# gcd_sched

Figure 1. Cell sizes after repair (gcd_sched).
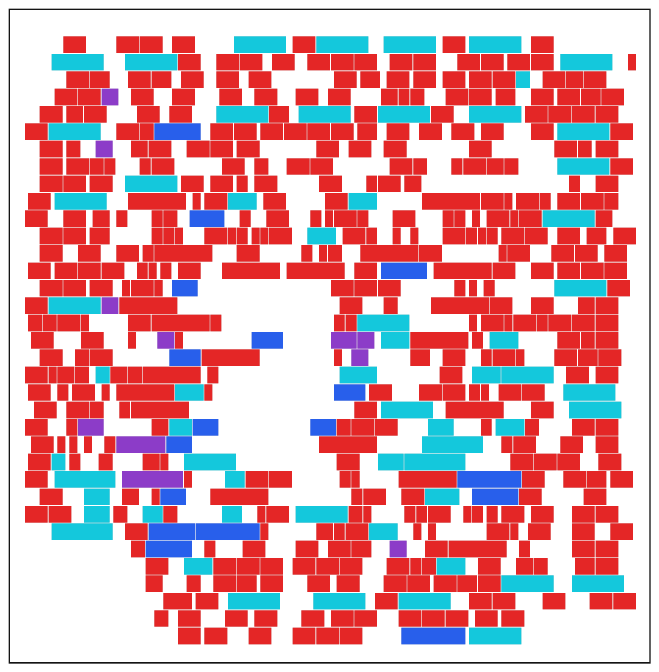

**src/rtl/gcd_pkg.sv**
```systemverilog
`default_nettype none
// ============================================================================
// Module   : gcd_pkg
// Brief    : Shared types and constants for the multi-requester GCD scheduler.
// Revision : 1.0 - initial release
// ============================================================================
package gcd_pkg;

    localparam int GCD_DEF_W = 16;

    // Subtractor minuend select: 1 picks register A, 0 picks register B
    localparam logic SEL_A = 1'b1;
    localparam logic SEL_B = 1'b0;

    typedef enum logic [2:0] {
        IDLE = 3'd0,
        LDA  = 3'd1,
        LDB  = 3'd2,
        RUN  = 3'd3,
        DONE = 3'd4
    } state_t;

endpackage
`default_nettype wire

```
**src/rtl/gcd_rr_arb.sv**
```systemverilog
`default_nettype none
// ============================================================================
// Module   : gcd_rr_arb
// Brief    : Combinational round-robin pick of the first requester after ptr.
// Revision : 1.0 - initial release
// ============================================================================
module gcd_rr_arb
    import gcd_pkg::*;
#(
    parameter int NREQ = 4
) (
    input  logic [NREQ-1:0]         req,
    input  logic [$clog2(NREQ)-1:0] ptr,
    output logic [$clog2(NREQ)-1:0] gnt_idx,
    output logic                    gnt_any
);

    localparam int c_IW = $clog2(NREQ);

    logic [c_IW-1:0] w_idx;

    // Scan from farthest to nearest so the nearest requester after ptr wins
    always_comb begin
        gnt_idx = '0;
        gnt_any = 1'b0;
        w_idx   = '0;
        for (int k = NREQ; k >= 1; k--) begin
            w_idx = c_IW'((int'(ptr) + k) % NREQ);
            if (req[w_idx]) begin
                gnt_idx = w_idx;
                gnt_any = 1'b1;
            end
        end
    end

endmodule
`default_nettype wire

```
**src/rtl/gcd_sched.sv**
```systemverilog
`default_nettype none
// ============================================================================
// Module   : gcd_sched
// Brief    : Round-robin scheduler sharing one subtractive GCD datapath.
//            Define GCD_TIMEOUT_EN to add a MAX_ITER limit on RUN cycles.
// Revision : 1.0 - initial release
// ============================================================================
module gcd_sched
    import gcd_pkg::*;
#(
    parameter int NREQ     = 4,
    parameter int W        = GCD_DEF_W,
    parameter int MAX_ITER = 65536
) (
    input  logic                    clk,
    input  logic                    rst_n,
    input  logic [NREQ-1:0]         req,
    input  logic [NREQ*W-1:0]       opa,
    input  logic [NREQ*W-1:0]       opb,
    output logic [NREQ-1:0]         ack,
    output logic                    rsp_valid,
    output logic [$clog2(NREQ)-1:0] rsp_id,
    output logic [W-1:0]            rsp_data,
    output logic                    rsp_err,
    output logic                    busy,
    output logic                    dp_ldA,
    output logic                    dp_ldB,
    output logic                    dp_sel_in,
    output logic                    dp_sel1,
    output logic                    dp_sel2,
    output logic [W-1:0]            dp_data_in,
    input  logic                    dp_lt,
    input  logic                    dp_gt,
    input  logic                    dp_eq,
    input  logic [W-1:0]            dp_aout
);

    localparam int c_IW = $clog2(NREQ);

    logic [W-1:0]    w_opa [NREQ];
    logic [W-1:0]    w_opb [NREQ];

    state_t          r_state;
    state_t          w_state_nxt;
    logic [c_IW-1:0] r_gnt_id;
    logic [c_IW-1:0] r_ptr;
    logic            r_byp;
    logic [W-1:0]    r_byp_data;

    logic [c_IW-1:0] w_arb_idx;
    logic            w_arb_any;
    logic            w_arb_zero;
    logic [W-1:0]    w_arb_byp;
    logic            w_timeout;
    logic            w_err;

    for (genvar gi = 0; gi < NREQ; gi++) begin : g_unpack
        assign w_opa[gi] = opa[gi*W +: W];
        assign w_opb[gi] = opb[gi*W +: W];
    end

    gcd_rr_arb #(
        .NREQ    (NREQ)
    ) u_arb (
        .req     (req),
        .ptr     (r_ptr),
        .gnt_idx (w_arb_idx),
        .gnt_any (w_arb_any)
    );

    // A zero operand makes the answer the other operand, with gcd(0,0) = 0
    assign w_arb_zero = (w_opa[w_arb_idx] == '0) || (w_opb[w_arb_idx] == '0);
    assign w_arb_byp  = (w_opa[w_arb_idx] == '0) ? w_opb[w_arb_idx] : w_opa[w_arb_idx];

`ifdef GCD_TIMEOUT_EN
    localparam int              c_CW  = $clog2(MAX_ITER + 1);
    localparam logic [c_CW-1:0] c_MAX = c_CW'(MAX_ITER);

    logic [c_CW-1:0] r_cnt;
    logic            r_err;

    always_ff @(posedge clk or negedge rst_n) begin
        if (!rst_n) begin
            r_cnt <= '0;
            r_err <= 1'b0;
        end else begin
            if (r_state == LDB) begin
                r_cnt <= '0;
            end else if (r_state == RUN) begin
                r_cnt <= r_cnt + 1'b1;
            end
            if (r_state == IDLE && w_arb_any) begin
                r_err <= 1'b0;
            end else if (w_timeout) begin
                r_err <= 1'b1;
            end
        end
    end

    assign w_timeout = (r_state == RUN) && !dp_eq && (r_cnt == c_MAX);
    assign w_err     = r_err;
`else
    logic w_unused_max_iter;
    assign w_unused_max_iter = (MAX_ITER > 0);
    assign w_timeout         = 1'b0;
    assign w_err             = 1'b0;
`endif

    always_ff @(posedge clk or negedge rst_n) begin
        if (!rst_n) begin
            r_state    <= IDLE;
            r_gnt_id   <= '0;
            r_ptr      <= c_IW'(NREQ - 1);
            r_byp      <= 1'b0;
            r_byp_data <= '0;
        end else begin
            r_state <= w_state_nxt;
            if (r_state == IDLE && w_arb_any) begin
                r_gnt_id   <= w_arb_idx;
                r_ptr      <= w_arb_idx;
                r_byp      <= w_arb_zero;
                r_byp_data <= w_arb_byp;
            end
        end
    end

    always_comb begin
        w_state_nxt = r_state;
        case (r_state)
            IDLE:    if (w_arb_any) w_state_nxt = w_arb_zero ? DONE : LDA;
            LDA:     w_state_nxt = LDB;
            LDB:     w_state_nxt = RUN;
            RUN:     if (dp_eq || w_timeout) w_state_nxt = DONE;
            DONE:    w_state_nxt = IDLE;
            default: w_state_nxt = IDLE;
        endcase
    end

    always_comb begin
        ack        = '0;
        rsp_valid  = 1'b0;
        rsp_id     = '0;
        rsp_data   = '0;
        rsp_err    = 1'b0;
        busy       = (r_state != IDLE);
        dp_ldA     = 1'b0;
        dp_ldB     = 1'b0;
        dp_sel_in  = 1'b0;
        dp_sel1    = 1'b0;
        dp_sel2    = 1'b0;
        dp_data_in = '0;
        case (r_state)
            LDA: begin
                dp_data_in = w_opa[r_gnt_id];
                dp_sel_in  = 1'b1;
                dp_ldA     = 1'b1;
            end
            LDB: begin
                dp_data_in = w_opb[r_gnt_id];
                dp_sel_in  = 1'b1;
                dp_ldB     = 1'b1;
            end
            RUN: begin
                // Subtrahend select has the opposite sense: 1 picks B
                if (!dp_eq && !w_timeout) begin
                    if (dp_gt) begin
                        dp_sel1 = SEL_A;
                        dp_sel2 = ~SEL_B;
                        dp_ldA  = 1'b1;
                    end else if (dp_lt) begin
                        dp_sel1 = SEL_B;
                        dp_sel2 = ~SEL_A;
                        dp_ldB  = 1'b1;
                    end
                end
            end
            DONE: begin
                for (int i = 0; i < NREQ; i++) begin
                    ack[i] = (r_gnt_id == c_IW'(i));
                end
                rsp_valid = 1'b1;
                rsp_id    = r_gnt_id;
                rsp_err   = w_err;
                if (r_byp) begin
                    rsp_data = r_byp_data;
                end else if (!w_err) begin
                    rsp_data = dp_aout;
                end
            end
            default: ;
        endcase
    end

endmodule
`default_nettype wire

```
**config.mk**
```make
export PLATFORM = sky130hd
export DESIGN_NAME = gcd_sched
export DESIGN_NICKNAME = d
export VERILOG_FILES = /design/src/rtl/gcd_pkg.sv /design/src/rtl/gcd_rr_arb.sv /design/src/rtl/gcd_sched.sv
export SDC_FILE = /design/constraint.sdc
export NUM_CORES = 1
export LEC_CHECK = 0
export ABC_CLOCK_PERIOD_IN_PS = 3800
export CAP_MARGIN = 20
export CORE_AREA = 2 2 98 100
export DETAILED_ROUTE_END_ITERATION = 8
export DIE_AREA = 0 0 100 102
export GPL_TIMING_DRIVEN = 0
export PLACE_DENSITY_LB_ADDON = 0.3
export REMOVE_ABC_BUFFERS = 1
export SYNTH_ARGS = -nofsm -noshare
export SYNTH_HDL_FRONTEND = slang
export SYNTH_SLANG_ARGS = --single-unit
```
**constraint.sdc**
```tcl
create_clock -name clk -period 3.8 [get_ports clk]
set_clock_uncertainty 0.2 [all_clocks]
set_input_delay 0.76 -clock clk [delete_from_list [all_inputs] [get_ports clk]]
set_output_delay 0.76 -clock clk [all_outputs]
set_load 0.05 [all_outputs]
```
# sensor_alarm_conditioner_flat

--- config.mk ---
export PLATFORM = sky130hd
export DESIGN_NAME = sensor_alarm_conditioner_flat
export DESIGN_NICKNAME = d
export VERILOG_FILES = /design/src/rtl/alarm_pkg.sv /design/src/rtl/sensor_alarm_conditioner_if.sv /design/src/rtl/alarm_debounce.sv /design/src/rtl/sensor_alarm_conditioner.sv /design/src/flat_wrapper.sv
export SDC_FILE = /design/constraint.sdc
export NUM_CORES = 1
export LEC_CHECK = 0
export CAP_MARGIN = 20
export CORE_MARGIN = 3
export CORE_UTILIZATION = 35
export DETAILED_ROUTE_END_ITERATION = 16
export PLACE_DENSITY = 0.51
export SLEW_MARGIN = 20
export SYNTH_ARGS = -nofsm -noshare
export SYNTH_HDL_FRONTEND = slang
export SYNTH_SLANG_ARGS = --single-unit
--- constraint.sdc ---
create_clock -name CLK -period 4.6 [get_ports CLK]
set_input_delay 0.46 -clock CLK [delete_from_list [all_inputs] [get_ports CLK]]
set_output_delay 0.46 -clock CLK [all_outputs]
set_load 0.03 [all_outputs]
--- src/rtl/alarm_pkg.sv ---
// Shared types and default constants for the sensor alarm front end.
package alarm_pkg;

  typedef enum logic {
    T_NORMAL = 1'b0,
    T_ALARM  = 1'b1
  } temp_state_t;

  localparam int TEMP_HI_DEF    = 60;
  localparam int TEMP_LO_DEF    = 55;
  localparam int TEMP_N_DEF     = 4;
  localparam int DEB_CYCLES_DEF = 16;
  localparam int TIMEOUT_DEF    = 1000;

endpackage

--- src/rtl/sensor_alarm_conditioner_if.sv ---
// Temperature sample bus between the sensor sampler and the alarm conditioner.
// Handshake: a sample is accepted on every CLK edge where TEMP_VALID is 1 (no
// back-pressure); TEMP_ACK is a registered one-cycle pulse in the following cycle.
interface sensor_alarm_conditioner_if;
  logic [7:0] TEMP_DATA;
  logic       TEMP_VALID;
  logic       TEMP_ACK;

  modport master (output TEMP_DATA, output TEMP_VALID, input  TEMP_ACK);
  modport slave  (input  TEMP_DATA, input  TEMP_VALID, output TEMP_ACK);
endinterface

--- src/rtl/alarm_debounce.sv ---
// Two-flop synchronizer followed by a consecutive-disagreement debounce counter.
module alarm_debounce
  import alarm_pkg::*;
#(
  parameter int DEB_CYCLES = DEB_CYCLES_DEF
) (
  input  logic CLK,
  input  logic RST,
  input  logic raw,
  output logic level
);

  localparam logic [7:0] CNT_MAX = 8'(DEB_CYCLES - 1);

  logic [1:0] sync_q;
  logic [7:0] cnt_q;

  // The level only toggles after DEB_CYCLES consecutive disagreeing samples.
  always_ff @(posedge CLK or posedge RST) begin
    if (RST) begin
      sync_q <= '0;
      cnt_q  <= '0;
      level  <= 1'b0;
    end else begin
      sync_q <= {sync_q[0], raw};
      if (sync_q[1] == level) begin
        cnt_q <= '0;
      end else if (cnt_q == CNT_MAX) begin
        level <= ~level;
        cnt_q <= '0;
      end else begin
        cnt_q <= cnt_q + 8'd1;
      end
    end
  end

endmodule

--- src/rtl/sensor_alarm_conditioner.sv ---
// Produces debounced HUMO/SOBRECARGA flags and a hysteretic, watchdog-protected
// TEMP flag for the downstream alarm state machine.
module sensor_alarm_conditioner
  import alarm_pkg::*;
#(
  parameter int         DEB_CYCLES = DEB_CYCLES_DEF,
  parameter logic [7:0] TEMP_HI    = 8'(TEMP_HI_DEF),
  parameter logic [7:0] TEMP_LO    = 8'(TEMP_LO_DEF),
  parameter int         TEMP_N     = TEMP_N_DEF,
  parameter int         TIMEOUT    = TIMEOUT_DEF
) (
  input  logic                         CLK,
  input  logic                         RST,
  input  logic                         SMOKE_RAW,
  input  logic                         OVL_RAW,
  sensor_alarm_conditioner_if.slave    temp_bus,
  output logic                         HUMO,
  output logic                         SOBRECARGA,
  output logic                         TEMP,
  output logic                         FAULT,
  output temp_state_t                  T_STATE
);

  localparam int               WD_W     = $clog2(TIMEOUT + 1);
  localparam logic [WD_W-1:0]  WD_MAX   = WD_W'(TIMEOUT);
  localparam logic [3:0]       QCNT_TGT = 4'(TEMP_N);

  alarm_debounce #(.DEB_CYCLES(DEB_CYCLES)) u_smoke_deb (
    .CLK   (CLK),
    .RST   (RST),
    .raw   (SMOKE_RAW),
    .level (HUMO)
  );

  alarm_debounce #(.DEB_CYCLES(DEB_CYCLES)) u_ovl_deb (
    .CLK   (CLK),
    .RST   (RST),
    .raw   (OVL_RAW),
    .level (SOBRECARGA)
  );

  temp_state_t     state_q, state_d;
  logic [3:0]      qcnt_q, qcnt_d;
  logic [WD_W-1:0] wd_q, wd_d;
  logic            ack_q, temp_q, fault_q;
  logic            temp_d, fault_d;
  logic            qualifies;

  always_ff @(posedge CLK or posedge RST) begin
    if (RST) begin
      state_q <= T_NORMAL;
      qcnt_q  <= '0;
      wd_q    <= '0;
      ack_q   <= 1'b0;
      temp_q  <= 1'b0;
      fault_q <= 1'b0;
    end else begin
      state_q <= state_d;
      qcnt_q  <= qcnt_d;
      wd_q    <= wd_d;
      ack_q   <= temp_bus.TEMP_VALID;
      temp_q  <= temp_d;
      fault_q <= fault_d;
    end
  end

  // The qualifying direction depends on the current state: hot samples arm the
  // alarm, cool samples clear it, anything in the band restarts the run.
  always_comb begin
    state_d   = state_q;
    qcnt_d    = qcnt_q;
    wd_d      = wd_q;
    qualifies = (state_q == T_NORMAL) ? (temp_bus.TEMP_DATA >= TEMP_HI)
                                      : (temp_bus.TEMP_DATA <= TEMP_LO);
    if (temp_bus.TEMP_VALID) begin
      wd_d = '0;
      if (!qualifies) begin
        qcnt_d = '0;
      end else if (qcnt_q + 4'd1 == QCNT_TGT) begin
        state_d = (state_q == T_NORMAL) ? T_ALARM : T_NORMAL;
        qcnt_d  = '0;
      end else begin
        qcnt_d = qcnt_q + 4'd1;
      end
    end else if (wd_q != WD_MAX) begin
      wd_d = wd_q + 1'b1;
    end
  end

  // A stale stream forces TEMP high without disturbing the hysteresis state.
  always_comb begin
    fault_d = (wd_d == WD_MAX);
    temp_d  = fault_d | (state_d == T_ALARM);
  end

  assign temp_bus.TEMP_ACK = ack_q;
  assign TEMP              = temp_q;
  assign FAULT             = fault_q;
  assign T_STATE           = state_q;

endmodule

--- src/flat_wrapper.sv ---
// flat-port wrapper written by rule: the top's interface ports become plain ports
module sensor_alarm_conditioner_flat import alarm_pkg::*;
#(
  parameter int         DEB_CYCLES = DEB_CYCLES_DEF,
  parameter logic [7:0] TEMP_HI    = 8'(TEMP_HI_DEF),
  parameter logic [7:0] TEMP_LO    = 8'(TEMP_LO_DEF),
  parameter int         TEMP_N     = TEMP_N_DEF,
  parameter int         TIMEOUT    = TIMEOUT_DEF
)
  (CLK, RST, SMOKE_RAW, OVL_RAW, HUMO, SOBRECARGA, TEMP, FAULT, T_STATE, temp_bus_TEMP_DATA, temp_bus_TEMP_VALID, temp_bus_TEMP_ACK);
  sensor_alarm_conditioner_if temp_bus_i ();
  input  logic CLK;
  input  logic RST;
  input  logic SMOKE_RAW;
  input  logic OVL_RAW;
  output logic HUMO;
  output logic SOBRECARGA;
  output logic TEMP;
  output logic FAULT;
  output temp_state_t T_STATE;
  input wire logic [$bits(temp_bus_i.TEMP_DATA)-1:0] temp_bus_TEMP_DATA;
  input wire logic [$bits(temp_bus_i.TEMP_VALID)-1:0] temp_bus_TEMP_VALID;
  output wire logic [$bits(temp_bus_i.TEMP_ACK)-1:0] temp_bus_TEMP_ACK;
  assign temp_bus_i.TEMP_DATA = temp_bus_TEMP_DATA;
  assign temp_bus_i.TEMP_VALID = temp_bus_TEMP_VALID;
  assign temp_bus_TEMP_ACK = temp_bus_i.TEMP_ACK;
  sensor_alarm_conditioner #(.DEB_CYCLES(DEB_CYCLES), .TEMP_HI(TEMP_HI), .TEMP_LO(TEMP_LO), .TEMP_N(TEMP_N), .TIMEOUT(TIMEOUT)) u_core (.CLK(CLK), .RST(RST), .SMOKE_RAW(SMOKE_RAW), .OVL_RAW(OVL_RAW), .temp_bus(temp_bus_i), .HUMO(HUMO), .SOBRECARGA(SOBRECARGA), .TEMP(TEMP), .FAULT(FAULT), .T_STATE(T_STATE));
endmodule
Figure 2. The clock network (sensor_alarm_conditioner_flat).
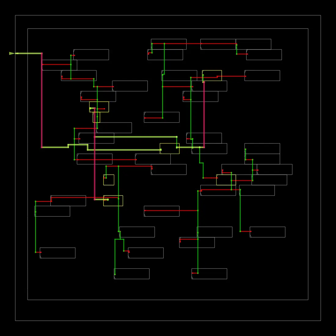
registers: 40
clk latency late pin: 290 ps

==> impl_metrics.yaml, sensor_alarm_conditioner_flat <==
# physical design summary
yosys:
  ys_sh_mux: 0.0257
  synth-edff-count: 0
  floorplan.nets: 194
  synthAdderAreaFrac: 0.0330
final_layout:
  mostFrequentLayoutCells: "dfrtp_1, nor2_1, clkdlybuf4s50_1, xor2_1, nand2_1"
  clockBufferCount: 5
  stdcell_area_mm2: 0.00223
  largest_reg_flops: 10
floorplan:
  dieWidth_um: 79.6
timing:
  relSlewSlack: 0.608
critical_path:
  crit_fanout: 16
  critPathCaptureType: "register"
  slowest_stage: "clkdlybuf4s50_1"
worst_hold_path:
  min_to: "u_core.u_ovl_deb.sync_q[1]"
  hp-class: "reg -> reg"
  min-delay-start: "u_core.u_ovl_deb.sync_q[0]"
route:
  route.met2.wl_um: 1710
status:
  status: "completed"
power_and_ir_drop:
  combinationalPowerShare: 0.160
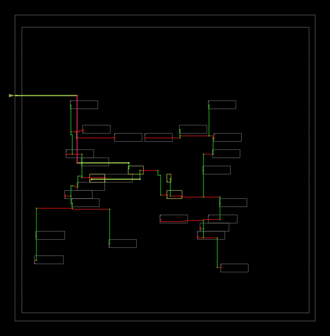
Figure 3: gcd_sched, the clock network.
clk sinks: 24
registers: 24
clk latency late pin: 260 ps
Num CTS Buffers: 3

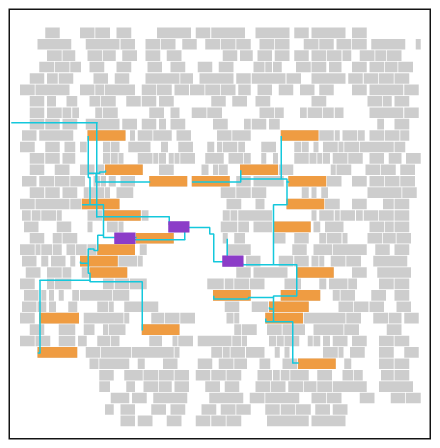
Figure 4: gcd_sched, clock network drawn from the DEF.
Key: cells driving clock nets = purple [count 3]; clock wires = cyan [length 364 um]; flip-flops = orange [count 24]
There are 4 routed clock nets.
Clk pwr share: 0.040
Power Clock: 160 uW

Notes on Figure 1 above:
Key: drive 2 = cyan [cells 60, share 11%]; drive 1 or less = red [cells 457, share 84%]; drive 3 to 4 = purple [cells 11, share 2.0%]; drive 6 and up = blue [cells 17, share 3.1%]

==> impl_metrics.yaml, gcd_sched <==
# physical design summary
yosys:
  top_cell_area_share: 0.227
  post-synth-top-area-cell: "mux2i_1"
  common_cells: "mux2i_1, a21oi_1, nor2_1, mux4_2, dfrtp_1"
  ys_types: 39
  netlist_area_mm2: 0.00356
timing:
  setup_slack_ps: 143
  setup_viol: 0
  relSlewSlack: 0.353
  fin_crit_sh: 0.962
floorplan:
  io_pins: 199
critical_path:
  crit_fanout: 22
  worstReg2RegStart: "r_ptr[1]"
  slowest_stage: "dfrtp_2"
  crit_path_end: "dp_data_in[7]"
  reg2reg_slack_ps: 570
  cp-startpoint: "r_gnt_id[0]"
worst_hold_path:
  hp-class: "reg -> reg"
  min_to: "r_byp_data[0]"
placed_design:
  gp_congestion: 0.775
final_layout:
  signal_buffers: 218
  nFillCells: 739
  comb-cell-share: 0.471
  area_growth_pct: 63.2
  largestClassByArea: "multi-input combinational cells"
power_and_ir_drop:
  seq_power_share: 0.154
  combinationalPower_uw: 3250
status:
  status: "completed"
route:
  dr.max_layer_used: "met4"
  drc: 0
  dr_wl_met3_um: 861

==> notes/layouts.md <==
Pictures saved along the way, in no particular order.

M1 wires.
Supply wires on this layer in grey. Cells faint in the background.
picture 1
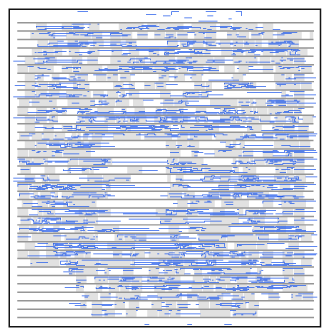
picture 2
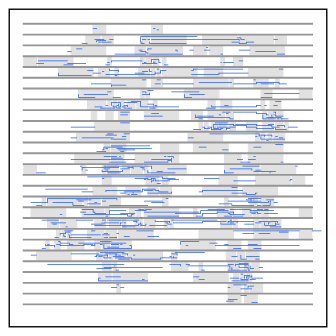
picture 1 -> gcd_sched
picture 2 -> sensor_alarm_conditioner_flat


# axist_lfsr_stream_gen

Figure 5. Placed cells, one colour a class (axist_lfsr_stream_gen).
Scale bar: 20 um.
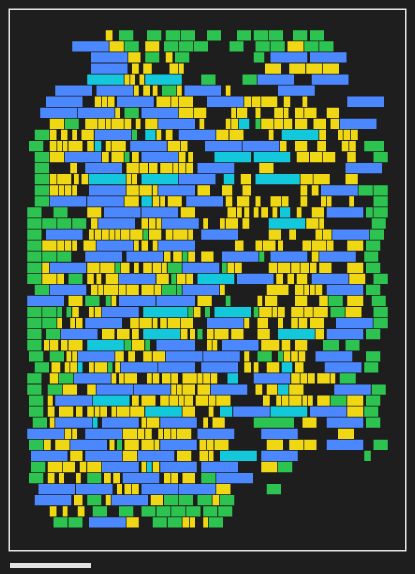

### config.mk
export PLATFORM = sky130hd
export DESIGN_NAME = axist_lfsr_stream_gen
export DESIGN_NICKNAME = d
export VERILOG_FILES = /design/src/rtl/axist_lfsr_stream_gen.sv
export SDC_FILE = /design/constraint.sdc
export NUM_CORES = 1
export LEC_CHECK = 0
export CORE_ASPECT_RATIO = 1.4
export CORE_MARGIN = 4
export CORE_UTILIZATION = 52
export CTS_BUF_LIST = sky130_fd_sc_hd__clkbuf_16
export DETAILED_ROUTE_END_ITERATION = 12
export GPL_TIMING_DRIVEN = 0
export PLACE_DENSITY = 0.89
export RECOVER_POWER = 100
export SETUP_SLACK_MARGIN = 0.15
export SYNTH_ARGS = -nofsm -noshare
export SYNTH_HDL_FRONTEND = slang
export SYNTH_SLANG_ARGS = --single-unit
### constraint.sdc
create_clock -name clk -period 3.43 [get_ports clk]
set_clock_uncertainty 0.2 [all_clocks]
set_input_delay 0.343 -clock clk [delete_from_list [all_inputs] [get_ports clk]]
set_output_delay 0.343 -clock clk [all_outputs]
set_load 0.01 [all_outputs]
### src/rtl/axist_lfsr_stream_gen.sv
// rtl/axist_lfsr_stream_gen.sv - multi-lane LFSR beat source with valid/ready output, burst control and wrap detect
module axist_lfsr_stream_gen #(
  parameter int LEADER_MODE = 1,
  parameter int NUM_LANES   = 1,
  parameter int CNT_W       = 16
) (
  input  logic                                  clk,
  input  logic                                  rst_n,
  input  logic                                  start_in,
  input  logic                                  stop_in,
  input  logic [NUM_LANES*40*LEADER_MODE-1:0]   seed_in,
  input  logic [CNT_W-1:0]                      burst_len_in,
  output logic                                  dout_valid,
  input  logic                                  dout_ready,
  output logic [NUM_LANES*40*LEADER_MODE-1:0]   dout_data,
  output logic [CNT_W-1:0]                      beat_cnt,
  output logic                                  busy,
  output logic                                  done,
  output logic                                  wrap_err
);

  localparam int W  = 40 * LEADER_MODE;
  localparam int DW = NUM_LANES * W;
  localparam logic [W-1:0]     LANE_ONE = {{(W-1){1'b0}}, 1'b1};
  localparam logic [CNT_W-1:0] CNT_ONE  = {{(CNT_W-1){1'b0}}, 1'b1};

  typedef enum logic [1:0] {
    S_IDLE,
    S_RUN,
    S_DONE
  } state_t;

  state_t               state_q, state_d;
  logic [DW-1:0]        lane_q, lane_nxt, seed_q, seed_fix;
  logic [NUM_LANES-1:0] wrap_hit;
  logic [CNT_W-1:0]     beat_cnt_q, burst_q, beat_inc;
  logic                 accept, last_beat;

  assign accept    = (state_q == S_RUN) && dout_ready;
  assign beat_inc  = beat_cnt_q + CNT_ONE;
  assign last_beat = accept && (burst_q != '0) && (beat_inc == burst_q);

  for (genvar i = 0; i < NUM_LANES; i++) begin : g_lane
    logic [W-1:0] r, s;
    logic         fb;

    assign r = lane_q[i*W +: W];
    assign s = seed_in[i*W +: W];

    if (LEADER_MODE == 4) begin : g_t160
      assign fb = r[159] ^ r[158] ^ r[141] ^ r[140];
    end else if (LEADER_MODE == 2) begin : g_t80
      assign fb = r[79] ^ r[78] ^ r[42] ^ r[41];
    end else begin : g_t40
      assign fb = r[39] ^ r[37] ^ r[20] ^ r[18];
    end

    assign lane_nxt[i*W +: W] = {r[W-2:0], fb};
    // An all-zero seed would lock the lane at zero forever, so it is promoted to 1.
    assign seed_fix[i*W +: W] = (s == '0) ? LANE_ONE : s;
    assign wrap_hit[i]        = (lane_nxt[i*W +: W] == seed_q[i*W +: W]);
  end

  always_ff @(posedge clk or negedge rst_n) begin
    if (!rst_n) begin
      state_q <= S_IDLE;
    end else begin
      state_q <= state_d;
    end
  end

  always_comb begin
    state_d = state_q;
    if (start_in) begin
      state_d = S_RUN;
    end else begin
      case (state_q)
        S_RUN:   if (stop_in || last_beat) state_d = S_DONE;
        default: state_d = state_q;
      endcase
    end
  end

  always_ff @(posedge clk or negedge rst_n) begin
    if (!rst_n) begin
      lane_q     <= {NUM_LANES{LANE_ONE}};
      seed_q     <= {NUM_LANES{LANE_ONE}};
      burst_q    <= '0;
      beat_cnt_q <= '0;
      wrap_err   <= 1'b0;
    end else if (start_in) begin
      lane_q     <= seed_fix;
      seed_q     <= seed_fix;
      burst_q    <= burst_len_in;
      beat_cnt_q <= '0;
      wrap_err   <= 1'b0;
    end else if (accept) begin
      lane_q     <= lane_nxt;
      beat_cnt_q <= beat_inc;
      if (|wrap_hit) wrap_err <= 1'b1;
    end
  end

  assign dout_valid = (state_q == S_RUN);
  assign busy       = (state_q == S_RUN);
  assign done       = (state_q == S_DONE);
  assign dout_data  = lane_q;
  assign beat_cnt   = beat_cnt_q;

endmodule

# btn_event_bank_flat

### src/rtl/btn_event_bank_pkg.sv
// Shared types and helpers for the button event bank: channel FSM states and
// counter width sizing.
package btn_pkg;

    typedef enum logic [1:0] {
        BTN_RELEASED = 2'd0,
        BTN_PRESSED  = 2'd1,
        BTN_HELD     = 2'd2
    } btn_state_t;

    // Bits needed to hold values 0..n; never less than one bit.
    function automatic int cnt_width(input int n);
        return (n < 1) ? 1 : $clog2(n + 1);
    endfunction

endpackage

### src/rtl/btn_event_bank_if.sv
// Button bank bus: raw levels in, debounced level and event pulses out.
interface btn_event_bank_if #(
    parameter int N_CH = 4
);
    logic [N_CH-1:0] dirty_in;
    logic [N_CH-1:0] clean_out;
    logic [N_CH-1:0] press_out;
    logic [N_CH-1:0] release_out;
    logic [N_CH-1:0] long_out;

    modport master (
        output dirty_in,
        input  clean_out,
        input  press_out,
        input  release_out,
        input  long_out
    );

    modport slave (
        input  dirty_in,
        output clean_out,
        output press_out,
        output release_out,
        output long_out
    );
endinterface

### src/rtl/btn_event_bank_channel.sv
// One button channel: 2-flop synchroniser, debouncer, press/hold FSM and,
// with BTN_AUTO_REPEAT_EN defined, a held-button auto-repeat counter.
module btn_channel
    import btn_pkg::*;
#(
    parameter int DEBOUNCE_CYCLES = 1000000,
    parameter int HOLD_CYCLES     = 50000000,
    parameter int REPEAT_CYCLES   = 10000000
) (
    input  logic clk_in,
    input  logic rst_in,
    input  logic dirty_in,
    output logic clean_out,
    output logic press_out,
    output logic release_out,
    output logic long_out
);

    localparam int DEB_W  = cnt_width(DEBOUNCE_CYCLES);
    localparam int HOLD_W = cnt_width(HOLD_CYCLES);
    localparam logic [DEB_W-1:0]  DEB_LAST  = DEB_W'(DEBOUNCE_CYCLES - 1);
    localparam logic [HOLD_W-1:0] HOLD_LAST = HOLD_W'(HOLD_CYCLES - 1);

    logic [1:0]        sync;
    logic              s;
    logic [DEB_W-1:0]  deb_cnt;
    logic              flip;
    logic              rise_evt;
    logic              fall_evt;

    btn_state_t        state;
    btn_state_t        state_nxt;
    logic [HOLD_W-1:0] hold_cnt;
    logic [HOLD_W-1:0] hold_nxt;
    logic              press_nxt;
    logic              release_nxt;
    logic              long_nxt;

`ifdef BTN_AUTO_REPEAT_EN
    localparam int RPT_W = cnt_width(REPEAT_CYCLES);
    localparam logic [RPT_W-1:0] RPT_LAST = RPT_W'(REPEAT_CYCLES - 1);
    logic [RPT_W-1:0]  rpt_cnt;
    logic [RPT_W-1:0]  rpt_nxt;
`endif

    assign s        = sync[1];
    assign flip     = (s != clean_out) && (deb_cnt == DEB_LAST);
    assign rise_evt = flip && s;
    assign fall_evt = flip && !s;

    // Debounced level only moves after DEBOUNCE_CYCLES consecutive disagreeing samples.
    always_ff @(posedge clk_in) begin
        if (rst_in) begin
            sync      <= 2'b00;
            clean_out <= 1'b0;
            deb_cnt   <= '0;
        end else begin
            sync <= {sync[0], dirty_in};
            if (flip) begin
                clean_out <= s;
                deb_cnt   <= '0;
            end else if (s == clean_out) begin
                deb_cnt <= '0;
            end else if (deb_cnt != DEB_LAST) begin
                deb_cnt <= deb_cnt + 1'b1;
            end
        end
    end

    always_ff @(posedge clk_in) begin
        if (rst_in) begin
            state       <= BTN_RELEASED;
            hold_cnt    <= '0;
            press_out   <= 1'b0;
            release_out <= 1'b0;
            long_out    <= 1'b0;
`ifdef BTN_AUTO_REPEAT_EN
            rpt_cnt     <= '0;
`endif
        end else begin
            state       <= state_nxt;
            hold_cnt    <= hold_nxt;
            press_out   <= press_nxt;
            release_out <= release_nxt;
            long_out    <= long_nxt;
`ifdef BTN_AUTO_REPEAT_EN
            rpt_cnt     <= rpt_nxt;
`endif
        end
    end

    // A release always wins over a long-press or repeat due on the same edge.
    always_comb begin
        state_nxt = state;
        hold_nxt  = hold_cnt;
`ifdef BTN_AUTO_REPEAT_EN
        rpt_nxt   = rpt_cnt;
`endif
        case (state)
            BTN_RELEASED: begin
                if (rise_evt) begin
                    state_nxt = BTN_PRESSED;
                    hold_nxt  = '0;
                end
            end
            BTN_PRESSED: begin
                if (fall_evt) begin
                    state_nxt = BTN_RELEASED;
                end else if (hold_cnt == HOLD_LAST) begin
                    state_nxt = BTN_HELD;
`ifdef BTN_AUTO_REPEAT_EN
                    rpt_nxt   = '0;
`endif
                end else begin
                    hold_nxt = hold_cnt + 1'b1;
                end
            end
            BTN_HELD: begin
                if (fall_evt) begin
                    state_nxt = BTN_RELEASED;
`ifdef BTN_AUTO_REPEAT_EN
                    rpt_nxt   = '0;
`endif
                end else begin
`ifdef BTN_AUTO_REPEAT_EN
                    rpt_nxt = (rpt_cnt == RPT_LAST) ? '0 : rpt_cnt + 1'b1;
`endif
                end
            end
            default: state_nxt = BTN_RELEASED;
        endcase
    end

    always_comb begin
        release_nxt = fall_evt;
        long_nxt    = (state == BTN_PRESSED) && !fall_evt && (hold_cnt == HOLD_LAST);
`ifdef BTN_AUTO_REPEAT_EN
        press_nxt   = rise_evt ||
                      ((state == BTN_HELD) && !fall_evt && (rpt_cnt == RPT_LAST));
`else
        press_nxt   = rise_evt;
`endif
    end

endmodule

### src/rtl/btn_event_bank.sv
// N_CH independent button conditioners sharing one clock; auto-repeat on held
// buttons is enabled by defining BTN_AUTO_REPEAT_EN.
module btn_event_bank
    import btn_pkg::*;
#(
    parameter int N_CH            = 4,
    parameter int DEBOUNCE_CYCLES = 1000000,
    parameter int HOLD_CYCLES     = 50000000,
    parameter int REPEAT_CYCLES   = 10000000
) (
    input  logic            clk_in,
    input  logic            rst_in,
    btn_event_bank_if.slave bus
);

    logic [N_CH-1:0] clean_bus;
    logic [N_CH-1:0] press_bus;
    logic [N_CH-1:0] release_bus;
    logic [N_CH-1:0] long_bus;

    for (genvar g = 0; g < N_CH; g++) begin : g_ch
        btn_channel #(
            .DEBOUNCE_CYCLES (DEBOUNCE_CYCLES),
            .HOLD_CYCLES     (HOLD_CYCLES),
            .REPEAT_CYCLES   (REPEAT_CYCLES)
        ) u_ch (
            .clk_in      (clk_in),
            .rst_in      (rst_in),
            .dirty_in    (bus.dirty_in[g]),
            .clean_out   (clean_bus[g]),
            .press_out   (press_bus[g]),
            .release_out (release_bus[g]),
            .long_out    (long_bus[g])
        );
    end

    assign bus.clean_out   = clean_bus;
    assign bus.press_out   = press_bus;
    assign bus.release_out = release_bus;
    assign bus.long_out    = long_bus;

endmodule

### src/flat_wrapper.sv
// flat-port wrapper written by rule: the top's interface ports become plain ports
module btn_event_bank_flat import btn_pkg::*;
#(
    parameter int N_CH            = 4,
    parameter int DEBOUNCE_CYCLES = 1000000,
    parameter int HOLD_CYCLES     = 50000000,
    parameter int REPEAT_CYCLES   = 10000000
)
  (clk_in, rst_in, bus_dirty_in, bus_clean_out, bus_press_out, bus_release_out, bus_long_out);
  btn_event_bank_if #(.N_CH(N_CH)) bus_i ();
  input  logic clk_in;
  input  logic rst_in;
  input wire logic [$bits(bus_i.dirty_in)-1:0] bus_dirty_in;
  output wire logic [$bits(bus_i.clean_out)-1:0] bus_clean_out;
  output wire logic [$bits(bus_i.press_out)-1:0] bus_press_out;
  output wire logic [$bits(bus_i.release_out)-1:0] bus_release_out;
  output wire logic [$bits(bus_i.long_out)-1:0] bus_long_out;
  assign bus_i.dirty_in = bus_dirty_in;
  assign bus_clean_out = bus_i.clean_out;
  assign bus_press_out = bus_i.press_out;
  assign bus_release_out = bus_i.release_out;
  assign bus_long_out = bus_i.long_out;
  btn_event_bank #(.N_CH(N_CH), .DEBOUNCE_CYCLES(DEBOUNCE_CYCLES), .HOLD_CYCLES(HOLD_CYCLES), .REPEAT_CYCLES(REPEAT_CYCLES)) u_core (.clk_in(clk_in), .rst_in(rst_in), .bus(bus_i));
endmodule
### config.mk
export PLATFORM = sky130hd
export DESIGN_NAME = btn_event_bank_flat
export DESIGN_NICKNAME = d
export VERILOG_FILES = /design/src/rtl/btn_event_bank_pkg.sv /design/src/rtl/btn_event_bank_if.sv /design/src/rtl/btn_event_bank_channel.sv /design/src/rtl/btn_event_bank.sv /design/src/flat_wrapper.sv
export SDC_FILE = /design/constraint.sdc
export NUM_CORES = 1
export LEC_CHECK = 0
export CAP_MARGIN = 20
export CELL_PAD_IN_SITES_DETAIL_PLACEMENT = 0
export CELL_PAD_IN_SITES_GLOBAL_PLACEMENT = 1
export CORE_UTILIZATION = 46
export DETAILED_ROUTE_END_ITERATION = 12
export PLACE_DENSITY = 0.8
export SLEW_MARGIN = 20
export SYNTH_ARGS = -nofsm -noshare
export SYNTH_HDL_FRONTEND = slang
export SYNTH_HIERARCHICAL = 1
export SYNTH_SLANG_ARGS = --single-unit
### constraint.sdc
create_clock -name clk_in -period 5.4 [get_ports clk_in]
set_input_delay 0.54 -clock clk_in [delete_from_list [all_inputs] [get_ports clk_in]]
set_output_delay 0.54 -clock clk_in [all_outputs]
set_load 0.01 [all_outputs]
Figure 6. Clock network drawn from the DEF (axist_lfsr_stream_gen).
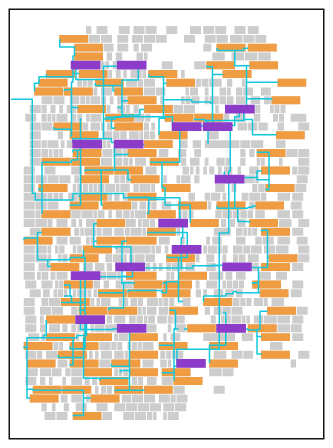
Key: clock wires = cyan [length 1490 um]; flip-flops = orange [count 115]; cells driving clock nets = purple [count 17]
Position of the flops: spread over the die.

## Picture notes: Figure 5
Key: flip-flops = blue [cells 115, share of their area 38%]; clock drivers and dummy loads = cyan [cells 32, share of their area 7.5%]; all other logic = yellow [cells 433, share of their area 36%]; other buffers and delay cells = green [cells 151, share of their area 18%]

==> impl_metrics.yaml, axist_lfsr_stream_gen <==
# physical design summary
power_and_ir_drop:
  vdd.ir_drop.worst_v: 0.000360
  p_leak_uw: 0.00334
  design_power_total_uw: 3970
  swShare: 0.280
grt:
  first_global_vias: 5557
  grt_util_met2: 0.466
yosys:
  synthAoiAreaFrac: 0.102
critical_path:
  crit_path_end: "state_q[0]"
  reg2reg_slack_ps: 360
  cpPeakStageDelay_ps: 500
status:
  status: "finished with violations"
  violations: "capacitance limit, slew limit"
timing:
  finalMaxSlewViolations: 68
  hold_viol: 0
  tns_ps: 0
worst_hold_path:
  min_to: "burst_q[10]"
flow_run:
  maxCapViolations: 1
final_layout:
  final_layout_size_suffix_gt1_frac: 0.0876
clock_tree:
  cts-resized-gates: 0
route:
  drt_first_iter_violations: 312
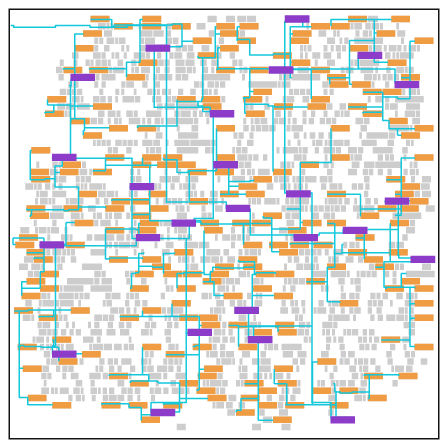
Figure 7: btn_event_bank_flat, clock network drawn from the DEF.
Key: flip-flops = orange [count 216]; clock wires = cyan [length 3010 um]; cells driving clock nets = purple [count 25]
There are 26 routed clock nets.

==> impl_metrics.yaml, btn_event_bank_flat <==
# physical design summary
clock_tree:
  postCtsSetupRepairBufs: 0
critical_path:
  crit_fanout: 11
  worst-path-buf-inv: 0
grt:
  use_met1: 0.293
timing:
  tns_ps: 0
yosys:
  yosys_cells: 1342
  async_flop_share: 0
  yosys_warnings: 6
placed_design:
  detailed_place_hpwl_um: 18600
  placed_cells: 1641
  place_ws_ps: 2710
worst_hold_path:
  hp-class: "reg -> reg"
final_layout:
  largest_reg_flops: 104
route:
  wirelength_met1_um: 13000
floorplan:
  initCoreUtil: 0.469
status:
  status: "completed"

==> screenshots <==
Cell sizes after repair.
image #1
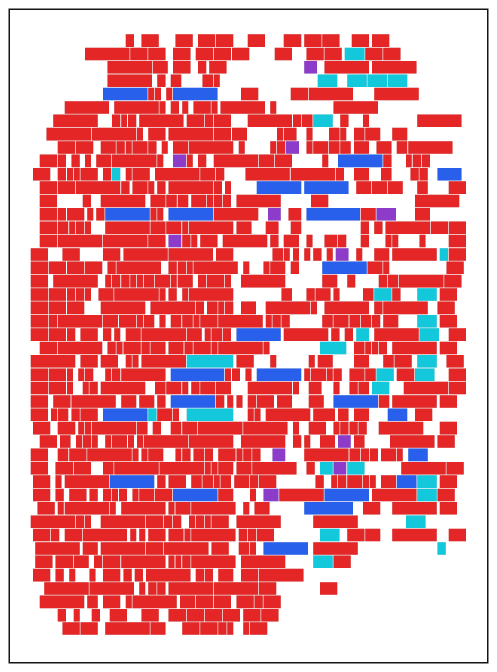
image #2
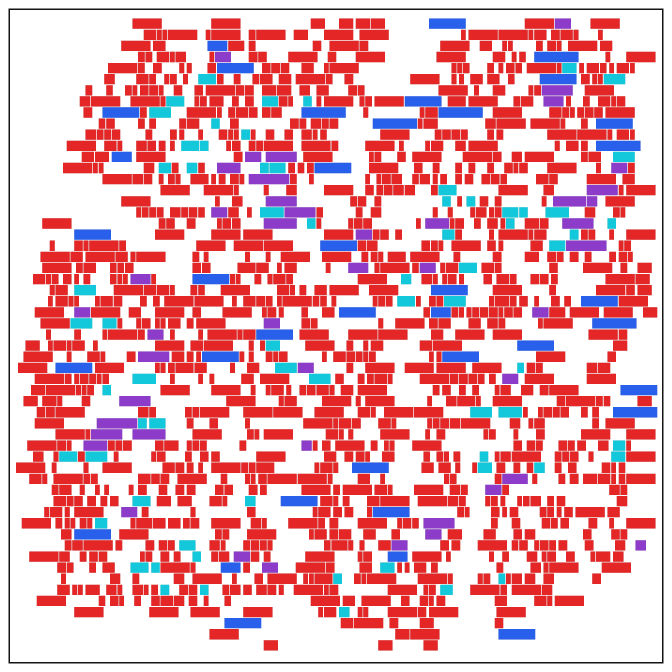
- image #2 = btn_event_bank_flat
- image #1 = axist_lfsr_stream_gen
The one with the most cells is image #2.


# qdivide_seq

Figure 8. Cell sizes after repair (qdivide_seq).
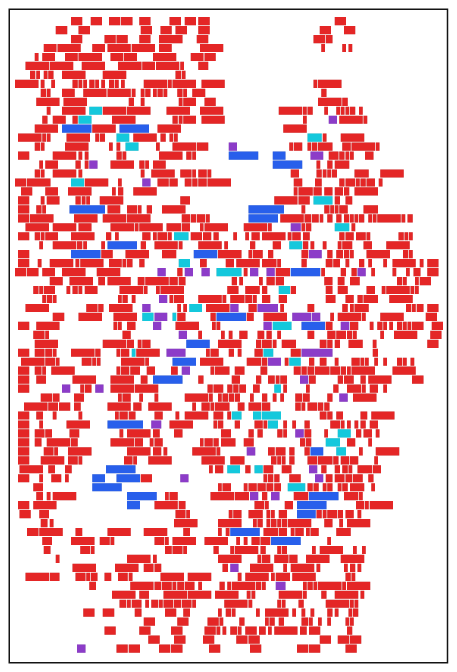

--- config.mk ---
export PLATFORM = sky130hd
export DESIGN_NAME = qdivide_seq
export DESIGN_NICKNAME = d
export VERILOG_FILES = /design/src/rtl/qfix_pkg.sv /design/src/rtl/udiv_step.sv /design/src/rtl/qdivide_seq.sv
export SDC_FILE = /design/constraint.sdc
export NUM_CORES = 1
export LEC_CHECK = 0
export ABC_CLOCK_PERIOD_IN_PS = 3200
export CORE_ASPECT_RATIO = 1.5
export CORE_UTILIZATION = 35
export CTS_CLUSTER_SIZE = 20
export DETAILED_ROUTE_END_ITERATION = 8
export PLACE_DENSITY = 0.61
export REMOVE_ABC_BUFFERS = 1
export SLEW_MARGIN = 40
export SYNTH_ARGS = -nofsm -noshare
export SYNTH_HDL_FRONTEND = slang
export SYNTH_HIERARCHICAL = 1
export SYNTH_SLANG_ARGS = --single-unit
--- constraint.sdc ---
create_clock -name clk -period 3.2 [get_ports clk]
set_clock_uncertainty 0.1 [all_clocks]
set_input_delay 0.96 -clock clk [delete_from_list [all_inputs] [get_ports clk]]
set_output_delay 0.96 -clock clk [all_outputs]
set_load 0.01 [all_outputs]
--- src/rtl/qfix_pkg.sv ---
// Shared constants and FSM state encoding for the Q15.16 signed-magnitude
// arithmetic blocks (multiplier and sequential divider).
package qfix_pkg;

    localparam int unsigned QW       = 32;
    localparam int unsigned QFRAC    = 16;
    localparam int unsigned QSIGN    = QW - 1;
    localparam logic [QW-2:0] QMAG_MAX = 31'h7FFFFFFF;

    typedef enum logic [1:0] {
        ST_IDLE = 2'd0,
        ST_RUN  = 2'd1,
        ST_DONE = 2'd2
    } qstate_e;

endpackage

--- src/rtl/udiv_step.sv ---
// One combinational restoring-division step: shift in the next numerator bit,
// subtract the divisor when it fits, and report the quotient bit.
module udiv_step #(
    parameter int unsigned MAGW = 31
) (
    input  logic [MAGW:0]   rem,
    input  logic            num_bit,
    input  logic [MAGW-1:0] mag_d,
    output logic [MAGW:0]   rem_next,
    output logic            qbit
);

    logic [MAGW:0] shifted;

    // A set top bit means the shifted value exceeds any divisor; the
    // modular subtraction still yields the correct remainder.
    always_comb begin
        shifted  = {rem[MAGW-1:0], num_bit};
        qbit     = rem[MAGW] || (shifted >= {1'b0, mag_d});
        rem_next = qbit ? (shifted - {1'b0, mag_d}) : shifted;
    end

endmodule

--- src/rtl/qdivide_seq.sv ---
// Sequential signed-magnitude Q15.16 divider: one restoring quotient bit per
// cycle behind a start/ready/done handshake, with saturation and /0 flags.
module qdivide_seq
    import qfix_pkg::*;
#(
    parameter int unsigned WIDTH = QW,
    parameter int unsigned FRAC  = QFRAC
) (
    input  logic             clk,
    input  logic             rst,
    input  logic             start,
    input  logic [WIDTH-1:0] dividend,
    input  logic [WIDTH-1:0] divisor,
    output logic             ready,
    output logic             done,
    output logic [WIDTH-1:0] result,
    output logic             overflow,
    output logic             div_zero
);

    localparam int unsigned ITER = WIDTH - 1 + FRAC;
    localparam int unsigned MAGW = WIDTH - 1;
    localparam int unsigned CNTW = $clog2(ITER + 1);
    localparam int unsigned SIGN = (WIDTH == QW) ? QSIGN : WIDTH - 1;
    localparam logic [MAGW-1:0] MAG_SAT = (WIDTH == QW) ? MAGW'(QMAG_MAX) : {MAGW{1'b1}};

    qstate_e         state;
    qstate_e         state_next;

    logic            sign;
    logic [MAGW-1:0] mag_d;
    logic [ITER-1:0] num;
    logic [MAGW:0]   rem;
    logic [ITER-1:0] quot;
    logic [CNTW-1:0] cnt;

    logic [MAGW:0]   rem_step;
    logic            qbit;
    logic [ITER-1:0] quot_step;
    logic            last_step;
    logic            sat;
    logic            zero_in;

    udiv_step #(
        .MAGW (MAGW)
    ) u_step (
        .rem      (rem),
        .num_bit  (num[ITER-1]),
        .mag_d    (mag_d),
        .rem_next (rem_step),
        .qbit     (qbit)
    );

    always_comb begin
        quot_step = {quot[ITER-2:0], qbit};
        last_step = (cnt == CNTW'(1));
        sat       = |quot_step[ITER-1:MAGW];
        zero_in   = (divisor[MAGW-1:0] == '0);
    end

    // Next-state logic.
    always_comb begin
        state_next = state;
        case (state)
            ST_IDLE: if (start) state_next = zero_in ? ST_DONE : ST_RUN;
            ST_RUN:  if (last_step) state_next = ST_DONE;
            ST_DONE: state_next = ST_IDLE;
            default: state_next = ST_IDLE;
        endcase
    end

    // State register with handshake outputs decoded from the next state.
    always_ff @(posedge clk) begin
        if (rst) begin
            state <= ST_IDLE;
            ready <= 1'b1;
            done  <= 1'b0;
        end else begin
            state <= state_next;
            ready <= (state_next == ST_IDLE);
            done  <= (state_next == ST_DONE);
        end
    end

    // Operand latch, shift/subtract datapath and result registers.
    always_ff @(posedge clk) begin
        if (rst) begin
            sign     <= 1'b0;
            mag_d    <= '0;
            num      <= '0;
            rem      <= '0;
            quot     <= '0;
            cnt      <= '0;
            result   <= '0;
            overflow <= 1'b0;
            div_zero <= 1'b0;
        end else begin
            case (state)
                ST_IDLE: begin
                    if (start) begin
                        sign  <= dividend[SIGN] ^ divisor[SIGN];
                        mag_d <= divisor[MAGW-1:0];
                        num   <= {dividend[MAGW-1:0], {FRAC{1'b0}}};
                        rem   <= '0;
                        quot  <= '0;
                        cnt   <= CNTW'(ITER);
                        if (zero_in) begin
                            result   <= {dividend[SIGN] ^ divisor[SIGN], MAG_SAT};
                            overflow <= 1'b0;
                            div_zero <= 1'b1;
                        end
                    end
                end
                ST_RUN: begin
                    num  <= {num[ITER-2:0], 1'b0};
                    rem  <= rem_step;
                    quot <= quot_step;
                    cnt  <= cnt - CNTW'(1);
                    if (last_step) begin
                        result   <= {sign, sat ? MAG_SAT : quot_step[MAGW-1:0]};
                        overflow <= sat;
                        div_zero <= 1'b0;
                    end
                end
                default: ;
            endcase
        end
    end

endmodule

# prog_loader

[src/rtl/prog_loader.sv]
// Boot loader: receives a framed program image, writes it into program memory from
// address 0, verifies the mod-256 checksum, then releases the core onto the memory port.
module prog_loader (
    input  logic        clk,
    input  logic        reset,
    input  logic        load_start,
    input  logic        in_valid,
    input  logic [7:0]  in_data,
    output logic        in_ready,
    input  logic [12:0] cpu_addr,
    input  logic        cpu_rd,
    output logic [12:0] mem_addr,
    output logic [7:0]  mem_wdata,
    output logic        mem_we,
    output logic        mem_rd,
    output logic        cpu_hold,
    output logic        done,
    output logic        err
);

    localparam int unsigned AW = 13;
    localparam int unsigned DW = 8;

    typedef enum logic [2:0] {
        S_IDLE, S_LEN_HI, S_LEN_LO, S_DATA, S_CSUM, S_RUN, S_ERR
    } state_t;

    state_t        state, state_n;
    logic [AW-1:0] len_q;
    logic [AW-1:0] cnt_q;
    logic [AW-1:0] load_addr_q;
    logic [DW-1:0] acc_q;
    logic [AW-1:0] cnt_inc_c;
    logic          accept_c;

    // load_start wins over a byte offered in the same cycle
    assign accept_c  = in_valid && in_ready && !load_start;
    assign cnt_inc_c = cnt_q + AW'(1);

    // Next-state logic
    always_comb begin
        state_n = state;
        if (load_start) begin
            state_n = S_LEN_HI;
        end else if (accept_c) begin
            case (state)
                S_LEN_HI: state_n = (in_data[7:5] != 3'b000) ? S_ERR : S_LEN_LO;
                S_LEN_LO: state_n = ({len_q[12:8], in_data} == AW'(0)) ? S_CSUM : S_DATA;
                S_DATA:   state_n = (cnt_inc_c == len_q) ? S_CSUM : S_DATA;
                S_CSUM:   state_n = (in_data == acc_q) ? S_RUN : S_ERR;
                default:  state_n = state;
            endcase
        end
    end

    // State, datapath and Moore outputs registered from the next state
    always_ff @(posedge clk or negedge reset) begin
        if (!reset) begin
            state       <= S_IDLE;
            in_ready    <= 1'b0;
            cpu_hold    <= 1'b1;
            done        <= 1'b0;
            err         <= 1'b0;
            mem_we      <= 1'b0;
            mem_wdata   <= '0;
            load_addr_q <= '0;
            len_q       <= '0;
            cnt_q       <= '0;
            acc_q       <= '0;
        end else begin
            state    <= state_n;
            in_ready <= (state_n == S_LEN_HI) || (state_n == S_LEN_LO) ||
                        (state_n == S_DATA)   || (state_n == S_CSUM);
            cpu_hold <= (state_n != S_RUN);
            done     <= (state_n == S_RUN);
            err      <= (state_n == S_ERR);
            mem_we   <= 1'b0;
            if (load_start) begin
                cnt_q <= '0;
                acc_q <= '0;
            end else if (accept_c) begin
                case (state)
                    S_LEN_HI: len_q[12:8] <= in_data[4:0];
                    S_LEN_LO: len_q[7:0]  <= in_data;
                    S_DATA: begin
                        mem_we      <= 1'b1;
                        mem_wdata   <= in_data;
                        load_addr_q <= cnt_q;
                        cnt_q       <= cnt_inc_c;
                        acc_q       <= acc_q + in_data;
                    end
                    default: ;
                endcase
            end
        end
    end

    // The core owns the memory port only once the image is verified
    assign mem_addr = (state == S_RUN) ? cpu_addr : load_addr_q;
    assign mem_rd   = (state == S_RUN) && cpu_rd;

endmodule
[config.mk]
export PLATFORM = sky130hd
export DESIGN_NAME = prog_loader
export DESIGN_NICKNAME = d
export VERILOG_FILES = /design/src/rtl/prog_loader.sv
export SDC_FILE = /design/constraint.sdc
export NUM_CORES = 1
export LEC_CHECK = 0
export ABC_AREA = 1
export CAP_MARGIN = 20
export CORE_MARGIN = 2
export CORE_UTILIZATION = 54
export CTS_CLUSTER_DIAMETER = 60
export DETAILED_ROUTE_END_ITERATION = 10
export GPL_ROUTABILITY_DRIVEN = 0
export PLACE_DENSITY = 0.8
export SLEW_MARGIN = 5
export SYNTH_ARGS = -nofsm -noshare
export SYNTH_HDL_FRONTEND = slang
export SYNTH_SLANG_ARGS = --single-unit
[constraint.sdc]
create_clock -name clk -period 2.12 [get_ports clk]
set_clock_uncertainty 0.05 [all_clocks]
set_input_delay 0.53 -clock clk [delete_from_list [all_inputs] [get_ports clk]]
set_output_delay 0.53 -clock clk [all_outputs]
set_load 0.05 [all_outputs]
# bcd_digit_pair_counter

[src/rtl/bcd_digit_pair_counter.sv]
// Two-digit BCD counter for one clock field with programmable modulus, RUN/SET modes, load and digit points.
// Optional build macro DIGIT_PAIR_BLINK_EN: digit points blink on tick while in SET (steady otherwise).
module bcd_digit_pair_counter #(
  parameter int MODULUS = 60,
  parameter int MIN_VAL = 0,
  parameter int LEFT_W  = 3
) (
  input  logic              clk,
  input  logic              rst_n,
  input  logic              tick,
  input  logic              set_req,
  input  logic              inc,
  input  logic              load,
  input  logic [LEFT_W-1:0] load_left,
  input  logic [3:0]        load_right,
  output logic [LEFT_W-1:0] left_digit,
  output logic [3:0]        right_digit,
  output logic              lps,
  output logic              rps,
  output logic              carry_out,
  output logic              load_err,
  output logic              in_set
);

  localparam logic [LEFT_W-1:0] MAX_L = LEFT_W'((MODULUS - 1) / 10);
  localparam logic [3:0]        MAX_R = 4'((MODULUS - 1) % 10);
  localparam logic [LEFT_W-1:0] MIN_L = LEFT_W'(MIN_VAL / 10);
  localparam logic [3:0]        MIN_R = 4'(MIN_VAL % 10);

  typedef enum logic {S_RUN, S_SET} state_t;

  state_t              state, state_n;
  logic [LEFT_W-1:0]   left_n;
  logic [3:0]          right_n;
  logic                carry_n, err_n;
  logic [31:0]         v_load;
  logic                load_ok;
  logic                at_max;
  logic [LEFT_W+3:0]   inc_val;

  // BCD +1 with wrap from MODULUS-1 back to MIN_VAL; {left, right}
  function automatic logic [LEFT_W+3:0] bcd_inc(input logic [LEFT_W-1:0] l,
                                                input logic [3:0]        r);
    if (l == MAX_L && r == MAX_R)
      return {MIN_L, MIN_R};
    else if (r == 4'd9)
      return {l + LEFT_W'(1), 4'd0};
    else
      return {l, r + 4'd1};
  endfunction

  assign v_load  = 32'(load_left) * 32'd10 + 32'(load_right);
  assign load_ok = (load_right <= 4'd9) && (v_load >= $unsigned(MIN_VAL)) &&
                   (v_load < $unsigned(MODULUS));
  assign at_max  = (left_digit == MAX_L) && (right_digit == MAX_R);
  assign inc_val = bcd_inc(left_digit, right_digit);

  always_comb begin
    state_n = state;
    left_n  = left_digit;
    right_n = right_digit;
    carry_n = 1'b0;
    err_n   = 1'b0;
    if (load) begin
      // load overrides everything else, including a mode toggle
      if (load_ok) begin
        left_n  = load_left;
        right_n = load_right;
      end else begin
        err_n = 1'b1;
      end
    end else if (state == S_RUN) begin
      if (tick) begin
        {left_n, right_n} = inc_val;
        carry_n = at_max;
      end
      if (set_req) state_n = S_SET;
    end else begin
      if (set_req)
        state_n = S_RUN;
      else if (inc)
        {left_n, right_n} = inc_val;
    end
  end

  always_ff @(posedge clk or negedge rst_n) begin
    if (!rst_n) begin
      state       <= S_RUN;
      left_digit  <= MIN_L;
      right_digit <= MIN_R;
      carry_out   <= 1'b0;
      load_err    <= 1'b0;
    end else begin
      state       <= state_n;
      left_digit  <= left_n;
      right_digit <= right_n;
      carry_out   <= carry_n;
      load_err    <= err_n;
    end
  end

  assign in_set = (state == S_SET);

`ifdef DIGIT_PAIR_BLINK_EN
  logic pt, pt_n;

  // points light on SET entry, toggle on each tick while in SET, clear on exit
  always_comb begin
    pt_n = pt;
    if (state_n == S_RUN)
      pt_n = 1'b0;
    else if (state == S_RUN)
      pt_n = 1'b1;
    else if (tick)
      pt_n = ~pt;
  end

  always_ff @(posedge clk or negedge rst_n) begin
    if (!rst_n) pt <= 1'b0;
    else        pt <= pt_n;
  end

  assign lps = pt;
  assign rps = pt;
`else
  assign lps = in_set;
  assign rps = in_set;
`endif

endmodule

[config.mk]
export PLATFORM = sky130hd
export DESIGN_NAME = bcd_digit_pair_counter
export DESIGN_NICKNAME = d
export VERILOG_FILES = /design/src/rtl/bcd_digit_pair_counter.sv
export SDC_FILE = /design/constraint.sdc
export NUM_CORES = 1
export LEC_CHECK = 0
export ABC_AREA = 1
export CAP_MARGIN = 20
export CORE_MARGIN = 2
export CORE_UTILIZATION = 30
export CTS_CLUSTER_SIZE = 8
export DETAILED_ROUTE_END_ITERATION = 10
export PLACE_DENSITY = 0.51
export REMOVE_ABC_BUFFERS = 1
export SYNTH_ARGS = -nofsm -noshare
export SYNTH_HDL_FRONTEND = slang
export SYNTH_SLANG_ARGS = --single-unit
[constraint.sdc]
create_clock -name clk -period 3.3 [get_ports clk]
set_input_delay 0.33 -clock clk [delete_from_list [all_inputs] [get_ports clk]]
set_output_delay 0.33 -clock clk [all_outputs]
set_load 0.01 [all_outputs]
# wb_ctrl_unit

`config.mk`:
```
export PLATFORM = sky130hd
export DESIGN_NAME = wb_ctrl_unit
export DESIGN_NICKNAME = d
export VERILOG_FILES = /design/src/rtl/wb_pkg.sv /design/src/rtl/wb_timeout_cnt.sv /design/src/rtl/wb_ctrl_unit.sv
export SDC_FILE = /design/constraint.sdc
export NUM_CORES = 1
export LEC_CHECK = 0
export ABC_AREA = 1
export CAP_MARGIN = 30
export CORE_MARGIN = 1
export CORE_UTILIZATION = 45
export DETAILED_ROUTE_END_ITERATION = 10
export GPL_TIMING_DRIVEN = 0
export PLACE_DENSITY = 0.75
export SYNTH_ARGS = -nofsm -noshare
export SYNTH_HDL_FRONTEND = slang
export SYNTH_HIERARCHICAL = 1
export SYNTH_SLANG_ARGS = --single-unit
```
`constraint.sdc`:
```
create_clock -name clk -period 1.7 [get_ports clk]
set_input_delay 0.425 -clock clk [delete_from_list [all_inputs] [get_ports clk]]
set_output_delay 0.425 -clock clk [all_outputs]
set_load 0.05 [all_outputs]
```
`src/rtl/wb_pkg.sv`:
```
// wb_pkg: writeback mux encodings and controller state type
package wb_pkg;
  localparam logic [1:0] WB_ALU = 2'b00;
  localparam logic [1:0] WB_MEM = 2'b01;
  localparam logic [1:0] WB_PC  = 2'b10;
  localparam logic [1:0] WB_RSV = 2'b11;
  typedef enum logic {IDLE, WAIT_MEM} wb_state_t;
endpackage

```
`src/rtl/wb_timeout_cnt.sv`:
```
// wb_timeout_cnt: counts WAIT_MEM cycles and flags the last allowed one
module wb_timeout_cnt #(
  parameter int MEM_TIMEOUT = 16
) (
  input  logic clk,
  input  logic rst_n,
  input  logic i_clr,
  input  logic i_en,
  output logic o_tc
);
  localparam int W = (MEM_TIMEOUT > 1) ? $clog2(MEM_TIMEOUT) : 1;
  logic [W-1:0] r_cnt;
  always_ff @(posedge clk or negedge rst_n)
    if (!rst_n) r_cnt <= '0;
    else if (i_clr) r_cnt <= '0;
    else if (i_en && !o_tc) r_cnt <= r_cnt + 1'b1;
  assign o_tc = r_cnt == W'(MEM_TIMEOUT - 1);
endmodule

```
`src/rtl/wb_ctrl_unit.sv`:
```
// wb_ctrl_unit: writeback-stage controller with a req/ack data-memory sequencer.
// Stalls while an access is outstanding and aborts it after MEM_TIMEOUT cycles.
module wb_ctrl_unit
  import wb_pkg::*;
#(
  parameter int MEM_TIMEOUT = 16,
  parameter int CNT_W       = 32
) (
  input  logic             clk,
  input  logic             rst_n,
  input  logic             wb_valid_in,
  input  logic [1:0]       wb_type_in,
  input  logic             reg_wr_in,
  input  logic             mem_wr_in,
  input  logic [4:0]       rd_in,
  input  logic             dmem_ack,
  output logic             dmem_req,
  output logic [1:0]       sel_dm,
  output logic             rf_we,
  output logic [4:0]       rf_waddr,
  output logic             stall,
  output logic             mem_err,
  output logic [CNT_W-1:0] stall_cycles
);
  wb_state_t        r_state, w_next;
  logic             r_mem_err;
  logic [CNT_W-1:0] r_stall_cycles;
  logic             w_memop, w_load_we, w_tc, w_req, w_we, w_stall;
  logic [1:0]       w_sel;

  wb_timeout_cnt #(.MEM_TIMEOUT(MEM_TIMEOUT)) u_tmo (
    .clk  (clk),
    .rst_n(rst_n),
    .i_clr(r_state == IDLE),
    .i_en (r_state == WAIT_MEM),
    .o_tc (w_tc)
  );

  always_comb begin
    w_memop   = wb_valid_in & ((wb_type_in == WB_MEM) | mem_wr_in);
    w_load_we = (wb_type_in == WB_MEM) & ~mem_wr_in & (rd_in != 5'd0);
    w_next    = r_state;
    w_req     = 1'b0;
    w_we      = 1'b0;
    w_stall   = 1'b0;
    w_sel     = wb_type_in;
    if (r_state == IDLE) begin
      if (w_memop) begin
        w_req   = 1'b1;
        w_sel   = WB_MEM;
        w_we    = dmem_ack & w_load_we;
        w_stall = ~dmem_ack;
        w_next  = dmem_ack ? IDLE : WAIT_MEM;
      end else
        w_we = wb_valid_in & reg_wr_in & (rd_in != 5'd0) & (wb_type_in != WB_RSV);
    end else begin
      w_req   = 1'b1;
      w_sel   = WB_MEM;
      w_we    = dmem_ack & w_load_we;
      w_stall = ~dmem_ack & ~w_tc;
      w_next  = (dmem_ack | w_tc) ? IDLE : WAIT_MEM;
    end
  end

  always_ff @(posedge clk or negedge rst_n)
    if (!rst_n) begin
      r_state        <= IDLE;
      r_mem_err      <= 1'b0;
      r_stall_cycles <= '0;
    end else begin
      r_state        <= w_next;
      r_mem_err      <= r_mem_err | ((r_state == WAIT_MEM) & w_tc & ~dmem_ack);
      r_stall_cycles <= (w_stall && !(&r_stall_cycles)) ? r_stall_cycles + 1'b1 : r_stall_cycles;
    end

  // Combinational outputs are gated so they read 0 for the whole reset window
  assign dmem_req     = rst_n & w_req;
  assign rf_we        = rst_n & w_we;
  assign stall        = rst_n & w_stall;
  assign sel_dm       = rst_n ? w_sel : 2'b00;
  assign rf_waddr     = rst_n ? rd_in : 5'd0;
  assign mem_err      = r_mem_err;
  assign stall_cycles = r_stall_cycles;
endmodule

```
# serial_adder

**config.mk**
```make
export PLATFORM = sky130hd
export DESIGN_NAME = serial_adder
export DESIGN_NICKNAME = d
export VERILOG_FILES = /design/src/rtl/serial_adder_pkg.sv /design/src/rtl/full_adder_1b.sv /design/src/rtl/serial_adder.sv
export SDC_FILE = /design/constraint.sdc
export NUM_CORES = 1
export LEC_CHECK = 0
export CAP_MARGIN = 0
export CELL_PAD_IN_SITES_DETAIL_PLACEMENT = 0
export CELL_PAD_IN_SITES_GLOBAL_PLACEMENT = 1
export CORE_MARGIN = 2
export CORE_UTILIZATION = 40
export CTS_CLUSTER_SIZE = 20
export DETAILED_ROUTE_END_ITERATION = 10
export GPL_TIMING_DRIVEN = 0
export PLACE_DENSITY_LB_ADDON = 0.1
export REMOVE_ABC_BUFFERS = 1
export SETUP_SLACK_MARGIN = 0.15
export SYNTH_ARGS = -nofsm -noshare
export SYNTH_HDL_FRONTEND = slang
export SYNTH_SLANG_ARGS = --single-unit
```
**constraint.sdc**
```tcl
create_clock -name clk -period 2.05 [get_ports clk]
set_input_delay 0.615 -clock clk [delete_from_list [all_inputs] [get_ports clk]]
set_output_delay 0.615 -clock clk [all_outputs]
set_load 0.02 [all_outputs]
```
**src/rtl/serial_adder_pkg.sv**
```systemverilog
// Shared types and helpers for the bit-serial adder: FSM encoding, width limits,
// and the carry logic used by the single full-adder cell.
package serial_adder_pkg;

    localparam int unsigned WIDTH_MIN = 2;
    localparam int unsigned WIDTH_MAX = 32;

    typedef enum logic [1:0] {
        ST_IDLE = 2'd0,
        ST_RUN  = 2'd1,
        ST_DONE = 2'd2
    } state_e;

    // Bit-counter width; guarded so a 1-bit counter is still produced for tiny widths.
    function automatic int unsigned cnt_width(input int unsigned width);
        return (width > 1) ? $clog2(width) : 1;
    endfunction

    // Carry of a full adder is the majority of its three inputs.
    function automatic logic maj3(input logic x, input logic y, input logic z);
        return (x & y) | (x & z) | (y & z);
    endfunction

endpackage : serial_adder_pkg

```
**src/rtl/full_adder_1b.sv**
```systemverilog
// Single-bit full adder cell, purely combinational.
module full_adder_1b
    import serial_adder_pkg::*;
(
    input  logic a,
    input  logic b,
    input  logic ci,
    output logic s,
    output logic co
);

    assign s  = a ^ b ^ ci;
    assign co = maj3(a, b, ci);

endmodule : full_adder_1b

```
**src/rtl/serial_adder.sv**
```systemverilog
// Bit-serial LSB-first adder: one full-adder cell reused for WIDTH clocks.
// Optional signed-overflow output is enabled by defining SADD_OVF_EN.
module serial_adder
    import serial_adder_pkg::*;
#(
    parameter int unsigned WIDTH = 8
) (
    input  logic             clk,
    input  logic             rst,
    input  logic             start,
    input  logic [WIDTH-1:0] a,
    input  logic [WIDTH-1:0] b,
    input  logic             cin,
    output logic             busy,
    output logic             done,
    output logic [WIDTH-1:0] sum,
    output logic             cout
`ifdef SADD_OVF_EN
    ,
    output logic             ovf
`endif
);

    localparam int unsigned CNT_W = cnt_width(WIDTH);
    localparam logic [CNT_W-1:0] CNT_LAST = CNT_W'(WIDTH - 1);

    state_e           state_q;
    logic [WIDTH-1:0] a_sh_q;
    logic [WIDTH-1:0] b_sh_q;
    logic [WIDTH-1:0] sum_q;
    logic [CNT_W-1:0] cnt_q;
    logic             carry_q;
    logic             cout_q;
    logic             busy_q;
    logic             done_q;
    logic             fa_s;
    logic             fa_co;
    logic             last_bit;
`ifdef SADD_OVF_EN
    logic             ovf_q;
`endif

    // Shared adder cell always looks at the current LSBs and running carry.
    full_adder_1b u_fa (
        .a  (a_sh_q[0]),
        .b  (b_sh_q[0]),
        .ci (carry_q),
        .s  (fa_s),
        .co (fa_co)
    );

    assign last_bit = (cnt_q == CNT_LAST);

    always_ff @(posedge clk) begin
        if (rst) begin
            state_q <= ST_IDLE;
            a_sh_q  <= '0;
            b_sh_q  <= '0;
            sum_q   <= '0;
            cnt_q   <= '0;
            carry_q <= 1'b0;
            cout_q  <= 1'b0;
            busy_q  <= 1'b0;
            done_q  <= 1'b0;
`ifdef SADD_OVF_EN
            ovf_q   <= 1'b0;
`endif
        end else begin
            unique case (state_q)
                ST_IDLE: begin
                    if (start) begin
                        a_sh_q  <= a;
                        b_sh_q  <= b;
                        carry_q <= cin;
                        cnt_q   <= '0;
                        busy_q  <= 1'b1;
                        state_q <= ST_RUN;
                    end
                end
                ST_RUN: begin
                    // sum doubles as the result shift register; bits enter at the MSB.
                    sum_q   <= {fa_s, sum_q[WIDTH-1:1]};
                    a_sh_q  <= {1'b0, a_sh_q[WIDTH-1:1]};
                    b_sh_q  <= {1'b0, b_sh_q[WIDTH-1:1]};
                    carry_q <= fa_co;
                    cnt_q   <= cnt_q + CNT_W'(1);
                    if (last_bit) begin
                        cout_q  <= fa_co;
`ifdef SADD_OVF_EN
                        // carry_q is the carry into the MSB on this edge.
                        ovf_q   <= carry_q ^ fa_co;
`endif
                        done_q  <= 1'b1;
                        state_q <= ST_DONE;
                    end
                end
                ST_DONE: begin
                    done_q  <= 1'b0;
                    busy_q  <= 1'b0;
                    state_q <= ST_IDLE;
                end
                default: begin
                    done_q  <= 1'b0;
                    busy_q  <= 1'b0;
                    state_q <= ST_IDLE;
                end
            endcase
        end
    end

    assign busy = busy_q;
    assign done = done_q;
    assign sum  = sum_q;
    assign cout = cout_q;
`ifdef SADD_OVF_EN
    assign ovf  = ovf_q;
`endif

endmodule : serial_adder

```
Figure 9. M1 wires (prog_loader).
Supply wires on this layer in grey. Cells faint in the background.
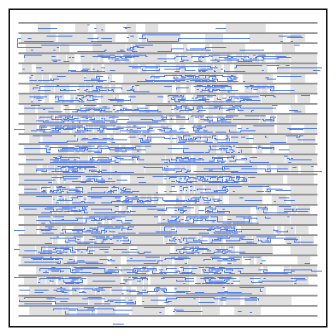
The longest straight run is 24.4 um. 513 nets have wire on it. The wires run mostly horizontal. The layer carries 3700 um of wire. The layer holds 40% of the routed length.

==> impl_metrics.yaml, prog_loader <==
# physical design summary
floorplan:
  n_tap_cell: 77
power_and_ir_drop:
  vdd.ir_drop.worst_v: 0.000741
placed_design:
  place_ws_ps: -613
  detailed_place_hpwl_um: 6500
yosys:
  netlist_area_mm2: 0.00355
  synthFlopType: "dfrtp_1"
  synth_flops: 63
route:
  drt_first_iter_violations: 171
clock_tree:
  cts-resized-gates: 22
  clk_latency_ps: 360
timing:
  setup_slack_ps: -37.4
  setup_viol: 14
grt:
  top_usage_layer: "met2"
critical_path:
  worstPathArrival_ps: 2360
status:
  status: "finished with violations"
  violations: "setup timing"
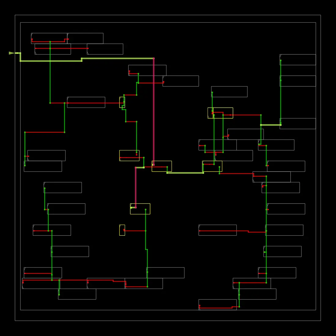
Figure 10: wb_ctrl_unit, the clock network.
clock skew: 9.60 ps
Num CTS Buffers: 5
registers: 38
clock buf count: 8

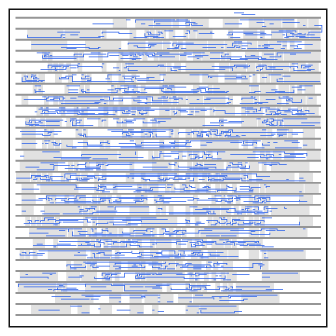
Figure 11: wb_ctrl_unit, M1 wires.
Supply wires on this layer in grey. Cells faint in the background.
The wires run mostly horizontal. 489 nets have wire on it. The layer carries 3690 um of wire. The layer holds 47% of the routed length.

==> impl_metrics.yaml, wb_ctrl_unit <==
# physical design summary
timing:
  setup_viol: 6
  setup_slack_ps: -216
  worst_slew_pin_slew_ps: 503
  hold_slack_ps: 78.9
placed_design:
  gp_congestion: 0.912
  placed_cells: 545
yosys:
  synth-edff-count: 0
  top_cell_area_share: 0.365
  synthCells: 418
critical_path:
  critPathCaptureType: "register"
  crit_fanout: 2
  critPathTopFamily: "buffers and inverters"
  reg2reg_slack_ps: -220
route:
  firstDrtPassIters: 8
  dr_wl_met3_um: 342
power_and_ir_drop:
  combinationalPowerShare: 0.313
  swShare: 0.355
  clk-power_uw: 599
  design_power_total_uw: 2390
  powerDensity_mw_per_mm2: 630
status:
  violations: "setup timing"
  status: "finished with violations"
final_layout:
  multiInputCombCellCount: 332
  signal_buffers: 95
grt:
  use_met3: 0.0465
clock_tree:
  cts-resized-gates: 119
  max-clock-path-buffers: 2
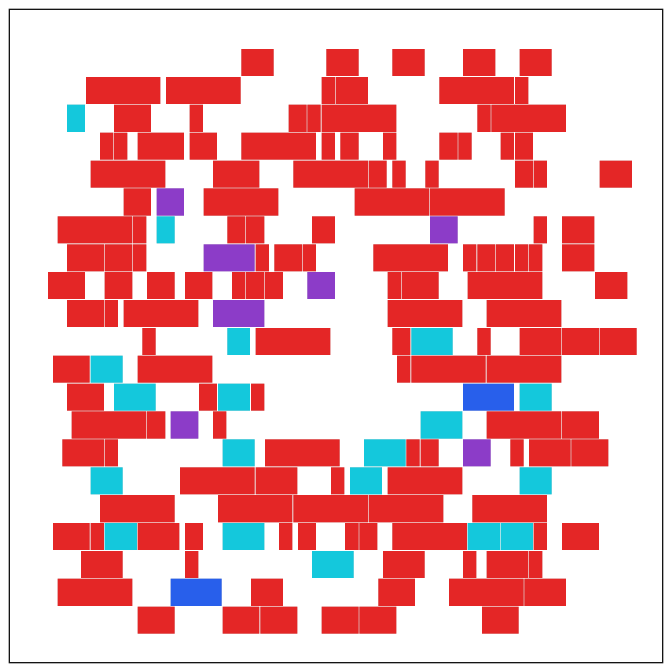
Figure 12: serial_adder, cell sizes after repair.
Key: drive 1 or less = red [cells 144, share 84%]; drive 3 to 4 = purple [cells 7, share 4.1%]; drive 6 and up = blue [cells 2, share 1.2%]; drive 2 = cyan [cells 19, share 11%]

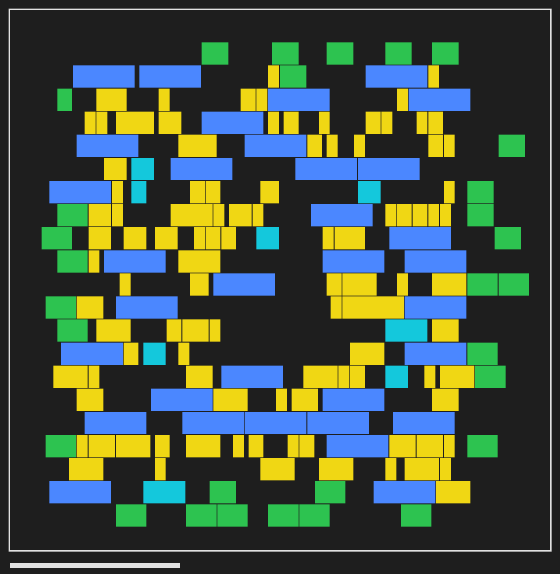
Figure 13: serial_adder, placed cells, one colour a class.
Scale bar: 20 um.
Key: all other logic = yellow [cells 101, share of their area 40%]; other buffers and delay cells = green [cells 30, share of their area 17%]; clock drivers and dummy loads = cyan [cells 8, share of their area 4.2%]; flip-flops = blue [cells 33, share of their area 39%]

==> impl_metrics.yaml, serial_adder <==
# physical design summary
yosys:
  synthFlopType: "dfxtp_1"
  synthTopLogicFamily: "AND-OR/OR-AND gates"
  synth_chip_area_mm2: 0.00142
  post-synth-top-area-cell: "dfxtp_1"
status:
  status: "completed"
flow_run:
  warnings: 25
clock_tree:
  cts_root_buffer: "clkbuf_4"
critical_path:
  worst-path-buf-inv: 1
  critPathRequiredTime_ps: 2330
  cp-startpoint: "start"
power_and_ir_drop:
  design_power_total_uw: 1300
  combinationalPower_uw: 185
  swShare: 0.254
final_layout:
  clock_area_frac: 0.0404
  final_layout_size_suffix_gt1_frac: 0.163
route:
  dr_wl_met3_um: 124
placed_design:
  io_buffers: 30
timing:
  rsz0062_at_grt: "false"
  hold_viol: 0
worst_hold_path:
  hp-class: "reg -> reg"
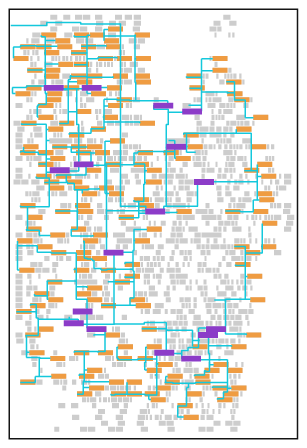
Figure 14: qdivide_seq, clock network drawn from the DEF.
Key: cells driving clock nets = purple [count 17]; clock wires = cyan [length 2360 um]; flip-flops = orange [count 185]
There are 18 routed clock nets. Position of the flops: spread over the die.
Power Clock: 2220 uW
Clk pwr share: 0.297
clk latency late pin: 430 ps

Notes on Figure 8 above:
Key: drive 6 and up = blue [cells 30, share 2.5%]; drive 1 or less = red [cells 1075, share 91%]; drive 2 = cyan [cells 31, share 2.6%]; drive 3 to 4 = purple [cells 43, share 3.6%]
Non-CTS buffers: 136
Finished Cell Area: 0.0111 mm2

==> impl_metrics.yaml, qdivide_seq <==
# physical design summary
final_layout:
  postLayoutCoreUtil: 0.440
  largestClassByArea: "multi-input combinational cells"
  seq_area_mm2: 0.00370
  n_antenna_cell: 0
yosys:
  top_cell_area_share: 0.414
  synthFlopType: "dfxtp_1"
  synthAoiAreaFrac: 0.273
  common_cells: "dfxtp_1, nand2_1, a21oi_1, nor2_1, inv_1"
route:
  drt-vias-per-instance: 5.33
  drc: 0
  drt_first_iter_violations: 497
  ant_nets: 0
critical_path:
  r2r-end: "rem[31]"
  reg2reg_slack_ps: 190
  crit_type: "reg -> reg"
power_and_ir_drop:
  power_leader: "combinational cells"
grt:
  use_met1: 0.210
  grt_pass1_wl_um: 38400
status:
  status: "completed"
floorplan:
  dieWidth_um: 133
  chip_area_mm2: 0.0262
  io_pins: 103
  num_rows: 71
clock_tree:
  path_clk_slew_ps: 70
timing:
  hold_slack_ps: 356
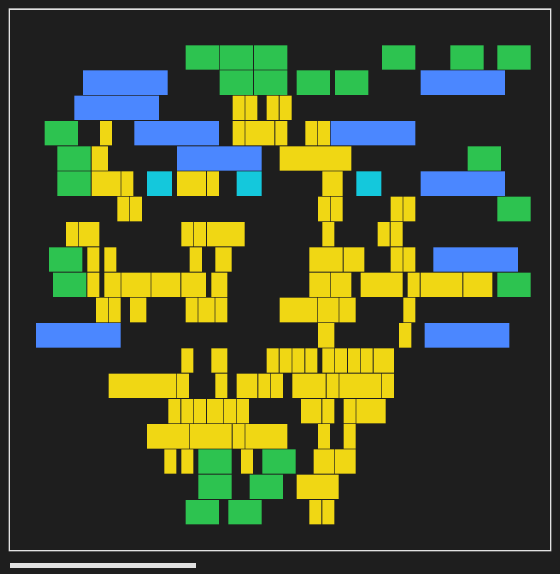
Figure 15: bcd_digit_pair_counter, placed cells, one colour a class.
Scale bar: 20 um.
Key: all other logic = yellow [cells 108, share of their area 54%]; other buffers and delay cells = green [cells 24, share of their area 21%]; flip-flops = blue [cells 10, share of their area 22%]; cells driving clock nets = cyan [cells 3, share of their area 2.0%]
fraction of area in registers: 0.216
final core occ: 0.417

==> impl_metrics.yaml, bcd_digit_pair_counter <==
# physical design summary
power_and_ir_drop:
  p_clk_frac: 0.151
clock_tree:
  clk_latency_ps: 260
  cts-hold-fix-buffers: 0
  path_clk_slew_ps: 60
route:
  dr.max_layer_used: "met4"
  dr_wl_met3_um: 67
  vias: 805
yosys:
  yosys_cells: 121
  synth-simple-area-share: 0.351
  synth_chip_area_um2: 880
  synthCells: 121
timing:
  skew_ps: 1.78
  finalMaxSlewViolations: 0
  relSlewSlack: 0.680
  hold_viol: 0
worst_hold_path:
  hp-class: "in -> async"
final_layout:
  nonClockInverterCount: 17
  logic_area_um2: 543
  regMostFlops: "right_digit"
  nFillCells: 297
  stdcell_area_mm2: 0.00116
grt:
  top_usage_layer: "met2"
  first_global_vias: 770
  use_met3: 0.0402
status:
  status: "completed"
critical_path:
  start_kind: "input port"

# if_id_stage

Figure 16. Placed cells, one colour a class (if_id_stage).
Scale bar: 50 um.
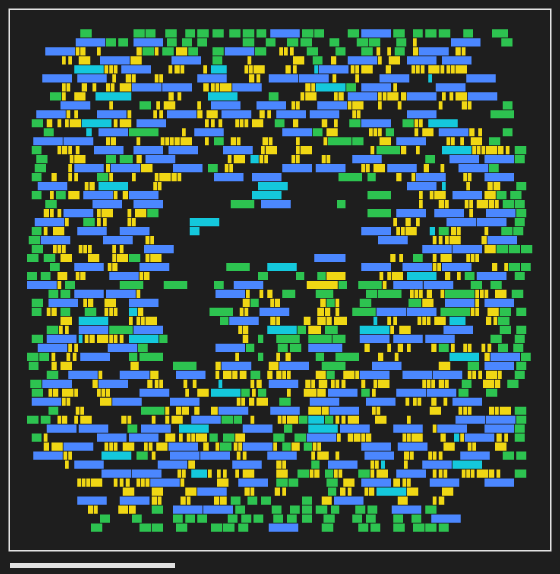

`config.mk`:
```
export PLATFORM = sky130hd
export DESIGN_NAME = if_id_stage
export DESIGN_NICKNAME = d
export VERILOG_FILES = /design/src/rtl/legv8_pkg.sv /design/src/rtl/if_id_skid.sv /design/src/rtl/if_id_stage.sv
export SDC_FILE = /design/constraint.sdc
export NUM_CORES = 1
export LEC_CHECK = 0
export CELL_PAD_IN_SITES_DETAIL_PLACEMENT = 0
export CELL_PAD_IN_SITES_GLOBAL_PLACEMENT = 1
export CORE_MARGIN = 5
export CORE_UTILIZATION = 37
export DETAILED_ROUTE_END_ITERATION = 10
export PLACE_DENSITY_LB_ADDON = 0.3
export SYNTH_ARGS = -nofsm -noshare
export SYNTH_HDL_FRONTEND = slang
export SYNTH_SLANG_ARGS = --single-unit
export TNS_END_PERCENT = 5
```
`constraint.sdc`:
```
create_clock -name clk -period 1.7 [get_ports clk]
set_input_delay 0.34 -clock clk [delete_from_list [all_inputs] [get_ports clk]]
set_output_delay 0.34 -clock clk [all_outputs]
set_load 0.02 [all_outputs]
```
`src/rtl/legv8_pkg.sv`:
```
// LEGv8 opcode field constants, instruction-class encoding and the
// masked-compare class decoder shared by the fetch/decode pipeline.
package legv8_pkg;

    localparam int OPCODE_W   = 11;
    localparam int OPCODE_MSB = 31;
    localparam int OPCODE_LSB = 21;

    // Full-width opcodes; branch patterns carry zeros in their don't-care bits
    localparam logic [OPCODE_W-1:0] OP_ADDS  = 11'b10101011000;
    localparam logic [OPCODE_W-1:0] OP_SUBS  = 11'b11101011000;
    localparam logic [OPCODE_W-1:0] OP_AND   = 11'b10001010000;
    localparam logic [OPCODE_W-1:0] OP_EOR   = 11'b11001010000;
    localparam logic [OPCODE_W-1:0] OP_LDUR  = 11'b11111000010;
    localparam logic [OPCODE_W-1:0] OP_STUR  = 11'b11111000000;
    localparam logic [OPCODE_W-1:0] OP_B     = 11'b00010100000;
    localparam logic [OPCODE_W-1:0] OP_CBZ   = 11'b10110100000;
    localparam logic [OPCODE_W-1:0] OP_BCOND = 11'b01010100000;

    localparam logic [OPCODE_W-1:0] MASK_FULL = 11'b11111111111;
    localparam logic [OPCODE_W-1:0] MASK_B    = 11'b11111100000;
    localparam logic [OPCODE_W-1:0] MASK_CB   = 11'b11111111000;

    localparam int CLASS_W     = 5;
    localparam int CLS_RTYPE   = 0;
    localparam int CLS_DTYPE   = 1;
    localparam int CLS_BRANCH  = 2;
    localparam int CLS_CBRANCH = 3;
    localparam int CLS_ILLEGAL = 4;

    typedef enum logic [CLASS_W-1:0] {
        IC_NONE    = 5'b00000,
        IC_RTYPE   = 5'b00001 << CLS_RTYPE,
        IC_DTYPE   = 5'b00001 << CLS_DTYPE,
        IC_BRANCH  = 5'b00001 << CLS_BRANCH,
        IC_CBRANCH = 5'b00001 << CLS_CBRANCH,
        IC_ILLEGAL = 5'b00001 << CLS_ILLEGAL
    } instr_class_t;

    function automatic logic op_match(input logic [OPCODE_W-1:0] op,
                                      input logic [OPCODE_W-1:0] pat,
                                      input logic [OPCODE_W-1:0] mask);
        return (op & mask) == (pat & mask);
    endfunction

    // Patterns are disjoint, so the priority order only guarantees one-hot
    function automatic instr_class_t classify(input logic [OPCODE_W-1:0] op);
        if (op_match(op, OP_ADDS, MASK_FULL) || op_match(op, OP_SUBS, MASK_FULL) ||
            op_match(op, OP_AND,  MASK_FULL) || op_match(op, OP_EOR,  MASK_FULL))
            return IC_RTYPE;
        if (op_match(op, OP_LDUR, MASK_FULL) || op_match(op, OP_STUR, MASK_FULL))
            return IC_DTYPE;
        if (op_match(op, OP_B, MASK_B))
            return IC_BRANCH;
        if (op_match(op, OP_CBZ, MASK_CB) || op_match(op, OP_BCOND, MASK_CB))
            return IC_CBRANCH;
        return IC_ILLEGAL;
    endfunction

endpackage

```
`src/rtl/if_id_skid.sv`:
```
// Generic two-entry skid buffer: main register drives the output, skid
// register catches the one beat that arrives while the output is stalled.
module if_id_skid #(
    parameter int WIDTH = 8
) (
    input  logic             clk,
    input  logic             rst_n,
    input  logic             in_valid,
    output logic             in_ready,
    input  logic [WIDTH-1:0] in_data,
    input  logic             flush,
    output logic             out_valid,
    input  logic             out_ready,
    output logic [WIDTH-1:0] out_data
);

    logic             main_valid_reg, main_valid_next;
    logic             skid_valid_reg, skid_valid_next;
    logic [WIDTH-1:0] main_data_reg,  main_data_next;
    logic [WIDTH-1:0] skid_data_reg,  skid_data_next;
    logic             accept;
    logic             drain;

    assign in_ready  = ~skid_valid_reg;
    assign out_valid = main_valid_reg;
    assign out_data  = main_data_reg;
    assign accept    = in_valid & in_ready;
    assign drain     = main_valid_reg & out_ready;

    always_comb begin
        main_valid_next = main_valid_reg;
        skid_valid_next = skid_valid_reg;
        main_data_next  = main_data_reg;
        skid_data_next  = skid_data_reg;
        if (flush) begin
            main_valid_next = 1'b0;
            skid_valid_next = 1'b0;
        end else if (skid_valid_reg) begin
            // in_ready is low here, so only the skid-to-main shift can happen
            if (drain) begin
                main_data_next  = skid_data_reg;
                skid_valid_next = 1'b0;
            end
        end else if (accept) begin
            if (!main_valid_reg || drain) begin
                main_data_next  = in_data;
                main_valid_next = 1'b1;
            end else begin
                skid_data_next  = in_data;
                skid_valid_next = 1'b1;
            end
        end else if (drain) begin
            main_valid_next = 1'b0;
        end
    end

    always_ff @(posedge clk or negedge rst_n) begin
        if (!rst_n) begin
            main_valid_reg <= 1'b0;
            skid_valid_reg <= 1'b0;
            main_data_reg  <= '0;
            skid_data_reg  <= '0;
        end else begin
            main_valid_reg <= main_valid_next;
            skid_valid_reg <= skid_valid_next;
            main_data_reg  <= main_data_next;
            skid_data_reg  <= skid_data_next;
        end
    end

endmodule

```
`src/rtl/if_id_stage.sv`:
```
// IF/ID pipeline register for the LEGv8 CPU: skid-buffered instruction and PC
// with the opcode field and a one-hot instruction class decoded on entry.
module if_id_stage
    import legv8_pkg::*;
#(
    parameter int PC_W    = 64,
    parameter int INSTR_W = 32
) (
    input  logic                clk,
    input  logic                rst_n,
    input  logic                in_valid,
    output logic                in_ready,
    input  logic [INSTR_W-1:0]  in_instr,
    input  logic [PC_W-1:0]     in_pc,
    input  logic                flush,
    output logic                out_valid,
    input  logic                out_ready,
    output logic [INSTR_W-1:0]  out_instr,
    output logic [PC_W-1:0]     out_pc,
    output logic [OPCODE_W-1:0] out_opcode,
    output logic [CLASS_W-1:0]  out_class
);

    localparam int DATA_W = CLASS_W + PC_W + INSTR_W;

    generate
        if (INSTR_W != 32) begin : g_bad_instr_w
            $error("if_id_stage: INSTR_W must be 32");
        end
    endgenerate

    instr_class_t      in_class;
    logic [DATA_W-1:0] in_data;
    logic [DATA_W-1:0] out_data;

    // Decoding before the register keeps the class off the decode-stage path
    assign in_class = classify(in_instr[OPCODE_MSB:OPCODE_LSB]);
    assign in_data  = {in_class, in_pc, in_instr};

    if_id_skid #(
        .WIDTH (DATA_W)
    ) u_skid (
        .clk       (clk),
        .rst_n     (rst_n),
        .in_valid  (in_valid),
        .in_ready  (in_ready),
        .in_data   (in_data),
        .flush     (flush),
        .out_valid (out_valid),
        .out_ready (out_ready),
        .out_data  (out_data)
    );

    assign {out_class, out_pc, out_instr} = out_data;
    assign out_opcode = out_instr[OPCODE_MSB:OPCODE_LSB];

endmodule
```
# decode_imm_extend_pipe

==> config.mk <==
export PLATFORM = sky130hd
export DESIGN_NAME = decode_imm_extend_pipe
export DESIGN_NICKNAME = d
export VERILOG_FILES = /design/src/rtl/decode_imm_extend_pipe.sv
export SDC_FILE = /design/constraint.sdc
export NUM_CORES = 1
export LEC_CHECK = 0
export CORE_MARGIN = 1
export CORE_UTILIZATION = 40
export CTS_CLUSTER_SIZE = 40
export DETAILED_ROUTE_END_ITERATION = 10
export GPL_TIMING_DRIVEN = 0
export PLACE_DENSITY = 0.81
export SLEW_MARGIN = 10
export SYNTH_ARGS = -nofsm -noshare
export SYNTH_HDL_FRONTEND = slang
export SYNTH_SLANG_ARGS = --single-unit
==> constraint.sdc <==
create_clock -name clk -period 4.03 [get_ports clk]
set_clock_uncertainty 0.15 [all_clocks]
set_input_delay 0.6045 -clock clk [delete_from_list [all_inputs] [get_ports clk]]
set_output_delay 0.6045 -clock clk [all_outputs]
set_load 0.02 [all_outputs]
==> src/rtl/decode_imm_extend_pipe.sv <==
// decode_imm_extend_pipe: registered immediate-extension stage for the ID/EX
// boundary. Extends an IN_W-bit immediate to OUT_W bits in one of four modes
// (sign, zero, upper-load, branch offset) and holds the result in a pipeline
// register with valid/stall/flush control.
// Optional feature macro: DECODE_EXT_STATS_EN adds the neg_count port and a
// CNT_W-bit saturating counter of loads whose result has its MSB set.
module decode_imm_extend_pipe #(
  parameter int IN_W  = 16,
  parameter int OUT_W = 32,
  parameter int CNT_W = 16
) (
  input  logic             clk,
  input  logic             reset,
  input  logic             in_valid,
  input  logic             stall,
  input  logic             flush,
  input  logic [IN_W-1:0]  instruction,
  input  logic [1:0]       mode,
  output logic             out_valid,
  output logic [OUT_W-1:0] extended_instruction,
  output logic [1:0]       out_mode
`ifdef DECODE_EXT_STATS_EN
  ,
  output logic [CNT_W-1:0] neg_count
`endif
);

  typedef enum logic [1:0] {
    MODE_SIGN   = 2'b00,
    MODE_ZERO   = 2'b01,
    MODE_UPPER  = 2'b10,
    MODE_BRANCH = 2'b11
  } mode_e;

  // The branch shift needs two spare bits above the immediate.
  if (OUT_W < IN_W + 2) begin : g_width_check
    $error("decode_imm_extend_pipe: OUT_W must be >= IN_W+2");
  end
  if (CNT_W < 1) begin : g_cnt_check
    $error("decode_imm_extend_pipe: CNT_W must be >= 1");
  end

  logic [OUT_W-1:0] sext;
  logic [OUT_W-1:0] ext_new;
  logic             load;

  logic             out_valid_d, out_valid_q;
  logic [OUT_W-1:0] ext_d, ext_q;
  logic [1:0]       out_mode_d, out_mode_q;

  // Combinational extension of the incoming immediate.
  always_comb begin
    sext = {{(OUT_W-IN_W){instruction[IN_W-1]}}, instruction};
    unique case (mode_e'(mode))
      MODE_SIGN:   ext_new = sext;
      MODE_ZERO:   ext_new = {{(OUT_W-IN_W){1'b0}}, instruction};
      MODE_UPPER:  ext_new = {instruction, {(OUT_W-IN_W){1'b0}}};
      MODE_BRANCH: ext_new = sext << 2;
      default:     ext_new = '0;
    endcase
  end

  // A real result is captured only when neither flushing nor stalling.
  assign load = !flush && !stall && in_valid;

  // Next-state for the pipeline register: flush > stall > load/bubble.
  always_comb begin
    out_valid_d = out_valid_q;
    ext_d       = ext_q;
    out_mode_d  = out_mode_q;
    if (flush) begin
      out_valid_d = 1'b0;
      ext_d       = '0;
      out_mode_d  = '0;
    end else if (!stall) begin
      out_valid_d = in_valid;
      ext_d       = in_valid ? ext_new : '0;
      out_mode_d  = in_valid ? mode : '0;
    end
  end

  // Pipeline register with synchronous reset.
  always_ff @(posedge clk) begin
    if (reset) begin
      out_valid_q <= 1'b0;
      ext_q       <= '0;
      out_mode_q  <= '0;
    end else begin
      out_valid_q <= out_valid_d;
      ext_q       <= ext_d;
      out_mode_q  <= out_mode_d;
    end
  end

  assign out_valid            = out_valid_q;
  assign extended_instruction = ext_q;
  assign out_mode             = out_mode_q;

`ifdef DECODE_EXT_STATS_EN
  logic [CNT_W-1:0] neg_count_d, neg_count_q;

  // Saturating count of loads producing a negative result.
  always_comb begin
    neg_count_d = neg_count_q;
    if (load && ext_new[OUT_W-1] && (neg_count_q != '1)) begin
      neg_count_d = neg_count_q + CNT_W'(1);
    end
  end

  // Statistics counter register.
  always_ff @(posedge clk) begin
    if (reset) begin
      neg_count_q <= '0;
    end else begin
      neg_count_q <= neg_count_d;
    end
  end

  assign neg_count = neg_count_q;
`else
  logic unused_load;
  assign unused_load = load;
`endif

endmodule
# pit_xfer_ctrl

`src/rtl/pit_xfer_ctrl.sv`:
```
// pit_xfer_ctrl: Pending Interest Table transfer controller.
// Stores an interest packet into one slot of PIT packet memory, or on a
// data-return lookup streams that slot back out (hit) or pulses fib_out (miss).
//
// Handshakes: a beat moves on a rising clk edge where valid && ready are both
// high. Valid never depends combinationally on ready. Once out_valid is raised,
// out_data holds until it is accepted. in_ready may drop without a handshake
// once the packet length has been reached.
module pit_xfer_ctrl #(
   parameter int DATA_W = 8,
   parameter int IDX_W  = 4,
   parameter int LEN_W  = 10
) (
   input  logic                   clk,
   input  logic                   reset,
   input  logic                   in_bit,
   input  logic                   out_bit,
   input  logic [IDX_W:0]         table_entry,
   input  logic [LEN_W:0]         pkt_len,
   input  logic [DATA_W-1:0]      in_data,
   input  logic                   in_valid,
   output logic                   in_ready,
   output logic [IDX_W+LEN_W-1:0] mem_addr,
   output logic [DATA_W-1:0]      mem_wdata,
   output logic                   mem_we,
   output logic                   mem_re,
   input  logic [DATA_W-1:0]      mem_rdata,
   output logic [DATA_W-1:0]      out_data,
   output logic                   out_valid,
   input  logic                   out_ready,
   output logic [LEN_W:0]         current_byte,
   output logic                   fib_out,
   output logic                   done,
   output logic                   busy
);

   localparam logic [LEN_W:0] SLOT_LEN = {1'b1, {LEN_W{1'b0}}};

   typedef enum logic [1:0] {S_IDLE, S_WRITE, S_READ, S_DONE} state_t;

   state_t            state;
   state_t            state_nxt;
   logic [IDX_W-1:0]  slot_q;
   logic [LEN_W:0]    len_q;
   logic [LEN_W:0]    rd_ptr;
   logic [LEN_W:0]    eff_len;
   logic [DATA_W-1:0] skid_data;
   logic              skid_valid;
   logic              wr_fire;
   logic              wr_last;
   logic              rd_accept;
   logic              rd_last;
   logic              rd_issue;

   // Effective length: 0 or anything larger than a slot means a full slot.
   always_comb begin
      eff_len = pkt_len;
      if (pkt_len == '0 || pkt_len > SLOT_LEN)
         eff_len = SLOT_LEN;
   end

   // Beat events. mem_re high means a read issued last edge whose data is on
   // mem_rdata now; the skid register absorbs it if out_data is stalled, and
   // issue is held off while the skid is occupied so nothing is overwritten.
   always_comb begin
      wr_fire   = (state == S_WRITE) && in_valid && (current_byte < len_q);
      wr_last   = wr_fire && (current_byte == len_q - 1'b1);
      rd_accept = (state == S_READ) && out_valid && out_ready;
      rd_last   = rd_accept && (current_byte == len_q - 1'b1);
      rd_issue  = (state == S_READ) && (rd_ptr < len_q) &&
                  (!out_valid || out_ready) && !skid_valid;
   end

   // State register.
   always_ff @(posedge clk or posedge reset) begin
      if (reset) state <= S_IDLE;
      else       state <= state_nxt;
   end

   // Next-state: write requests win over read requests; a miss stays idle.
   always_comb begin
      state_nxt = state;
      case (state)
         S_IDLE: begin
            if (in_bit)                              state_nxt = S_WRITE;
            else if (out_bit && table_entry[IDX_W])  state_nxt = S_READ;
         end
         S_WRITE: if (wr_last) state_nxt = S_DONE;
         S_READ:  if (rd_last) state_nxt = S_DONE;
         S_DONE:  state_nxt = S_IDLE;
         default: state_nxt = S_IDLE;
      endcase
   end

   // State-decoded outputs.
   always_comb begin
      in_ready = (state == S_WRITE) && (current_byte < len_q);
      busy     = (state != S_IDLE);
      done     = (state == S_DONE);
   end

   // Datapath: request sampling, memory strobes, output stream and counters.
   always_ff @(posedge clk or posedge reset) begin
      if (reset) begin
         slot_q       <= '0;
         len_q        <= '0;
         rd_ptr       <= '0;
         current_byte <= '0;
         mem_addr     <= '0;
         mem_wdata    <= '0;
         mem_we       <= 1'b0;
         mem_re       <= 1'b0;
         out_data     <= '0;
         out_valid    <= 1'b0;
         skid_data    <= '0;
         skid_valid   <= 1'b0;
         fib_out      <= 1'b0;
      end else begin
         mem_we  <= 1'b0;
         mem_re  <= 1'b0;
         fib_out <= 1'b0;
         case (state)
            S_IDLE: begin
               rd_ptr     <= '0;
               skid_valid <= 1'b0;
               if (in_bit || out_bit) begin
                  slot_q <= table_entry[IDX_W-1:0];
                  len_q  <= eff_len;
               end
               if (in_bit || (out_bit && table_entry[IDX_W]))
                  current_byte <= '0;
               else if (out_bit)
                  fib_out <= 1'b1;
            end
            S_WRITE: begin
               if (wr_fire) begin
                  mem_we       <= 1'b1;
                  mem_addr     <= {slot_q, current_byte[LEN_W-1:0]};
                  mem_wdata    <= in_data;
                  current_byte <= current_byte + 1'b1;
               end
            end
            S_READ: begin
               if (rd_issue) begin
                  mem_re   <= 1'b1;
                  mem_addr <= {slot_q, rd_ptr[LEN_W-1:0]};
                  rd_ptr   <= rd_ptr + 1'b1;
               end
               if (rd_accept)
                  current_byte <= current_byte + 1'b1;
               if (out_valid && !out_ready) begin
                  if (mem_re) begin
                     skid_data  <= mem_rdata;
                     skid_valid <= 1'b1;
                  end
               end else if (skid_valid) begin
                  out_data   <= skid_data;
                  out_valid  <= 1'b1;
                  skid_valid <= 1'b0;
               end else if (mem_re) begin
                  out_data  <= mem_rdata;
                  out_valid <= 1'b1;
               end else begin
                  out_valid <= 1'b0;
               end
            end
            default: ;
         endcase
      end
   end

endmodule

```
`config.mk`:
```
export PLATFORM = sky130hd
export DESIGN_NAME = pit_xfer_ctrl
export DESIGN_NICKNAME = d
export VERILOG_FILES = /design/src/rtl/pit_xfer_ctrl.sv
export SDC_FILE = /design/constraint.sdc
export NUM_CORES = 1
export LEC_CHECK = 0
export CORE_ASPECT_RATIO = 0.7
export CORE_MARGIN = 2
export CORE_UTILIZATION = 45
export CTS_BUF_LIST = sky130_fd_sc_hd__clkbuf_4
export CTS_CLUSTER_DIAMETER = 60
export DETAILED_ROUTE_END_ITERATION = 10
export PLACE_DENSITY = 0.7
export SLEW_MARGIN = 10
export SYNTH_ARGS = -nofsm -noshare
export SYNTH_HDL_FRONTEND = slang
export SYNTH_SLANG_ARGS = --single-unit
export TNS_END_PERCENT = 20
```
`constraint.sdc`:
```
create_clock -name clk -period 7.34 [get_ports clk]
set_input_delay 2.202 -clock clk [delete_from_list [all_inputs] [get_ports clk]]
set_output_delay 2.202 -clock clk [all_outputs]
set_load 0.005 [all_outputs]
```
# logic_op_arbiter

**config.mk**
```make
export PLATFORM = sky130hd
export DESIGN_NAME = logic_op_arbiter
export DESIGN_NICKNAME = d
export VERILOG_FILES = /design/src/rtl/logic_op_arbiter.sv
export SDC_FILE = /design/constraint.sdc
export NUM_CORES = 1
export LEC_CHECK = 0
export CORE_UTILIZATION = 40
export DETAILED_ROUTE_END_ITERATION = 8
export PLACE_DENSITY = 0.71
export SKIP_LAST_GASP = 1
export SLEW_MARGIN = 10
export SYNTH_ARGS = -nofsm -noshare
export SYNTH_HDL_FRONTEND = slang
export SYNTH_HIERARCHICAL = 1
export SYNTH_SLANG_ARGS = --single-unit
```
**constraint.sdc**
```tcl
create_clock -name clk -period 1.72 [get_ports clk]
set_clock_uncertainty 0.1 [all_clocks]
set_input_delay 0.43 -clock clk [delete_from_list [all_inputs] [get_ports clk]]
set_output_delay 0.43 -clock clk [all_outputs]
set_load 0.01 [all_outputs]
```
**src/rtl/logic_op_arbiter.sv**
```systemverilog
// logic_op_arbiter
//   Shares one WIDTH-bit bitwise AND/OR unit between two requesters. Requests
//   arrive on valid/ready channels and are arbitrated round-robin. Only one
//   operation is in flight. Its result is held on a valid/ready response
//   channel until the consumer accepts it.
//
// Ports
//   clk, rst              system clock; synchronous active-high reset
//   req{0,1}_valid/ready  request handshake per requester
//   req{0,1}_a/_b         operands
//   req{0,1}_op           opcode: 0 = AND, 1 = OR
//   rsp_valid/ready       response handshake
//   rsp_data              result of the granted request
//   rsp_id                requester index that owns rsp_data
//   done_cnt              completed responses, wraps modulo 2^CNT_W

// and_gate: WIDTH-bit bitwise AND.
module and_gate #(
    parameter int unsigned WIDTH = 1
) (
    input  logic [WIDTH-1:0] a,
    input  logic [WIDTH-1:0] b,
    output logic [WIDTH-1:0] y
);
    assign y = a & b;
endmodule

// or_gate: WIDTH-bit bitwise OR.
module or_gate #(
    parameter int unsigned WIDTH = 1
) (
    input  logic [WIDTH-1:0] a,
    input  logic [WIDTH-1:0] b,
    output logic [WIDTH-1:0] y
);
    assign y = a | b;
endmodule

module logic_op_arbiter #(
    parameter int unsigned WIDTH = 3,
    parameter int unsigned CNT_W = 8
) (
    input  logic             clk,
    input  logic             rst,
    input  logic             req0_valid,
    output logic             req0_ready,
    input  logic [WIDTH-1:0] req0_a,
    input  logic [WIDTH-1:0] req0_b,
    input  logic             req0_op,
    input  logic             req1_valid,
    output logic             req1_ready,
    input  logic [WIDTH-1:0] req1_a,
    input  logic [WIDTH-1:0] req1_b,
    input  logic             req1_op,
    output logic             rsp_valid,
    input  logic             rsp_ready,
    output logic [WIDTH-1:0] rsp_data,
    output logic             rsp_id,
    output logic [CNT_W-1:0] done_cnt
);

    typedef enum logic [0:0] {StIdle, StResp} state_t;

    state_t           state_q, state_d;
    logic             prio_q;
    logic             id_q;
    logic             op_q;
    logic [WIDTH-1:0] a_q, b_q;
    logic [CNT_W-1:0] done_cnt_q;

    logic             grant_valid;
    logic             grant_id;
    logic             accept;
    logic             rsp_done;
    logic [WIDTH-1:0] and_y, or_y;

    // Grant: a lone requester wins; on contention the favoured one (prio_q) wins.
    always_comb begin
        grant_valid = req0_valid | req1_valid;
        if (req0_valid && req1_valid) begin
            grant_id = prio_q;
        end else begin
            grant_id = req1_valid;
        end
    end

    // Next state and request readies.
    always_comb begin
        state_d    = state_q;
        req0_ready = 1'b0;
        req1_ready = 1'b0;
        unique case (state_q)
            StIdle: begin
                req0_ready = grant_valid && (grant_id == 1'b0);
                req1_ready = grant_valid && (grant_id == 1'b1);
                if (grant_valid) begin
                    state_d = StResp;
                end
            end
            StResp: begin
                if (rsp_ready) begin
                    state_d = StIdle;
                end
            end
            default: state_d = StIdle;
        endcase
    end

    assign accept   = (req0_valid && req0_ready) || (req1_valid && req1_ready);
    assign rsp_done = rsp_valid && rsp_ready;

    always_ff @(posedge clk) begin
        if (rst) begin
            state_q    <= StIdle;
            prio_q     <= 1'b0;
            id_q       <= 1'b0;
            op_q       <= 1'b0;
            a_q        <= '0;
            b_q        <= '0;
            done_cnt_q <= '0;
        end else begin
            state_q <= state_d;
            // Operands are captured so later requester changes cannot disturb the result.
            if (accept) begin
                id_q <= grant_id;
                op_q <= grant_id ? req1_op : req0_op;
                a_q  <= grant_id ? req1_a  : req0_a;
                b_q  <= grant_id ? req1_b  : req0_b;
            end
            if (rsp_done) begin
                done_cnt_q <= done_cnt_q + CNT_W'(1);
                prio_q     <= ~id_q;
            end
        end
    end

    and_gate #(
        .WIDTH (WIDTH)
    ) u_and_gate (
        .a (a_q),
        .b (b_q),
        .y (and_y)
    );

    or_gate #(
        .WIDTH (WIDTH)
    ) u_or_gate (
        .a (a_q),
        .b (b_q),
        .y (or_y)
    );

    // Result is a pure function of registered operands, so it is stable in StResp.
    assign rsp_data  = op_q ? or_y : and_y;
    assign rsp_valid = (state_q == StResp);
    assign rsp_id    = id_q;
    assign done_cnt  = done_cnt_q;

endmodule
```

==> notes/layouts.md <==
Pictures saved along the way, in no particular order.

M1 wires.
Supply wires on this layer in grey. Cells faint in the background.
Plate I
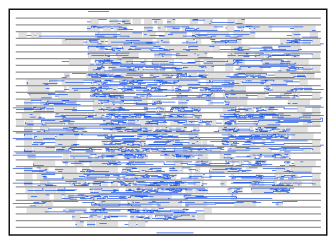
Plate II
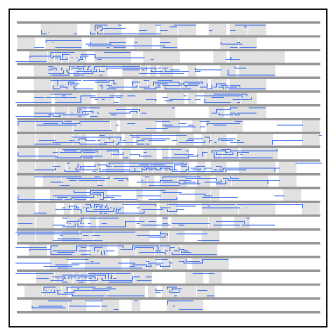
Plate III
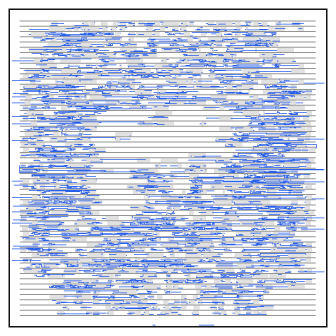
Plate IV
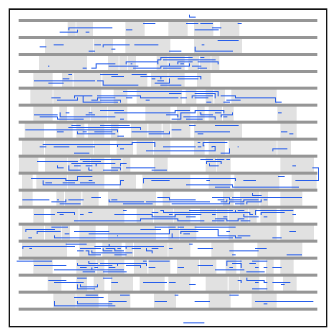
For if_id_stage, see Plate III.
For logic_op_arbiter, see Plate IV.
For decode_imm_extend_pipe, see Plate II.
For pit_xfer_ctrl, see Plate I.

Key to Plate I:
534 nets have wire on it. The layer holds 49% of the routed length. The wires run mostly horizontal. The longest straight run is 36.8 um.

Figure 17. Clock network drawn from the DEF (if_id_stage).
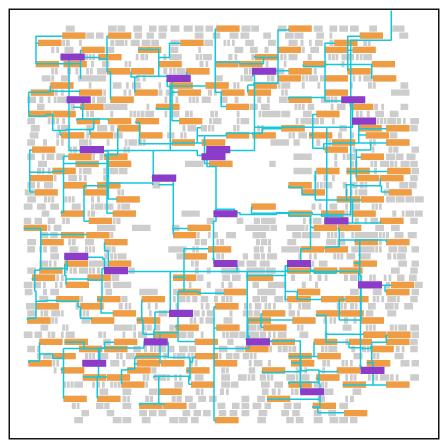
Key: clock wires = cyan [length 2840 um]; cells driving clock nets = purple [count 23]; flip-flops = orange [count 204]
Position of the flops: spread over the die. There are 24 routed clock nets.
clock skew: 8.80 ps
Power Clock: 4800 uW

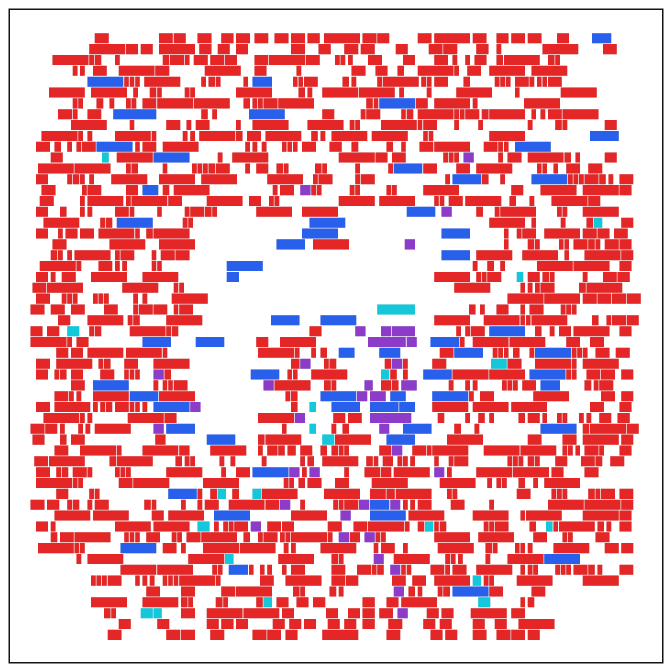
Figure 18: if_id_stage, cell sizes after repair.
Key: drive 1 or less = red [cells 1034, share 90%]; drive 3 to 4 = purple [cells 37, share 3.2%]; drive 2 = cyan [cells 21, share 1.8%]; drive 6 and up = blue [cells 60, share 5.2%]
final worst slack: 19.0 ps
Syn-to-layout area delta: 41.3%
Non-CTS buffers: 275

Notes on Figure 16 above:
Key: clock drivers and dummy loads = cyan [cells 41, share of their area 6.1%]; flip-flops = blue [cells 204, share of their area 43%]; other buffers and delay cells = green [cells 275, share of their area 24%]; all other logic = yellow [cells 632, share of their area 27%]
Finished Cell Area: 0.0123 mm2
cell row count: 56
Core Box Area: 0.0233 mm2
fraction of area in registers: 0.415
final core occ: 0.528

==> impl_metrics.yaml, if_id_stage <==
# physical design summary
worst_hold_path:
  hp-class: "in -> async"
placed_design:
  placed_cells: 1420
  place_area_mm2: 0.0115
  io_buffers: 214
final_layout:
  nFillCells: 2170
  seq_area_mm2: 0.00511
  mostFrequentLayoutCells: "nand2_1, dfrtp_1, dlygate4sd2_1, clkdlybuf4s50_1, a21oi_1"
grt:
  grt_use_total: 0.166
  grt_pass1_wl_um: 36100
  top_usage_layer: "met2"
  use_met1: 0.230
  grt_util_met2: 0.265
power_and_ir_drop:
  design_power_total_uw: 14700
  p_clk_frac: 0.326
  vdd.ir_drop.worst_v: 0.000588
  swShare: 0.304
critical_path:
  critPathRequiredTime_ps: 2110
  worstReg2RegStart: "u_skid.skid_valid_reg"
  critPathCaptureType: "register"
  r2r-end: "u_skid.out_data[75]"
yosys:
  async_flop_share: 1.00
  ys_sh_mux: 0.110
  synthFlopType: "dfrtp_1"
route:
  drt_first_iter_violations: 360
  dr.max_layer_used: "met4"
  route.met2.wl_um: 10700
status:
  status: "completed"
timing:
  fin_crit_sh: 0.989
floorplan:
  io_pins: 215
clock_tree:
  postCtsSetupRepairBufs: 0
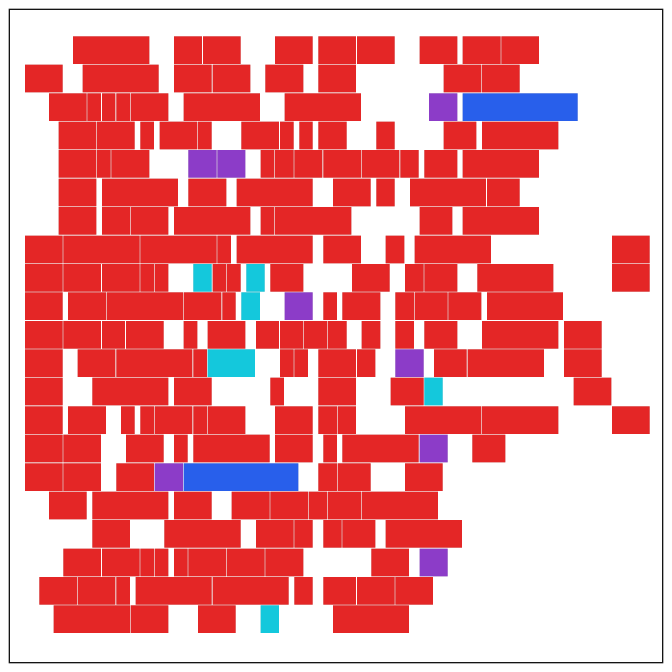
Figure 19: decode_imm_extend_pipe, cell sizes after repair.
Key: drive 6 and up = blue [cells 2, share 0.95%]; drive 1 or less = red [cells 194, share 92%]; drive 2 = cyan [cells 6, share 2.9%]; drive 3 to 4 = purple [cells 8, share 3.8%]
final worst slack: 1910 ps
Finished Cell Area: 0.00218 mm2
Syn-to-layout area delta: 49.7%
Non-CTS buffers: 72

==> impl_metrics.yaml, decode_imm_extend_pipe <==
# physical design summary
yosys:
  postSynthSeqShare: 0.482
  common_cells: "dfxtp_1, nor2_1, a22o_1, mux2i_1, o21ai_0"
  netlist_area_mm2: 0.00146
  top_cell: "dfxtp_1"
  synthTopCellsByArea: "dfxtp_1, mux2i_1, a222oi_1, a22o_1, nor2_1"
power_and_ir_drop:
  internal-power_uw: 596
final_layout:
  area_share_nonclk_buffers: 0.291
  clock_area_frac: 0.0482
  fin_nets: 232
  largestClassByArea: "registers"
  seq_area_um2: 701
timing:
  min_period_ps: 2120
  hold_slack_ps: 338
critical_path:
  reg2reg_slack_ps: 2990
  worst_r2r_path_depth: 2
  crit_path_end: "extended_instruction[13]"
grt:
  use_met3: 0.0551
  grt_util_met2: 0.327
clock_tree:
  clk_latency_ps: 350
  cts.sink_count: 35
status:
  status: "completed"
placed_design:
  detailed_place_hpwl_um: 2860
route:
  dr_wl_met3_um: 367
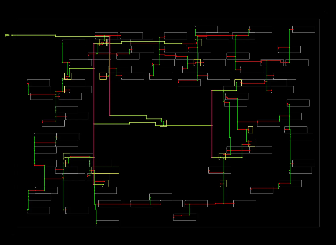
Figure 20: pit_xfer_ctrl, the clock network.
clock skew: 16.2 ps
registers: 82
clk latency late pin: 460 ps

==> impl_metrics.yaml, pit_xfer_ctrl <==
# physical design summary
status:
  status: "completed"
yosys:
  synthTopCellsByArea: "dfrtp_1, ha_1, mux2_2, nand2_1, o31ai_1"
  ys_sh_mux: 0.128
  synthXorXnorAreaFrac: 0.0183
  synthCells: 451
  top_cell: "dfrtp_1"
timing:
  fin_crit_sh: 0.674
  finalMaxSlewViolations: 0
route:
  ant_nets: 0
critical_path:
  crit_type: "reg -> out"
power_and_ir_drop:
  combinationalPower_uw: 1170
placed_design:
  placed_cells: 654
  place_area_mm2: 0.00572
grt:
  use_met1: 0.311
  grt_util_met2: 0.311
final_layout:
  area_growth_pct: 22.4
  largest_reg_flops: 14
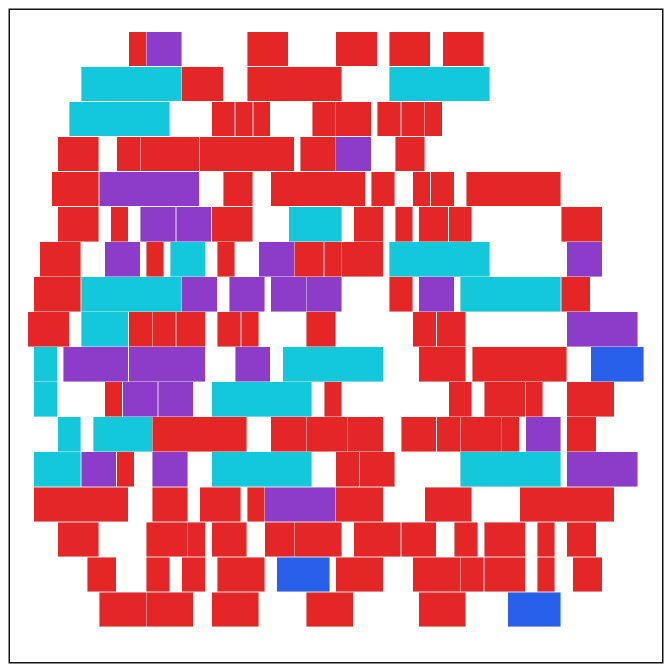
Figure 21: logic_op_arbiter, cell sizes after repair.
Key: drive 3 to 4 = purple [cells 24, share 16%]; drive 1 or less = red [cells 108, share 71%]; drive 6 and up = blue [cells 3, share 2.0%]; drive 2 = cyan [cells 18, share 12%]

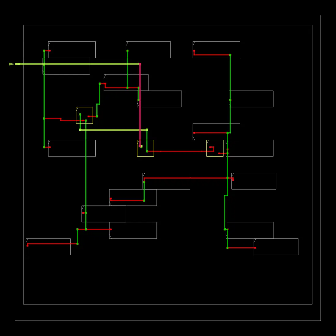
Figure 22: logic_op_arbiter, the clock network.
registers: 18
clock buf count: 3
clk latency late pin: 290 ps
clk sinks: 18
Num CTS Buffers: 3

==> impl_metrics.yaml, logic_op_arbiter <==
# physical design summary
grt:
  grt_overflow: 0
  grt_max_degree: 16
  grt_util_met2: 0.400
status:
  status: "finished with violations"
  violations: "setup timing"
power_and_ir_drop:
  swShare: 0.270
  p_leak_uw: 0.000588
  p_clk_frac: 0.228
critical_path:
  reg2reg_slack_ps: 300
  critPathRequiredTime_ps: 1190
  critPathTopFamily: "flip-flops"
timing:
  setup_viol: 3
  setup_slack_ps: -48.9
final_layout:
  clock_area_frac: 0.0159
  comb-cell-share: 0.388
  final_layout_size_suffix_gt1_frac: 0.294
route:
  firstDrtPassIters: 4
flow_run:
  warnings: 28
clock_tree:
  cts-resized-gates: 46
  postCtsSetupRepairBufs: 1
worst_hold_path:
  holdPathStages: 3

# max_accumulator_flat

Figure 23. Clock network drawn from the DEF (max_accumulator_flat).
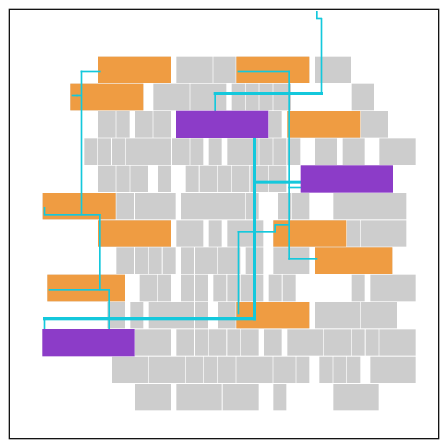

==> src/rtl/max_accumulator_if.sv <==
// Handshake/result bundle for max_accumulator: sample stream in, frame maximum and status out.
interface max_accumulator_if #(
    parameter int unsigned WIDTH = 4,
    parameter int unsigned COUNT = 8
);
    localparam int unsigned CW = $clog2(COUNT + 1);

    logic             start;
    logic [WIDTH-1:0] d;
    logic             d_valid;
    logic             d_ready;
    logic [WIDTH-1:0] max;
    logic [CW-1:0]    count;
    logic             busy;
    logic             done;

    modport master (
        output start, d, d_valid,
        input  d_ready, max, count, busy, done
    );

    modport slave (
        input  start, d, d_valid,
        output d_ready, max, count, busy, done
    );
endinterface

==> src/rtl/max_accumulator.sv <==
// Frame-based running maximum: folds COUNT accepted samples through max_selector2
// and presents the frame maximum with a done flag.
module max_selector2 #(
    parameter int unsigned WIDTH = 4
) (
    input  logic [WIDTH-1:0] d0,
    input  logic [WIDTH-1:0] d1,
    output logic [WIDTH-1:0] y
);
    // Strict compare keeps d0 on ties.
    assign y = (d1 > d0) ? d1 : d0;
endmodule

module max_accumulator #(
    parameter int unsigned WIDTH = 4,
    parameter int unsigned COUNT = 8
) (
    input  logic               clk,
    input  logic               reset,
    max_accumulator_if.slave   bus
);
    localparam int unsigned   CW   = $clog2(COUNT + 1);
    localparam logic [CW-1:0] LAST = CW'(COUNT - 1);

    typedef enum logic [1:0] {
        IDLE  = 2'd0,
        ACCUM = 2'd1,
        DONE  = 2'd2
    } state_t;

    state_t           state, state_n;
    logic [WIDTH-1:0] max_q, max_n;
    logic [CW-1:0]    count_q, count_n;
    logic [WIDTH-1:0] sel_y;
    logic             ready;
    logic             xfer;

    max_selector2 #(.WIDTH(WIDTH)) u_sel (
        .d0 (max_q),
        .d1 (bus.d),
        .y  (sel_y)
    );

    assign ready = (state == ACCUM);
    assign xfer  = bus.d_valid && ready;

    always_ff @(posedge clk) begin
        if (reset) begin
            state   <= IDLE;
            max_q   <= '0;
            count_q <= '0;
        end else begin
            state   <= state_n;
            max_q   <= max_n;
            count_q <= count_n;
        end
    end

    always_comb begin
        state_n = state;
        max_n   = max_q;
        count_n = count_q;
        case (state)
            IDLE, DONE: begin
                if (bus.start) begin
                    state_n = ACCUM;
                    max_n   = '0;
                    count_n = '0;
                end
            end
            ACCUM: begin
                if (xfer) begin
                    max_n   = sel_y;
                    count_n = count_q + CW'(1);
                    if (count_q == LAST) state_n = DONE;
                end
            end
            default: state_n = IDLE;
        endcase
    end

    assign bus.d_ready = ready;
    assign bus.busy    = ready;
    assign bus.done    = (state == DONE);
    assign bus.max     = max_q;
    assign bus.count   = count_q;
endmodule

==> src/flat_wrapper.sv <==
// flat-port wrapper written by rule: the top's interface ports become plain ports
module max_accumulator_flat 
#(
    parameter int unsigned WIDTH = 4,
    parameter int unsigned COUNT = 8
)
  (clk, reset, bus_start, bus_d, bus_d_valid, bus_d_ready, bus_max, bus_count, bus_busy, bus_done);
  max_accumulator_if #(.WIDTH(WIDTH), .COUNT(COUNT)) bus_i ();
  input  logic clk;
  input  logic reset;
  input wire logic [$bits(bus_i.start)-1:0] bus_start;
  input wire logic [$bits(bus_i.d)-1:0] bus_d;
  input wire logic [$bits(bus_i.d_valid)-1:0] bus_d_valid;
  output wire logic [$bits(bus_i.d_ready)-1:0] bus_d_ready;
  output wire logic [$bits(bus_i.max)-1:0] bus_max;
  output wire logic [$bits(bus_i.count)-1:0] bus_count;
  output wire logic [$bits(bus_i.busy)-1:0] bus_busy;
  output wire logic [$bits(bus_i.done)-1:0] bus_done;
  assign bus_i.start = bus_start;
  assign bus_i.d = bus_d;
  assign bus_i.d_valid = bus_d_valid;
  assign bus_d_ready = bus_i.d_ready;
  assign bus_max = bus_i.max;
  assign bus_count = bus_i.count;
  assign bus_busy = bus_i.busy;
  assign bus_done = bus_i.done;
  max_accumulator #(.WIDTH(WIDTH), .COUNT(COUNT)) u_core (.clk(clk), .reset(reset), .bus(bus_i));
endmodule
==> config.mk <==
export PLATFORM = sky130hd
export DESIGN_NAME = max_accumulator_flat
export DESIGN_NICKNAME = d
export VERILOG_FILES = /design/src/rtl/max_accumulator_if.sv /design/src/rtl/max_accumulator.sv /design/src/flat_wrapper.sv
export SDC_FILE = /design/constraint.sdc
export NUM_CORES = 1
export LEC_CHECK = 0
export ABC_AREA = 1
export CORE_MARGIN = 2
export CORE_UTILIZATION = 46
export CTS_BUF_LIST = sky130_fd_sc_hd__clkbuf_16
export CTS_CLUSTER_DIAMETER = 200
export DETAILED_ROUTE_END_ITERATION = 10
export PLACE_DENSITY = 0.89
export SLEW_MARGIN = 10
export SYNTH_ARGS = -nofsm -noshare
export SYNTH_HDL_FRONTEND = slang
export SYNTH_HIERARCHICAL = 1
export SYNTH_SLANG_ARGS = --single-unit
==> constraint.sdc <==
create_clock -name clk -period 1.7 [get_ports clk]
set_input_delay 0.17 -clock clk [delete_from_list [all_inputs] [get_ports clk]]
set_output_delay 0.17 -clock clk [all_outputs]
set_load 0.03 [all_outputs]
# sipo_frame_rx

===== src/rtl/sipo_frame_rx.sv =====
// Serial-to-parallel frame receiver: start bit, WIDTH data bits MSB-first, optional even parity, stop bit.
// Latency: dout_valid rises on the clk edge that samples the stop bit (frame = 1+WIDTH+PARITY_EN+1 strobes).
// Backpressure: one-word holding buffer; a good frame arriving while it is full and not being read is dropped (sticky overrun).
//
// Ports:
//   clk, reset        rising-edge clock, asynchronous active-low reset
//   bit_en, sin       sample strobe and serial line (idles high); sin only consumed when bit_en=1
//   dout, dout_valid  received word (first data bit in MSB) and its valid flag
//   dout_ready        consumer accepts dout when dout_valid & dout_ready
//   frame_err         1-cycle pulse when the stop bit is sampled low
//   parity_err        1-cycle pulse when a good-stop frame has odd parity (word still delivered)
//   overrun           sticky flag: a good word was dropped because the buffer was full
module sipo_frame_rx #(
    parameter int WIDTH     = 4,
    parameter bit PARITY_EN = 1'b1
) (
    input  logic             clk,
    input  logic             reset,
    input  logic             bit_en,
    input  logic             sin,
    output logic [WIDTH-1:0] dout,
    output logic             dout_valid,
    input  logic             dout_ready,
    output logic             frame_err,
    output logic             parity_err,
    output logic             overrun
);

    localparam int CW = (WIDTH > 2) ? $clog2(WIDTH) : 1;

    typedef enum logic [1:0] {
        IDLE   = 2'd0,
        DATA   = 2'd1,
        PARITY = 2'd2,
        STOP   = 2'd3
    } state_t;

    state_t           state;
    state_t           state_nxt;
    logic [WIDTH-1:0] sh;
    logic [CW-1:0]    cnt;
    logic             par_bit;

    logic             last_data;
    logic             stop_sample;
    logic             good_frame;
    logic             bad_frame;
    logic             par_mis;
    logic             can_load;

    assign last_data   = (cnt == CW'(WIDTH - 1));
    assign stop_sample = bit_en && (state == STOP);
    assign good_frame  = stop_sample && sin;
    assign bad_frame   = stop_sample && !sin;
    // Even parity over data plus parity bit must XOR to zero.
    assign par_mis     = PARITY_EN && (^{sh, par_bit});
    // Buffer can take a new word if empty or being drained on this same edge.
    assign can_load    = !dout_valid || dout_ready;

    // State register
    always_ff @(posedge clk or negedge reset) begin
        if (!reset) begin
            state <= IDLE;
        end else begin
            state <= state_nxt;
        end
    end

    // Next-state logic; the FSM only moves on strobe cycles
    always_comb begin
        state_nxt = state;
        if (bit_en) begin
            case (state)
                IDLE:    if (!sin) state_nxt = DATA;
                DATA:    if (last_data) state_nxt = PARITY_EN ? PARITY : STOP;
                PARITY:  state_nxt = STOP;
                STOP:    state_nxt = IDLE;
                default: state_nxt = IDLE;
            endcase
        end
    end

    // Shift register, bit counter and captured parity bit
    always_ff @(posedge clk or negedge reset) begin
        if (!reset) begin
            sh      <= '0;
            cnt     <= '0;
            par_bit <= 1'b0;
        end else if (bit_en) begin
            case (state)
                IDLE: begin
                    if (!sin) cnt <= '0;
                end
                DATA: begin
                    sh  <= {sh[WIDTH-2:0], sin};
                    cnt <= cnt + CW'(1);
                end
                PARITY: begin
                    par_bit <= sin;
                end
                default: begin
                end
            endcase
        end
    end

    // Holding buffer, handshake and error reporting
    always_ff @(posedge clk or negedge reset) begin
        if (!reset) begin
            dout       <= '0;
            dout_valid <= 1'b0;
            frame_err  <= 1'b0;
            parity_err <= 1'b0;
            overrun    <= 1'b0;
        end else begin
            frame_err  <= bad_frame;
            parity_err <= good_frame && par_mis;
            if (good_frame && can_load) begin
                dout       <= sh;
                dout_valid <= 1'b1;
            end else if (dout_valid && dout_ready) begin
                dout_valid <= 1'b0;
            end
            if (good_frame && !can_load) begin
                overrun <= 1'b1;
            end
        end
    end

endmodule


===== config.mk =====
export PLATFORM = sky130hd
export DESIGN_NAME = sipo_frame_rx
export DESIGN_NICKNAME = d
export VERILOG_FILES = /design/src/rtl/sipo_frame_rx.sv
export SDC_FILE = /design/constraint.sdc
export NUM_CORES = 1
export LEC_CHECK = 0
export CORE_ASPECT_RATIO = 1.25
export CORE_UTILIZATION = 50
export CTS_BUF_LIST = sky130_fd_sc_hd__clkbuf_16
export CTS_CLUSTER_SIZE = 30
export DETAILED_ROUTE_END_ITERATION = 10
export PLACE_DENSITY = 0.75
export SLEW_MARGIN = 15
export SYNTH_ARGS = -nofsm -noshare
export SYNTH_HDL_FRONTEND = slang
export SYNTH_SLANG_ARGS = --single-unit

===== constraint.sdc =====
create_clock -name clk -period 1.8 [get_ports clk]
set_input_delay 0.45 -clock clk [delete_from_list [all_inputs] [get_ports clk]]
set_output_delay 0.45 -clock clk [all_outputs]
set_load 0.02 [all_outputs]

# aes128_mode_ctrl_flat

$ cat src/rtl/aes128_mode_ctrl_if.sv
// Handshake bundle around aes128_mode_ctrl: plaintext input stream, result
// output stream and the cipher-core start/complete interface.
//   slave  : the mode controller's view (accepts din, produces dout, drives core)
//   master : the environment's view (block source, result sink, cipher core)
// Signals:
//   in_valid/in_ready/din     input block handshake and payload
//   out_valid/out_ready/dout  result handshake and payload
//   core_start/core_din       start pulse and input block to the cipher core
//   core_ready/core_dout      core idle/complete flag and core result
interface aes128_mode_ctrl_if;
  localparam int unsigned BLK_W = 128;

  logic             in_valid;
  logic             in_ready;
  logic [BLK_W-1:0] din;

  logic             out_valid;
  logic             out_ready;
  logic [BLK_W-1:0] dout;

  logic             core_start;
  logic [BLK_W-1:0] core_din;
  logic             core_ready;
  logic [BLK_W-1:0] core_dout;

  modport slave (
    input  in_valid,
    output in_ready,
    input  din,
    output out_valid,
    input  out_ready,
    output dout,
    output core_start,
    output core_din,
    input  core_ready,
    input  core_dout
  );

  modport master (
    output in_valid,
    input  in_ready,
    output din,
    input  out_valid,
    output out_ready,
    input  dout,
    input  core_start,
    input  core_din,
    output core_ready,
    output core_dout
  );
endinterface

$ cat src/rtl/aes128_mode_ctrl.sv
// Block-mode sequencer in front of an AES-128 cipher core (ECB, CBC, CFB-128,
// OFB, CTR encryption). One block in flight: accept, form the core input,
// pulse core start, wait for completion, apply the mode post-XOR and chaining
// update, then hold the result until the sink takes it.
// Ports:
//   clk_sys, rst_n  clock, asynchronous active-low reset
//   mode            block mode (0 ECB,1 CBC,2 CFB,3 OFB,4 CTR, 5-7 as ECB), taken on iv_load
//   iv_load, iv     load chain register/mode, clear blk_cnt and err (IDLE only)
//   bus             input/output streams and cipher-core handshake (slave view)
//   busy            controller not idle
//   err             sticky core-timeout flag, cleared by iv_load
//   blk_cnt         blocks completed since last iv_load (wraps)
module aes128_mode_ctrl #(
  parameter int unsigned TIMEOUT = 31,
  parameter int unsigned CNT_W   = 32
) (
  input  logic               clk_sys,
  input  logic               rst_n,
  input  logic [2:0]         mode,
  input  logic               iv_load,
  input  logic [127:0]       iv,
  aes128_mode_ctrl_if.slave  bus,
  output logic               busy,
  output logic               err,
  output logic [CNT_W-1:0]   blk_cnt
);

  localparam int unsigned BLK_W = 128;
  localparam int unsigned TMO_W = $clog2(TIMEOUT);

  typedef enum logic [1:0] {
    S_IDLE,
    S_START,
    S_WAIT,
    S_OUT
  } state_e;

  typedef enum logic [2:0] {
    M_ECB = 3'd0,
    M_CBC = 3'd1,
    M_CFB = 3'd2,
    M_OFB = 3'd3,
    M_CTR = 3'd4
  } mode_e;

  state_e           state_q, state_d;
  mode_e            mode_q, mode_d;
  mode_e            mode_in_c;
  logic [BLK_W-1:0] chain_q, chain_d;
  logic [BLK_W-1:0] din_q, din_d;
  logic [BLK_W-1:0] core_din_q, core_din_d;
  logic [BLK_W-1:0] dout_q, dout_d;
  logic [TMO_W-1:0] tmo_q, tmo_d;
  logic             err_q, err_d;
  logic [CNT_W-1:0] cnt_q, cnt_d;
  logic             armed_q;
  logic             in_ready_c;

  // Unused mode encodings collapse to ECB at load time.
  always_comb begin
    mode_in_c = M_ECB;
    if (mode <= 3'd4) begin
      mode_in_c = mode_e'(mode);
    end
  end

  // State and datapath registers.
  always_ff @(posedge clk_sys or negedge rst_n) begin
    if (!rst_n) begin
      state_q    <= S_IDLE;
      mode_q     <= M_ECB;
      chain_q    <= '0;
      din_q      <= '0;
      core_din_q <= '0;
      dout_q     <= '0;
      tmo_q      <= '0;
      err_q      <= 1'b0;
      cnt_q      <= '0;
      armed_q    <= 1'b0;
    end else begin
      state_q    <= state_d;
      mode_q     <= mode_d;
      chain_q    <= chain_d;
      din_q      <= din_d;
      core_din_q <= core_din_d;
      dout_q     <= dout_d;
      tmo_q      <= tmo_d;
      err_q      <= err_d;
      cnt_q      <= cnt_d;
      armed_q    <= 1'b1;
    end
  end

  // Next-state and datapath updates.
  always_comb begin
    state_d    = state_q;
    mode_d     = mode_q;
    chain_d    = chain_q;
    din_d      = din_q;
    core_din_d = core_din_q;
    dout_d     = dout_q;
    tmo_d      = tmo_q;
    err_d      = err_q;
    cnt_d      = cnt_q;
    in_ready_c = 1'b0;

    case (state_q)
      S_IDLE: begin
        // armed_q keeps in_ready low while reset is asserted and for the
        // first clock after release.
        in_ready_c = armed_q & bus.core_ready & ~iv_load;
        if (iv_load) begin
          chain_d = iv;
          mode_d  = mode_in_c;
          cnt_d   = '0;
          err_d   = 1'b0;
        end else if (bus.in_valid && in_ready_c) begin
          din_d   = bus.din;
          state_d = S_START;
          case (mode_q)
            M_CBC:               core_din_d = bus.din ^ chain_q;
            M_CFB, M_OFB, M_CTR: core_din_d = chain_q;
            default:             core_din_d = bus.din;
          endcase
        end
      end

      S_START: begin
        tmo_d   = '0;
        state_d = S_WAIT;
      end

      S_WAIT: begin
        if (bus.core_ready) begin
          case (mode_q)
            M_CFB, M_OFB, M_CTR: dout_d = bus.core_dout ^ din_q;
            default:             dout_d = bus.core_dout;
          endcase
          case (mode_q)
            M_CBC:   chain_d = bus.core_dout;
            M_CFB:   chain_d = bus.core_dout ^ din_q;
            M_OFB:   chain_d = bus.core_dout;
            M_CTR:   chain_d = chain_q + BLK_W'(1);
            default: chain_d = chain_q;
          endcase
          cnt_d   = cnt_q + CNT_W'(1);
          state_d = S_OUT;
        end else if (tmo_q == TMO_W'(TIMEOUT - 1)) begin
          // Core never completed: drop the block, keep chain and count.
          err_d   = 1'b1;
          state_d = S_IDLE;
        end else begin
          tmo_d = tmo_q + TMO_W'(1);
        end
      end

      S_OUT: begin
        if (bus.out_ready) begin
          state_d = S_IDLE;
        end
      end

      default: begin
        state_d = S_IDLE;
      end
    endcase
  end

  // Output decode: flags come straight from the state register.
  assign bus.in_ready   = in_ready_c;
  assign bus.out_valid  = (state_q == S_OUT);
  assign bus.dout       = dout_q;
  assign bus.core_start = (state_q == S_START);
  assign bus.core_din   = core_din_q;
  assign busy           = (state_q != S_IDLE);
  assign err            = err_q;
  assign blk_cnt        = cnt_q;

endmodule

$ cat src/flat_wrapper.sv
// flat-port wrapper written by rule: the top's interface ports become plain ports
module aes128_mode_ctrl_flat 
#(
  parameter int unsigned TIMEOUT = 31,
  parameter int unsigned CNT_W   = 32
)
  (clk_sys, rst_n, mode, iv_load, iv, busy, err, blk_cnt, bus_in_valid, bus_in_ready, bus_din, bus_out_valid, bus_out_ready, bus_dout, bus_core_start, bus_core_din, bus_core_ready, bus_core_dout);
  aes128_mode_ctrl_if bus_i ();
  input  logic clk_sys;
  input  logic rst_n;
  input  logic [2:0] mode;
  input  logic iv_load;
  input  logic [127:0] iv;
  output logic busy;
  output logic err;
  output logic [CNT_W-1:0] blk_cnt;
  input wire logic [$bits(bus_i.in_valid)-1:0] bus_in_valid;
  output wire logic [$bits(bus_i.in_ready)-1:0] bus_in_ready;
  input wire logic [$bits(bus_i.din)-1:0] bus_din;
  output wire logic [$bits(bus_i.out_valid)-1:0] bus_out_valid;
  input wire logic [$bits(bus_i.out_ready)-1:0] bus_out_ready;
  output wire logic [$bits(bus_i.dout)-1:0] bus_dout;
  output wire logic [$bits(bus_i.core_start)-1:0] bus_core_start;
  output wire logic [$bits(bus_i.core_din)-1:0] bus_core_din;
  input wire logic [$bits(bus_i.core_ready)-1:0] bus_core_ready;
  input wire logic [$bits(bus_i.core_dout)-1:0] bus_core_dout;
  assign bus_i.in_valid = bus_in_valid;
  assign bus_in_ready = bus_i.in_ready;
  assign bus_i.din = bus_din;
  assign bus_out_valid = bus_i.out_valid;
  assign bus_i.out_ready = bus_out_ready;
  assign bus_dout = bus_i.dout;
  assign bus_core_start = bus_i.core_start;
  assign bus_core_din = bus_i.core_din;
  assign bus_i.core_ready = bus_core_ready;
  assign bus_i.core_dout = bus_core_dout;
  aes128_mode_ctrl #(.TIMEOUT(TIMEOUT), .CNT_W(CNT_W)) u_core (.clk_sys(clk_sys), .rst_n(rst_n), .mode(mode), .iv_load(iv_load), .iv(iv), .bus(bus_i), .busy(busy), .err(err), .blk_cnt(blk_cnt));
endmodule
$ cat config.mk
export PLATFORM = sky130hd
export DESIGN_NAME = aes128_mode_ctrl_flat
export DESIGN_NICKNAME = d
export VERILOG_FILES = /design/src/rtl/aes128_mode_ctrl_if.sv /design/src/rtl/aes128_mode_ctrl.sv /design/src/flat_wrapper.sv
export SDC_FILE = /design/constraint.sdc
export NUM_CORES = 2
export LEC_CHECK = 0
export CORE_ASPECT_RATIO = 0.8
export CORE_MARGIN = 8
export CORE_UTILIZATION = 40
export DETAILED_ROUTE_END_ITERATION = 10
export SLEW_MARGIN = 30
export SYNTH_ARGS = -nofsm -noshare
export SYNTH_HDL_FRONTEND = slang
export SYNTH_SLANG_ARGS = --single-unit
$ cat constraint.sdc
create_clock -name clk_sys -period 4.1 [get_ports clk_sys]
set_input_delay 0.41 -clock clk_sys [delete_from_list [all_inputs] [get_ports clk_sys]]
set_output_delay 0.41 -clock clk_sys [all_outputs]
set_load 0.02 [all_outputs]
# mult_share_arb

==> config.mk <==
export PLATFORM = sky130hd
export DESIGN_NAME = mult_share_arb
export DESIGN_NICKNAME = d
export VERILOG_FILES = /design/src/rtl/mult_share_arb.sv
export SDC_FILE = /design/constraint.sdc
export NUM_CORES = 1
export LEC_CHECK = 0
export ABC_AREA = 1
export CORE_ASPECT_RATIO = 2
export CORE_UTILIZATION = 40
export DETAILED_ROUTE_END_ITERATION = 8
export GPL_TIMING_DRIVEN = 0
export PLACE_DENSITY = 0.65
export SLEW_MARGIN = 15
export SYNTH_ARGS = -nofsm -noshare
export SYNTH_HDL_FRONTEND = slang
export SYNTH_SLANG_ARGS = --single-unit
==> constraint.sdc <==
create_clock -name clk -period 8.53 [get_ports clk]
set_clock_uncertainty 0.2 [all_clocks]
set_input_delay 1.2795 -clock clk [delete_from_list [all_inputs] [get_ports clk]]
set_output_delay 1.2795 -clock clk [all_outputs]
set_load 0.02 [all_outputs]
==> src/rtl/mult_share_arb.sv <==
// Two-requester arbiter sharing one combinational 4x4 multiplier with registered results.
// Define MULT_PIPE_EN to add a product register stage (extra CALC2 state, one more cycle of latency).

module multiplier (
    input  logic [3:0] a,
    input  logic [3:0] b,
    output logic [7:0] p
);

    logic [7:0] acc_s;

    // Array multiplier: sum of AND-gated partial-product rows, one per bit of b
    always_comb begin
        acc_s = 8'd0;
        for (int i = 0; i < 4; i++) begin
            acc_s = acc_s + ({4'd0, (a & {4{b[i]}})} << i);
        end
        p = acc_s;
    end

endmodule

module mult_share_arb #(
    parameter logic PRIO_INIT = 1'b0
) (
    input  logic       clk,
    input  logic       rst,
    input  logic       req0,
    input  logic       req1,
    input  logic [3:0] a0,
    input  logic [3:0] b0,
    input  logic [3:0] a1,
    input  logic [3:0] b1,
    output logic       ack0,
    output logic       ack1,
    output logic [7:0] y,
    output logic       y_valid,
    output logic       y_id,
    output logic       busy
);

`ifdef MULT_PIPE_EN
    typedef enum logic [1:0] {IDLE = 2'd0, CALC = 2'd1, CALC2 = 2'd2} state_t;
    logic [7:0] prod_r;
`else
    typedef enum logic [1:0] {IDLE = 2'd0, CALC = 2'd1} state_t;
`endif

    state_t     state_r;
    logic       prio_r;
    logic       id_r;
    logic [3:0] a_r;
    logic [3:0] b_r;
    logic       win_s;
    logic [7:0] prod_s;

    multiplier u_mult (
        .a (a_r),
        .b (b_r),
        .p (prod_s)
    );

    // Winner selection: a lone request always wins, a tie goes to the priority holder
    always_comb begin
        if (req0 && req1) begin
            win_s = prio_r;
        end else if (req1) begin
            win_s = 1'b1;
        end else begin
            win_s = 1'b0;
        end
    end

    // Arbitration FSM with registered outputs; ack and y_valid are single-cycle pulses
    always_ff @(posedge clk) begin
        if (rst) begin
            state_r <= IDLE;
            prio_r  <= PRIO_INIT;
            id_r    <= 1'b0;
            a_r     <= 4'd0;
            b_r     <= 4'd0;
            ack0    <= 1'b0;
            ack1    <= 1'b0;
            y       <= 8'd0;
            y_valid <= 1'b0;
            y_id    <= 1'b0;
            busy    <= 1'b0;
`ifdef MULT_PIPE_EN
            prod_r  <= 8'd0;
`endif
        end else begin
            ack0    <= 1'b0;
            ack1    <= 1'b0;
            y_valid <= 1'b0;
            case (state_r)
                IDLE: begin
                    if (req0 || req1) begin
                        a_r     <= win_s ? a1 : a0;
                        b_r     <= win_s ? b1 : b0;
                        id_r    <= win_s;
                        ack0    <= ~win_s;
                        ack1    <= win_s;
                        prio_r  <= ~win_s;
                        busy    <= 1'b1;
                        state_r <= CALC;
                    end else begin
                        busy    <= 1'b0;
                        state_r <= IDLE;
                    end
                end
`ifdef MULT_PIPE_EN
                CALC: begin
                    prod_r  <= prod_s;
                    busy    <= 1'b1;
                    state_r <= CALC2;
                end
                CALC2: begin
                    y       <= prod_r;
                    y_id    <= id_r;
                    y_valid <= 1'b1;
                    busy    <= 1'b0;
                    state_r <= IDLE;
                end
`else
                CALC: begin
                    y       <= prod_s;
                    y_id    <= id_r;
                    y_valid <= 1'b1;
                    busy    <= 1'b0;
                    state_r <= IDLE;
                end
`endif
                default: begin
                    busy    <= 1'b0;
                    state_r <= IDLE;
                end
            endcase
        end
    end

endmodule

# inst_fetch

File: config.mk
export PLATFORM = sky130hd
export DESIGN_NAME = inst_fetch
export DESIGN_NICKNAME = d
export VERILOG_FILES = /design/src/rtl/inst_fetch.sv
export SDC_FILE = /design/constraint.sdc
export NUM_CORES = 1
export LEC_CHECK = 0
export ABC_AREA = 0
export CAP_MARGIN = 20
export CORE_MARGIN = 5
export CORE_UTILIZATION = 35
export DETAILED_ROUTE_END_ITERATION = 7
export RECOVER_POWER = 100
export SLEW_MARGIN = 10
export SYNTH_ARGS = -nofsm -noshare
export SYNTH_HDL_FRONTEND = slang
export SYNTH_SLANG_ARGS = --single-unit
File: constraint.sdc
create_clock -name i_Clk -period 2 [get_ports i_Clk]
set_input_delay 0.3 -clock i_Clk [delete_from_list [all_inputs] [get_ports i_Clk]]
set_output_delay 0.3 -clock i_Clk [all_outputs]
set_load 0.005 [all_outputs]
File: src/rtl/inst_fetch.sv
// Instruction fetch: PC consumer, req/gnt/rvalid memory master, IF/ID output regs.
// Optional IFETCH_BUS_ERR_EN adds i_mem_err / o_inst_err bus-error reporting.
module inst_fetch #(
    parameter int                ADDR_W   = 32,
    parameter int                DATA_W   = 32,
    parameter logic [DATA_W-1:0] NOP_INST = 32'h00000013
) (
    input  logic              i_Clk,
    input  logic              i_reset,
    input  logic [ADDR_W-1:0] i_pc,
    input  logic              i_jump_flag,
    input  logic              i_stall,
    output logic              o_hold_req,
    output logic              o_mem_req,
    output logic [ADDR_W-1:0] o_mem_addr,
    input  logic              i_mem_gnt,
    input  logic              i_mem_rvalid,
    input  logic [DATA_W-1:0] i_mem_rdata,
`ifdef IFETCH_BUS_ERR_EN
    input  logic              i_mem_err,
    output logic              o_inst_err,
`endif
    output logic [DATA_W-1:0] o_inst,
    output logic [ADDR_W-1:0] o_inst_addr,
    output logic              o_inst_valid
);

    typedef enum logic [2:0] {
        S_IDLE, S_REQ, S_WAIT, S_BUF, S_DROP
    } state_t;

    state_t            r_state;
    state_t            w_next;
    logic [ADDR_W-1:0] r_addr;
    logic [DATA_W-1:0] r_buf;
    logic              w_deliver;
    logic              w_cap;
    logic [DATA_W-1:0] w_data;
    logic [DATA_W-1:0] w_inst;
`ifdef IFETCH_BUS_ERR_EN
    logic              r_buf_err;
    logic              w_err;
`endif

    always_comb begin
        w_next    = r_state;
        w_deliver = 1'b0;
        w_cap     = 1'b0;
        w_data    = i_mem_rdata;
`ifdef IFETCH_BUS_ERR_EN
        w_err     = i_mem_err;
`endif
        unique case (r_state)
            S_IDLE: w_next = S_REQ;
            S_REQ: begin
                if (i_mem_gnt)
                    w_next = i_jump_flag ? S_DROP : S_WAIT;
            end
            S_WAIT: begin
                if (i_jump_flag) begin
                    w_next = i_mem_rvalid ? S_REQ : S_DROP;
                end else if (i_mem_rvalid) begin
                    if (i_stall) begin
                        w_cap  = 1'b1;
                        w_next = S_BUF;
                    end else begin
                        w_deliver = 1'b1;
                        w_next    = S_REQ;
                    end
                end
            end
            S_BUF: begin
                w_data = r_buf;
`ifdef IFETCH_BUS_ERR_EN
                w_err  = r_buf_err;
`endif
                if (i_jump_flag) begin
                    w_next = S_REQ;
                end else if (!i_stall) begin
                    w_deliver = 1'b1;
                    w_next    = S_REQ;
                end
            end
            S_DROP: begin
                if (i_mem_rvalid)
                    w_next = S_REQ;
            end
            default: w_next = S_IDLE;
        endcase
    end

`ifdef IFETCH_BUS_ERR_EN
    assign w_inst = w_err ? NOP_INST : w_data;
`else
    assign w_inst = w_data;
`endif

    assign o_mem_req  = (r_state == S_REQ);
    assign o_mem_addr = i_pc;
    assign o_hold_req = !w_deliver;

    always_ff @(posedge i_Clk or negedge i_reset) begin
        if (!i_reset) begin
            r_state <= S_IDLE;
            r_addr  <= '0;
            r_buf   <= '0;
        end else begin
            r_state <= w_next;
            if (r_state == S_REQ && i_mem_gnt)
                r_addr <= i_pc;
            if (w_cap)
                r_buf <= i_mem_rdata;
        end
    end

`ifdef IFETCH_BUS_ERR_EN
    always_ff @(posedge i_Clk or negedge i_reset) begin
        if (!i_reset) begin
            r_buf_err  <= 1'b0;
            o_inst_err <= 1'b0;
        end else begin
            if (w_cap)
                r_buf_err <= i_mem_err;
            if (i_jump_flag)
                o_inst_err <= 1'b0;
            else if (!i_stall)
                o_inst_err <= w_deliver & w_err;
        end
    end
`endif

    // Jump flushes even a stalled IF/ID; stall otherwise freezes everything.
    always_ff @(posedge i_Clk or negedge i_reset) begin
        if (!i_reset) begin
            o_inst       <= NOP_INST;
            o_inst_addr  <= '0;
            o_inst_valid <= 1'b0;
        end else if (i_jump_flag) begin
            o_inst       <= NOP_INST;
            o_inst_valid <= 1'b0;
        end else if (!i_stall) begin
            if (w_deliver) begin
                o_inst       <= w_inst;
                o_inst_addr  <= r_addr;
                o_inst_valid <= 1'b1;
            end else begin
                o_inst       <= NOP_INST;
                o_inst_valid <= 1'b0;
            end
        end
    end

endmodule


==> notes/layouts.md <==
Pictures saved along the way, in no particular order.

Cell sizes after repair.
shot_01.png
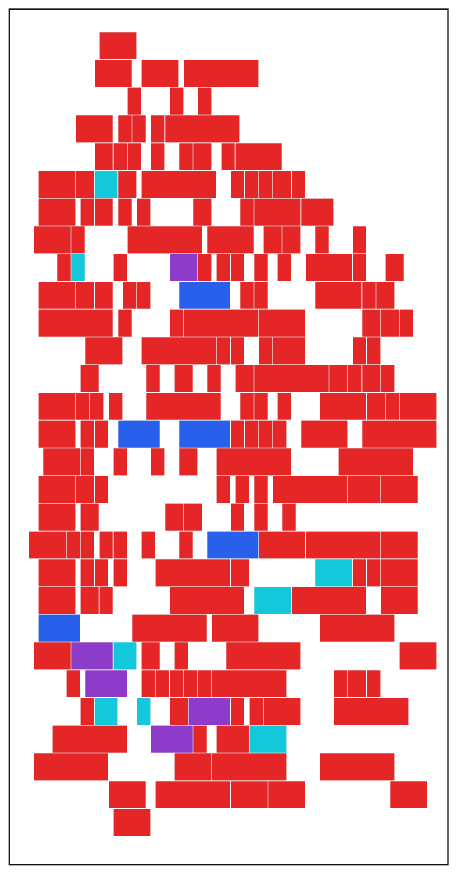
shot_02.png
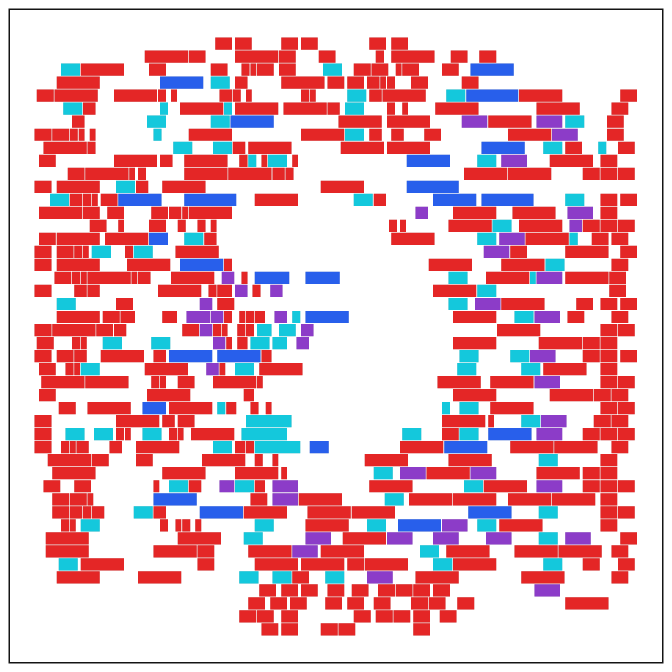
shot_03.png
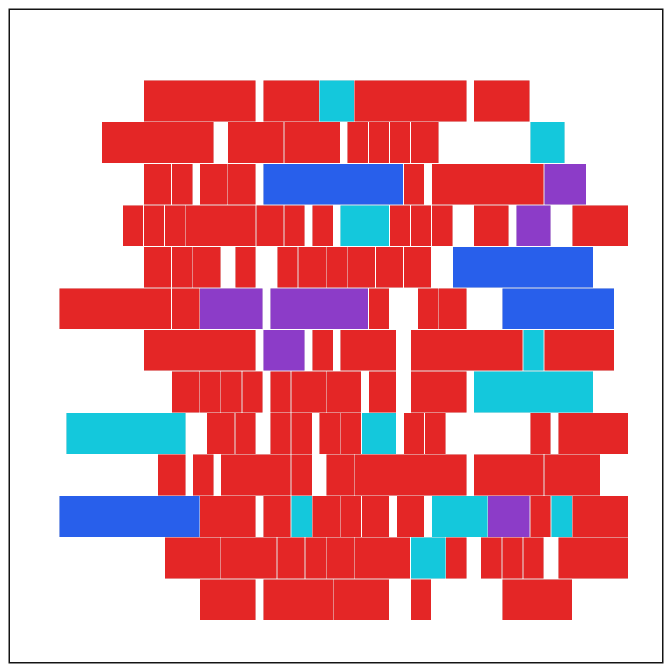
shot_04.png
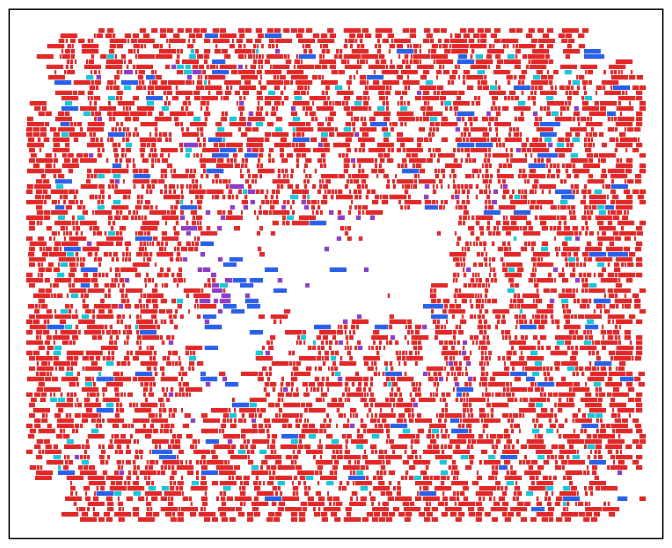
shot_05.png
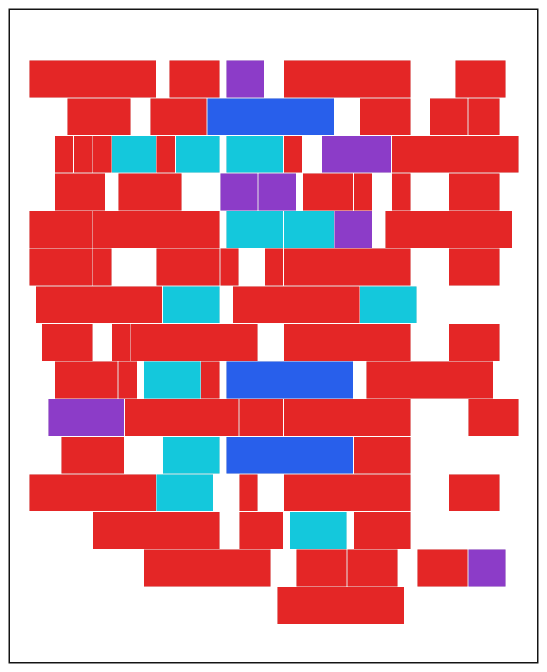
shot_02.png comes from inst_fetch.
shot_04.png comes from aes128_mode_ctrl_flat.
shot_03.png comes from max_accumulator_flat.
shot_01.png comes from mult_share_arb.
shot_05.png comes from sipo_frame_rx.
Of these, fewest cells: shot_05.png
Of these, most cells: shot_04.png

Figure 24. Clock network drawn from the DEF (inst_fetch).
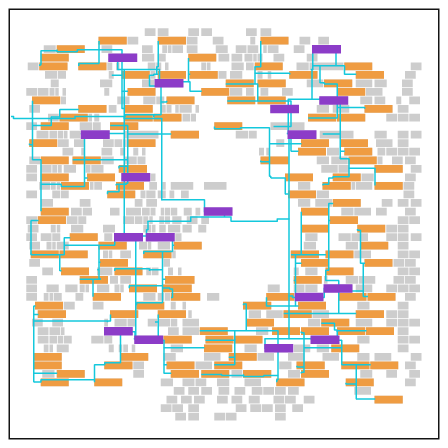
Key: clock wires = cyan [length 1670 um]; flip-flops = orange [count 132]; cells driving clock nets = purple [count 17]
There are 18 routed clock nets. Position of the flops: spread over the die.
clock skew: 7.24 ps
Clk pwr share: 0.308

==> impl_metrics.yaml, inst_fetch <==
# physical design summary
yosys:
  syn_area_per_cell_um2: 13.7
  ys_types: 28
  synthAoiAreaFrac: 0.0796
  postSynthSeqShare: 0.593
final_layout:
  seq_area_mm2: 0.00331
  clockBufferCount: 21
  seq_cell_count: 132
  nonClockInverterCount: 4
floorplan:
  core-area_mm2: 0.0158
power_and_ir_drop:
  powerDensity_mw_per_mm2: 1310
grt:
  grt_use_total: 0.151
  antenna_found_initial: 0
timing:
  setup_viol: 0
status:
  status: "completed"
route:
  vias: 3695
critical_path:
  worst_r2r_path_depth: 5
  critPathTopFamily: "simple AND/OR/NAND/NOR gates"
placed_design:
  detailed_place_hpwl_um: 9490
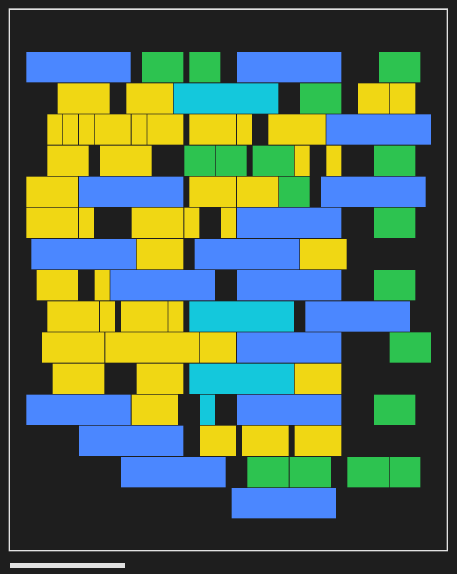
Figure 25: sipo_frame_rx, placed cells, one colour a class.
Scale bar: 10 um.
Key: other buffers and delay cells = green [cells 17, share of their area 15%]; all other logic = yellow [cells 43, share of their area 37%]; flip-flops = blue [cells 17, share of their area 40%]; clock drivers and dummy loads = cyan [cells 4, share of their area 7.5%]

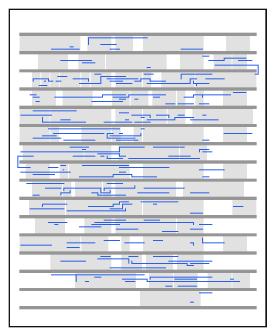
Figure 26: sipo_frame_rx, M1 wires.
Supply wires on this layer in grey. Cells faint in the background.
The layer holds 43% of the routed length. The wires run mostly horizontal. The layer carries 584 um of wire.
met1 global-route usage: 0.222
routed wire length: 1350 um
via count: 504

==> impl_metrics.yaml, sipo_frame_rx <==
# physical design summary
route:
  dr_wl_met3_um: 42
  ant_nets: 0
worst_hold_path:
  hp-class: "reg -> reg"
  min-delay-start: "overrun"
timing:
  hold_viol: 0
final_layout:
  area_growth_pct: 31.6
  signal_buffers: 17
grt:
  use_met3: 0.0427
  grt_overflow: 0
  top_usage_layer: "met2"
placed_design:
  placed_cells: 94
yosys:
  async_flop_share: 1.00
  synthXorXnorAreaFrac: 0.0491
power_and_ir_drop:
  clk-power_uw: 431
status:
  status: "completed"
critical_path:
  worst-path-buf-inv: 1
clock_tree:
  cts_made_buffers: 3
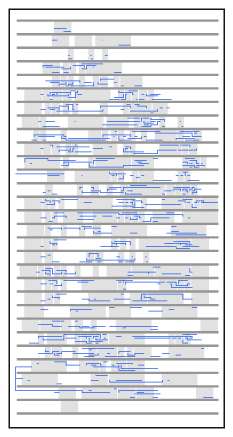
Figure 27: mult_share_arb, M1 wires.
Supply wires on this layer in grey. Cells faint in the background.
The layer carries 979 um of wire. The wires run mostly horizontal. The longest straight run is 13.3 um.
routed wire length: 2590 um
met1 global-route usage: 0.161
via count: 1182

==> impl_metrics.yaml, mult_share_arb <==
# physical design summary
status:
  status: "completed"
yosys:
  top_cell: "nand2_1"
  ys_sh_mux: 0
  yosys_cells: 181
  synthCells: 181
  yosys_warnings: 0
grt:
  use_met3: 0.0130
  grt_max_degree: 15
clock_tree:
  cts-hold-fix-buffers: 0
  postCtsSetupRepairBufs: 0
power_and_ir_drop:
  power_leader: "sequential cells"
  seq_power_share: 0.499
  combinationalPower_uw: 54.9
timing:
  rsz0062_at_grt: "false"
final_layout:
  clockBufferCount: 3
  n_antenna_cell: 0
  clock_area_frac: 0.0281
  seq_area_um2: 460
route:
  route.met2.wl_um: 1510
floorplan:
  chip_area_mm2: 0.00359
critical_path:
  slowest_stage: "fa_1"
placed_design:
  gp_congestion: 0.763
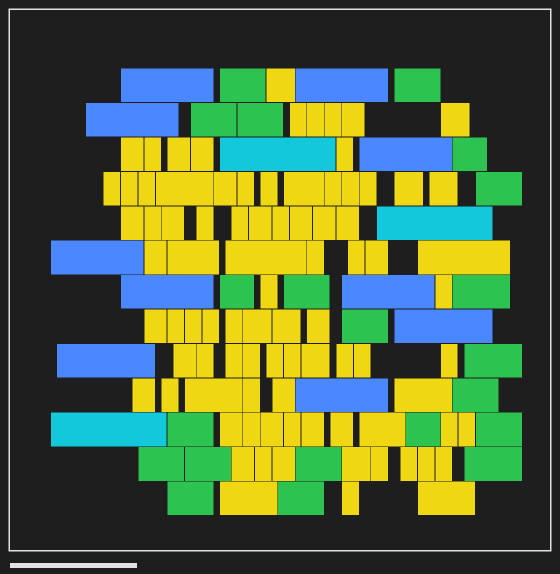
Figure 28: max_accumulator_flat, placed cells, one colour a class.
Scale bar: 10 um.
Key: flip-flops = blue [cells 10, share of their area 21%]; all other logic = yellow [cells 87, share of their area 49%]; other buffers and delay cells = green [cells 21, share of their area 22%]; cells driving clock nets = cyan [cells 3, share of their area 7.8%]

## Picture notes: Figure 23
Key: cells driving clock nets = purple [count 3]; clock wires = cyan [length 163 um]; flip-flops = orange [count 10]
There are 4 routed clock nets.

==> impl_metrics.yaml, max_accumulator_flat <==
# physical design summary
yosys:
  async_flop_share: 0
  top_cell: "nand2_1"
  synthTopLogicFamily: "simple AND/OR/NAND/NOR gates"
  top_cell_area_share: 0.291
  ys_sh_mux: 0
critical_path:
  r2r-end: "u_core/bus.max[0]"
  crit_type: "reg -> reg"
  critPathTopFamily: "simple AND/OR/NAND/NOR gates"
grt:
  grt_max_degree: 10
  grt_overflow: 0
  top_usage_layer: "met2"
clock_tree:
  cts_made_buffers: 3
floorplan:
  num_rows: 13
timing:
  tns_ps: 0
  hold_viol: 0
status:
  status: "completed"
final_layout:
  area_share_nonclk_buffers: 0.215
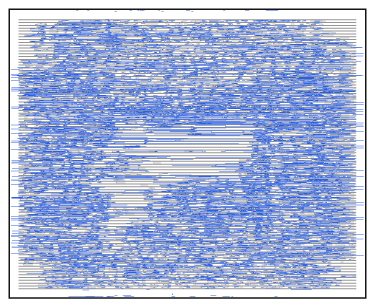
Figure 29: aes128_mode_ctrl_flat, M1 wires.
Supply wires on this layer in grey. Cells faint in the background.
The longest straight run is 86.5 um. The layer holds 42% of the routed length. The layer carries 59.8 mm of wire. The wires run mostly horizontal.

==> impl_metrics.yaml, aes128_mode_ctrl_flat <==
# physical design summary
status:
  status: "completed"
final_layout:
  logic_area_mm2: 0.0185
  fin_nets: 4886
timing:
  tns_ps: 0
  relSlewSlack: 0.364
  worst_slew_pin_slew_ps: 951
floorplan:
  num_rows: 95
  io_pins: 686
  core-area_mm2: 0.0838
placed_design:
  place_area_mm2: 0.0419
yosys:
  top_cell_area_share: 0.412
  synthAoiAreaFrac: 0.265
  yosys_cells: 3977
grt:
  grt_max_degree: 176
critical_path:
  worst-path-buf-inv: 0
route:
  avgRoutedWirePerCell_um: 25.1
  ant_nets: 0
clock_tree:
  cts-hold-fix-buffers: 1

# modexp_ctrl

Figure 30. M1 wires (modexp_ctrl).
Supply wires on this layer in grey. Cells faint in the background.
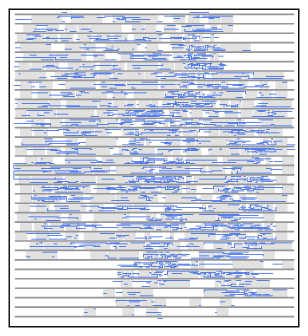

==> src/rtl/modexp_pkg.sv <==
// Shared types and constants for the modular-exponentiation sequencer.
// Bank-select codes match the operand/destination mux of the MonPro banks.
package modexp_pkg;

  localparam int DATA_WIDTH_DEF = 32;
  localparam int TOTAL_ADDR_DEF = 128;

  typedef enum logic [3:0] {
    ST_IDLE,
    ST_CONV_M,
    ST_CONV_A,
    ST_FETCH,
    ST_SQUARE,
    ST_MULT,
    ST_NEXT,
    ST_CONV_OUT,
    ST_DONE
  } state_t;

  localparam logic [2:0] SEL_MSG    = 3'd0;
  localparam logic [2:0] SEL_R2     = 3'd1;
  localparam logic [2:0] SEL_ONE    = 3'd2;
  localparam logic [2:0] SEL_MBAR   = 3'd3;
  localparam logic [2:0] SEL_ABAR   = 3'd4;
  localparam logic [2:0] SEL_RESULT = 3'd5;

  // A one-word exponent memory still needs a 1-bit address port.
  function automatic int addr_width(input int n);
    return (n > 1) ? $clog2(n) : 1;
  endfunction

endpackage

==> src/rtl/exp_bit_scanner.sv <==
// Exponent bit scanner: word fetch, MSB-first shift register, bit/word counters.
// MODEXP_SKIP_LEADING_ZEROS_EN enables the leading-zero skip flag.
module exp_bit_scanner
  import modexp_pkg::*;
#(
  parameter int DATA_WIDTH = DATA_WIDTH_DEF,
  parameter int TOTAL_ADDR = TOTAL_ADDR_DEF
) (
  input  logic                                clk,
  input  logic                                reset,
  input  logic                                init,
  input  logic                                fetch,
  input  logic                                advance,
  input  logic [DATA_WIDTH-1:0]               exp_rdata,
  output logic [addr_width(TOTAL_ADDR)-1:0]   exp_addr,
  output logic                                cur_bit,
  output logic                                bit_next,
  output logic                                bit_valid,
  output logic                                loading,
  output logic                                word_end,
  output logic                                last,
  output logic                                skip_zero
);

  localparam int AW = addr_width(TOTAL_ADDR);
  localparam int CW = $clog2(DATA_WIDTH + 1);

  logic [DATA_WIDTH-1:0] shift_q;
  logic [CW-1:0]         cnt_q;
  logic [AW-1:0]         word_q;
  logic                  load_q;

  assign exp_addr  = word_q;
  assign cur_bit   = shift_q[DATA_WIDTH-1];
  assign bit_valid = (cnt_q != '0);
  assign loading   = load_q;
  assign word_end  = (cnt_q == CW'(1));
  assign last      = word_end && (word_q == '0);
  // Bit that becomes current after this cycle's load or shift.
  assign bit_next  = load_q ? exp_rdata[DATA_WIDTH-1] : shift_q[DATA_WIDTH-2];

  // Fetch is two cycles: address out, then latch the synchronous read data.
  always_ff @(posedge clk or posedge reset) begin
    if (reset) begin
      shift_q <= '0;
      cnt_q   <= '0;
      word_q  <= '0;
      load_q  <= 1'b0;
    end else if (init) begin
      cnt_q   <= '0;
      word_q  <= AW'(TOTAL_ADDR - 1);
      load_q  <= 1'b0;
    end else if (load_q) begin
      shift_q <= exp_rdata;
      cnt_q   <= CW'(DATA_WIDTH);
      load_q  <= 1'b0;
    end else if (fetch) begin
      load_q  <= 1'b1;
    end else if (advance && bit_valid) begin
      shift_q <= shift_q << 1;
      cnt_q   <= cnt_q - CW'(1);
      if (word_end && (word_q != '0)) begin
        word_q <= word_q - AW'(1);
      end
    end
  end

`ifdef MODEXP_SKIP_LEADING_ZEROS_EN
  logic lead_q;

  always_ff @(posedge clk or posedge reset) begin
    if (reset) begin
      lead_q <= 1'b1;
    end else if (init) begin
      lead_q <= 1'b1;
    end else if (bit_valid && cur_bit) begin
      lead_q <= 1'b0;
    end
  end

  assign skip_zero = lead_q;
`else
  assign skip_zero = 1'b0;
`endif

endmodule

==> src/rtl/modexp_ctrl.sv <==
// Left-to-right square-and-multiply sequencer driving one shared MonPro core.
// Optional leading-zero skip: MODEXP_SKIP_LEADING_ZEROS_EN (handled in exp_bit_scanner).
module modexp_ctrl
  import modexp_pkg::*;
#(
  parameter int DATA_WIDTH = DATA_WIDTH_DEF,
  parameter int TOTAL_ADDR = TOTAL_ADDR_DEF
) (
  input  logic                                clk,
  input  logic                                reset,
  input  logic                                start,
  output logic                                busy,
  output logic                                done,
  output logic [addr_width(TOTAL_ADDR)-1:0]   exp_addr,
  input  logic [DATA_WIDTH-1:0]               exp_rdata,
  output logic                                mp_start,
  output logic [2:0]                          mp_sel_x,
  output logic [2:0]                          mp_sel_y,
  output logic [2:0]                          mp_sel_dst,
  input  logic                                mp_done,
  output logic [15:0]                         op_count,
  output state_t                              dbg_state
);

  // MonPro handshake: mp_start pulses for one cycle with the selects valid;
  // the selects stay put until mp_done, which is honoured only while issued_q.

  state_t state_q, next_state;
  logic   issued_q, issued_d;
  logic   issuing, issue_done;
  logic   init, fetch, advance;
  logic   cur_bit, bit_next, bit_valid, loading, word_end, last, skip_zero;
  logic [15:0] op_count_q;

  exp_bit_scanner #(
    .DATA_WIDTH (DATA_WIDTH),
    .TOTAL_ADDR (TOTAL_ADDR)
  ) u_scanner (
    .clk       (clk),
    .reset     (reset),
    .init      (init),
    .fetch     (fetch),
    .advance   (advance),
    .exp_rdata (exp_rdata),
    .exp_addr  (exp_addr),
    .cur_bit   (cur_bit),
    .bit_next  (bit_next),
    .bit_valid (bit_valid),
    .loading   (loading),
    .word_end  (word_end),
    .last      (last),
    .skip_zero (skip_zero)
  );

  always_ff @(posedge clk or posedge reset) begin
    if (reset) begin
      state_q    <= ST_IDLE;
      issued_q   <= 1'b0;
      op_count_q <= '0;
    end else begin
      state_q  <= next_state;
      issued_q <= issued_d;
      if (init) begin
        op_count_q <= '0;
      end else if (mp_start) begin
        op_count_q <= op_count_q + 16'd1;
      end
    end
  end

  assign issuing    = (state_q == ST_CONV_M) || (state_q == ST_CONV_A) ||
                      (state_q == ST_SQUARE) || (state_q == ST_MULT)   ||
                      (state_q == ST_CONV_OUT);
  assign issue_done = issued_q && mp_done;
  assign init       = (state_q == ST_IDLE) && start;
  assign fetch      = (state_q == ST_FETCH);
  assign advance    = (state_q == ST_NEXT);

  assign mp_start   = issuing && !issued_q;
  assign busy       = (state_q != ST_IDLE) && (state_q != ST_DONE);
  assign done       = (state_q == ST_DONE);
  assign op_count   = op_count_q;
  assign dbg_state  = state_q;

  always_comb begin
    next_state = state_q;
    issued_d   = 1'b0;
    mp_sel_x   = SEL_MSG;
    mp_sel_y   = SEL_MSG;
    mp_sel_dst = SEL_MSG;
    if (issuing) begin
      issued_d = issued_q ? !mp_done : 1'b1;
    end
    case (state_q)
      ST_IDLE: begin
        if (start) next_state = ST_CONV_M;
      end
      ST_CONV_M: begin
        mp_sel_x   = SEL_MSG;
        mp_sel_y   = SEL_R2;
        mp_sel_dst = SEL_MBAR;
        if (issue_done) next_state = ST_CONV_A;
      end
      ST_CONV_A: begin
        mp_sel_x   = SEL_ONE;
        mp_sel_y   = SEL_R2;
        mp_sel_dst = SEL_ABAR;
        if (issue_done) next_state = ST_FETCH;
      end
      ST_FETCH: begin
        if (loading) next_state = (skip_zero && !bit_next) ? ST_NEXT : ST_SQUARE;
      end
      ST_SQUARE: begin
        mp_sel_x   = SEL_ABAR;
        mp_sel_y   = SEL_ABAR;
        mp_sel_dst = SEL_ABAR;
        if (issue_done) next_state = (bit_valid && cur_bit) ? ST_MULT : ST_NEXT;
      end
      ST_MULT: begin
        mp_sel_x   = SEL_MBAR;
        mp_sel_y   = SEL_ABAR;
        mp_sel_dst = SEL_ABAR;
        if (issue_done) next_state = ST_NEXT;
      end
      ST_NEXT: begin
        // Leading zeros loop here one bit per cycle without issuing.
        if (word_end) begin
          next_state = last ? ST_CONV_OUT : ST_FETCH;
        end else begin
          next_state = (skip_zero && !bit_next) ? ST_NEXT : ST_SQUARE;
        end
      end
      ST_CONV_OUT: begin
        mp_sel_x   = SEL_ABAR;
        mp_sel_y   = SEL_ONE;
        mp_sel_dst = SEL_RESULT;
        if (issue_done) next_state = ST_DONE;
      end
      ST_DONE: begin
        next_state = ST_IDLE;
      end
      default: begin
        next_state = ST_IDLE;
      end
    endcase
  end

endmodule

==> config.mk <==
export PLATFORM = sky130hd
export DESIGN_NAME = modexp_ctrl
export DESIGN_NICKNAME = d
export VERILOG_FILES = /design/src/rtl/modexp_pkg.sv /design/src/rtl/exp_bit_scanner.sv /design/src/rtl/modexp_ctrl.sv
export SDC_FILE = /design/constraint.sdc
export NUM_CORES = 1
export LEC_CHECK = 0
export CAP_MARGIN = 20
export CORE_ASPECT_RATIO = 1.1
export CORE_UTILIZATION = 52
export CTS_CLUSTER_DIAMETER = 50
export DETAILED_ROUTE_END_ITERATION = 8
export HOLD_SLACK_MARGIN = 0.15
export PLACE_DENSITY = 0.84
export SKIP_CTS_REPAIR_TIMING = 1
export SYNTH_ARGS = -nofsm -noshare
export SYNTH_HDL_FRONTEND = slang
export SYNTH_SLANG_ARGS = --single-unit
==> constraint.sdc <==
create_clock -name clk -period 2.8 [get_ports clk]
set_input_delay 0.56 -clock clk [delete_from_list [all_inputs] [get_ports clk]]
set_output_delay 0.56 -clock clk [all_outputs]
set_load 0.01 [all_outputs]
# fetch_seq_flat

<file path="config.mk">
export PLATFORM = sky130hd
export DESIGN_NAME = fetch_seq_flat
export DESIGN_NICKNAME = d
export VERILOG_FILES = /design/src/rtl/fetch_seq_pkg.sv /design/src/rtl/fetch_seq_if.sv /design/src/rtl/fetch_seq.sv /design/src/flat_wrapper.sv
export SDC_FILE = /design/constraint.sdc
export NUM_CORES = 1
export LEC_CHECK = 0
export CAP_MARGIN = 30
export CORE_ASPECT_RATIO = 0.5
export CORE_MARGIN = 4
export CORE_UTILIZATION = 40
export DETAILED_ROUTE_END_ITERATION = 10
export GPL_TIMING_DRIVEN = 0
export PLACE_DENSITY_LB_ADDON = 0.08
export SKIP_CTS_REPAIR_TIMING = 1
export SYNTH_ARGS = -nofsm -noshare
export SYNTH_HDL_FRONTEND = slang
export SYNTH_SLANG_ARGS = --single-unit
</file>
<file path="constraint.sdc">
create_clock -name clock -period 2.9 [get_ports clock]
set_input_delay 0.435 -clock clock [delete_from_list [all_inputs] [get_ports clock]]
set_output_delay 0.435 -clock clock [all_outputs]
set_load 0.05 [all_outputs]
</file>
<file path="src/rtl/fetch_seq_pkg.sv">
// Shared definitions for the fetch sequencer: data width, FSM state encodings
// and the retired-counter step.
package fetch_seq_pkg;

  localparam int DATA_W = 32;

  typedef enum logic [2:0] {
    ST_IDLE   = 3'd0,
    ST_FETCH  = 3'd1,
    ST_DECODE = 3'd2,
    ST_EXEC   = 3'd3,
    ST_HALT   = 3'd4,
    ST_FAULT  = 3'd5
  } state_t;

  // Retired count is a plain 16-bit wrap-around counter.
  function automatic logic [15:0] retired_next(input logic [15:0] cnt);
    return cnt + 16'd1;
  endfunction

endpackage

</file>
<file path="src/rtl/fetch_seq_if.sv">
// Instruction-memory fetch bus between the sequencer (master) and the
// instruction memory (slave).
interface fetch_seq_if;
  import fetch_seq_pkg::*;

  logic              imem_req;
  logic              imem_ack;
  logic [DATA_W-1:0] imem_rdata;

  modport master (output imem_req, input imem_ack, input imem_rdata);
  modport slave  (input imem_req, output imem_ack, output imem_rdata);

endinterface

</file>
<file path="src/rtl/fetch_seq.sv">
// Fetch/decode/execute sequencer with fetch timeout and retired counter.
// Optional interrupt take-over is enabled by defining FETCH_SEQ_IRQ_EN.
module fetch_seq
  import fetch_seq_pkg::*;
#(
  parameter int TIMEOUT = 16
) (
  input  logic              clock,
  input  logic              rst,
  input  logic              run,
  fetch_seq_if.master       imem,
  output logic [DATA_W-1:0] ir,
  output logic              ir_valid,
  input  logic              exec_done,
  input  logic              br_taken,
  input  logic              halt,
  output logic              pc_en,
  output logic              pc_bre,
  output logic              fault,
  output logic [15:0]       retired,
  output logic [2:0]        state
`ifdef FETCH_SEQ_IRQ_EN
  ,
  input  logic              irq,
  output logic              irq_take
`endif
);

  localparam logic [7:0] WAIT_LAST = 8'(TIMEOUT - 1);

  state_t      state_q;
  state_t      state_d;
  logic [7:0]  wait_cnt;
  logic [15:0] retired_cnt;
  logic        ack_hit;

  assign ack_hit = (state_q == ST_FETCH) && imem.imem_ack;
  assign fault   = (state_q == ST_FAULT);
  assign retired = retired_cnt;
  assign state   = state_q;

  // PC strobes are gated by rst so a reset during EXEC never leaks a pc_en pulse.
  always_comb begin
    state_d       = state_q;
    imem.imem_req = 1'b0;
    ir_valid      = 1'b0;
    pc_en         = 1'b0;
    pc_bre        = 1'b0;
`ifdef FETCH_SEQ_IRQ_EN
    irq_take      = 1'b0;
`endif
    case (state_q)
      ST_IDLE: begin
        if (run) state_d = ST_FETCH;
      end
      ST_FETCH: begin
        imem.imem_req = 1'b1;
        if (imem.imem_ack)
          state_d = ST_DECODE;
        else if (wait_cnt == WAIT_LAST)
          state_d = ST_FAULT;
      end
      ST_DECODE: begin
        ir_valid = 1'b1;
        state_d  = ST_EXEC;
      end
      ST_EXEC: begin
        if (exec_done) begin
          pc_en  = !rst;
          pc_bre = br_taken && !rst;
          if (halt)
            state_d = ST_HALT;
          else
            state_d = ST_FETCH;
`ifdef FETCH_SEQ_IRQ_EN
          // Interrupt: datapath substitutes the vector, so no branch select.
          if (!halt && irq) begin
            pc_bre   = 1'b0;
            irq_take = !rst;
          end
`endif
        end
      end
      ST_HALT: begin
        if (run) state_d = ST_FETCH;
`ifdef FETCH_SEQ_IRQ_EN
        if (irq) begin
          state_d  = ST_FETCH;
          irq_take = !rst;
        end
`endif
      end
      ST_FAULT: begin
        state_d = ST_FAULT;
      end
      default: begin
        state_d = ST_IDLE;
      end
    endcase
  end

  // Wait counter restarts from zero on every entry into FETCH.
  always_ff @(posedge clock) begin
    if (rst) begin
      state_q     <= ST_IDLE;
      wait_cnt    <= '0;
      ir          <= '0;
      retired_cnt <= '0;
    end else begin
      state_q <= state_d;
      if ((state_q == ST_FETCH) && (state_d == ST_FETCH))
        wait_cnt <= wait_cnt + 8'd1;
      else
        wait_cnt <= '0;
      if (ack_hit)
        ir <= imem.imem_rdata;
      if (pc_en)
        retired_cnt <= retired_next(retired_cnt);
    end
  end

endmodule

</file>
<file path="src/flat_wrapper.sv">
// flat-port wrapper written by rule: the top's interface ports become plain ports
module fetch_seq_flat import fetch_seq_pkg::*;
#(
  parameter int TIMEOUT = 16
)
  (clock, rst, run, ir, ir_valid, exec_done, br_taken, halt, pc_en, pc_bre, fault, retired, state, imem_imem_req, imem_imem_ack, imem_imem_rdata);
  fetch_seq_if imem_i ();
  input  logic clock;
  input  logic rst;
  input  logic run;
  output logic [DATA_W-1:0] ir;
  output logic ir_valid;
  input  logic exec_done;
  input  logic br_taken;
  input  logic halt;
  output logic pc_en;
  output logic pc_bre;
  output logic fault;
  output logic [15:0] retired;
  output logic [2:0] state;
  output wire logic [$bits(imem_i.imem_req)-1:0] imem_imem_req;
  input wire logic [$bits(imem_i.imem_ack)-1:0] imem_imem_ack;
  input wire logic [$bits(imem_i.imem_rdata)-1:0] imem_imem_rdata;
  assign imem_imem_req = imem_i.imem_req;
  assign imem_i.imem_ack = imem_imem_ack;
  assign imem_i.imem_rdata = imem_imem_rdata;
  fetch_seq #(.TIMEOUT(TIMEOUT)) u_core (.clock(clock), .rst(rst), .run(run), .imem(imem_i), .ir(ir), .ir_valid(ir_valid), .exec_done(exec_done), .br_taken(br_taken), .halt(halt), .pc_en(pc_en), .pc_bre(pc_bre), .fault(fault), .retired(retired), .state(state));
endmodule
</file>
# mult_seq_controller

## src/rtl/mult_seq_controller.sv

```systemverilog
// Multi-cycle WIDTH x WIDTH unsigned multiplier sequenced over a single shared 2x2 multiplier.
// Optional feature: define MULT_SEQ_ZERO_SKIP_EN to finish zero-operand requests on the start edge.

module multiplier (
  input  logic [1:0] a,
  input  logic [1:0] b,
  output logic [3:0] y
);
  assign y = {2'b00, a} * {2'b00, b};
endmodule

module mult_seq_controller #(
  parameter int WIDTH = 8
) (
  input  logic               clk,
  input  logic               rst,
  input  logic               start,
  input  logic [WIDTH-1:0]   a,
  input  logic [WIDTH-1:0]   b,
  output logic               busy,
  output logic               done,
  output logic [2*WIDTH-1:0] product
);
  localparam int ND = WIDTH / 2;
  localparam int IW = (ND > 1) ? $clog2(ND) : 1;
  localparam int PW = 2 * WIDTH;
  localparam logic [IW-1:0] LAST = IW'(ND - 1);

  typedef enum logic [1:0] {IDLE = 2'd0, RUN = 2'd1, DONE = 2'd2} state_t;

  state_t          state, state_nxt;
  logic [WIDTH-1:0] a_l, b_l;
  logic [PW-1:0]   acc, pp_sh, sum;
  logic [IW-1:0]   i, j;
  logic [IW:0]     dsum;
  logic [1:0]      a_dig, b_dig;
  logic [3:0]      pp;
  logic            accept, zero_op, last;

  // digit i of a and digit j of b feed the one shared 2x2 multiplier
  assign a_dig = 2'(a_l >> {i, 1'b0});
  assign b_dig = 2'(b_l >> {j, 1'b0});

  multiplier u_mult (
    .a (a_dig),
    .b (b_dig),
    .y (pp)
  );

  assign dsum   = {1'b0, i} + {1'b0, j};
  assign pp_sh  = PW'(pp) << {dsum, 1'b0};
  assign sum    = acc + pp_sh;
  assign last   = (i == LAST) && (j == LAST);
  assign accept = start && ((state == IDLE) || (state == DONE));

`ifdef MULT_SEQ_ZERO_SKIP_EN
  assign zero_op = (a == '0) || (b == '0);
`else
  assign zero_op = 1'b0;
`endif

  always_comb begin
    state_nxt = state;
    case (state)
      IDLE:    if (start) state_nxt = zero_op ? DONE : RUN;
      RUN:     if (last)  state_nxt = DONE;
      DONE:    if (start) state_nxt = zero_op ? DONE : RUN;
               else       state_nxt = IDLE;
      default: state_nxt = IDLE;
    endcase
  end

  // busy/done are flops tracking the decoded next state, so they equal (state==RUN/DONE)
  always_ff @(posedge clk or posedge rst) begin
    if (rst) begin
      state <= IDLE;
      busy  <= 1'b0;
      done  <= 1'b0;
    end else begin
      state <= state_nxt;
      busy  <= (state_nxt == RUN);
      done  <= (state_nxt == DONE);
    end
  end

  always_ff @(posedge clk or posedge rst) begin
    if (rst) begin
      a_l     <= '0;
      b_l     <= '0;
      acc     <= '0;
      i       <= '0;
      j       <= '0;
      product <= '0;
    end else if (accept) begin
      a_l <= a;
      b_l <= b;
      acc <= '0;
      i   <= '0;
      j   <= '0;
      if (zero_op) product <= '0;
    end else if (state == RUN) begin
      acc <= sum;
      if (j == LAST) begin
        j <= '0;
        i <= i + 1'b1;
      end else begin
        j <= j + 1'b1;
      end
      // product is only ever written with the complete sum
      if (last) product <= sum;
    end
  end
endmodule

```

## config.mk

```make
export PLATFORM = sky130hd
export DESIGN_NAME = mult_seq_controller
export DESIGN_NICKNAME = d
export VERILOG_FILES = /design/src/rtl/mult_seq_controller.sv
export SDC_FILE = /design/constraint.sdc
export NUM_CORES = 1
export LEC_CHECK = 0
export ABC_AREA = 1
export ABC_CLOCK_PERIOD_IN_PS = 3240
export CORE_MARGIN = 5
export CORE_UTILIZATION = 59
export CTS_BUF_LIST = sky130_fd_sc_hd__clkbuf_4 sky130_fd_sc_hd__clkbuf_8
export DETAILED_ROUTE_END_ITERATION = 8
export PLACE_DENSITY = 0.83
export RECOVER_POWER = 100
export SETUP_SLACK_MARGIN = 0.2
export SLEW_MARGIN = 15
export SYNTH_ARGS = -nofsm -noshare
export SYNTH_HDL_FRONTEND = slang
export SYNTH_HIERARCHICAL = 1
export SYNTH_SLANG_ARGS = --single-unit
export TNS_END_PERCENT = 10
```

## constraint.sdc

```tcl
create_clock -name clk -period 3.24 [get_ports clk]
set_input_delay 0.324 -clock clk [delete_from_list [all_inputs] [get_ports clk]]
set_output_delay 0.324 -clock clk [all_outputs]
set_load 0.03 [all_outputs]
```

Figure 31. Cell sizes after repair (fetch_seq_flat).
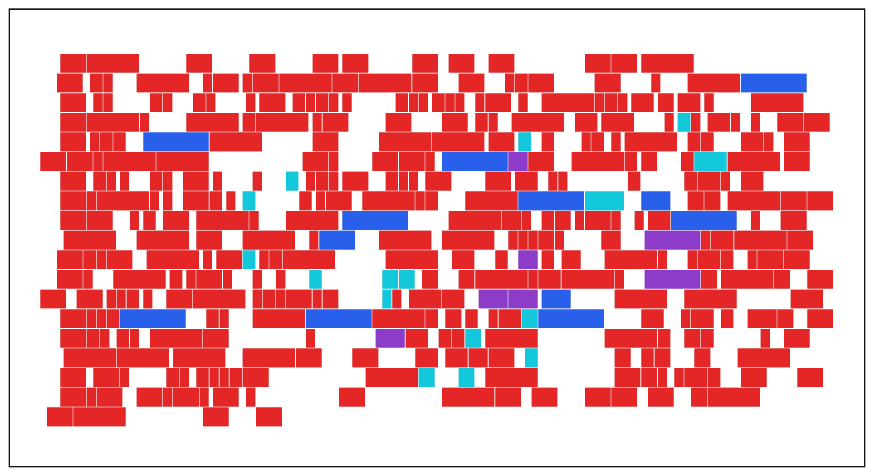
Key: drive 6 and up = blue [cells 12, share 3.0%]; drive 2 = cyan [cells 16, share 4.0%]; drive 3 to 4 = purple [cells 7, share 1.8%]; drive 1 or less = red [cells 362, share 91%]
Finished Cell Area: 0.00373 mm2
Syn-to-layout area delta: 53.3%

==> impl_metrics.yaml, fetch_seq_flat <==
# physical design summary
timing:
  relSlewSlack: 0.636
  min_period_ps: 2730
  worst_slew_pin_slew_ps: 544
route:
  drc: 0
worst_hold_path:
  hp-class: "reg -> reg"
final_layout:
  largestClassByArea: "registers"
  seq_area_mm2: 0.00118
  nFillCells: 479
  seq-cell-share: 0.317
  n_antenna_cell: 0
placed_design:
  placed_cells: 455
  detailed_place_hpwl_um: 4540
critical_path:
  crit_type: "in -> out"
  start_kind: "input port"
power_and_ir_drop:
  design_power_total_uw: 2100
yosys:
  top_cell_area_share: 0.485
  synthAdderAreaFrac: 0.0103
  common_cells: "nand2_1, dfxtp_1, a21oi_1, nor2_1"
  top_cell: "nand2_1"
grt:
  antenna_found_initial: 0
floorplan:
  num_rows: 19
status:
  status: "completed"
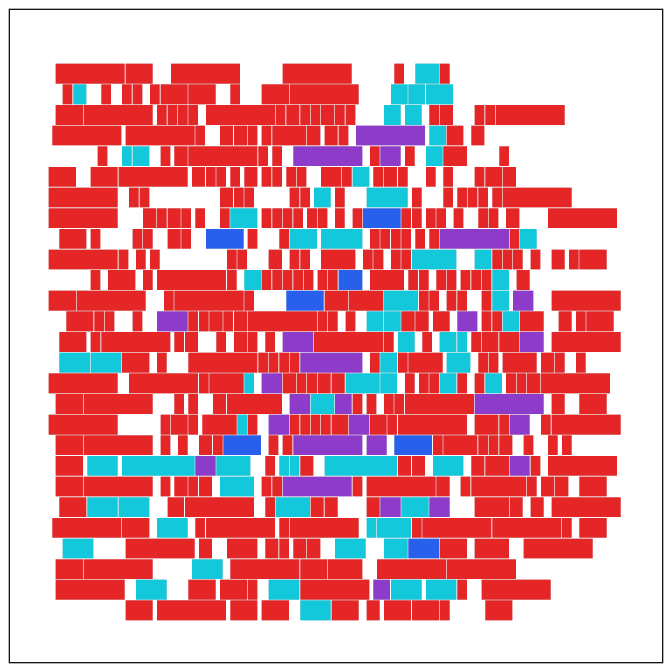
Figure 32: mult_seq_controller, cell sizes after repair.
Key: drive 6 and up = blue [cells 7, share 1.4%]; drive 3 to 4 = purple [cells 25, share 5.1%]; drive 1 or less = red [cells 391, share 80%]; drive 2 = cyan [cells 65, share 13%]

==> impl_metrics.yaml, mult_seq_controller <==
# physical design summary
power_and_ir_drop:
  power_leader: "combinational cells"
  vdd.ir_drop.worst_v: 0.000612
  seq_power_share: 0.257
  p_seq_uw: 1270
placed_design:
  gp_congestion: 0.938
flow_run:
  warnings: 27
final_layout:
  logic_area_mm2: 0.00192
  mostFrequentLayoutCells: "nand2_1, dfrtp_1, inv_1, nor2_1, nand3_1"
  clockBufferCount: 6
  multiInputCombCellCount: 315
  signal_buffers: 50
timing:
  min_period_ps: 3100
  setup_viol: 0
  fmax_mhz: 323
critical_path:
  critPathCaptureType: "register"
  slowest_stage: "dfrtp_2"
yosys:
  yosys_cells: 439
  post-synth-top-area-cell: "dfrtp_1"
clock_tree:
  postCtsSetupRepairBufs: 4
status:
  status: "completed"
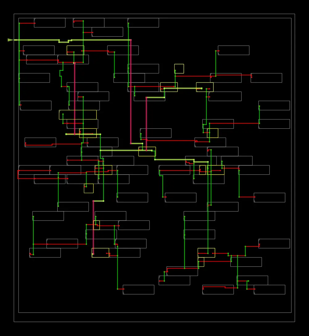
Figure 33: modexp_ctrl, the clock network.
Num CTS Buffers: 9
clk latency late pin: 350 ps
clk sinks: 67
clock buf count: 9
clock skew: 8.02 ps

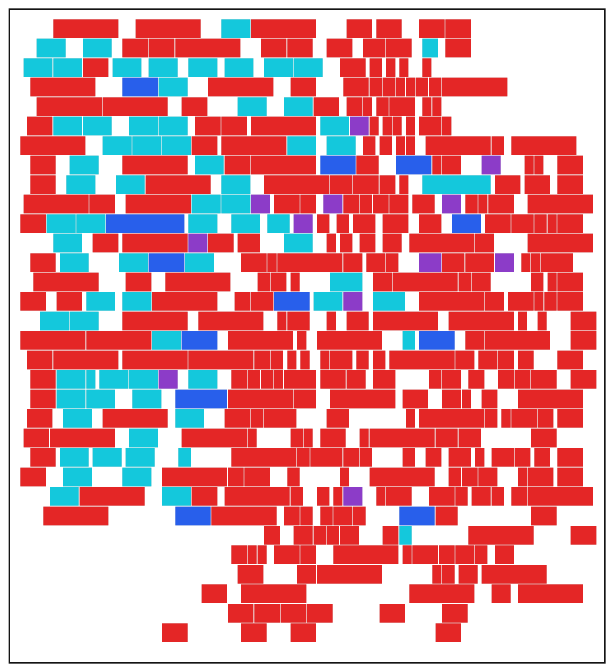
Figure 34: modexp_ctrl, cell sizes after repair.
Key: drive 6 and up = blue [cells 12, share 2.8%]; drive 2 = cyan [cells 72, share 17%]; drive 3 to 4 = purple [cells 12, share 2.8%]; drive 1 or less = red [cells 334, share 78%]

About Figure 30:
411 nets have wire on it. The longest straight run is 21.2 um. The wires run mostly horizontal.
via count: 3052
routed wire length: 8360 um
met1 global-route usage: 0.259

==> impl_metrics.yaml, modexp_ctrl <==
# physical design summary
floorplan:
  initCoreUtil: 0.534
  dieWidth_um: 82.9
route:
  drt_first_iter_violations: 148
  dr.max_layer_used: "met4"
status:
  status: "completed"
timing:
  hold_viol: 0
final_layout:
  logic_area_mm2: 0.00189
  area_share_nonclk_buffers: 0.176
  postLayoutCoreUtil: 0.681
  area_growth_pct: 27.4
yosys:
  synthTopCellsByArea: "dfrtp_1, mux2_2, mux2i_1, nand2_1, a21oi_1"
placed_design:
  place_ws_ps: 464
  io_buffers: 74
grt:
  grt_use_total: 0.231
critical_path:
  worst_r2r_path_depth: 6

==> screenshots <==
Placed cells, one colour a class.
Scale bar: 20 um.
panel A
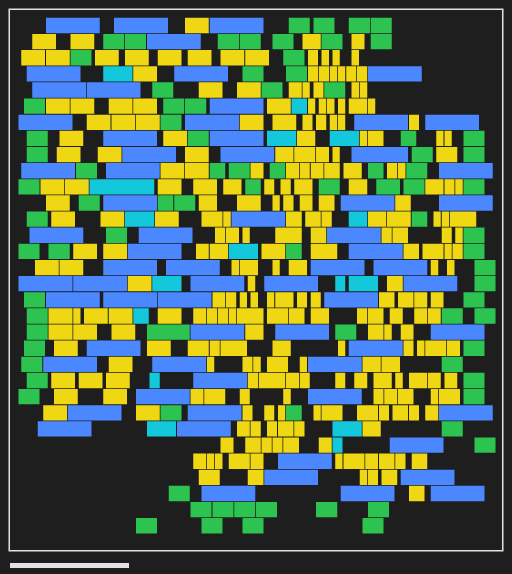
panel B
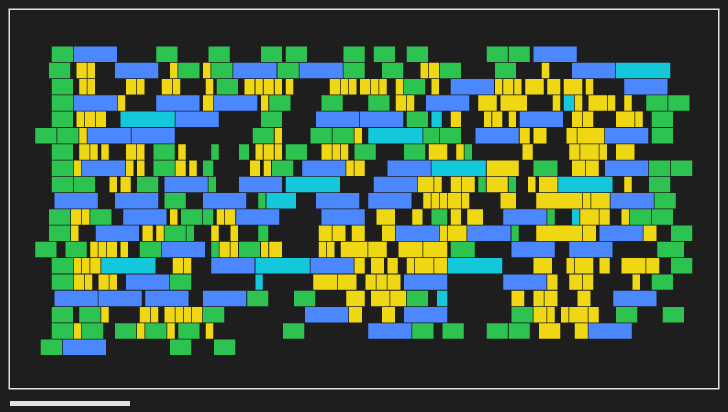
panel C
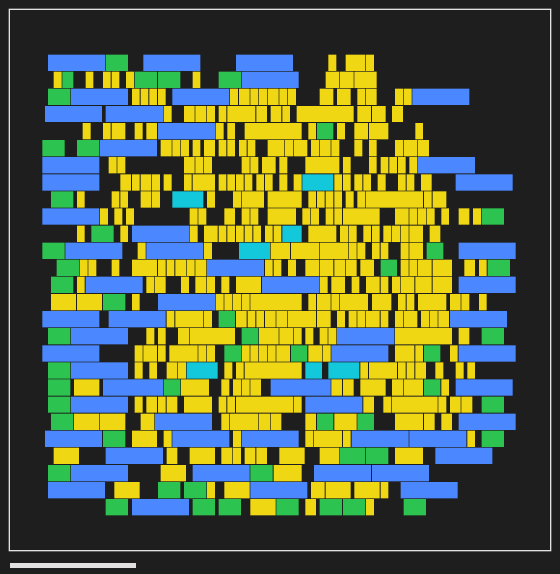
fetch_seq_flat -> panel B
mult_seq_controller -> panel C
modexp_ctrl -> panel A

Key to panel C:
Key: clock drivers and dummy loads = cyan [cells 7, share of their area 2.1%]; other buffers and delay cells = green [cells 50, share of their area 11%]; flip-flops = blue [cells 56, share of their area 34%]; all other logic = yellow [cells 375, share of their area 52%]


# icache_sa

Figure 35. M1 wires (icache_sa).
Supply wires on this layer in grey. Cells faint in the background.
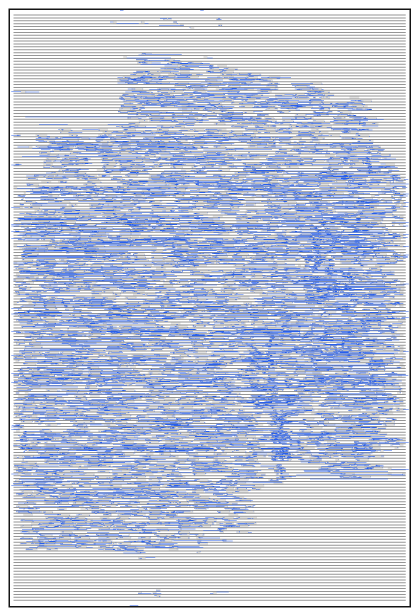

===== src/rtl/icache_sa_pkg.sv =====
// icache_sa_pkg: fill FSM state type and pseudo-LRU tree helpers shared by icache_sa.
// Tree layout: bit0 is the root; bit1/bit2 select within the low/high way pair.
package icache_sa_pkg;

    typedef enum logic [1:0] {IDLE, FILL, WRITE} icache_state_t;

    localparam int PLRU_W = 3;

    function automatic logic [1:0] plru_victim(input logic [PLRU_W-1:0] tree, input int ways);
        return ways == 4 ? (tree[0] ? {1'b1, tree[2]} : {1'b0, tree[1]}) :
               ways == 2 ? {1'b0, tree[0]} : 2'd0;
    endfunction

    // Point every node on the accessed path away from the accessed way.
    function automatic logic [PLRU_W-1:0] plru_touch(input logic [PLRU_W-1:0] tree, input logic [1:0] way,
                                                     input int ways);
        logic [PLRU_W-1:0] n;
        n = tree;
        if (ways == 2) begin
            n[0] = ~way[0];
        end else if (ways == 4) begin
            n[0] = ~way[1];
            if (way[1]) n[2] = ~way[0];
            else n[1] = ~way[0];
        end else begin
            n = '0;
        end
        return n;
    endfunction

endpackage


===== src/rtl/icache_plru.sv =====
// icache_plru: combinational pseudo-LRU tree update and victim selection for one set.
module icache_plru
    import icache_sa_pkg::*;
#(
    parameter int WAYS = 2
) (
    input  logic [PLRU_W-1:0] tree,
    input  logic [1:0]        way,
    output logic [PLRU_W-1:0] next_tree,
    output logic [1:0]        victim
);

    assign next_tree = plru_touch(tree, way, WAYS);
    assign victim    = plru_victim(tree, WAYS);

endmodule


===== src/rtl/icache_sa.sv =====
// icache_sa: set-associative instruction cache with PLRU replacement and block-fill FSM.
// Define ICACHE_CRITICAL_WORD_EN to fill requested-word-first and hit on its capture.
module icache_sa
    import icache_sa_pkg::*;
#(
    parameter int SETS     = 8,
    parameter int WAYS     = 2,
    parameter int BLKWORDS = 2
) (
    input  logic        CLK,
    input  logic        nRST,
    input  logic        imemREN,
    input  logic [31:0] imemaddr,
    output logic        ihit,
    output logic [31:0] imemload,
    output logic        iREN,
    output logic [31:0] iaddr,
    input  logic        iwait,
    input  logic [31:0] iload
);

    localparam int WOFF  = $clog2(BLKWORDS);
    localparam int IDX   = $clog2(SETS);
    localparam int TAG_W = 30 - IDX - WOFF;
    localparam int WB    = WOFF > 0 ? WOFF : 1;
    localparam int WW    = WAYS > 1 ? $clog2(WAYS) : 1;
    localparam logic [WB-1:0] WMASK = WB'(BLKWORDS - 1);

    typedef struct packed {
        logic                       valid;
        logic [TAG_W-1:0]           tag;
        logic [BLKWORDS-1:0][31:0]  data;
    } frame_t;

    frame_t                    frames_q [SETS][WAYS];
    logic [PLRU_W-1:0]         plru_q [SETS];
    logic [BLKWORDS-1:0][31:0] buf_q, buf_d;
    icache_state_t             state_q, state_d;
    logic [WB-1:0]             cnt_q, cnt_d;
    logic [31:0]               addr_q, addr_d;

    logic [IDX-1:0]    req_idx, fill_idx, cur_idx;
    logic [TAG_W-1:0]  req_tag;
    logic [WB-1:0]     req_woff, fill_woff, start;
    logic              hit, has_inv, idle_hit, crit_hit;
    logic [WW-1:0]     hit_way, inv_way, victim, plru_way;
    logic [PLRU_W-1:0] plru_next;
    logic [1:0]        plru_vic;

    assign req_idx   = imemaddr[IDX+WOFF+1:WOFF+2];
    assign req_tag   = imemaddr[31:IDX+WOFF+2];
    assign req_woff  = WB'(imemaddr[31:2]) & WMASK;
    assign fill_idx  = addr_q[IDX+WOFF+1:WOFF+2];
`ifdef ICACHE_CRITICAL_WORD_EN
    assign start     = WB'(addr_q[31:2]) & WMASK;
    assign crit_hit  = state_q == FILL && !iwait && cnt_q == '0 && imemREN && imemaddr[31:2] == addr_q[31:2];
`else
    assign start     = '0;
    assign crit_hit  = 1'b0;
`endif
    assign fill_woff = (start + cnt_q) & WMASK;

    always_comb begin
        hit     = 1'b0;
        hit_way = '0;
        has_inv = 1'b0;
        inv_way = '0;
        for (int w = WAYS - 1; w >= 0; w--) begin
            if (frames_q[req_idx][w].valid && frames_q[req_idx][w].tag == req_tag) begin
                hit     = 1'b1;
                hit_way = WW'(w);
            end
            if (!frames_q[fill_idx][w].valid) begin
                has_inv = 1'b1;
                inv_way = WW'(w);
            end
        end
    end

    // One PLRU instance serves both the IDLE hit update and the WRITE victim choice.
    assign cur_idx  = state_q == IDLE ? req_idx : fill_idx;
    assign victim   = has_inv ? inv_way : WW'(plru_vic);
    assign plru_way = state_q == WRITE ? victim : hit_way;

    icache_plru #(.WAYS(WAYS)) u_plru (
        .tree      (plru_q[cur_idx]),
        .way       (2'(plru_way)),
        .next_tree (plru_next),
        .victim    (plru_vic)
    );

    assign idle_hit = state_q == IDLE && imemREN && hit;
    assign ihit     = idle_hit | crit_hit;
    assign imemload = idle_hit ? frames_q[req_idx][hit_way].data[req_woff] : crit_hit ? iload : '0;
    assign iREN     = state_q == FILL;
    assign iaddr    = iREN ? (addr_q & ~32'(BLKWORDS * 4 - 1)) | (32'(fill_woff) << 2) : imemaddr;

    always_comb begin
        state_d = state_q;
        cnt_d   = cnt_q;
        addr_d  = addr_q;
        buf_d   = buf_q;
        case (state_q)
            IDLE: if (imemREN && !hit) begin
                state_d = FILL;
                cnt_d   = '0;
                addr_d  = imemaddr;
            end
            FILL: if (!iwait) begin
                buf_d[fill_woff] = iload;
                cnt_d            = cnt_q + WB'(1);
                state_d          = cnt_q == WMASK ? WRITE : FILL;
            end
            default: state_d = IDLE;
        endcase
    end

    always_ff @(posedge CLK or negedge nRST) begin
        if (!nRST) begin
            state_q <= IDLE;
            cnt_q   <= '0;
            addr_q  <= '0;
            buf_q   <= '0;
            for (int s = 0; s < SETS; s++) begin
                plru_q[s] <= '0;
                for (int w = 0; w < WAYS; w++) frames_q[s][w].valid <= 1'b0;
            end
        end else begin
            state_q <= state_d;
            cnt_q   <= cnt_d;
            addr_q  <= addr_d;
            buf_q   <= buf_d;
            if (idle_hit || state_q == WRITE) plru_q[cur_idx] <= plru_next;
            if (state_q == WRITE) frames_q[fill_idx][victim] <= {1'b1, addr_q[31:IDX+WOFF+2], buf_q};
        end
    end

endmodule


===== config.mk =====
export PLATFORM = sky130hd
export DESIGN_NAME = icache_sa
export DESIGN_NICKNAME = d
export VERILOG_FILES = /design/src/rtl/icache_sa_pkg.sv /design/src/rtl/icache_plru.sv /design/src/rtl/icache_sa.sv
export SDC_FILE = /design/constraint.sdc
export NUM_CORES = 1
export LEC_CHECK = 0
export CAP_MARGIN = 20
export CORE_ASPECT_RATIO = 1.5
export CORE_MARGIN = 3
export CORE_UTILIZATION = 30
export DETAILED_ROUTE_END_ITERATION = 6
export PLACE_DENSITY = 0.45
export RECOVER_POWER = 25
export SKIP_CTS_REPAIR_TIMING = 1
export SYNTH_ARGS = -nofsm -noshare
export SYNTH_HDL_FRONTEND = slang
export SYNTH_HIERARCHICAL = 1
export SYNTH_SLANG_ARGS = --single-unit

===== constraint.sdc =====
create_clock -name CLK -period 12.9 [get_ports CLK]
set_input_delay 2.58 -clock CLK [delete_from_list [all_inputs] [get_ports CLK]]
set_output_delay 2.58 -clock CLK [all_outputs]
set_load 0.05 [all_outputs]

# ring_johnson_ctr

[src/rtl/ring_johnson_ctr.sv]
// Ring/Johnson shift-register sequence counter with direction, parallel load, step index and wrap pulse.
// Optional self-correction of illegal patterns is enabled by defining RING_CTR_SELFCORR_EN.
module ring_johnson_ctr #(
  parameter int unsigned WIDTH   = 4,
  parameter bit          JOHNSON = 1'b0,
  localparam int unsigned PW     = $clog2(2 * WIDTH)
) (
  input  logic             clk,
  input  logic             rstn,
  input  logic             en,
  input  logic             dir,
  input  logic             load,
  input  logic [WIDTH-1:0] load_val,
  output logic [WIDTH-1:0] out,
  output logic [PW-1:0]    pos,
  output logic             wrap,
  output logic             err
);

  localparam int unsigned    P        = JOHNSON ? 2 * WIDTH : WIDTH;
  localparam logic [WIDTH-1:0] RING_RST = {1'b1, {(WIDTH - 1){1'b0}}};
  localparam logic [WIDTH-1:0] RST_VAL  = JOHNSON ? {WIDTH{1'b0}} : RING_RST;
  localparam logic [PW-1:0]    POS_MAX  = PW'(P - 1);

  logic [WIDTH-1:0] out_q, out_d, shift_r_c, shift_l_c;
  logic [PW-1:0]    pos_q, pos_d, pos_step_c;
  logic             wrap_q, wrap_d;
  logic             err_q, err_d;
  logic             fb_r_c, fb_l_c;
  logic             illegal_c;

  // Feedback bit: straight for ring, inverted (twisted) for Johnson
  assign fb_r_c    = JOHNSON ? ~out_q[0]       : out_q[0];
  assign fb_l_c    = JOHNSON ? ~out_q[WIDTH-1] : out_q[WIDTH-1];
  assign shift_r_c = {fb_r_c, out_q[WIDTH-1:1]};
  assign shift_l_c = {out_q[WIDTH-2:0], fb_l_c};

  // Step index is modulo P, which is not a power of two in general
  always_comb begin
    pos_step_c = pos_q;
    if (!dir) begin
      pos_step_c = (pos_q == POS_MAX) ? '0 : pos_q + PW'(1);
    end else begin
      pos_step_c = (pos_q == '0) ? POS_MAX : pos_q - PW'(1);
    end
  end

`ifdef RING_CTR_SELFCORR_EN
  // Ring: exactly one hot bit. Johnson: at most one non-circular adjacent transition.
  always_comb begin
    illegal_c = 1'b0;
    if (JOHNSON) begin
      illegal_c = ($countones(out_q[WIDTH-1:1] ^ out_q[WIDTH-2:0]) > 1);
    end else begin
      illegal_c = !$onehot(out_q);
    end
  end
`else
  assign illegal_c = 1'b0;
`endif

  // Next state: load > enabled step (or recovery) > hold
  always_comb begin
    out_d  = out_q;
    pos_d  = pos_q;
    wrap_d = 1'b0;
    err_d  = err_q;
    if (load) begin
      out_d = load_val;
      pos_d = '0;
    end else if (en) begin
      if (illegal_c) begin
        out_d = RST_VAL;
        pos_d = '0;
        err_d = 1'b1;
      end else begin
        out_d  = dir ? shift_l_c : shift_r_c;
        pos_d  = pos_step_c;
        wrap_d = (pos_step_c == '0);
      end
    end
  end

  always_ff @(posedge clk) begin
    if (!rstn) begin
      out_q  <= RST_VAL;
      pos_q  <= '0;
      wrap_q <= 1'b0;
      err_q  <= 1'b0;
    end else begin
      out_q  <= out_d;
      pos_q  <= pos_d;
      wrap_q <= wrap_d;
      err_q  <= err_d;
    end
  end

  assign out  = out_q;
  assign pos  = pos_q;
  assign wrap = wrap_q;
  assign err  = err_q;

endmodule

[config.mk]
export PLATFORM = sky130hd
export DESIGN_NAME = ring_johnson_ctr
export DESIGN_NICKNAME = d
export VERILOG_FILES = /design/src/rtl/ring_johnson_ctr.sv
export SDC_FILE = /design/constraint.sdc
export NUM_CORES = 1
export LEC_CHECK = 0
export ABC_AREA = 1
export CORE_AREA = 2 2 39 41
export CTS_BUF_LIST = sky130_fd_sc_hd__clkbuf_8
export DETAILED_ROUTE_END_ITERATION = 10
export DIE_AREA = 0 0 41 43
export PLACE_DENSITY = 0.7
export SLEW_MARGIN = 40
export SYNTH_ARGS = -nofsm -noshare
export SYNTH_HDL_FRONTEND = slang
export SYNTH_SLANG_ARGS = --single-unit
[constraint.sdc]
create_clock -name clk -period 2.1 [get_ports clk]
set_clock_uncertainty 0.2 [all_clocks]
set_input_delay 0.63 -clock clk [delete_from_list [all_inputs] [get_ports clk]]
set_output_delay 0.63 -clock clk [all_outputs]
set_load 0.05 [all_outputs]
# alu_staged

File: src/rtl/alu_pkg.sv
`default_nettype none
// ============================================================================
// Module   : alu_pkg
// Brief    : Shared encodings, FSM states and constants for alu_staged.
// Revision : 1.0 - initial release
// ============================================================================
package alu_pkg;

   localparam int unsigned DEF_TIMEOUT = 16;

   // Arithmetic commands (MODE = 1)
   localparam logic [3:0] A_ADD     = 4'd0;
   localparam logic [3:0] A_SUB     = 4'd1;
   localparam logic [3:0] A_ADD_CIN = 4'd2;
   localparam logic [3:0] A_SUB_CIN = 4'd3;
   localparam logic [3:0] A_INC_A   = 4'd4;
   localparam logic [3:0] A_DEC_A   = 4'd5;
   localparam logic [3:0] A_INC_B   = 4'd6;
   localparam logic [3:0] A_DEC_B   = 4'd7;
   localparam logic [3:0] A_CMP     = 4'd8;
   localparam logic [3:0] A_MUL_INC = 4'd9;
   localparam logic [3:0] A_MUL_SHL = 4'd10;
   localparam logic [3:0] A_SADD    = 4'd11;
   localparam logic [3:0] A_SSUB    = 4'd12;

   // Logic commands (MODE = 0)
   localparam logic [3:0] L_AND     = 4'd0;
   localparam logic [3:0] L_NAND    = 4'd1;
   localparam logic [3:0] L_OR      = 4'd2;
   localparam logic [3:0] L_NOR     = 4'd3;
   localparam logic [3:0] L_XOR     = 4'd4;
   localparam logic [3:0] L_XNOR    = 4'd5;
   localparam logic [3:0] L_NOT_A   = 4'd6;
   localparam logic [3:0] L_NOT_B   = 4'd7;
   localparam logic [3:0] L_SHR1_A  = 4'd8;
   localparam logic [3:0] L_SHL1_A  = 4'd9;
   localparam logic [3:0] L_SHR1_B  = 4'd10;
   localparam logic [3:0] L_SHL1_B  = 4'd11;
   localparam logic [3:0] L_ROL     = 4'd12;
   localparam logic [3:0] L_ROR     = 4'd13;

   typedef enum logic [2:0] {
      IDLE   = 3'd0,
      WAIT_A = 3'd1,
      WAIT_B = 3'd2,
      EXEC   = 3'd3,
      MUL2   = 3'd4
   } state_t;

   typedef struct packed {
      logic cout;
      logic oflow;
      logic g;
      logic e;
      logic l;
      logic err;
   } flags_t;

   localparam flags_t ERR_FLAGS = '{cout: 1'b0, oflow: 1'b0, g: 1'b0,
                                    e: 1'b0, l: 1'b0, err: 1'b1};

   // Operand-valid bits an op needs: 01 = A only, 10 = B only, 00 = none (illegal op).
   function automatic logic [1:0] need_mask(input logic mode, input logic [3:0] cmd);
      logic [1:0] m;
      m = 2'b11;
      if (mode) begin
         if (cmd == A_INC_A || cmd == A_DEC_A)      m = 2'b01;
         else if (cmd == A_INC_B || cmd == A_DEC_B) m = 2'b10;
         else if (cmd > A_SSUB)                     m = 2'b00;
      end else begin
         if (cmd == L_NOT_A || cmd == L_SHR1_A || cmd == L_SHL1_A)      m = 2'b01;
         else if (cmd == L_NOT_B || cmd == L_SHR1_B || cmd == L_SHL1_B) m = 2'b10;
         else if (cmd > L_ROR)                                          m = 2'b00;
      end
      return m;
   endfunction

endpackage
`default_nettype wire

File: src/rtl/alu_mul2.sv
`default_nettype none
// ============================================================================
// Module   : alu_mul2
// Brief    : Two-stage registered N x N -> 2N multiplier with valid pipeline.
// Revision : 1.0 - initial release
// ============================================================================
module alu_mul2 #(
   parameter int N = 8
) (
   input  logic           CLK,
   input  logic           RST,
   input  logic           i_ce,
   input  logic           i_valid,
   input  logic [N-1:0]   i_a,
   input  logic [N-1:0]   i_b,
   output logic [2*N-1:0] o_product,
   output logic           o_valid
);

   logic [N-1:0]   r_a;
   logic [N-1:0]   r_b;
   logic           r_v1;
   logic [2*N-1:0] r_p;
   logic           r_v2;

   always_ff @(posedge CLK or posedge RST) begin
      if (RST) begin
         r_a  <= '0;
         r_b  <= '0;
         r_v1 <= 1'b0;
         r_p  <= '0;
         r_v2 <= 1'b0;
      end else if (i_ce) begin
         r_a  <= i_a;
         r_b  <= i_b;
         r_v1 <= i_valid;
         r_p  <= {{N{1'b0}}, r_a} * {{N{1'b0}}, r_b};
         r_v2 <= r_v1;
      end
   end

   assign o_product = r_p;
   assign o_valid   = r_v2;

endmodule
`default_nettype wire

File: src/rtl/alu_staged.sv
`default_nettype none
// ============================================================================
// Module   : alu_staged
// Brief    : N-bit ALU with operand staging, timeout, pipelined multiply.
//            Define ALU_SAT_EN to saturate SADD/SSUB instead of wrapping.
// Revision : 1.0 - initial release
// ============================================================================
module alu_staged
   import alu_pkg::*;
#(
   parameter int N       = 8,
   parameter int TIMEOUT = DEF_TIMEOUT
) (
   input  logic           CLK,
   input  logic           RST,
   input  logic           CE,
   input  logic           MODE,
   input  logic [3:0]     CMD,
   input  logic [1:0]     INP_VALID,
   input  logic [N-1:0]   OPA,
   input  logic [N-1:0]   OPB,
   input  logic           CIN,
   output logic [2*N-1:0] RES,
   output logic           COUT,
   output logic           OFLOW,
   output logic           G,
   output logic           E,
   output logic           L,
   output logic           ERR,
   output logic           RES_VALID,
   output logic           BUSY
);

   localparam int            c_sw     = $clog2(N);
   localparam int            c_cw     = $clog2(TIMEOUT + 1);
   localparam logic [c_cw-1:0] c_last = c_cw'(TIMEOUT - 1);
   localparam logic [c_cw-1:0] c_cinc = c_cw'(1);
   localparam logic [N-1:0]  c_one_n  = N'(1);
   localparam logic [N:0]    c_one_w  = {{N{1'b0}}, 1'b1};

   state_t           r_state, w_next;
   logic [N-1:0]     r_a, r_b, w_a_sel, w_b_sel, w_mul_a, w_mul_b;
   logic [3:0]       r_cmd, w_cmd_sel;
   logic             r_mode, w_mode_sel, r_cin, w_cin_sel;
   logic [c_cw-1:0]  r_cnt;
   logic [1:0]       w_need, w_missing;
   logic             w_in_idle, w_in_wait, w_is_mul, w_arrive, w_timeout;
   logic             w_latch, w_go_mul, w_done, w_mul_vld;
   logic [2*N-1:0]   w_mul_p;
   logic [2*N-1:0]   r_res, w_res_nxt, w_core_res;
   flags_t           r_flags, w_flags_nxt, w_core_flags;
   logic             r_res_valid;
   logic [N:0]       w_sum, w_ssum;
   logic [2*N-1:0]   w_rot;
   logic [N-1:0]     w_lres;
   logic [c_sw-1:0]  w_amt;
`ifdef ALU_SAT_EN
   logic [N-1:0]     w_sat;
`endif

   // Operands/command seen this cycle: live inputs for whatever is still outstanding.
   always_comb begin
      w_in_idle  = (r_state == IDLE);
      w_in_wait  = (r_state == WAIT_A) || (r_state == WAIT_B);
      w_a_sel    = (w_in_idle || r_state == WAIT_A) ? OPA : r_a;
      w_b_sel    = (w_in_idle || r_state == WAIT_B) ? OPB : r_b;
      w_cmd_sel  = w_in_idle ? CMD  : r_cmd;
      w_mode_sel = w_in_idle ? MODE : r_mode;
      w_cin_sel  = w_in_idle ? CIN  : r_cin;
      w_need     = need_mask(w_mode_sel, w_cmd_sel);
      w_missing  = w_need & ~INP_VALID;
      w_is_mul   = w_mode_sel && (w_cmd_sel == A_MUL_INC || w_cmd_sel == A_MUL_SHL);
      w_arrive   = (r_state == WAIT_A && INP_VALID[0]) || (r_state == WAIT_B && INP_VALID[1]);
      w_timeout  = w_in_wait && !w_arrive && (r_cnt == c_last);
      w_latch    = (w_in_idle && INP_VALID != 2'b00) || w_arrive;
   end

   always_comb begin
      w_next = r_state;
      case (r_state)
         IDLE: begin
            if (INP_VALID != 2'b00) begin
               if (w_missing == 2'b00) w_next = w_is_mul ? MUL2 : EXEC;
               else if (w_missing[0])  w_next = WAIT_A;
               else                    w_next = WAIT_B;
            end
         end
         WAIT_A, WAIT_B: begin
            if (w_arrive)       w_next = w_is_mul ? MUL2 : EXEC;
            else if (w_timeout) w_next = IDLE;
         end
         EXEC:    w_next = IDLE;
         MUL2:    if (w_mul_vld) w_next = IDLE;
         default: w_next = IDLE;
      endcase
   end

   // The multiplier captures on the same edge the operands are latched.
   always_comb begin
      w_go_mul = (w_next == MUL2) && (r_state != MUL2);
      w_mul_a  = (w_cmd_sel == A_MUL_INC) ? w_a_sel + c_one_n : {w_a_sel[N-2:0], 1'b0};
      w_mul_b  = (w_cmd_sel == A_MUL_INC) ? w_b_sel + c_one_n : w_b_sel;
      w_done   = (r_state == EXEC) || (r_state == MUL2 && w_mul_vld) || w_timeout;
   end

   alu_mul2 #(.N(N)) u_mul2 (
      .CLK       (CLK),
      .RST       (RST),
      .i_ce      (CE),
      .i_valid   (w_go_mul),
      .i_a       (w_mul_a),
      .i_b       (w_mul_b),
      .o_product (w_mul_p),
      .o_valid   (w_mul_vld)
   );

   always_comb begin
      w_core_res   = '0;
      w_core_flags = '0;
      w_sum        = '0;
      w_ssum       = '0;
      w_rot        = '0;
      w_lres       = '0;
      w_amt        = r_b[c_sw-1:0];
`ifdef ALU_SAT_EN
      w_sat        = '0;
`endif
      if (r_mode) begin
         case (r_cmd)
            A_ADD, A_ADD_CIN, A_INC_A, A_INC_B: begin
               if (r_cmd == A_ADD)          w_sum = {1'b0, r_a} + {1'b0, r_b};
               else if (r_cmd == A_ADD_CIN) w_sum = {1'b0, r_a} + {1'b0, r_b} + {{N{1'b0}}, r_cin};
               else if (r_cmd == A_INC_A)   w_sum = {1'b0, r_a} + c_one_w;
               else                         w_sum = {1'b0, r_b} + c_one_w;
               w_core_res        = {{(N-1){1'b0}}, w_sum};
               w_core_flags.cout = w_sum[N];
            end
            A_SUB, A_SUB_CIN, A_DEC_A, A_DEC_B: begin
               // Bit N of the (N+1)-bit difference is the borrow.
               if (r_cmd == A_SUB)          w_sum = {1'b0, r_a} - {1'b0, r_b};
               else if (r_cmd == A_SUB_CIN) w_sum = {1'b0, r_a} - {1'b0, r_b} - {{N{1'b0}}, r_cin};
               else if (r_cmd == A_DEC_A)   w_sum = {1'b0, r_a} - c_one_w;
               else                         w_sum = {1'b0, r_b} - c_one_w;
               w_core_res         = {{N{1'b0}}, w_sum[N-1:0]};
               w_core_flags.oflow = w_sum[N];
            end
            A_CMP: begin
               w_core_flags.g = (r_a > r_b);
               w_core_flags.e = (r_a == r_b);
               w_core_flags.l = (r_a < r_b);
            end
            A_MUL_INC, A_MUL_SHL: ;
            A_SADD, A_SSUB: begin
               if (r_cmd == A_SADD) w_ssum = {r_a[N-1], r_a} + {r_b[N-1], r_b};
               else                 w_ssum = {r_a[N-1], r_a} - {r_b[N-1], r_b};
               w_core_flags.oflow = w_ssum[N] ^ w_ssum[N-1];
               w_core_flags.g     = ($signed(r_a) > $signed(r_b));
               w_core_flags.e     = (r_a == r_b);
               w_core_flags.l     = ($signed(r_a) < $signed(r_b));
`ifdef ALU_SAT_EN
               if (w_core_flags.oflow) begin
                  w_sat      = w_ssum[N] ? {1'b1, {(N-1){1'b0}}} : {1'b0, {(N-1){1'b1}}};
                  w_core_res = {{N{w_sat[N-1]}}, w_sat};
               end else begin
                  w_core_res = {{(N-1){w_ssum[N]}}, w_ssum};
               end
`else
               w_core_res = {{(N-1){w_ssum[N]}}, w_ssum};
`endif
            end
            default: w_core_flags.err = 1'b1;
         endcase
      end else begin
         case (r_cmd)
            L_AND:    w_lres = r_a & r_b;
            L_NAND:   w_lres = ~(r_a & r_b);
            L_OR:     w_lres = r_a | r_b;
            L_NOR:    w_lres = ~(r_a | r_b);
            L_XOR:    w_lres = r_a ^ r_b;
            L_XNOR:   w_lres = ~(r_a ^ r_b);
            L_NOT_A:  w_lres = ~r_a;
            L_NOT_B:  w_lres = ~r_b;
            L_SHR1_A: w_lres = {1'b0, r_a[N-1:1]};
            L_SHL1_A: w_lres = {r_a[N-2:0], 1'b0};
            L_SHR1_B: w_lres = {1'b0, r_b[N-1:1]};
            L_SHL1_B: w_lres = {r_b[N-2:0], 1'b0};
            L_ROL: begin
               w_rot            = {r_a, r_a} << w_amt;
               w_lres           = w_rot[2*N-1:N];
               w_core_flags.err = ((r_b >> c_sw) != '0);
            end
            L_ROR: begin
               w_rot            = {r_a, r_a} >> w_amt;
               w_lres           = w_rot[N-1:0];
               w_core_flags.err = ((r_b >> c_sw) != '0);
            end
            default: w_core_flags.err = 1'b1;
         endcase
         w_core_res = {{N{1'b0}}, w_lres};
      end
   end

   always_comb begin
      w_res_nxt   = w_core_res;
      w_flags_nxt = w_core_flags;
      if (w_timeout) begin
         w_res_nxt   = '0;
         w_flags_nxt = ERR_FLAGS;
      end else if (r_state == MUL2) begin
         w_res_nxt   = w_mul_p;
         w_flags_nxt = '0;
      end
   end

   always_ff @(posedge CLK or posedge RST) begin
      if (RST) begin
         r_state     <= IDLE;
         r_cnt       <= '0;
         r_a         <= '0;
         r_b         <= '0;
         r_cmd       <= '0;
         r_mode      <= 1'b0;
         r_cin       <= 1'b0;
         r_res       <= '0;
         r_flags     <= '0;
         r_res_valid <= 1'b0;
      end else begin
         r_res_valid <= CE && w_done;
         if (CE) begin
            r_state <= w_next;
            if (w_latch) begin
               r_a    <= w_a_sel;
               r_b    <= w_b_sel;
               r_cmd  <= w_cmd_sel;
               r_mode <= w_mode_sel;
               r_cin  <= w_cin_sel;
            end
            if (w_in_wait && !w_arrive && !w_timeout) r_cnt <= r_cnt + c_cinc;
            else                                      r_cnt <= '0;
            if (w_done) begin
               r_res   <= w_res_nxt;
               r_flags <= w_flags_nxt;
            end
         end
      end
   end

   assign RES       = r_res;
   assign COUT      = r_flags.cout;
   assign OFLOW     = r_flags.oflow;
   assign G         = r_flags.g;
   assign E         = r_flags.e;
   assign L         = r_flags.l;
   assign ERR       = r_flags.err;
   assign RES_VALID = r_res_valid;
   assign BUSY      = (r_state != IDLE);

endmodule
`default_nettype wire

File: config.mk
export PLATFORM = sky130hd
export DESIGN_NAME = alu_staged
export DESIGN_NICKNAME = d
export VERILOG_FILES = /design/src/rtl/alu_pkg.sv /design/src/rtl/alu_mul2.sv /design/src/rtl/alu_staged.sv
export SDC_FILE = /design/constraint.sdc
export NUM_CORES = 1
export LEC_CHECK = 0
export CAP_MARGIN = 15
export CORE_MARGIN = 2
export CORE_UTILIZATION = 63
export CTS_BUF_LIST = sky130_fd_sc_hd__clkbuf_16
export DETAILED_ROUTE_END_ITERATION = 6
export PLACE_DENSITY = 0.81
export SLEW_MARGIN = 30
export SYNTH_ARGS = -nofsm -noshare
export SYNTH_HDL_FRONTEND = slang
export SYNTH_SLANG_ARGS = --single-unit
File: constraint.sdc
create_clock -name CLK -period 5.55 [get_ports CLK]
set_input_delay 1.11 -clock CLK [delete_from_list [all_inputs] [get_ports CLK]]
set_output_delay 1.11 -clock CLK [all_outputs]
set_load 0.02 [all_outputs]
# uart_rx_flat

**src/rtl/uart_rx_if.sv**
```systemverilog
// UART receiver bus: serial line and configuration in, received-byte strobe and status out.
interface uart_rx_if #(
    parameter int unsigned DIV_WIDTH = 12
);
    logic                 rx;
    logic [DIV_WIDTH-1:0] baud_divider;
    logic                 parity_en;
    logic                 parity_type_odd;
    logic                 valid;
    logic [7:0]           data;
    logic                 parity_error;
    logic                 frame_error;
    logic                 busy;

    // Receiver side
    modport master (
        input  rx, baud_divider, parity_en, parity_type_odd,
        output valid, data, parity_error, frame_error, busy
    );

    // Line driver / byte consumer side
    modport slave (
        output rx, baud_divider, parity_en, parity_type_odd,
        input  valid, data, parity_error, frame_error, busy
    );
endinterface

```
**src/rtl/uart_rx.sv**
```systemverilog
// UART receiver core: oversampled start/data/parity/stop recovery with one-cycle valid pulse per frame.
// Configuration is latched at start detection so mid-frame register writes are harmless.
module uart_rx #(
    parameter int unsigned SYNC_STAGES = 2,
    parameter int unsigned DIV_WIDTH   = 12
) (
    input  logic      clk,
    input  logic      rst,
    uart_rx_if.master bus
);
    localparam int unsigned DW = DIV_WIDTH;
    localparam int unsigned SW = SYNC_STAGES;

    typedef enum logic [2:0] {IDLE, START, DATA, PARITY, STOP} state_t;

    state_t         state_q, state_n;
    logic [SW-1:0]  sync_q;
    logic           rx_s;
    logic           rx_prev_q;
    logic [DW-1:0]  cnt_q, cnt_n;
    logic [DW-1:0]  div_q, div_n;
    logic [DW-1:0]  div_c;
    logic           pen_q, pen_n;
    logic           odd_q, odd_n;
    logic [2:0]     idx_q, idx_n;
    logic [7:0]     shift_q, shift_n;
    logic           perr_q, perr_n;
    logic           valid_q, valid_n;
    logic [7:0]     data_q, data_n;
    logic           parity_error_q, parity_error_n;
    logic           frame_error_q, frame_error_n;
    logic           busy_q, busy_n;
    logic           cnt_zero_c;

    // Metastability synchronizer; preset to idle-high so reset never looks like a start edge
    always_ff @(posedge clk or posedge rst) begin
        if (rst) begin
            sync_q    <= '1;
            rx_prev_q <= 1'b1;
        end else begin
            sync_q    <= {sync_q[SW-2:0], bus.rx};
            rx_prev_q <= rx_s;
        end
    end

    assign rx_s       = sync_q[SW-1];
    assign div_c      = (bus.baud_divider < DW'(4)) ? DW'(4) : bus.baud_divider;
    assign cnt_zero_c = (cnt_q == '0);

    // State and datapath registers
    always_ff @(posedge clk or posedge rst) begin
        if (rst) begin
            state_q        <= IDLE;
            cnt_q          <= '0;
            div_q          <= DW'(4);
            pen_q          <= 1'b0;
            odd_q          <= 1'b0;
            idx_q          <= '0;
            shift_q        <= '0;
            perr_q         <= 1'b0;
            valid_q        <= 1'b0;
            data_q         <= '0;
            parity_error_q <= 1'b0;
            frame_error_q  <= 1'b0;
            busy_q         <= 1'b0;
        end else begin
            state_q        <= state_n;
            cnt_q          <= cnt_n;
            div_q          <= div_n;
            pen_q          <= pen_n;
            odd_q          <= odd_n;
            idx_q          <= idx_n;
            shift_q        <= shift_n;
            perr_q         <= perr_n;
            valid_q        <= valid_n;
            data_q         <= data_n;
            parity_error_q <= parity_error_n;
            frame_error_q  <= frame_error_n;
            busy_q         <= busy_n;
        end
    end

    // Next-state and next-output logic
    always_comb begin
        state_n        = state_q;
        cnt_n          = cnt_q;
        div_n          = div_q;
        pen_n          = pen_q;
        odd_n          = odd_q;
        idx_n          = idx_q;
        shift_n        = shift_q;
        perr_n         = perr_q;
        valid_n        = 1'b0;
        data_n         = data_q;
        parity_error_n = parity_error_q;
        frame_error_n  = frame_error_q;

        case (state_q)
            IDLE: begin
                // Only a genuine 1->0 transition starts a frame; a stuck-low line is ignored
                if (!rx_s && rx_prev_q) begin
                    div_n   = div_c;
                    pen_n   = bus.parity_en;
                    odd_n   = bus.parity_type_odd;
                    cnt_n   = (div_c >> 1) - DW'(1);
                    perr_n  = 1'b0;
                    state_n = START;
                end
            end
            START: begin
                if (cnt_zero_c) begin
                    if (rx_s) begin
                        state_n = IDLE;
                    end else begin
                        cnt_n   = div_q - DW'(1);
                        idx_n   = '0;
                        state_n = DATA;
                    end
                end else begin
                    cnt_n = cnt_q - DW'(1);
                end
            end
            DATA: begin
                if (cnt_zero_c) begin
                    shift_n[idx_q] = rx_s;
                    cnt_n          = div_q - DW'(1);
                    if (idx_q == 3'd7) begin
                        state_n = pen_q ? PARITY : STOP;
                    end else begin
                        idx_n = idx_q + 3'd1;
                    end
                end else begin
                    cnt_n = cnt_q - DW'(1);
                end
            end
            PARITY: begin
                if (cnt_zero_c) begin
                    perr_n  = (rx_s != ((^shift_q) ^ odd_q));
                    cnt_n   = div_q - DW'(1);
                    state_n = STOP;
                end else begin
                    cnt_n = cnt_q - DW'(1);
                end
            end
            STOP: begin
                if (cnt_zero_c) begin
                    valid_n        = 1'b1;
                    data_n         = shift_q;
                    parity_error_n = perr_q;
                    frame_error_n  = ~rx_s;
                    state_n        = IDLE;
                end else begin
                    cnt_n = cnt_q - DW'(1);
                end
            end
            default: state_n = IDLE;
        endcase

        busy_n = (state_n != IDLE);
    end

    assign bus.valid        = valid_q;
    assign bus.data         = data_q;
    assign bus.parity_error = parity_error_q;
    assign bus.frame_error  = frame_error_q;
    assign bus.busy         = busy_q;

endmodule

```
**src/flat_wrapper.sv**
```systemverilog
// flat-port wrapper written by rule: the top's interface ports become plain ports
module uart_rx_flat 
#(
    parameter int unsigned SYNC_STAGES = 2,
    parameter int unsigned DIV_WIDTH   = 12
)
  (clk, rst, bus_rx, bus_baud_divider, bus_parity_en, bus_parity_type_odd, bus_valid, bus_data, bus_parity_error, bus_frame_error, bus_busy);
  uart_rx_if #(.DIV_WIDTH(DIV_WIDTH)) bus_i ();
  input  logic clk;
  input  logic rst;
  input wire logic [$bits(bus_i.rx)-1:0] bus_rx;
  input wire logic [$bits(bus_i.baud_divider)-1:0] bus_baud_divider;
  input wire logic [$bits(bus_i.parity_en)-1:0] bus_parity_en;
  input wire logic [$bits(bus_i.parity_type_odd)-1:0] bus_parity_type_odd;
  output wire logic [$bits(bus_i.valid)-1:0] bus_valid;
  output wire logic [$bits(bus_i.data)-1:0] bus_data;
  output wire logic [$bits(bus_i.parity_error)-1:0] bus_parity_error;
  output wire logic [$bits(bus_i.frame_error)-1:0] bus_frame_error;
  output wire logic [$bits(bus_i.busy)-1:0] bus_busy;
  assign bus_i.rx = bus_rx;
  assign bus_i.baud_divider = bus_baud_divider;
  assign bus_i.parity_en = bus_parity_en;
  assign bus_i.parity_type_odd = bus_parity_type_odd;
  assign bus_valid = bus_i.valid;
  assign bus_data = bus_i.data;
  assign bus_parity_error = bus_i.parity_error;
  assign bus_frame_error = bus_i.frame_error;
  assign bus_busy = bus_i.busy;
  uart_rx #(.SYNC_STAGES(SYNC_STAGES), .DIV_WIDTH(DIV_WIDTH)) u_core (.clk(clk), .rst(rst), .bus(bus_i));
endmodule
```
**config.mk**
```make
export PLATFORM = sky130hd
export DESIGN_NAME = uart_rx_flat
export DESIGN_NICKNAME = d
export VERILOG_FILES = /design/src/rtl/uart_rx_if.sv /design/src/rtl/uart_rx.sv /design/src/flat_wrapper.sv
export SDC_FILE = /design/constraint.sdc
export NUM_CORES = 1
export LEC_CHECK = 0
export CAP_MARGIN = 40
export CORE_ASPECT_RATIO = 1.75
export CORE_MARGIN = 2
export CORE_UTILIZATION = 52
export CTS_BUF_LIST = sky130_fd_sc_hd__clkbuf_16
export CTS_CLUSTER_DIAMETER = 150
export DETAILED_ROUTE_END_ITERATION = 12
export HOLD_SLACK_MARGIN = 0.1
export PLACE_DENSITY_LB_ADDON = 0.25
export SLEW_MARGIN = 0
export SYNTH_ARGS = -nofsm -noshare
export SYNTH_HDL_FRONTEND = slang
export SYNTH_SLANG_ARGS = --single-unit
```
**constraint.sdc**
```tcl
create_clock -name clk -period 2.8 [get_ports clk]
set_input_delay 0.42 -clock clk [delete_from_list [all_inputs] [get_ports clk]]
set_output_delay 0.42 -clock clk [all_outputs]
set_load 0.005 [all_outputs]
```
Figure 36. M1 wires (ring_johnson_ctr).
Supply wires on this layer in grey. Cells faint in the background.
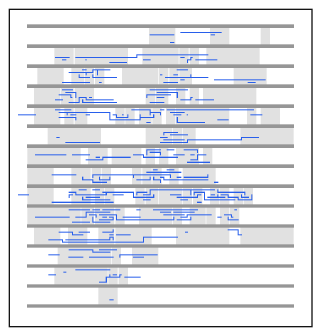
The layer carries 476 um of wire. The wires run mostly horizontal. 90 nets have wire on it.

==> impl_metrics.yaml, ring_johnson_ctr <==
# physical design summary
clock_tree:
  path_clk_slew_ps: 40
  cts_tree: "yes"
grt:
  use_met3: 0.0366
route:
  vias: 515
  firstDrtPassIters: 4
  drt-vias-per-instance: 4.68
  dr_wl_met3_um: 60
status:
  status: "completed"
final_layout:
  clockBufferCount: 3
  final_common_cell: "nand2_1"
  clock_area_frac: 0.0549
  nonClockInverterCount: 13
  final_layout_size_suffix_gt1_frac: 0.202
  seq-cell-share: 0.213
worst_hold_path:
  holdPathStages: 2
critical_path:
  reg2reg_slack_ps: 580
  critPathTopFamily: "buffers and inverters"
  crit_path_end: "out[2]"
  worstReg2RegStart: "pos[0]"
yosys:
  floorplan.nets: 88
  yosys_cells: 76
  top_cell: "nand2_1"
timing:
  fmax_mhz: 544
  setup_slack_ps: 260
  min_period_ps: 1840
flow_run:
  maxCapViolations: 0
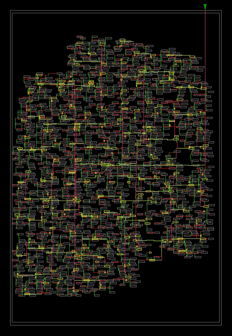
Figure 37: icache_sa, the clock network.
clock buf count: 216
clock skew: 26.0 ps
clk latency late pin: 800 ps
clk sinks: 1560

About Figure 35:
3043 nets have wire on it. The longest straight run is 121 um. The wires run mostly horizontal. The layer holds 43% of the routed length. The layer carries 72.0 mm of wire.

==> impl_metrics.yaml, icache_sa <==
# physical design summary
final_layout:
  largestClassByArea: "registers"
yosys:
  syn_area_per_cell_um2: 21.0
clock_tree:
  ctsHtreeMaxLevel: 4
critical_path:
  start_kind: "input port"
  worstReg2RegStart: "state_q[0]"
  cp-startpoint: "imemaddr[5]"
worst_hold_path:
  min-delay-start: "frames_q[454]"
  holdPathStages: 1
status:
  status: "completed"
grt:
  antenna_found_initial: 13
  grt_use_total: 0.159
  grt_max_degree: 81
route:
  drt-total-wl_um: 167000
  dr.max_layer_used: "met5"
placed_design:
  place_ws_ps: 1910
timing:
  setup_slack_ps: 2050
  setup_viol: 0
floorplan:
  chip_area_mm2: 0.210
  dieWidth_um: 375
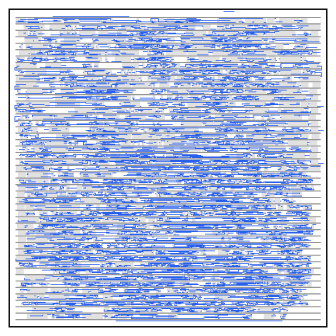
Figure 38: alu_staged, M1 wires.
Supply wires on this layer in grey. Cells faint in the background.
The longest straight run is 70.4 um. The layer carries 14200 um of wire. The wires run mostly horizontal. 1334 nets have wire on it.
met1 global-route usage: 0.549
via count: 10200
routed wire length: 33000 um

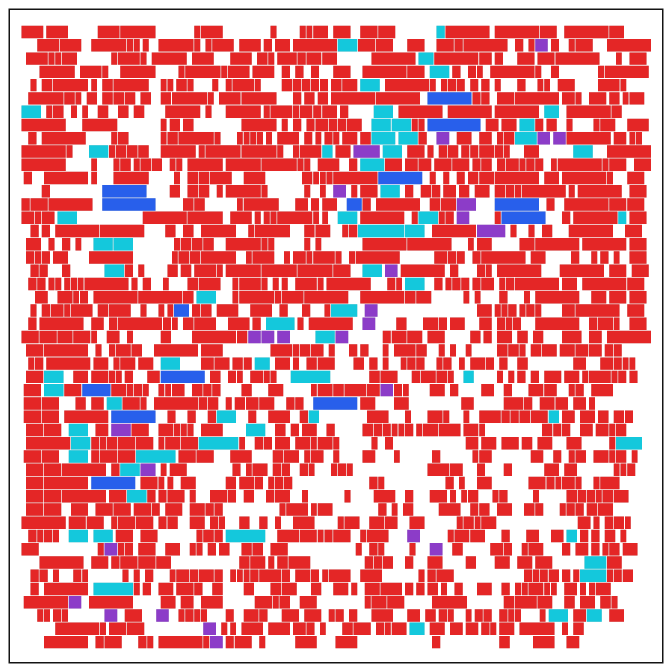
Figure 39: alu_staged, cell sizes after repair.
Key: drive 3 to 4 = purple [cells 27, share 2.0%]; drive 1 or less = red [cells 1223, share 92%]; drive 6 and up = blue [cells 14, share 1.1%]; drive 2 = cyan [cells 64, share 4.8%]

==> impl_metrics.yaml, alu_staged <==
# physical design summary
floorplan:
  die.size.y_um: 134
  n_tap_cell: 220
  dieWidth_um: 134
final_layout:
  comb-cell-share: 0.665
  signal_buffers: 72
  logic_area_mm2: 0.00767
  seq_area_mm2: 0.00218
  n_antenna_cell: 0
  seq_cell_count: 87
timing:
  setup_viol: 0
critical_path:
  cpPeakStageDelay_ps: 600
  critPathTopFamily: "adder cells"
  worst_r2r_path_depth: 16
  path_cells: "and2_1 -> fa_1 -> inv_1 -> fa_1 -> inv_1 -> fa_1 -> inv_1 -> fa_1 -> inv_1 -> ha_1 -> a2111oi_0 -> nor3_1 -> nor3_1 -> a21oi_1 -> xor2_1 -> mux2_2"
clock_tree:
  cts-resized-gates: 0
  cts_made_buffers: 9
placed_design:
  place_area_mm2: 0.0112
  io_buffers: 50
flow_run:
  warnings: 43
yosys:
  synthFlopType: "dfrtp_1"
  floorplan.nets: 1466
  synthTopLogicFamily: "AND-OR/OR-AND gates"
  top_cell: "nand2_1"
  synthCells: 1330
worst_hold_path:
  min-delay-start: "L"
status:
  status: "completed"
route:
  dr.max_layer_used: "met4"
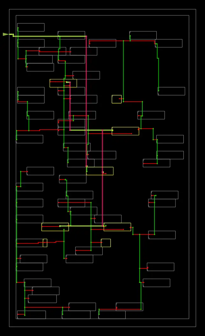
Figure 40: uart_rx_flat, the clock network.
clk sinks: 56
clock buf count: 5
clock skew: 9.93 ps
Num CTS Buffers: 5

==> impl_metrics.yaml, uart_rx_flat <==
# physical design summary
status:
  status: "completed"
timing:
  fmax_mhz: 368
  tns_ps: 0
  setup_viol: 0
critical_path:
  crit_fanout: 11
  crit_path_end: "u_core.cnt_q[4]"
  crit_type: "reg -> reg"
  worstPathArrival_ps: 2940
yosys:
  synthAdderAreaFrac: 0.0194
  syn_area_per_cell_um2: 9.95
  floorplan.nets: 346
  async_flop_share: 1.00
  postSynthSeqShare: 0.436
  top_cell: "dfrtp_1"
  synthTopLogicFamily: "simple AND/OR/NAND/NOR gates"
  top_cell_area_share: 0.404
  yosys_cells: 324
  synth_flops: 56
route:
  drt-vias-per-instance: 5.91
  avgRoutedWirePerCell_um: 17.6
worst_hold_path:
  hp-class: "reg -> reg"
  min-delay-start: "u_core.sync_q[0]"
final_layout:
  n_antenna_cell: 0
  mostFrequentLayoutCells: "dfrtp_1, nand2_1, mux2_2, clkdlybuf4s50_1, buf_4"
floorplan:
  core-area_mm2: 0.00609
clock_tree:
  clk_latency_ps: 300
  cts_tree: "yes"
placed_design:
  placed_cells: 444

# mem_port_arbiter

Figure 41. Clock network drawn from the DEF (mem_port_arbiter).
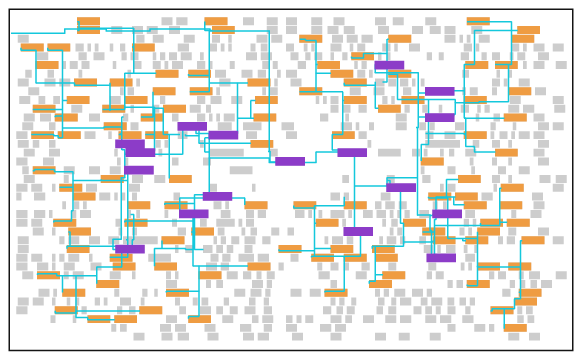

## config.mk

```make
export PLATFORM = sky130hd
export DESIGN_NAME = mem_port_arbiter
export DESIGN_NICKNAME = d
export VERILOG_FILES = /design/src/rtl/mem_arb_pkg.sv /design/src/rtl/rr_arb2.sv /design/src/rtl/mem_port_arbiter.sv
export SDC_FILE = /design/constraint.sdc
export NUM_CORES = 1
export LEC_CHECK = 0
export ABC_CLOCK_PERIOD_IN_PS = 2400
export CELL_PAD_IN_SITES_DETAIL_PLACEMENT = 1
export CELL_PAD_IN_SITES_GLOBAL_PLACEMENT = 1
export CORE_ASPECT_RATIO = 0.6
export CORE_UTILIZATION = 25
export CTS_CLUSTER_SIZE = 28
export DETAILED_ROUTE_END_ITERATION = 16
export PLACE_DENSITY_LB_ADDON = 0.1
export SLEW_MARGIN = 20
export SYNTH_ARGS = -nofsm -noshare
export SYNTH_HDL_FRONTEND = slang
export SYNTH_SLANG_ARGS = --single-unit
```

## constraint.sdc

```tcl
create_clock -name clk -period 2.4 [get_ports clk]
set_input_delay 0.48 -clock clk [delete_from_list [all_inputs] [get_ports clk]]
set_output_delay 0.48 -clock clk [all_outputs]
set_load 0.02 [all_outputs]
```

## src/rtl/mem_arb_pkg.sv

```systemverilog
// Shared types and constants for the two-requester memory port arbiter.
package mem_arb_pkg;

    // Number of requesters sharing the memory port
    localparam int NUM_REQ = 2;

    // Top-level controller states: serving requests, or sweeping the memory
    typedef enum logic {
        IDLE  = 1'b0,
        CLEAR = 1'b1
    } state_t;

    // Requester index
    typedef logic [0:0] req_id_t;

    // One slot of the response pipeline that tracks an accepted access
    typedef struct packed {
        logic    valid;
        req_id_t id;
        logic    we;
        logic    err;
    } rsp_stage_t;

endpackage

```

## src/rtl/rr_arb2.sv

```systemverilog
// Two-way round-robin grant; the pointer remembers the last requester served.
module rr_arb2
    import mem_arb_pkg::*;
(
    input  logic               clk,
    input  logic               i_reset,
    input  logic [NUM_REQ-1:0] i_req,
    input  logic               i_update,
    input  req_id_t            i_update_id,
    output logic [NUM_REQ-1:0] o_grant
);

    req_id_t r_last;

    // Track the most recently served requester; starts at 1 so requester 0 wins the first tie
    always_ff @(posedge clk) begin
        if (i_reset) begin
            r_last <= 1'b1;
        end else if (i_update) begin
            r_last <= i_update_id;
        end
    end

    // Lone requester wins; on a tie the one not served last wins
    always_comb begin
        o_grant = '0;
        case (i_req)
            2'b01:   o_grant = 2'b01;
            2'b10:   o_grant = 2'b10;
            2'b11:   o_grant = (r_last == 1'b1) ? 2'b01 : 2'b10;
            default: o_grant = '0;
        endcase
    end

endmodule

```

## src/rtl/mem_port_arbiter.sv

```systemverilog
// Shares one registered memory port between two requesters and a full-memory
// clear engine. Responses come back two cycles after accept, in accept order.
module mem_port_arbiter
    import mem_arb_pkg::*;
#(
    parameter int WID_MEM   = 8,
    parameter int DEPTH_MEM = 2048
) (
    input  logic                             clk,
    input  logic                             reset,
    input  logic [NUM_REQ-1:0]               req_valid,
    input  logic [NUM_REQ-1:0]               req_we,
    input  logic [NUM_REQ-1:0][31:0]         req_addr,
    input  logic [NUM_REQ-1:0][WID_MEM-1:0]  req_wdata,
    output logic [NUM_REQ-1:0]               req_ready,
    output logic [NUM_REQ-1:0]               rsp_valid,
    output logic                             rsp_err,
    output logic [WID_MEM-1:0]               rsp_rdata,
    input  logic                             clr_start,
    input  logic [WID_MEM-1:0]               clr_value,
    output logic                             clr_busy,
    output logic                             clr_done,
    output logic [31:0]                      mem_raddr,
    output logic [31:0]                      mem_waddr,
    output logic                             mem_we,
    output logic [WID_MEM-1:0]               mem_din,
    input  logic [WID_MEM-1:0]               mem_dout
);

    localparam int                CNT_W    = (DEPTH_MEM > 1) ? $clog2(DEPTH_MEM) : 1;
    localparam logic [31:0]       DEPTH_U  = 32'(DEPTH_MEM);
    localparam logic [CNT_W-1:0]  CNT_LAST = CNT_W'(DEPTH_MEM - 1);

    state_t              r_state;
    state_t              w_state_next;
    logic                w_accept_en;
    logic                w_clearing;
    logic                w_clr_last;

    logic [NUM_REQ-1:0]  w_grant;
    logic                w_accept;
    req_id_t             w_sel_id;
    logic [31:0]         w_sel_addr;
    logic                w_sel_we;
    logic [WID_MEM-1:0]  w_sel_wdata;
    logic                w_sel_in_range;

    logic [CNT_W-1:0]    r_clr_cnt;
    logic [WID_MEM-1:0]  r_clr_value;
    logic                r_clr_done;

    logic [31:0]         r_mem_raddr;
    logic [31:0]         r_mem_waddr;
    logic                r_mem_we;
    logic [WID_MEM-1:0]  r_mem_din;

    rsp_stage_t          r_stage1;
    rsp_stage_t          r_stage2;
    logic [NUM_REQ-1:0]  w_rsp_hit;
    logic [NUM_REQ-1:0]  r_rsp_valid;
    logic                r_rsp_err;
    logic [WID_MEM-1:0]  r_rsp_rdata;

    // ---------------------------------------------------------------- arbitration
    rr_arb2 u_rr_arb2 (
        .clk         (clk),
        .i_reset     (reset),
        .i_req       (req_valid),
        .i_update    (w_accept),
        .i_update_id (w_sel_id),
        .o_grant     (w_grant)
    );

    for (genvar gi = 0; gi < NUM_REQ; gi++) begin : g_ready
        assign req_ready[gi] = req_valid[gi] & w_grant[gi] & w_accept_en;
    end

    // At most one bit of req_ready is set, so bit 1 alone identifies the winner
    assign w_accept       = |req_ready;
    assign w_sel_id       = req_ready[1];
    assign w_sel_addr     = req_addr[w_sel_id];
    assign w_sel_we       = req_we[w_sel_id];
    assign w_sel_wdata    = req_wdata[w_sel_id];
    assign w_sel_in_range = (w_sel_addr < DEPTH_U);

    // ---------------------------------------------------------------- FSM
    // State register
    always_ff @(posedge clk) begin
        if (reset) begin
            r_state <= IDLE;
        end else begin
            r_state <= w_state_next;
        end
    end

    // Next state: a clear start wins over requests; leave CLEAR once the last word is issued
    always_comb begin
        w_state_next = r_state;
        case (r_state)
            IDLE:    if (clr_start)  w_state_next = CLEAR;
            CLEAR:   if (w_clr_last) w_state_next = IDLE;
            default: w_state_next = IDLE;
        endcase
    end

    // State-derived controls: requests only in IDLE without a simultaneous clear start
    always_comb begin
        w_accept_en = 1'b0;
        w_clearing  = 1'b0;
        clr_busy    = 1'b0;
        case (r_state)
            IDLE: begin
                w_accept_en = !clr_start && !reset;
            end
            CLEAR: begin
                w_clearing = 1'b1;
                clr_busy   = 1'b1;
            end
            default: ;
        endcase
    end

    assign w_clr_last = w_clearing && (r_clr_cnt == CNT_LAST);

    // ---------------------------------------------------------------- clear engine
    // Latch the fill word on start and step the sweep address each CLEAR cycle
    always_ff @(posedge clk) begin
        if (reset) begin
            r_clr_cnt   <= '0;
            r_clr_value <= '0;
        end else if (r_state == IDLE && clr_start) begin
            r_clr_cnt   <= '0;
            r_clr_value <= clr_value;
        end else if (w_clearing) begin
            r_clr_cnt   <= r_clr_cnt + CNT_W'(1);
        end
    end

    // Completion strobe lands in the first IDLE cycle after the final clear write
    always_ff @(posedge clk) begin
        if (reset) begin
            r_clr_done <= 1'b0;
        end else begin
            r_clr_done <= w_clr_last;
        end
    end

    // ---------------------------------------------------------------- memory port
    // Register the port from either a clear step or the accepted request; write only in range
    always_ff @(posedge clk) begin
        if (reset) begin
            r_mem_raddr <= '0;
            r_mem_waddr <= '0;
            r_mem_we    <= 1'b0;
            r_mem_din   <= '0;
        end else begin
            r_mem_we <= 1'b0;
            if (w_clearing) begin
                r_mem_waddr <= 32'(r_clr_cnt);
                r_mem_din   <= r_clr_value;
                r_mem_we    <= 1'b1;
            end else if (w_accept) begin
                r_mem_raddr <= w_sel_addr;
                r_mem_waddr <= w_sel_addr;
                r_mem_din   <= w_sel_wdata;
                r_mem_we    <= w_sel_we & w_sel_in_range;
            end
        end
    end

    // ---------------------------------------------------------------- responses
    // Two-stage tracker aligns each accept with the memory read latency
    always_ff @(posedge clk) begin
        if (reset) begin
            r_stage1 <= '0;
            r_stage2 <= '0;
        end else begin
            r_stage1.valid <= w_accept;
            r_stage1.id    <= w_sel_id;
            r_stage1.we    <= w_sel_we;
            r_stage1.err   <= !w_sel_in_range;
            r_stage2       <= r_stage1;
        end
    end

    for (genvar gi = 0; gi < NUM_REQ; gi++) begin : g_rsp_hit
        assign w_rsp_hit[gi] = r_stage2.valid && (r_stage2.id == req_id_t'(gi));
    end

    // Register the response; read data only for in-range reads, zero otherwise
    always_ff @(posedge clk) begin
        if (reset) begin
            r_rsp_valid <= '0;
            r_rsp_err   <= 1'b0;
            r_rsp_rdata <= '0;
        end else begin
            r_rsp_valid <= w_rsp_hit;
            r_rsp_err   <= r_stage2.valid && r_stage2.err;
            r_rsp_rdata <= (r_stage2.valid && !r_stage2.we && !r_stage2.err) ? mem_dout : '0;
        end
    end

    assign rsp_valid = r_rsp_valid;
    assign rsp_err   = r_rsp_err;
    assign rsp_rdata = r_rsp_rdata;
    assign clr_done  = r_clr_done;
    assign mem_raddr = r_mem_raddr;
    assign mem_waddr = r_mem_waddr;
    assign mem_we    = r_mem_we;
    assign mem_din   = r_mem_din;

endmodule

```

# uart_tx_cfg

$ cat src/rtl/uart_tx_cfg.sv
// rtl/uart_tx_cfg.sv - runtime-configurable UART transmitter (5-8 data bits, parity, 1/2 stop) with write FIFO
// Optional line break control: define UART_TX_BREAK_EN to add break_i.
module uart_tx_cfg #(
    parameter int FIFO_DEPTH = 8,
    parameter int DIV_WIDTH  = 16
) (
    input  logic                          clk_i,
    input  logic                          rst_ni,
`ifdef UART_TX_BREAK_EN
    input  logic                          break_i,
`endif
    input  logic [DIV_WIDTH-1:0]          baud_div_i,
    input  logic [1:0]                    data_bits_i,
    input  logic [1:0]                    parity_i,
    input  logic                          stop2_i,
    input  logic                          tx_en_i,
    input  logic                          tx_we_i,
    input  logic [7:0]                    din_i,
    output logic                          empty_o,
    output logic                          full_o,
    output logic [$clog2(FIFO_DEPTH):0]   level_o,
    output logic                          ovf_o,
    output logic                          busy_o,
    output logic                          tx_bit_o
);

    localparam int PTR_W = $clog2(FIFO_DEPTH);
    localparam int CNT_W = PTR_W + 1;
    localparam logic [PTR_W-1:0]     PTR_ONE = PTR_W'(1);
    localparam logic [CNT_W-1:0]     CNT_ONE = CNT_W'(1);
    localparam logic [CNT_W-1:0]     CNT_FULL = CNT_W'(FIFO_DEPTH);
    localparam logic [DIV_WIDTH-1:0] DIV_ONE = DIV_WIDTH'(1);

    typedef enum logic [2:0] {
        IDLE   = 3'd0,
        START  = 3'd1,
        DATA   = 3'd2,
        PARITY = 3'd3,
        STOP   = 3'd4
    } state_t;

    state_t               state_q, state_d;
    logic [7:0]           mem_q [FIFO_DEPTH];
    logic [PTR_W-1:0]     wr_ptr_q, rd_ptr_q;
    logic [CNT_W-1:0]     count_q;
    logic                 ovf_q;
    logic                 push, pop, empty, full;

    logic [7:0]           data_q;
    logic [1:0]           nbits_q;
    logic [1:0]           par_q;
    logic                 stop2_q;
    logic [DIV_WIDTH-1:0] div_q, tmr_q, div_eff;
    logic [2:0]           bit_idx_q;
    logic                 stop_cnt_q;

    logic                 brk;
    logic                 start_ok, bit_end, data_last, stop_last, par_en, par_bit;
    logic                 line;

`ifdef UART_TX_BREAK_EN
    assign brk = break_i;
`else
    assign brk = 1'b0;
`endif

    assign empty   = (count_q == '0);
    assign full    = (count_q == CNT_FULL);
    assign push    = tx_we_i && (!full || pop);
    assign div_eff = (baud_div_i == '0) ? DIV_ONE : baud_div_i;

    assign start_ok  = tx_en_i && !empty && !brk;
    assign bit_end   = (tmr_q == '0);
    assign data_last = (bit_idx_q == ({1'b0, nbits_q} + 3'd4));
    assign stop_last = (stop_cnt_q == stop2_q);
    assign par_en    = par_q[0] ^ par_q[1];
    // Only the configured data bits contribute; odd parity (10) inverts via par_q[1].
    assign par_bit   = (^(data_q & (8'hFF >> (2'd3 - nbits_q)))) ^ par_q[1];

    always_ff @(posedge clk_i) begin
        if (push) begin
            mem_q[wr_ptr_q] <= din_i;
        end
    end

    always_ff @(posedge clk_i or negedge rst_ni) begin
        if (!rst_ni) begin
            wr_ptr_q <= '0;
            rd_ptr_q <= '0;
            count_q  <= '0;
            ovf_q    <= 1'b0;
        end else begin
            if (push) begin
                wr_ptr_q <= wr_ptr_q + PTR_ONE;
            end
            if (pop) begin
                rd_ptr_q <= rd_ptr_q + PTR_ONE;
            end
            case ({push, pop})
                2'b10:   count_q <= count_q + CNT_ONE;
                2'b01:   count_q <= count_q - CNT_ONE;
                default: count_q <= count_q;
            endcase
            ovf_q <= tx_we_i && full && !pop;
        end
    end

    // Frame datapath: format and divisor are captured at pop so later config writes cannot disturb it.
    always_ff @(posedge clk_i or negedge rst_ni) begin
        if (!rst_ni) begin
            data_q     <= '0;
            nbits_q    <= '0;
            par_q      <= '0;
            stop2_q    <= 1'b0;
            div_q      <= DIV_ONE;
            tmr_q      <= '0;
            bit_idx_q  <= '0;
            stop_cnt_q <= 1'b0;
        end else begin
            if (pop) begin
                data_q  <= mem_q[rd_ptr_q];
                nbits_q <= data_bits_i;
                par_q   <= parity_i;
                stop2_q <= stop2_i;
                div_q   <= div_eff;
                tmr_q   <= div_eff - DIV_ONE;
            end else if (state_q != IDLE) begin
                tmr_q <= bit_end ? (div_q - DIV_ONE) : (tmr_q - DIV_ONE);
            end

            if (state_q == START) begin
                bit_idx_q <= '0;
            end else if (state_q == DATA && bit_end) begin
                bit_idx_q <= bit_idx_q + 3'd1;
            end

            if (state_q != STOP) begin
                stop_cnt_q <= 1'b0;
            end else if (bit_end) begin
                stop_cnt_q <= ~stop_cnt_q;
            end
        end
    end

    always_ff @(posedge clk_i or negedge rst_ni) begin
        if (!rst_ni) begin
            state_q <= IDLE;
        end else begin
            state_q <= state_d;
        end
    end

    always_comb begin
        state_d = state_q;
        pop     = 1'b0;
        case (state_q)
            IDLE: begin
                if (start_ok) begin
                    pop     = 1'b1;
                    state_d = START;
                end
            end
            START: begin
                if (bit_end) begin
                    state_d = DATA;
                end
            end
            DATA: begin
                if (bit_end && data_last) begin
                    state_d = par_en ? PARITY : STOP;
                end
            end
            PARITY: begin
                if (bit_end) begin
                    state_d = STOP;
                end
            end
            STOP: begin
                // Back-to-back: the next start bit follows the last stop cycle directly.
                if (bit_end && stop_last) begin
                    if (start_ok) begin
                        pop     = 1'b1;
                        state_d = START;
                    end else begin
                        state_d = IDLE;
                    end
                end
            end
            default: state_d = IDLE;
        endcase
    end

    always_comb begin
        line = 1'b1;
        case (state_q)
            IDLE:    line = 1'b1;
            START:   line = 1'b0;
            DATA:    line = data_q[bit_idx_q];
            PARITY:  line = par_bit;
            STOP:    line = 1'b1;
            default: line = 1'b1;
        endcase
    end

    assign tx_bit_o = line & ~brk;
    assign busy_o   = (state_q != IDLE);
    assign empty_o  = empty;
    assign full_o   = full;
    assign level_o  = count_q;
    assign ovf_o    = ovf_q;

endmodule
$ cat config.mk
export PLATFORM = sky130hd
export DESIGN_NAME = uart_tx_cfg
export DESIGN_NICKNAME = d
export VERILOG_FILES = /design/src/rtl/uart_tx_cfg.sv
export SDC_FILE = /design/constraint.sdc
export NUM_CORES = 1
export LEC_CHECK = 0
export CELL_PAD_IN_SITES_DETAIL_PLACEMENT = 0
export CELL_PAD_IN_SITES_GLOBAL_PLACEMENT = 1
export CORE_MARGIN = 2
export CORE_UTILIZATION = 37
export DETAILED_ROUTE_END_ITERATION = 10
export HOLD_SLACK_MARGIN = 0.12
export PLACE_DENSITY_LB_ADDON = 0.1
export SLEW_MARGIN = 0
export SYNTH_ARGS = -nofsm -noshare
export SYNTH_HDL_FRONTEND = slang
export SYNTH_SLANG_ARGS = --single-unit
$ cat constraint.sdc
create_clock -name clk_i -period 4.15 [get_ports clk_i]
set_input_delay 0.415 -clock clk_i [delete_from_list [all_inputs] [get_ports clk_i]]
set_output_delay 0.415 -clock clk_i [all_outputs]
set_load 0.01 [all_outputs]

## Gallery

The clock network.
(a)
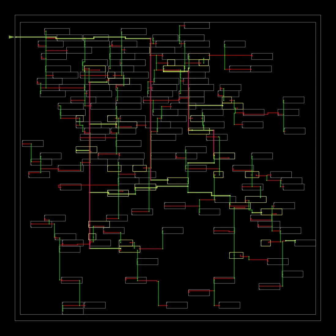
(b)
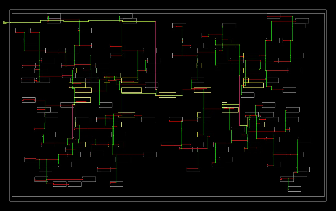
mem_port_arbiter is (b).
uart_tx_cfg is (a).

Figure 42. Cell sizes after repair (uart_tx_cfg).
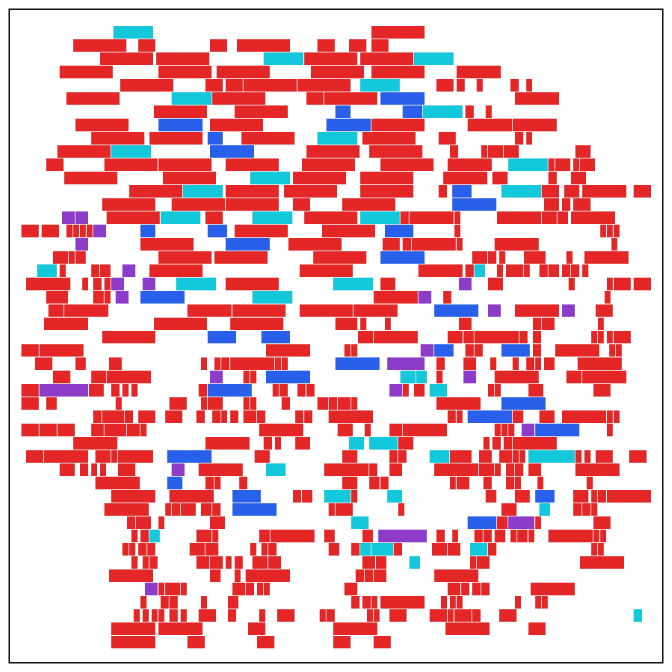
Key: drive 3 to 4 = purple [cells 23, share 3.8%]; drive 6 and up = blue [cells 32, share 5.3%]; drive 2 = cyan [cells 38, share 6.3%]; drive 1 or less = red [cells 507, share 85%]

==> impl_metrics.yaml, uart_tx_cfg <==
# physical design summary
critical_path:
  worst_r2r_path_depth: 9
  crit_fanout: 20
  worstSetupPathDepth: 9
  reg2reg_slack_ps: 850
final_layout:
  final_layout_size_suffix_gt1_frac: 0.155
  nonClockInverterCount: 4
  largestClassByArea: "registers"
  n_antenna_cell: 0
yosys:
  synthTopCellsByArea: "edfxtp_1, dfrtp_1, mux4_2, nand2_1, o21ai_0"
  top_cell_area_share: 0.309
status:
  status: "completed"
grt:
  grt_overflow: 0
  antenna_found_initial: 0
  use_met3: 0.0411
placed_design:
  gp_congestion: 0.820
timing:
  finalMaxSlewViolations: 0
floorplan:
  io_pins: 42
route:
  drt_first_iter_violations: 316
  ant_nets: 0
clock_tree:
  cts_tree: "yes"
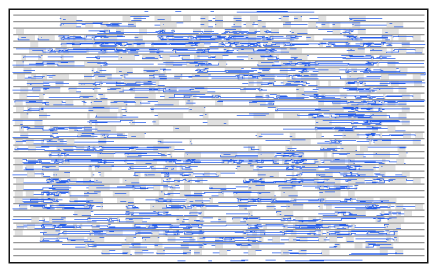
Figure 43: mem_port_arbiter, M1 wires.
Supply wires on this layer in grey. Cells faint in the background.
The wires run mostly horizontal. The layer holds 51% of the routed length. The longest straight run is 53.8 um. 717 nets have wire on it.
met1 global-route usage: 0.263
routed wire length: 17000 um
via count: 4477

Notes on Figure 41 above:
Key: clock wires = cyan [length 1860 um]; cells driving clock nets = purple [count 17]; flip-flops = orange [count 114]
Position of the flops: spread over the die.

==> impl_metrics.yaml, mem_port_arbiter <==
# physical design summary
status:
  status: "completed"
final_layout:
  signal_buffers: 208
  seq-cell-share: 0.314
  stdcell_area_mm2: 0.00727
  clock_area_frac: 0.0812
grt:
  top_usage_layer: "met2"
flow_run:
  warnings: 27
power_and_ir_drop:
  p_seq_uw: 2010
  p_clk_frac: 0.493
  p_leak_uw: 0.00256
  switching_power_uw: 1310
critical_path:
  r2r-end: "mem_din[5]"
  reg2reg_slack_ps: 450
yosys:
  netlist_area_mm2: 0.00446
  synthAdderAreaFrac: 0.00280
  ys_types: 43
timing:
  setup_viol: 0
worst_hold_path:
  holdPathStages: 1


==> layout pictures side by side <==
Placed cells, one colour a class.
picture 1
Scale bar: 20 um.
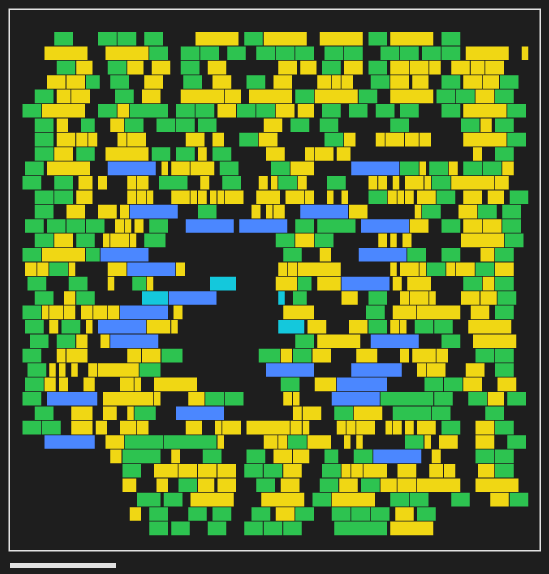
picture 2
Scale bar: 20 um.
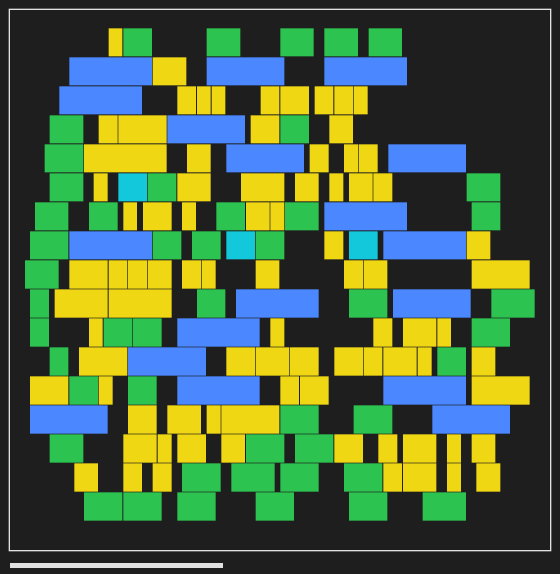
picture 3
Scale bar: 10 um.
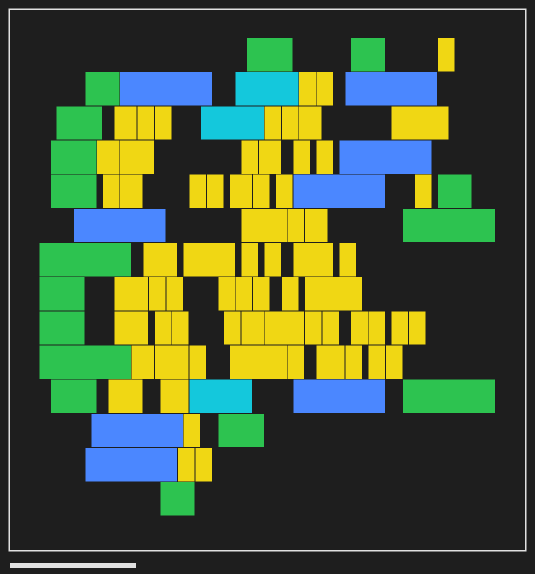
picture 4
Scale bar: 50 um.
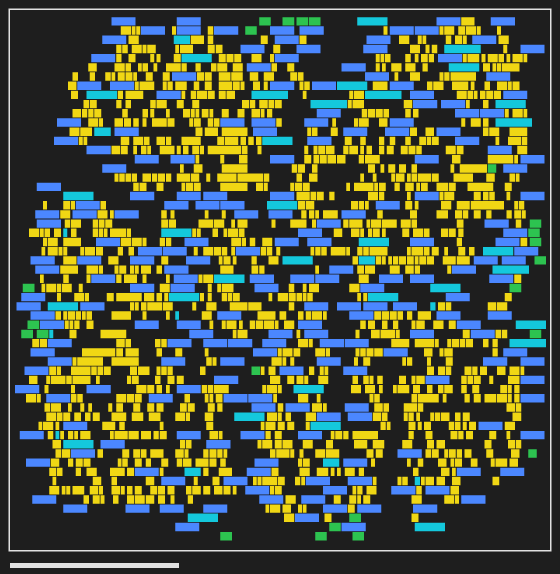
picture 5
Scale bar: 20 um.
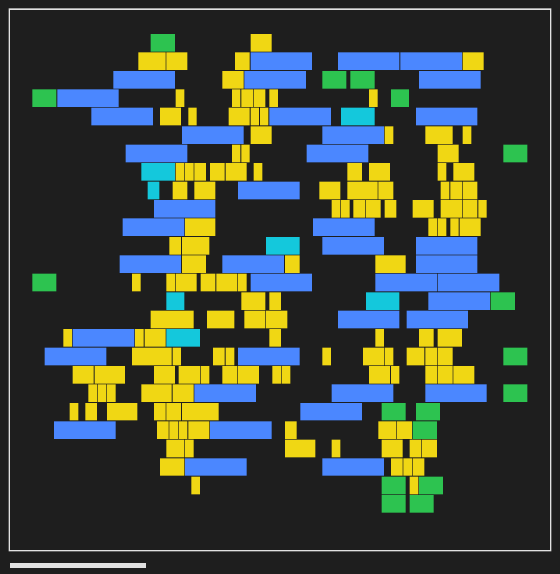
picture 6
Scale bar: 50 um.
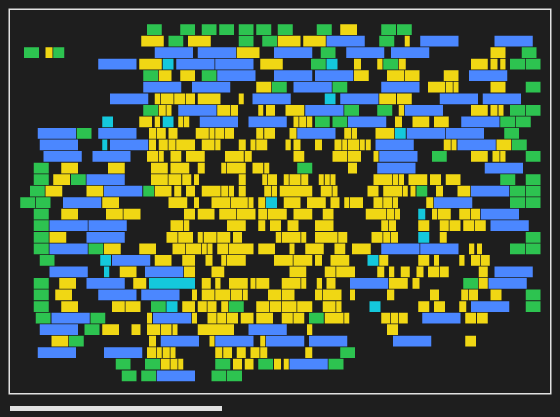
- gcd_sched = picture 1
- sensor_alarm_conditioner_flat = picture 5
- btn_event_bank_flat = picture 4
- ring_johnson_ctr = picture 3
- logic_op_arbiter = picture 2
- pit_xfer_ctrl = picture 6


==> notes/layouts.md <==
Pictures saved along the way, in no particular order.

Clock network drawn from the DEF.
image #1
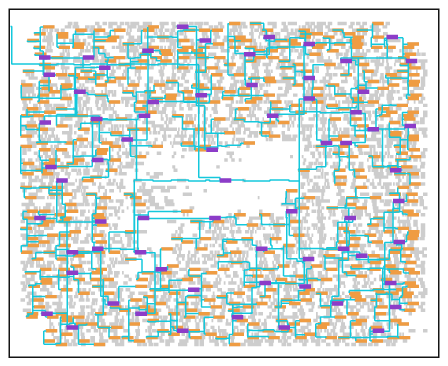
image #2
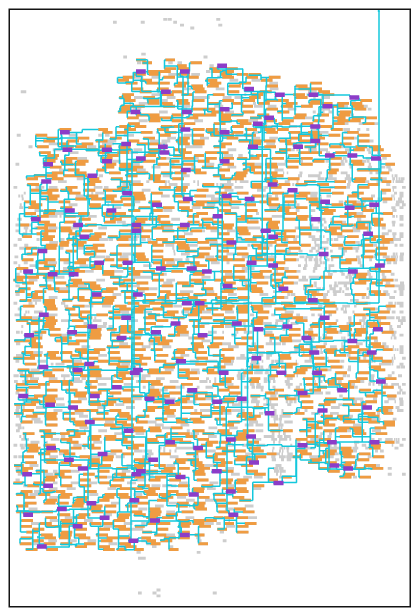
image #3
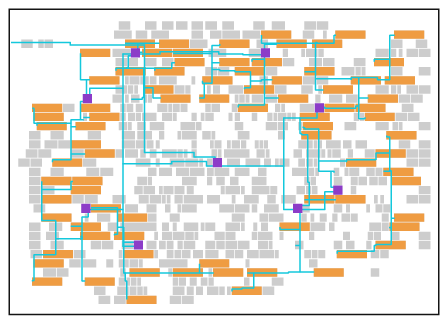
image #4
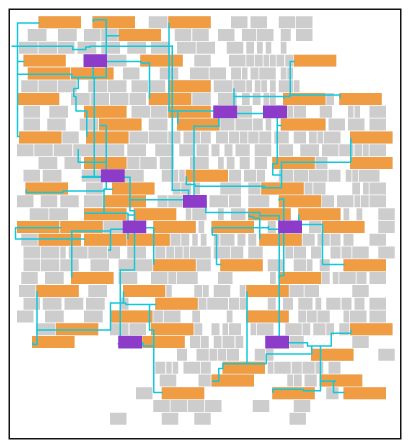
image #5
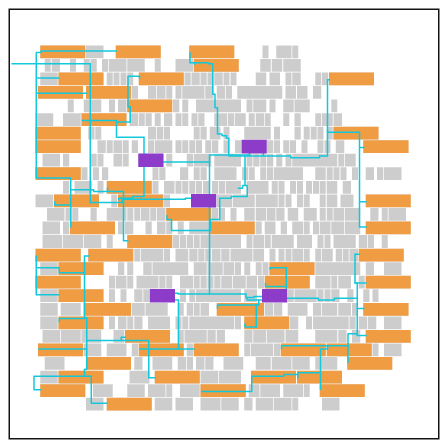
image #6
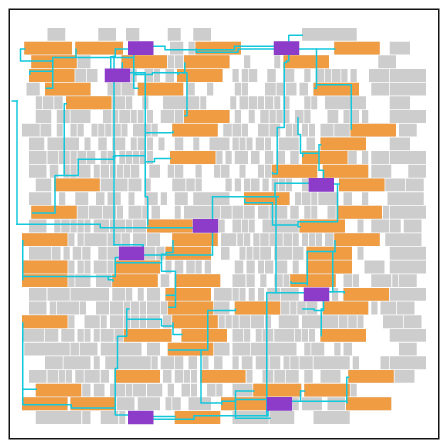
prog_loader is image #6.
mult_seq_controller is image #5.
pit_xfer_ctrl is image #3.
icache_sa is image #2.
aes128_mode_ctrl_flat is image #1.
modexp_ctrl is image #4.
Of these, most sequential cells: image #2

Key to image #1:
Key: flip-flops = orange [count 556]; cells driving clock nets = purple [count 67]; clock wires = cyan [length 8930 um]
There are 68 routed clock nets.

Power figures rest on the tool's default switching activity, not on a simulated workload.
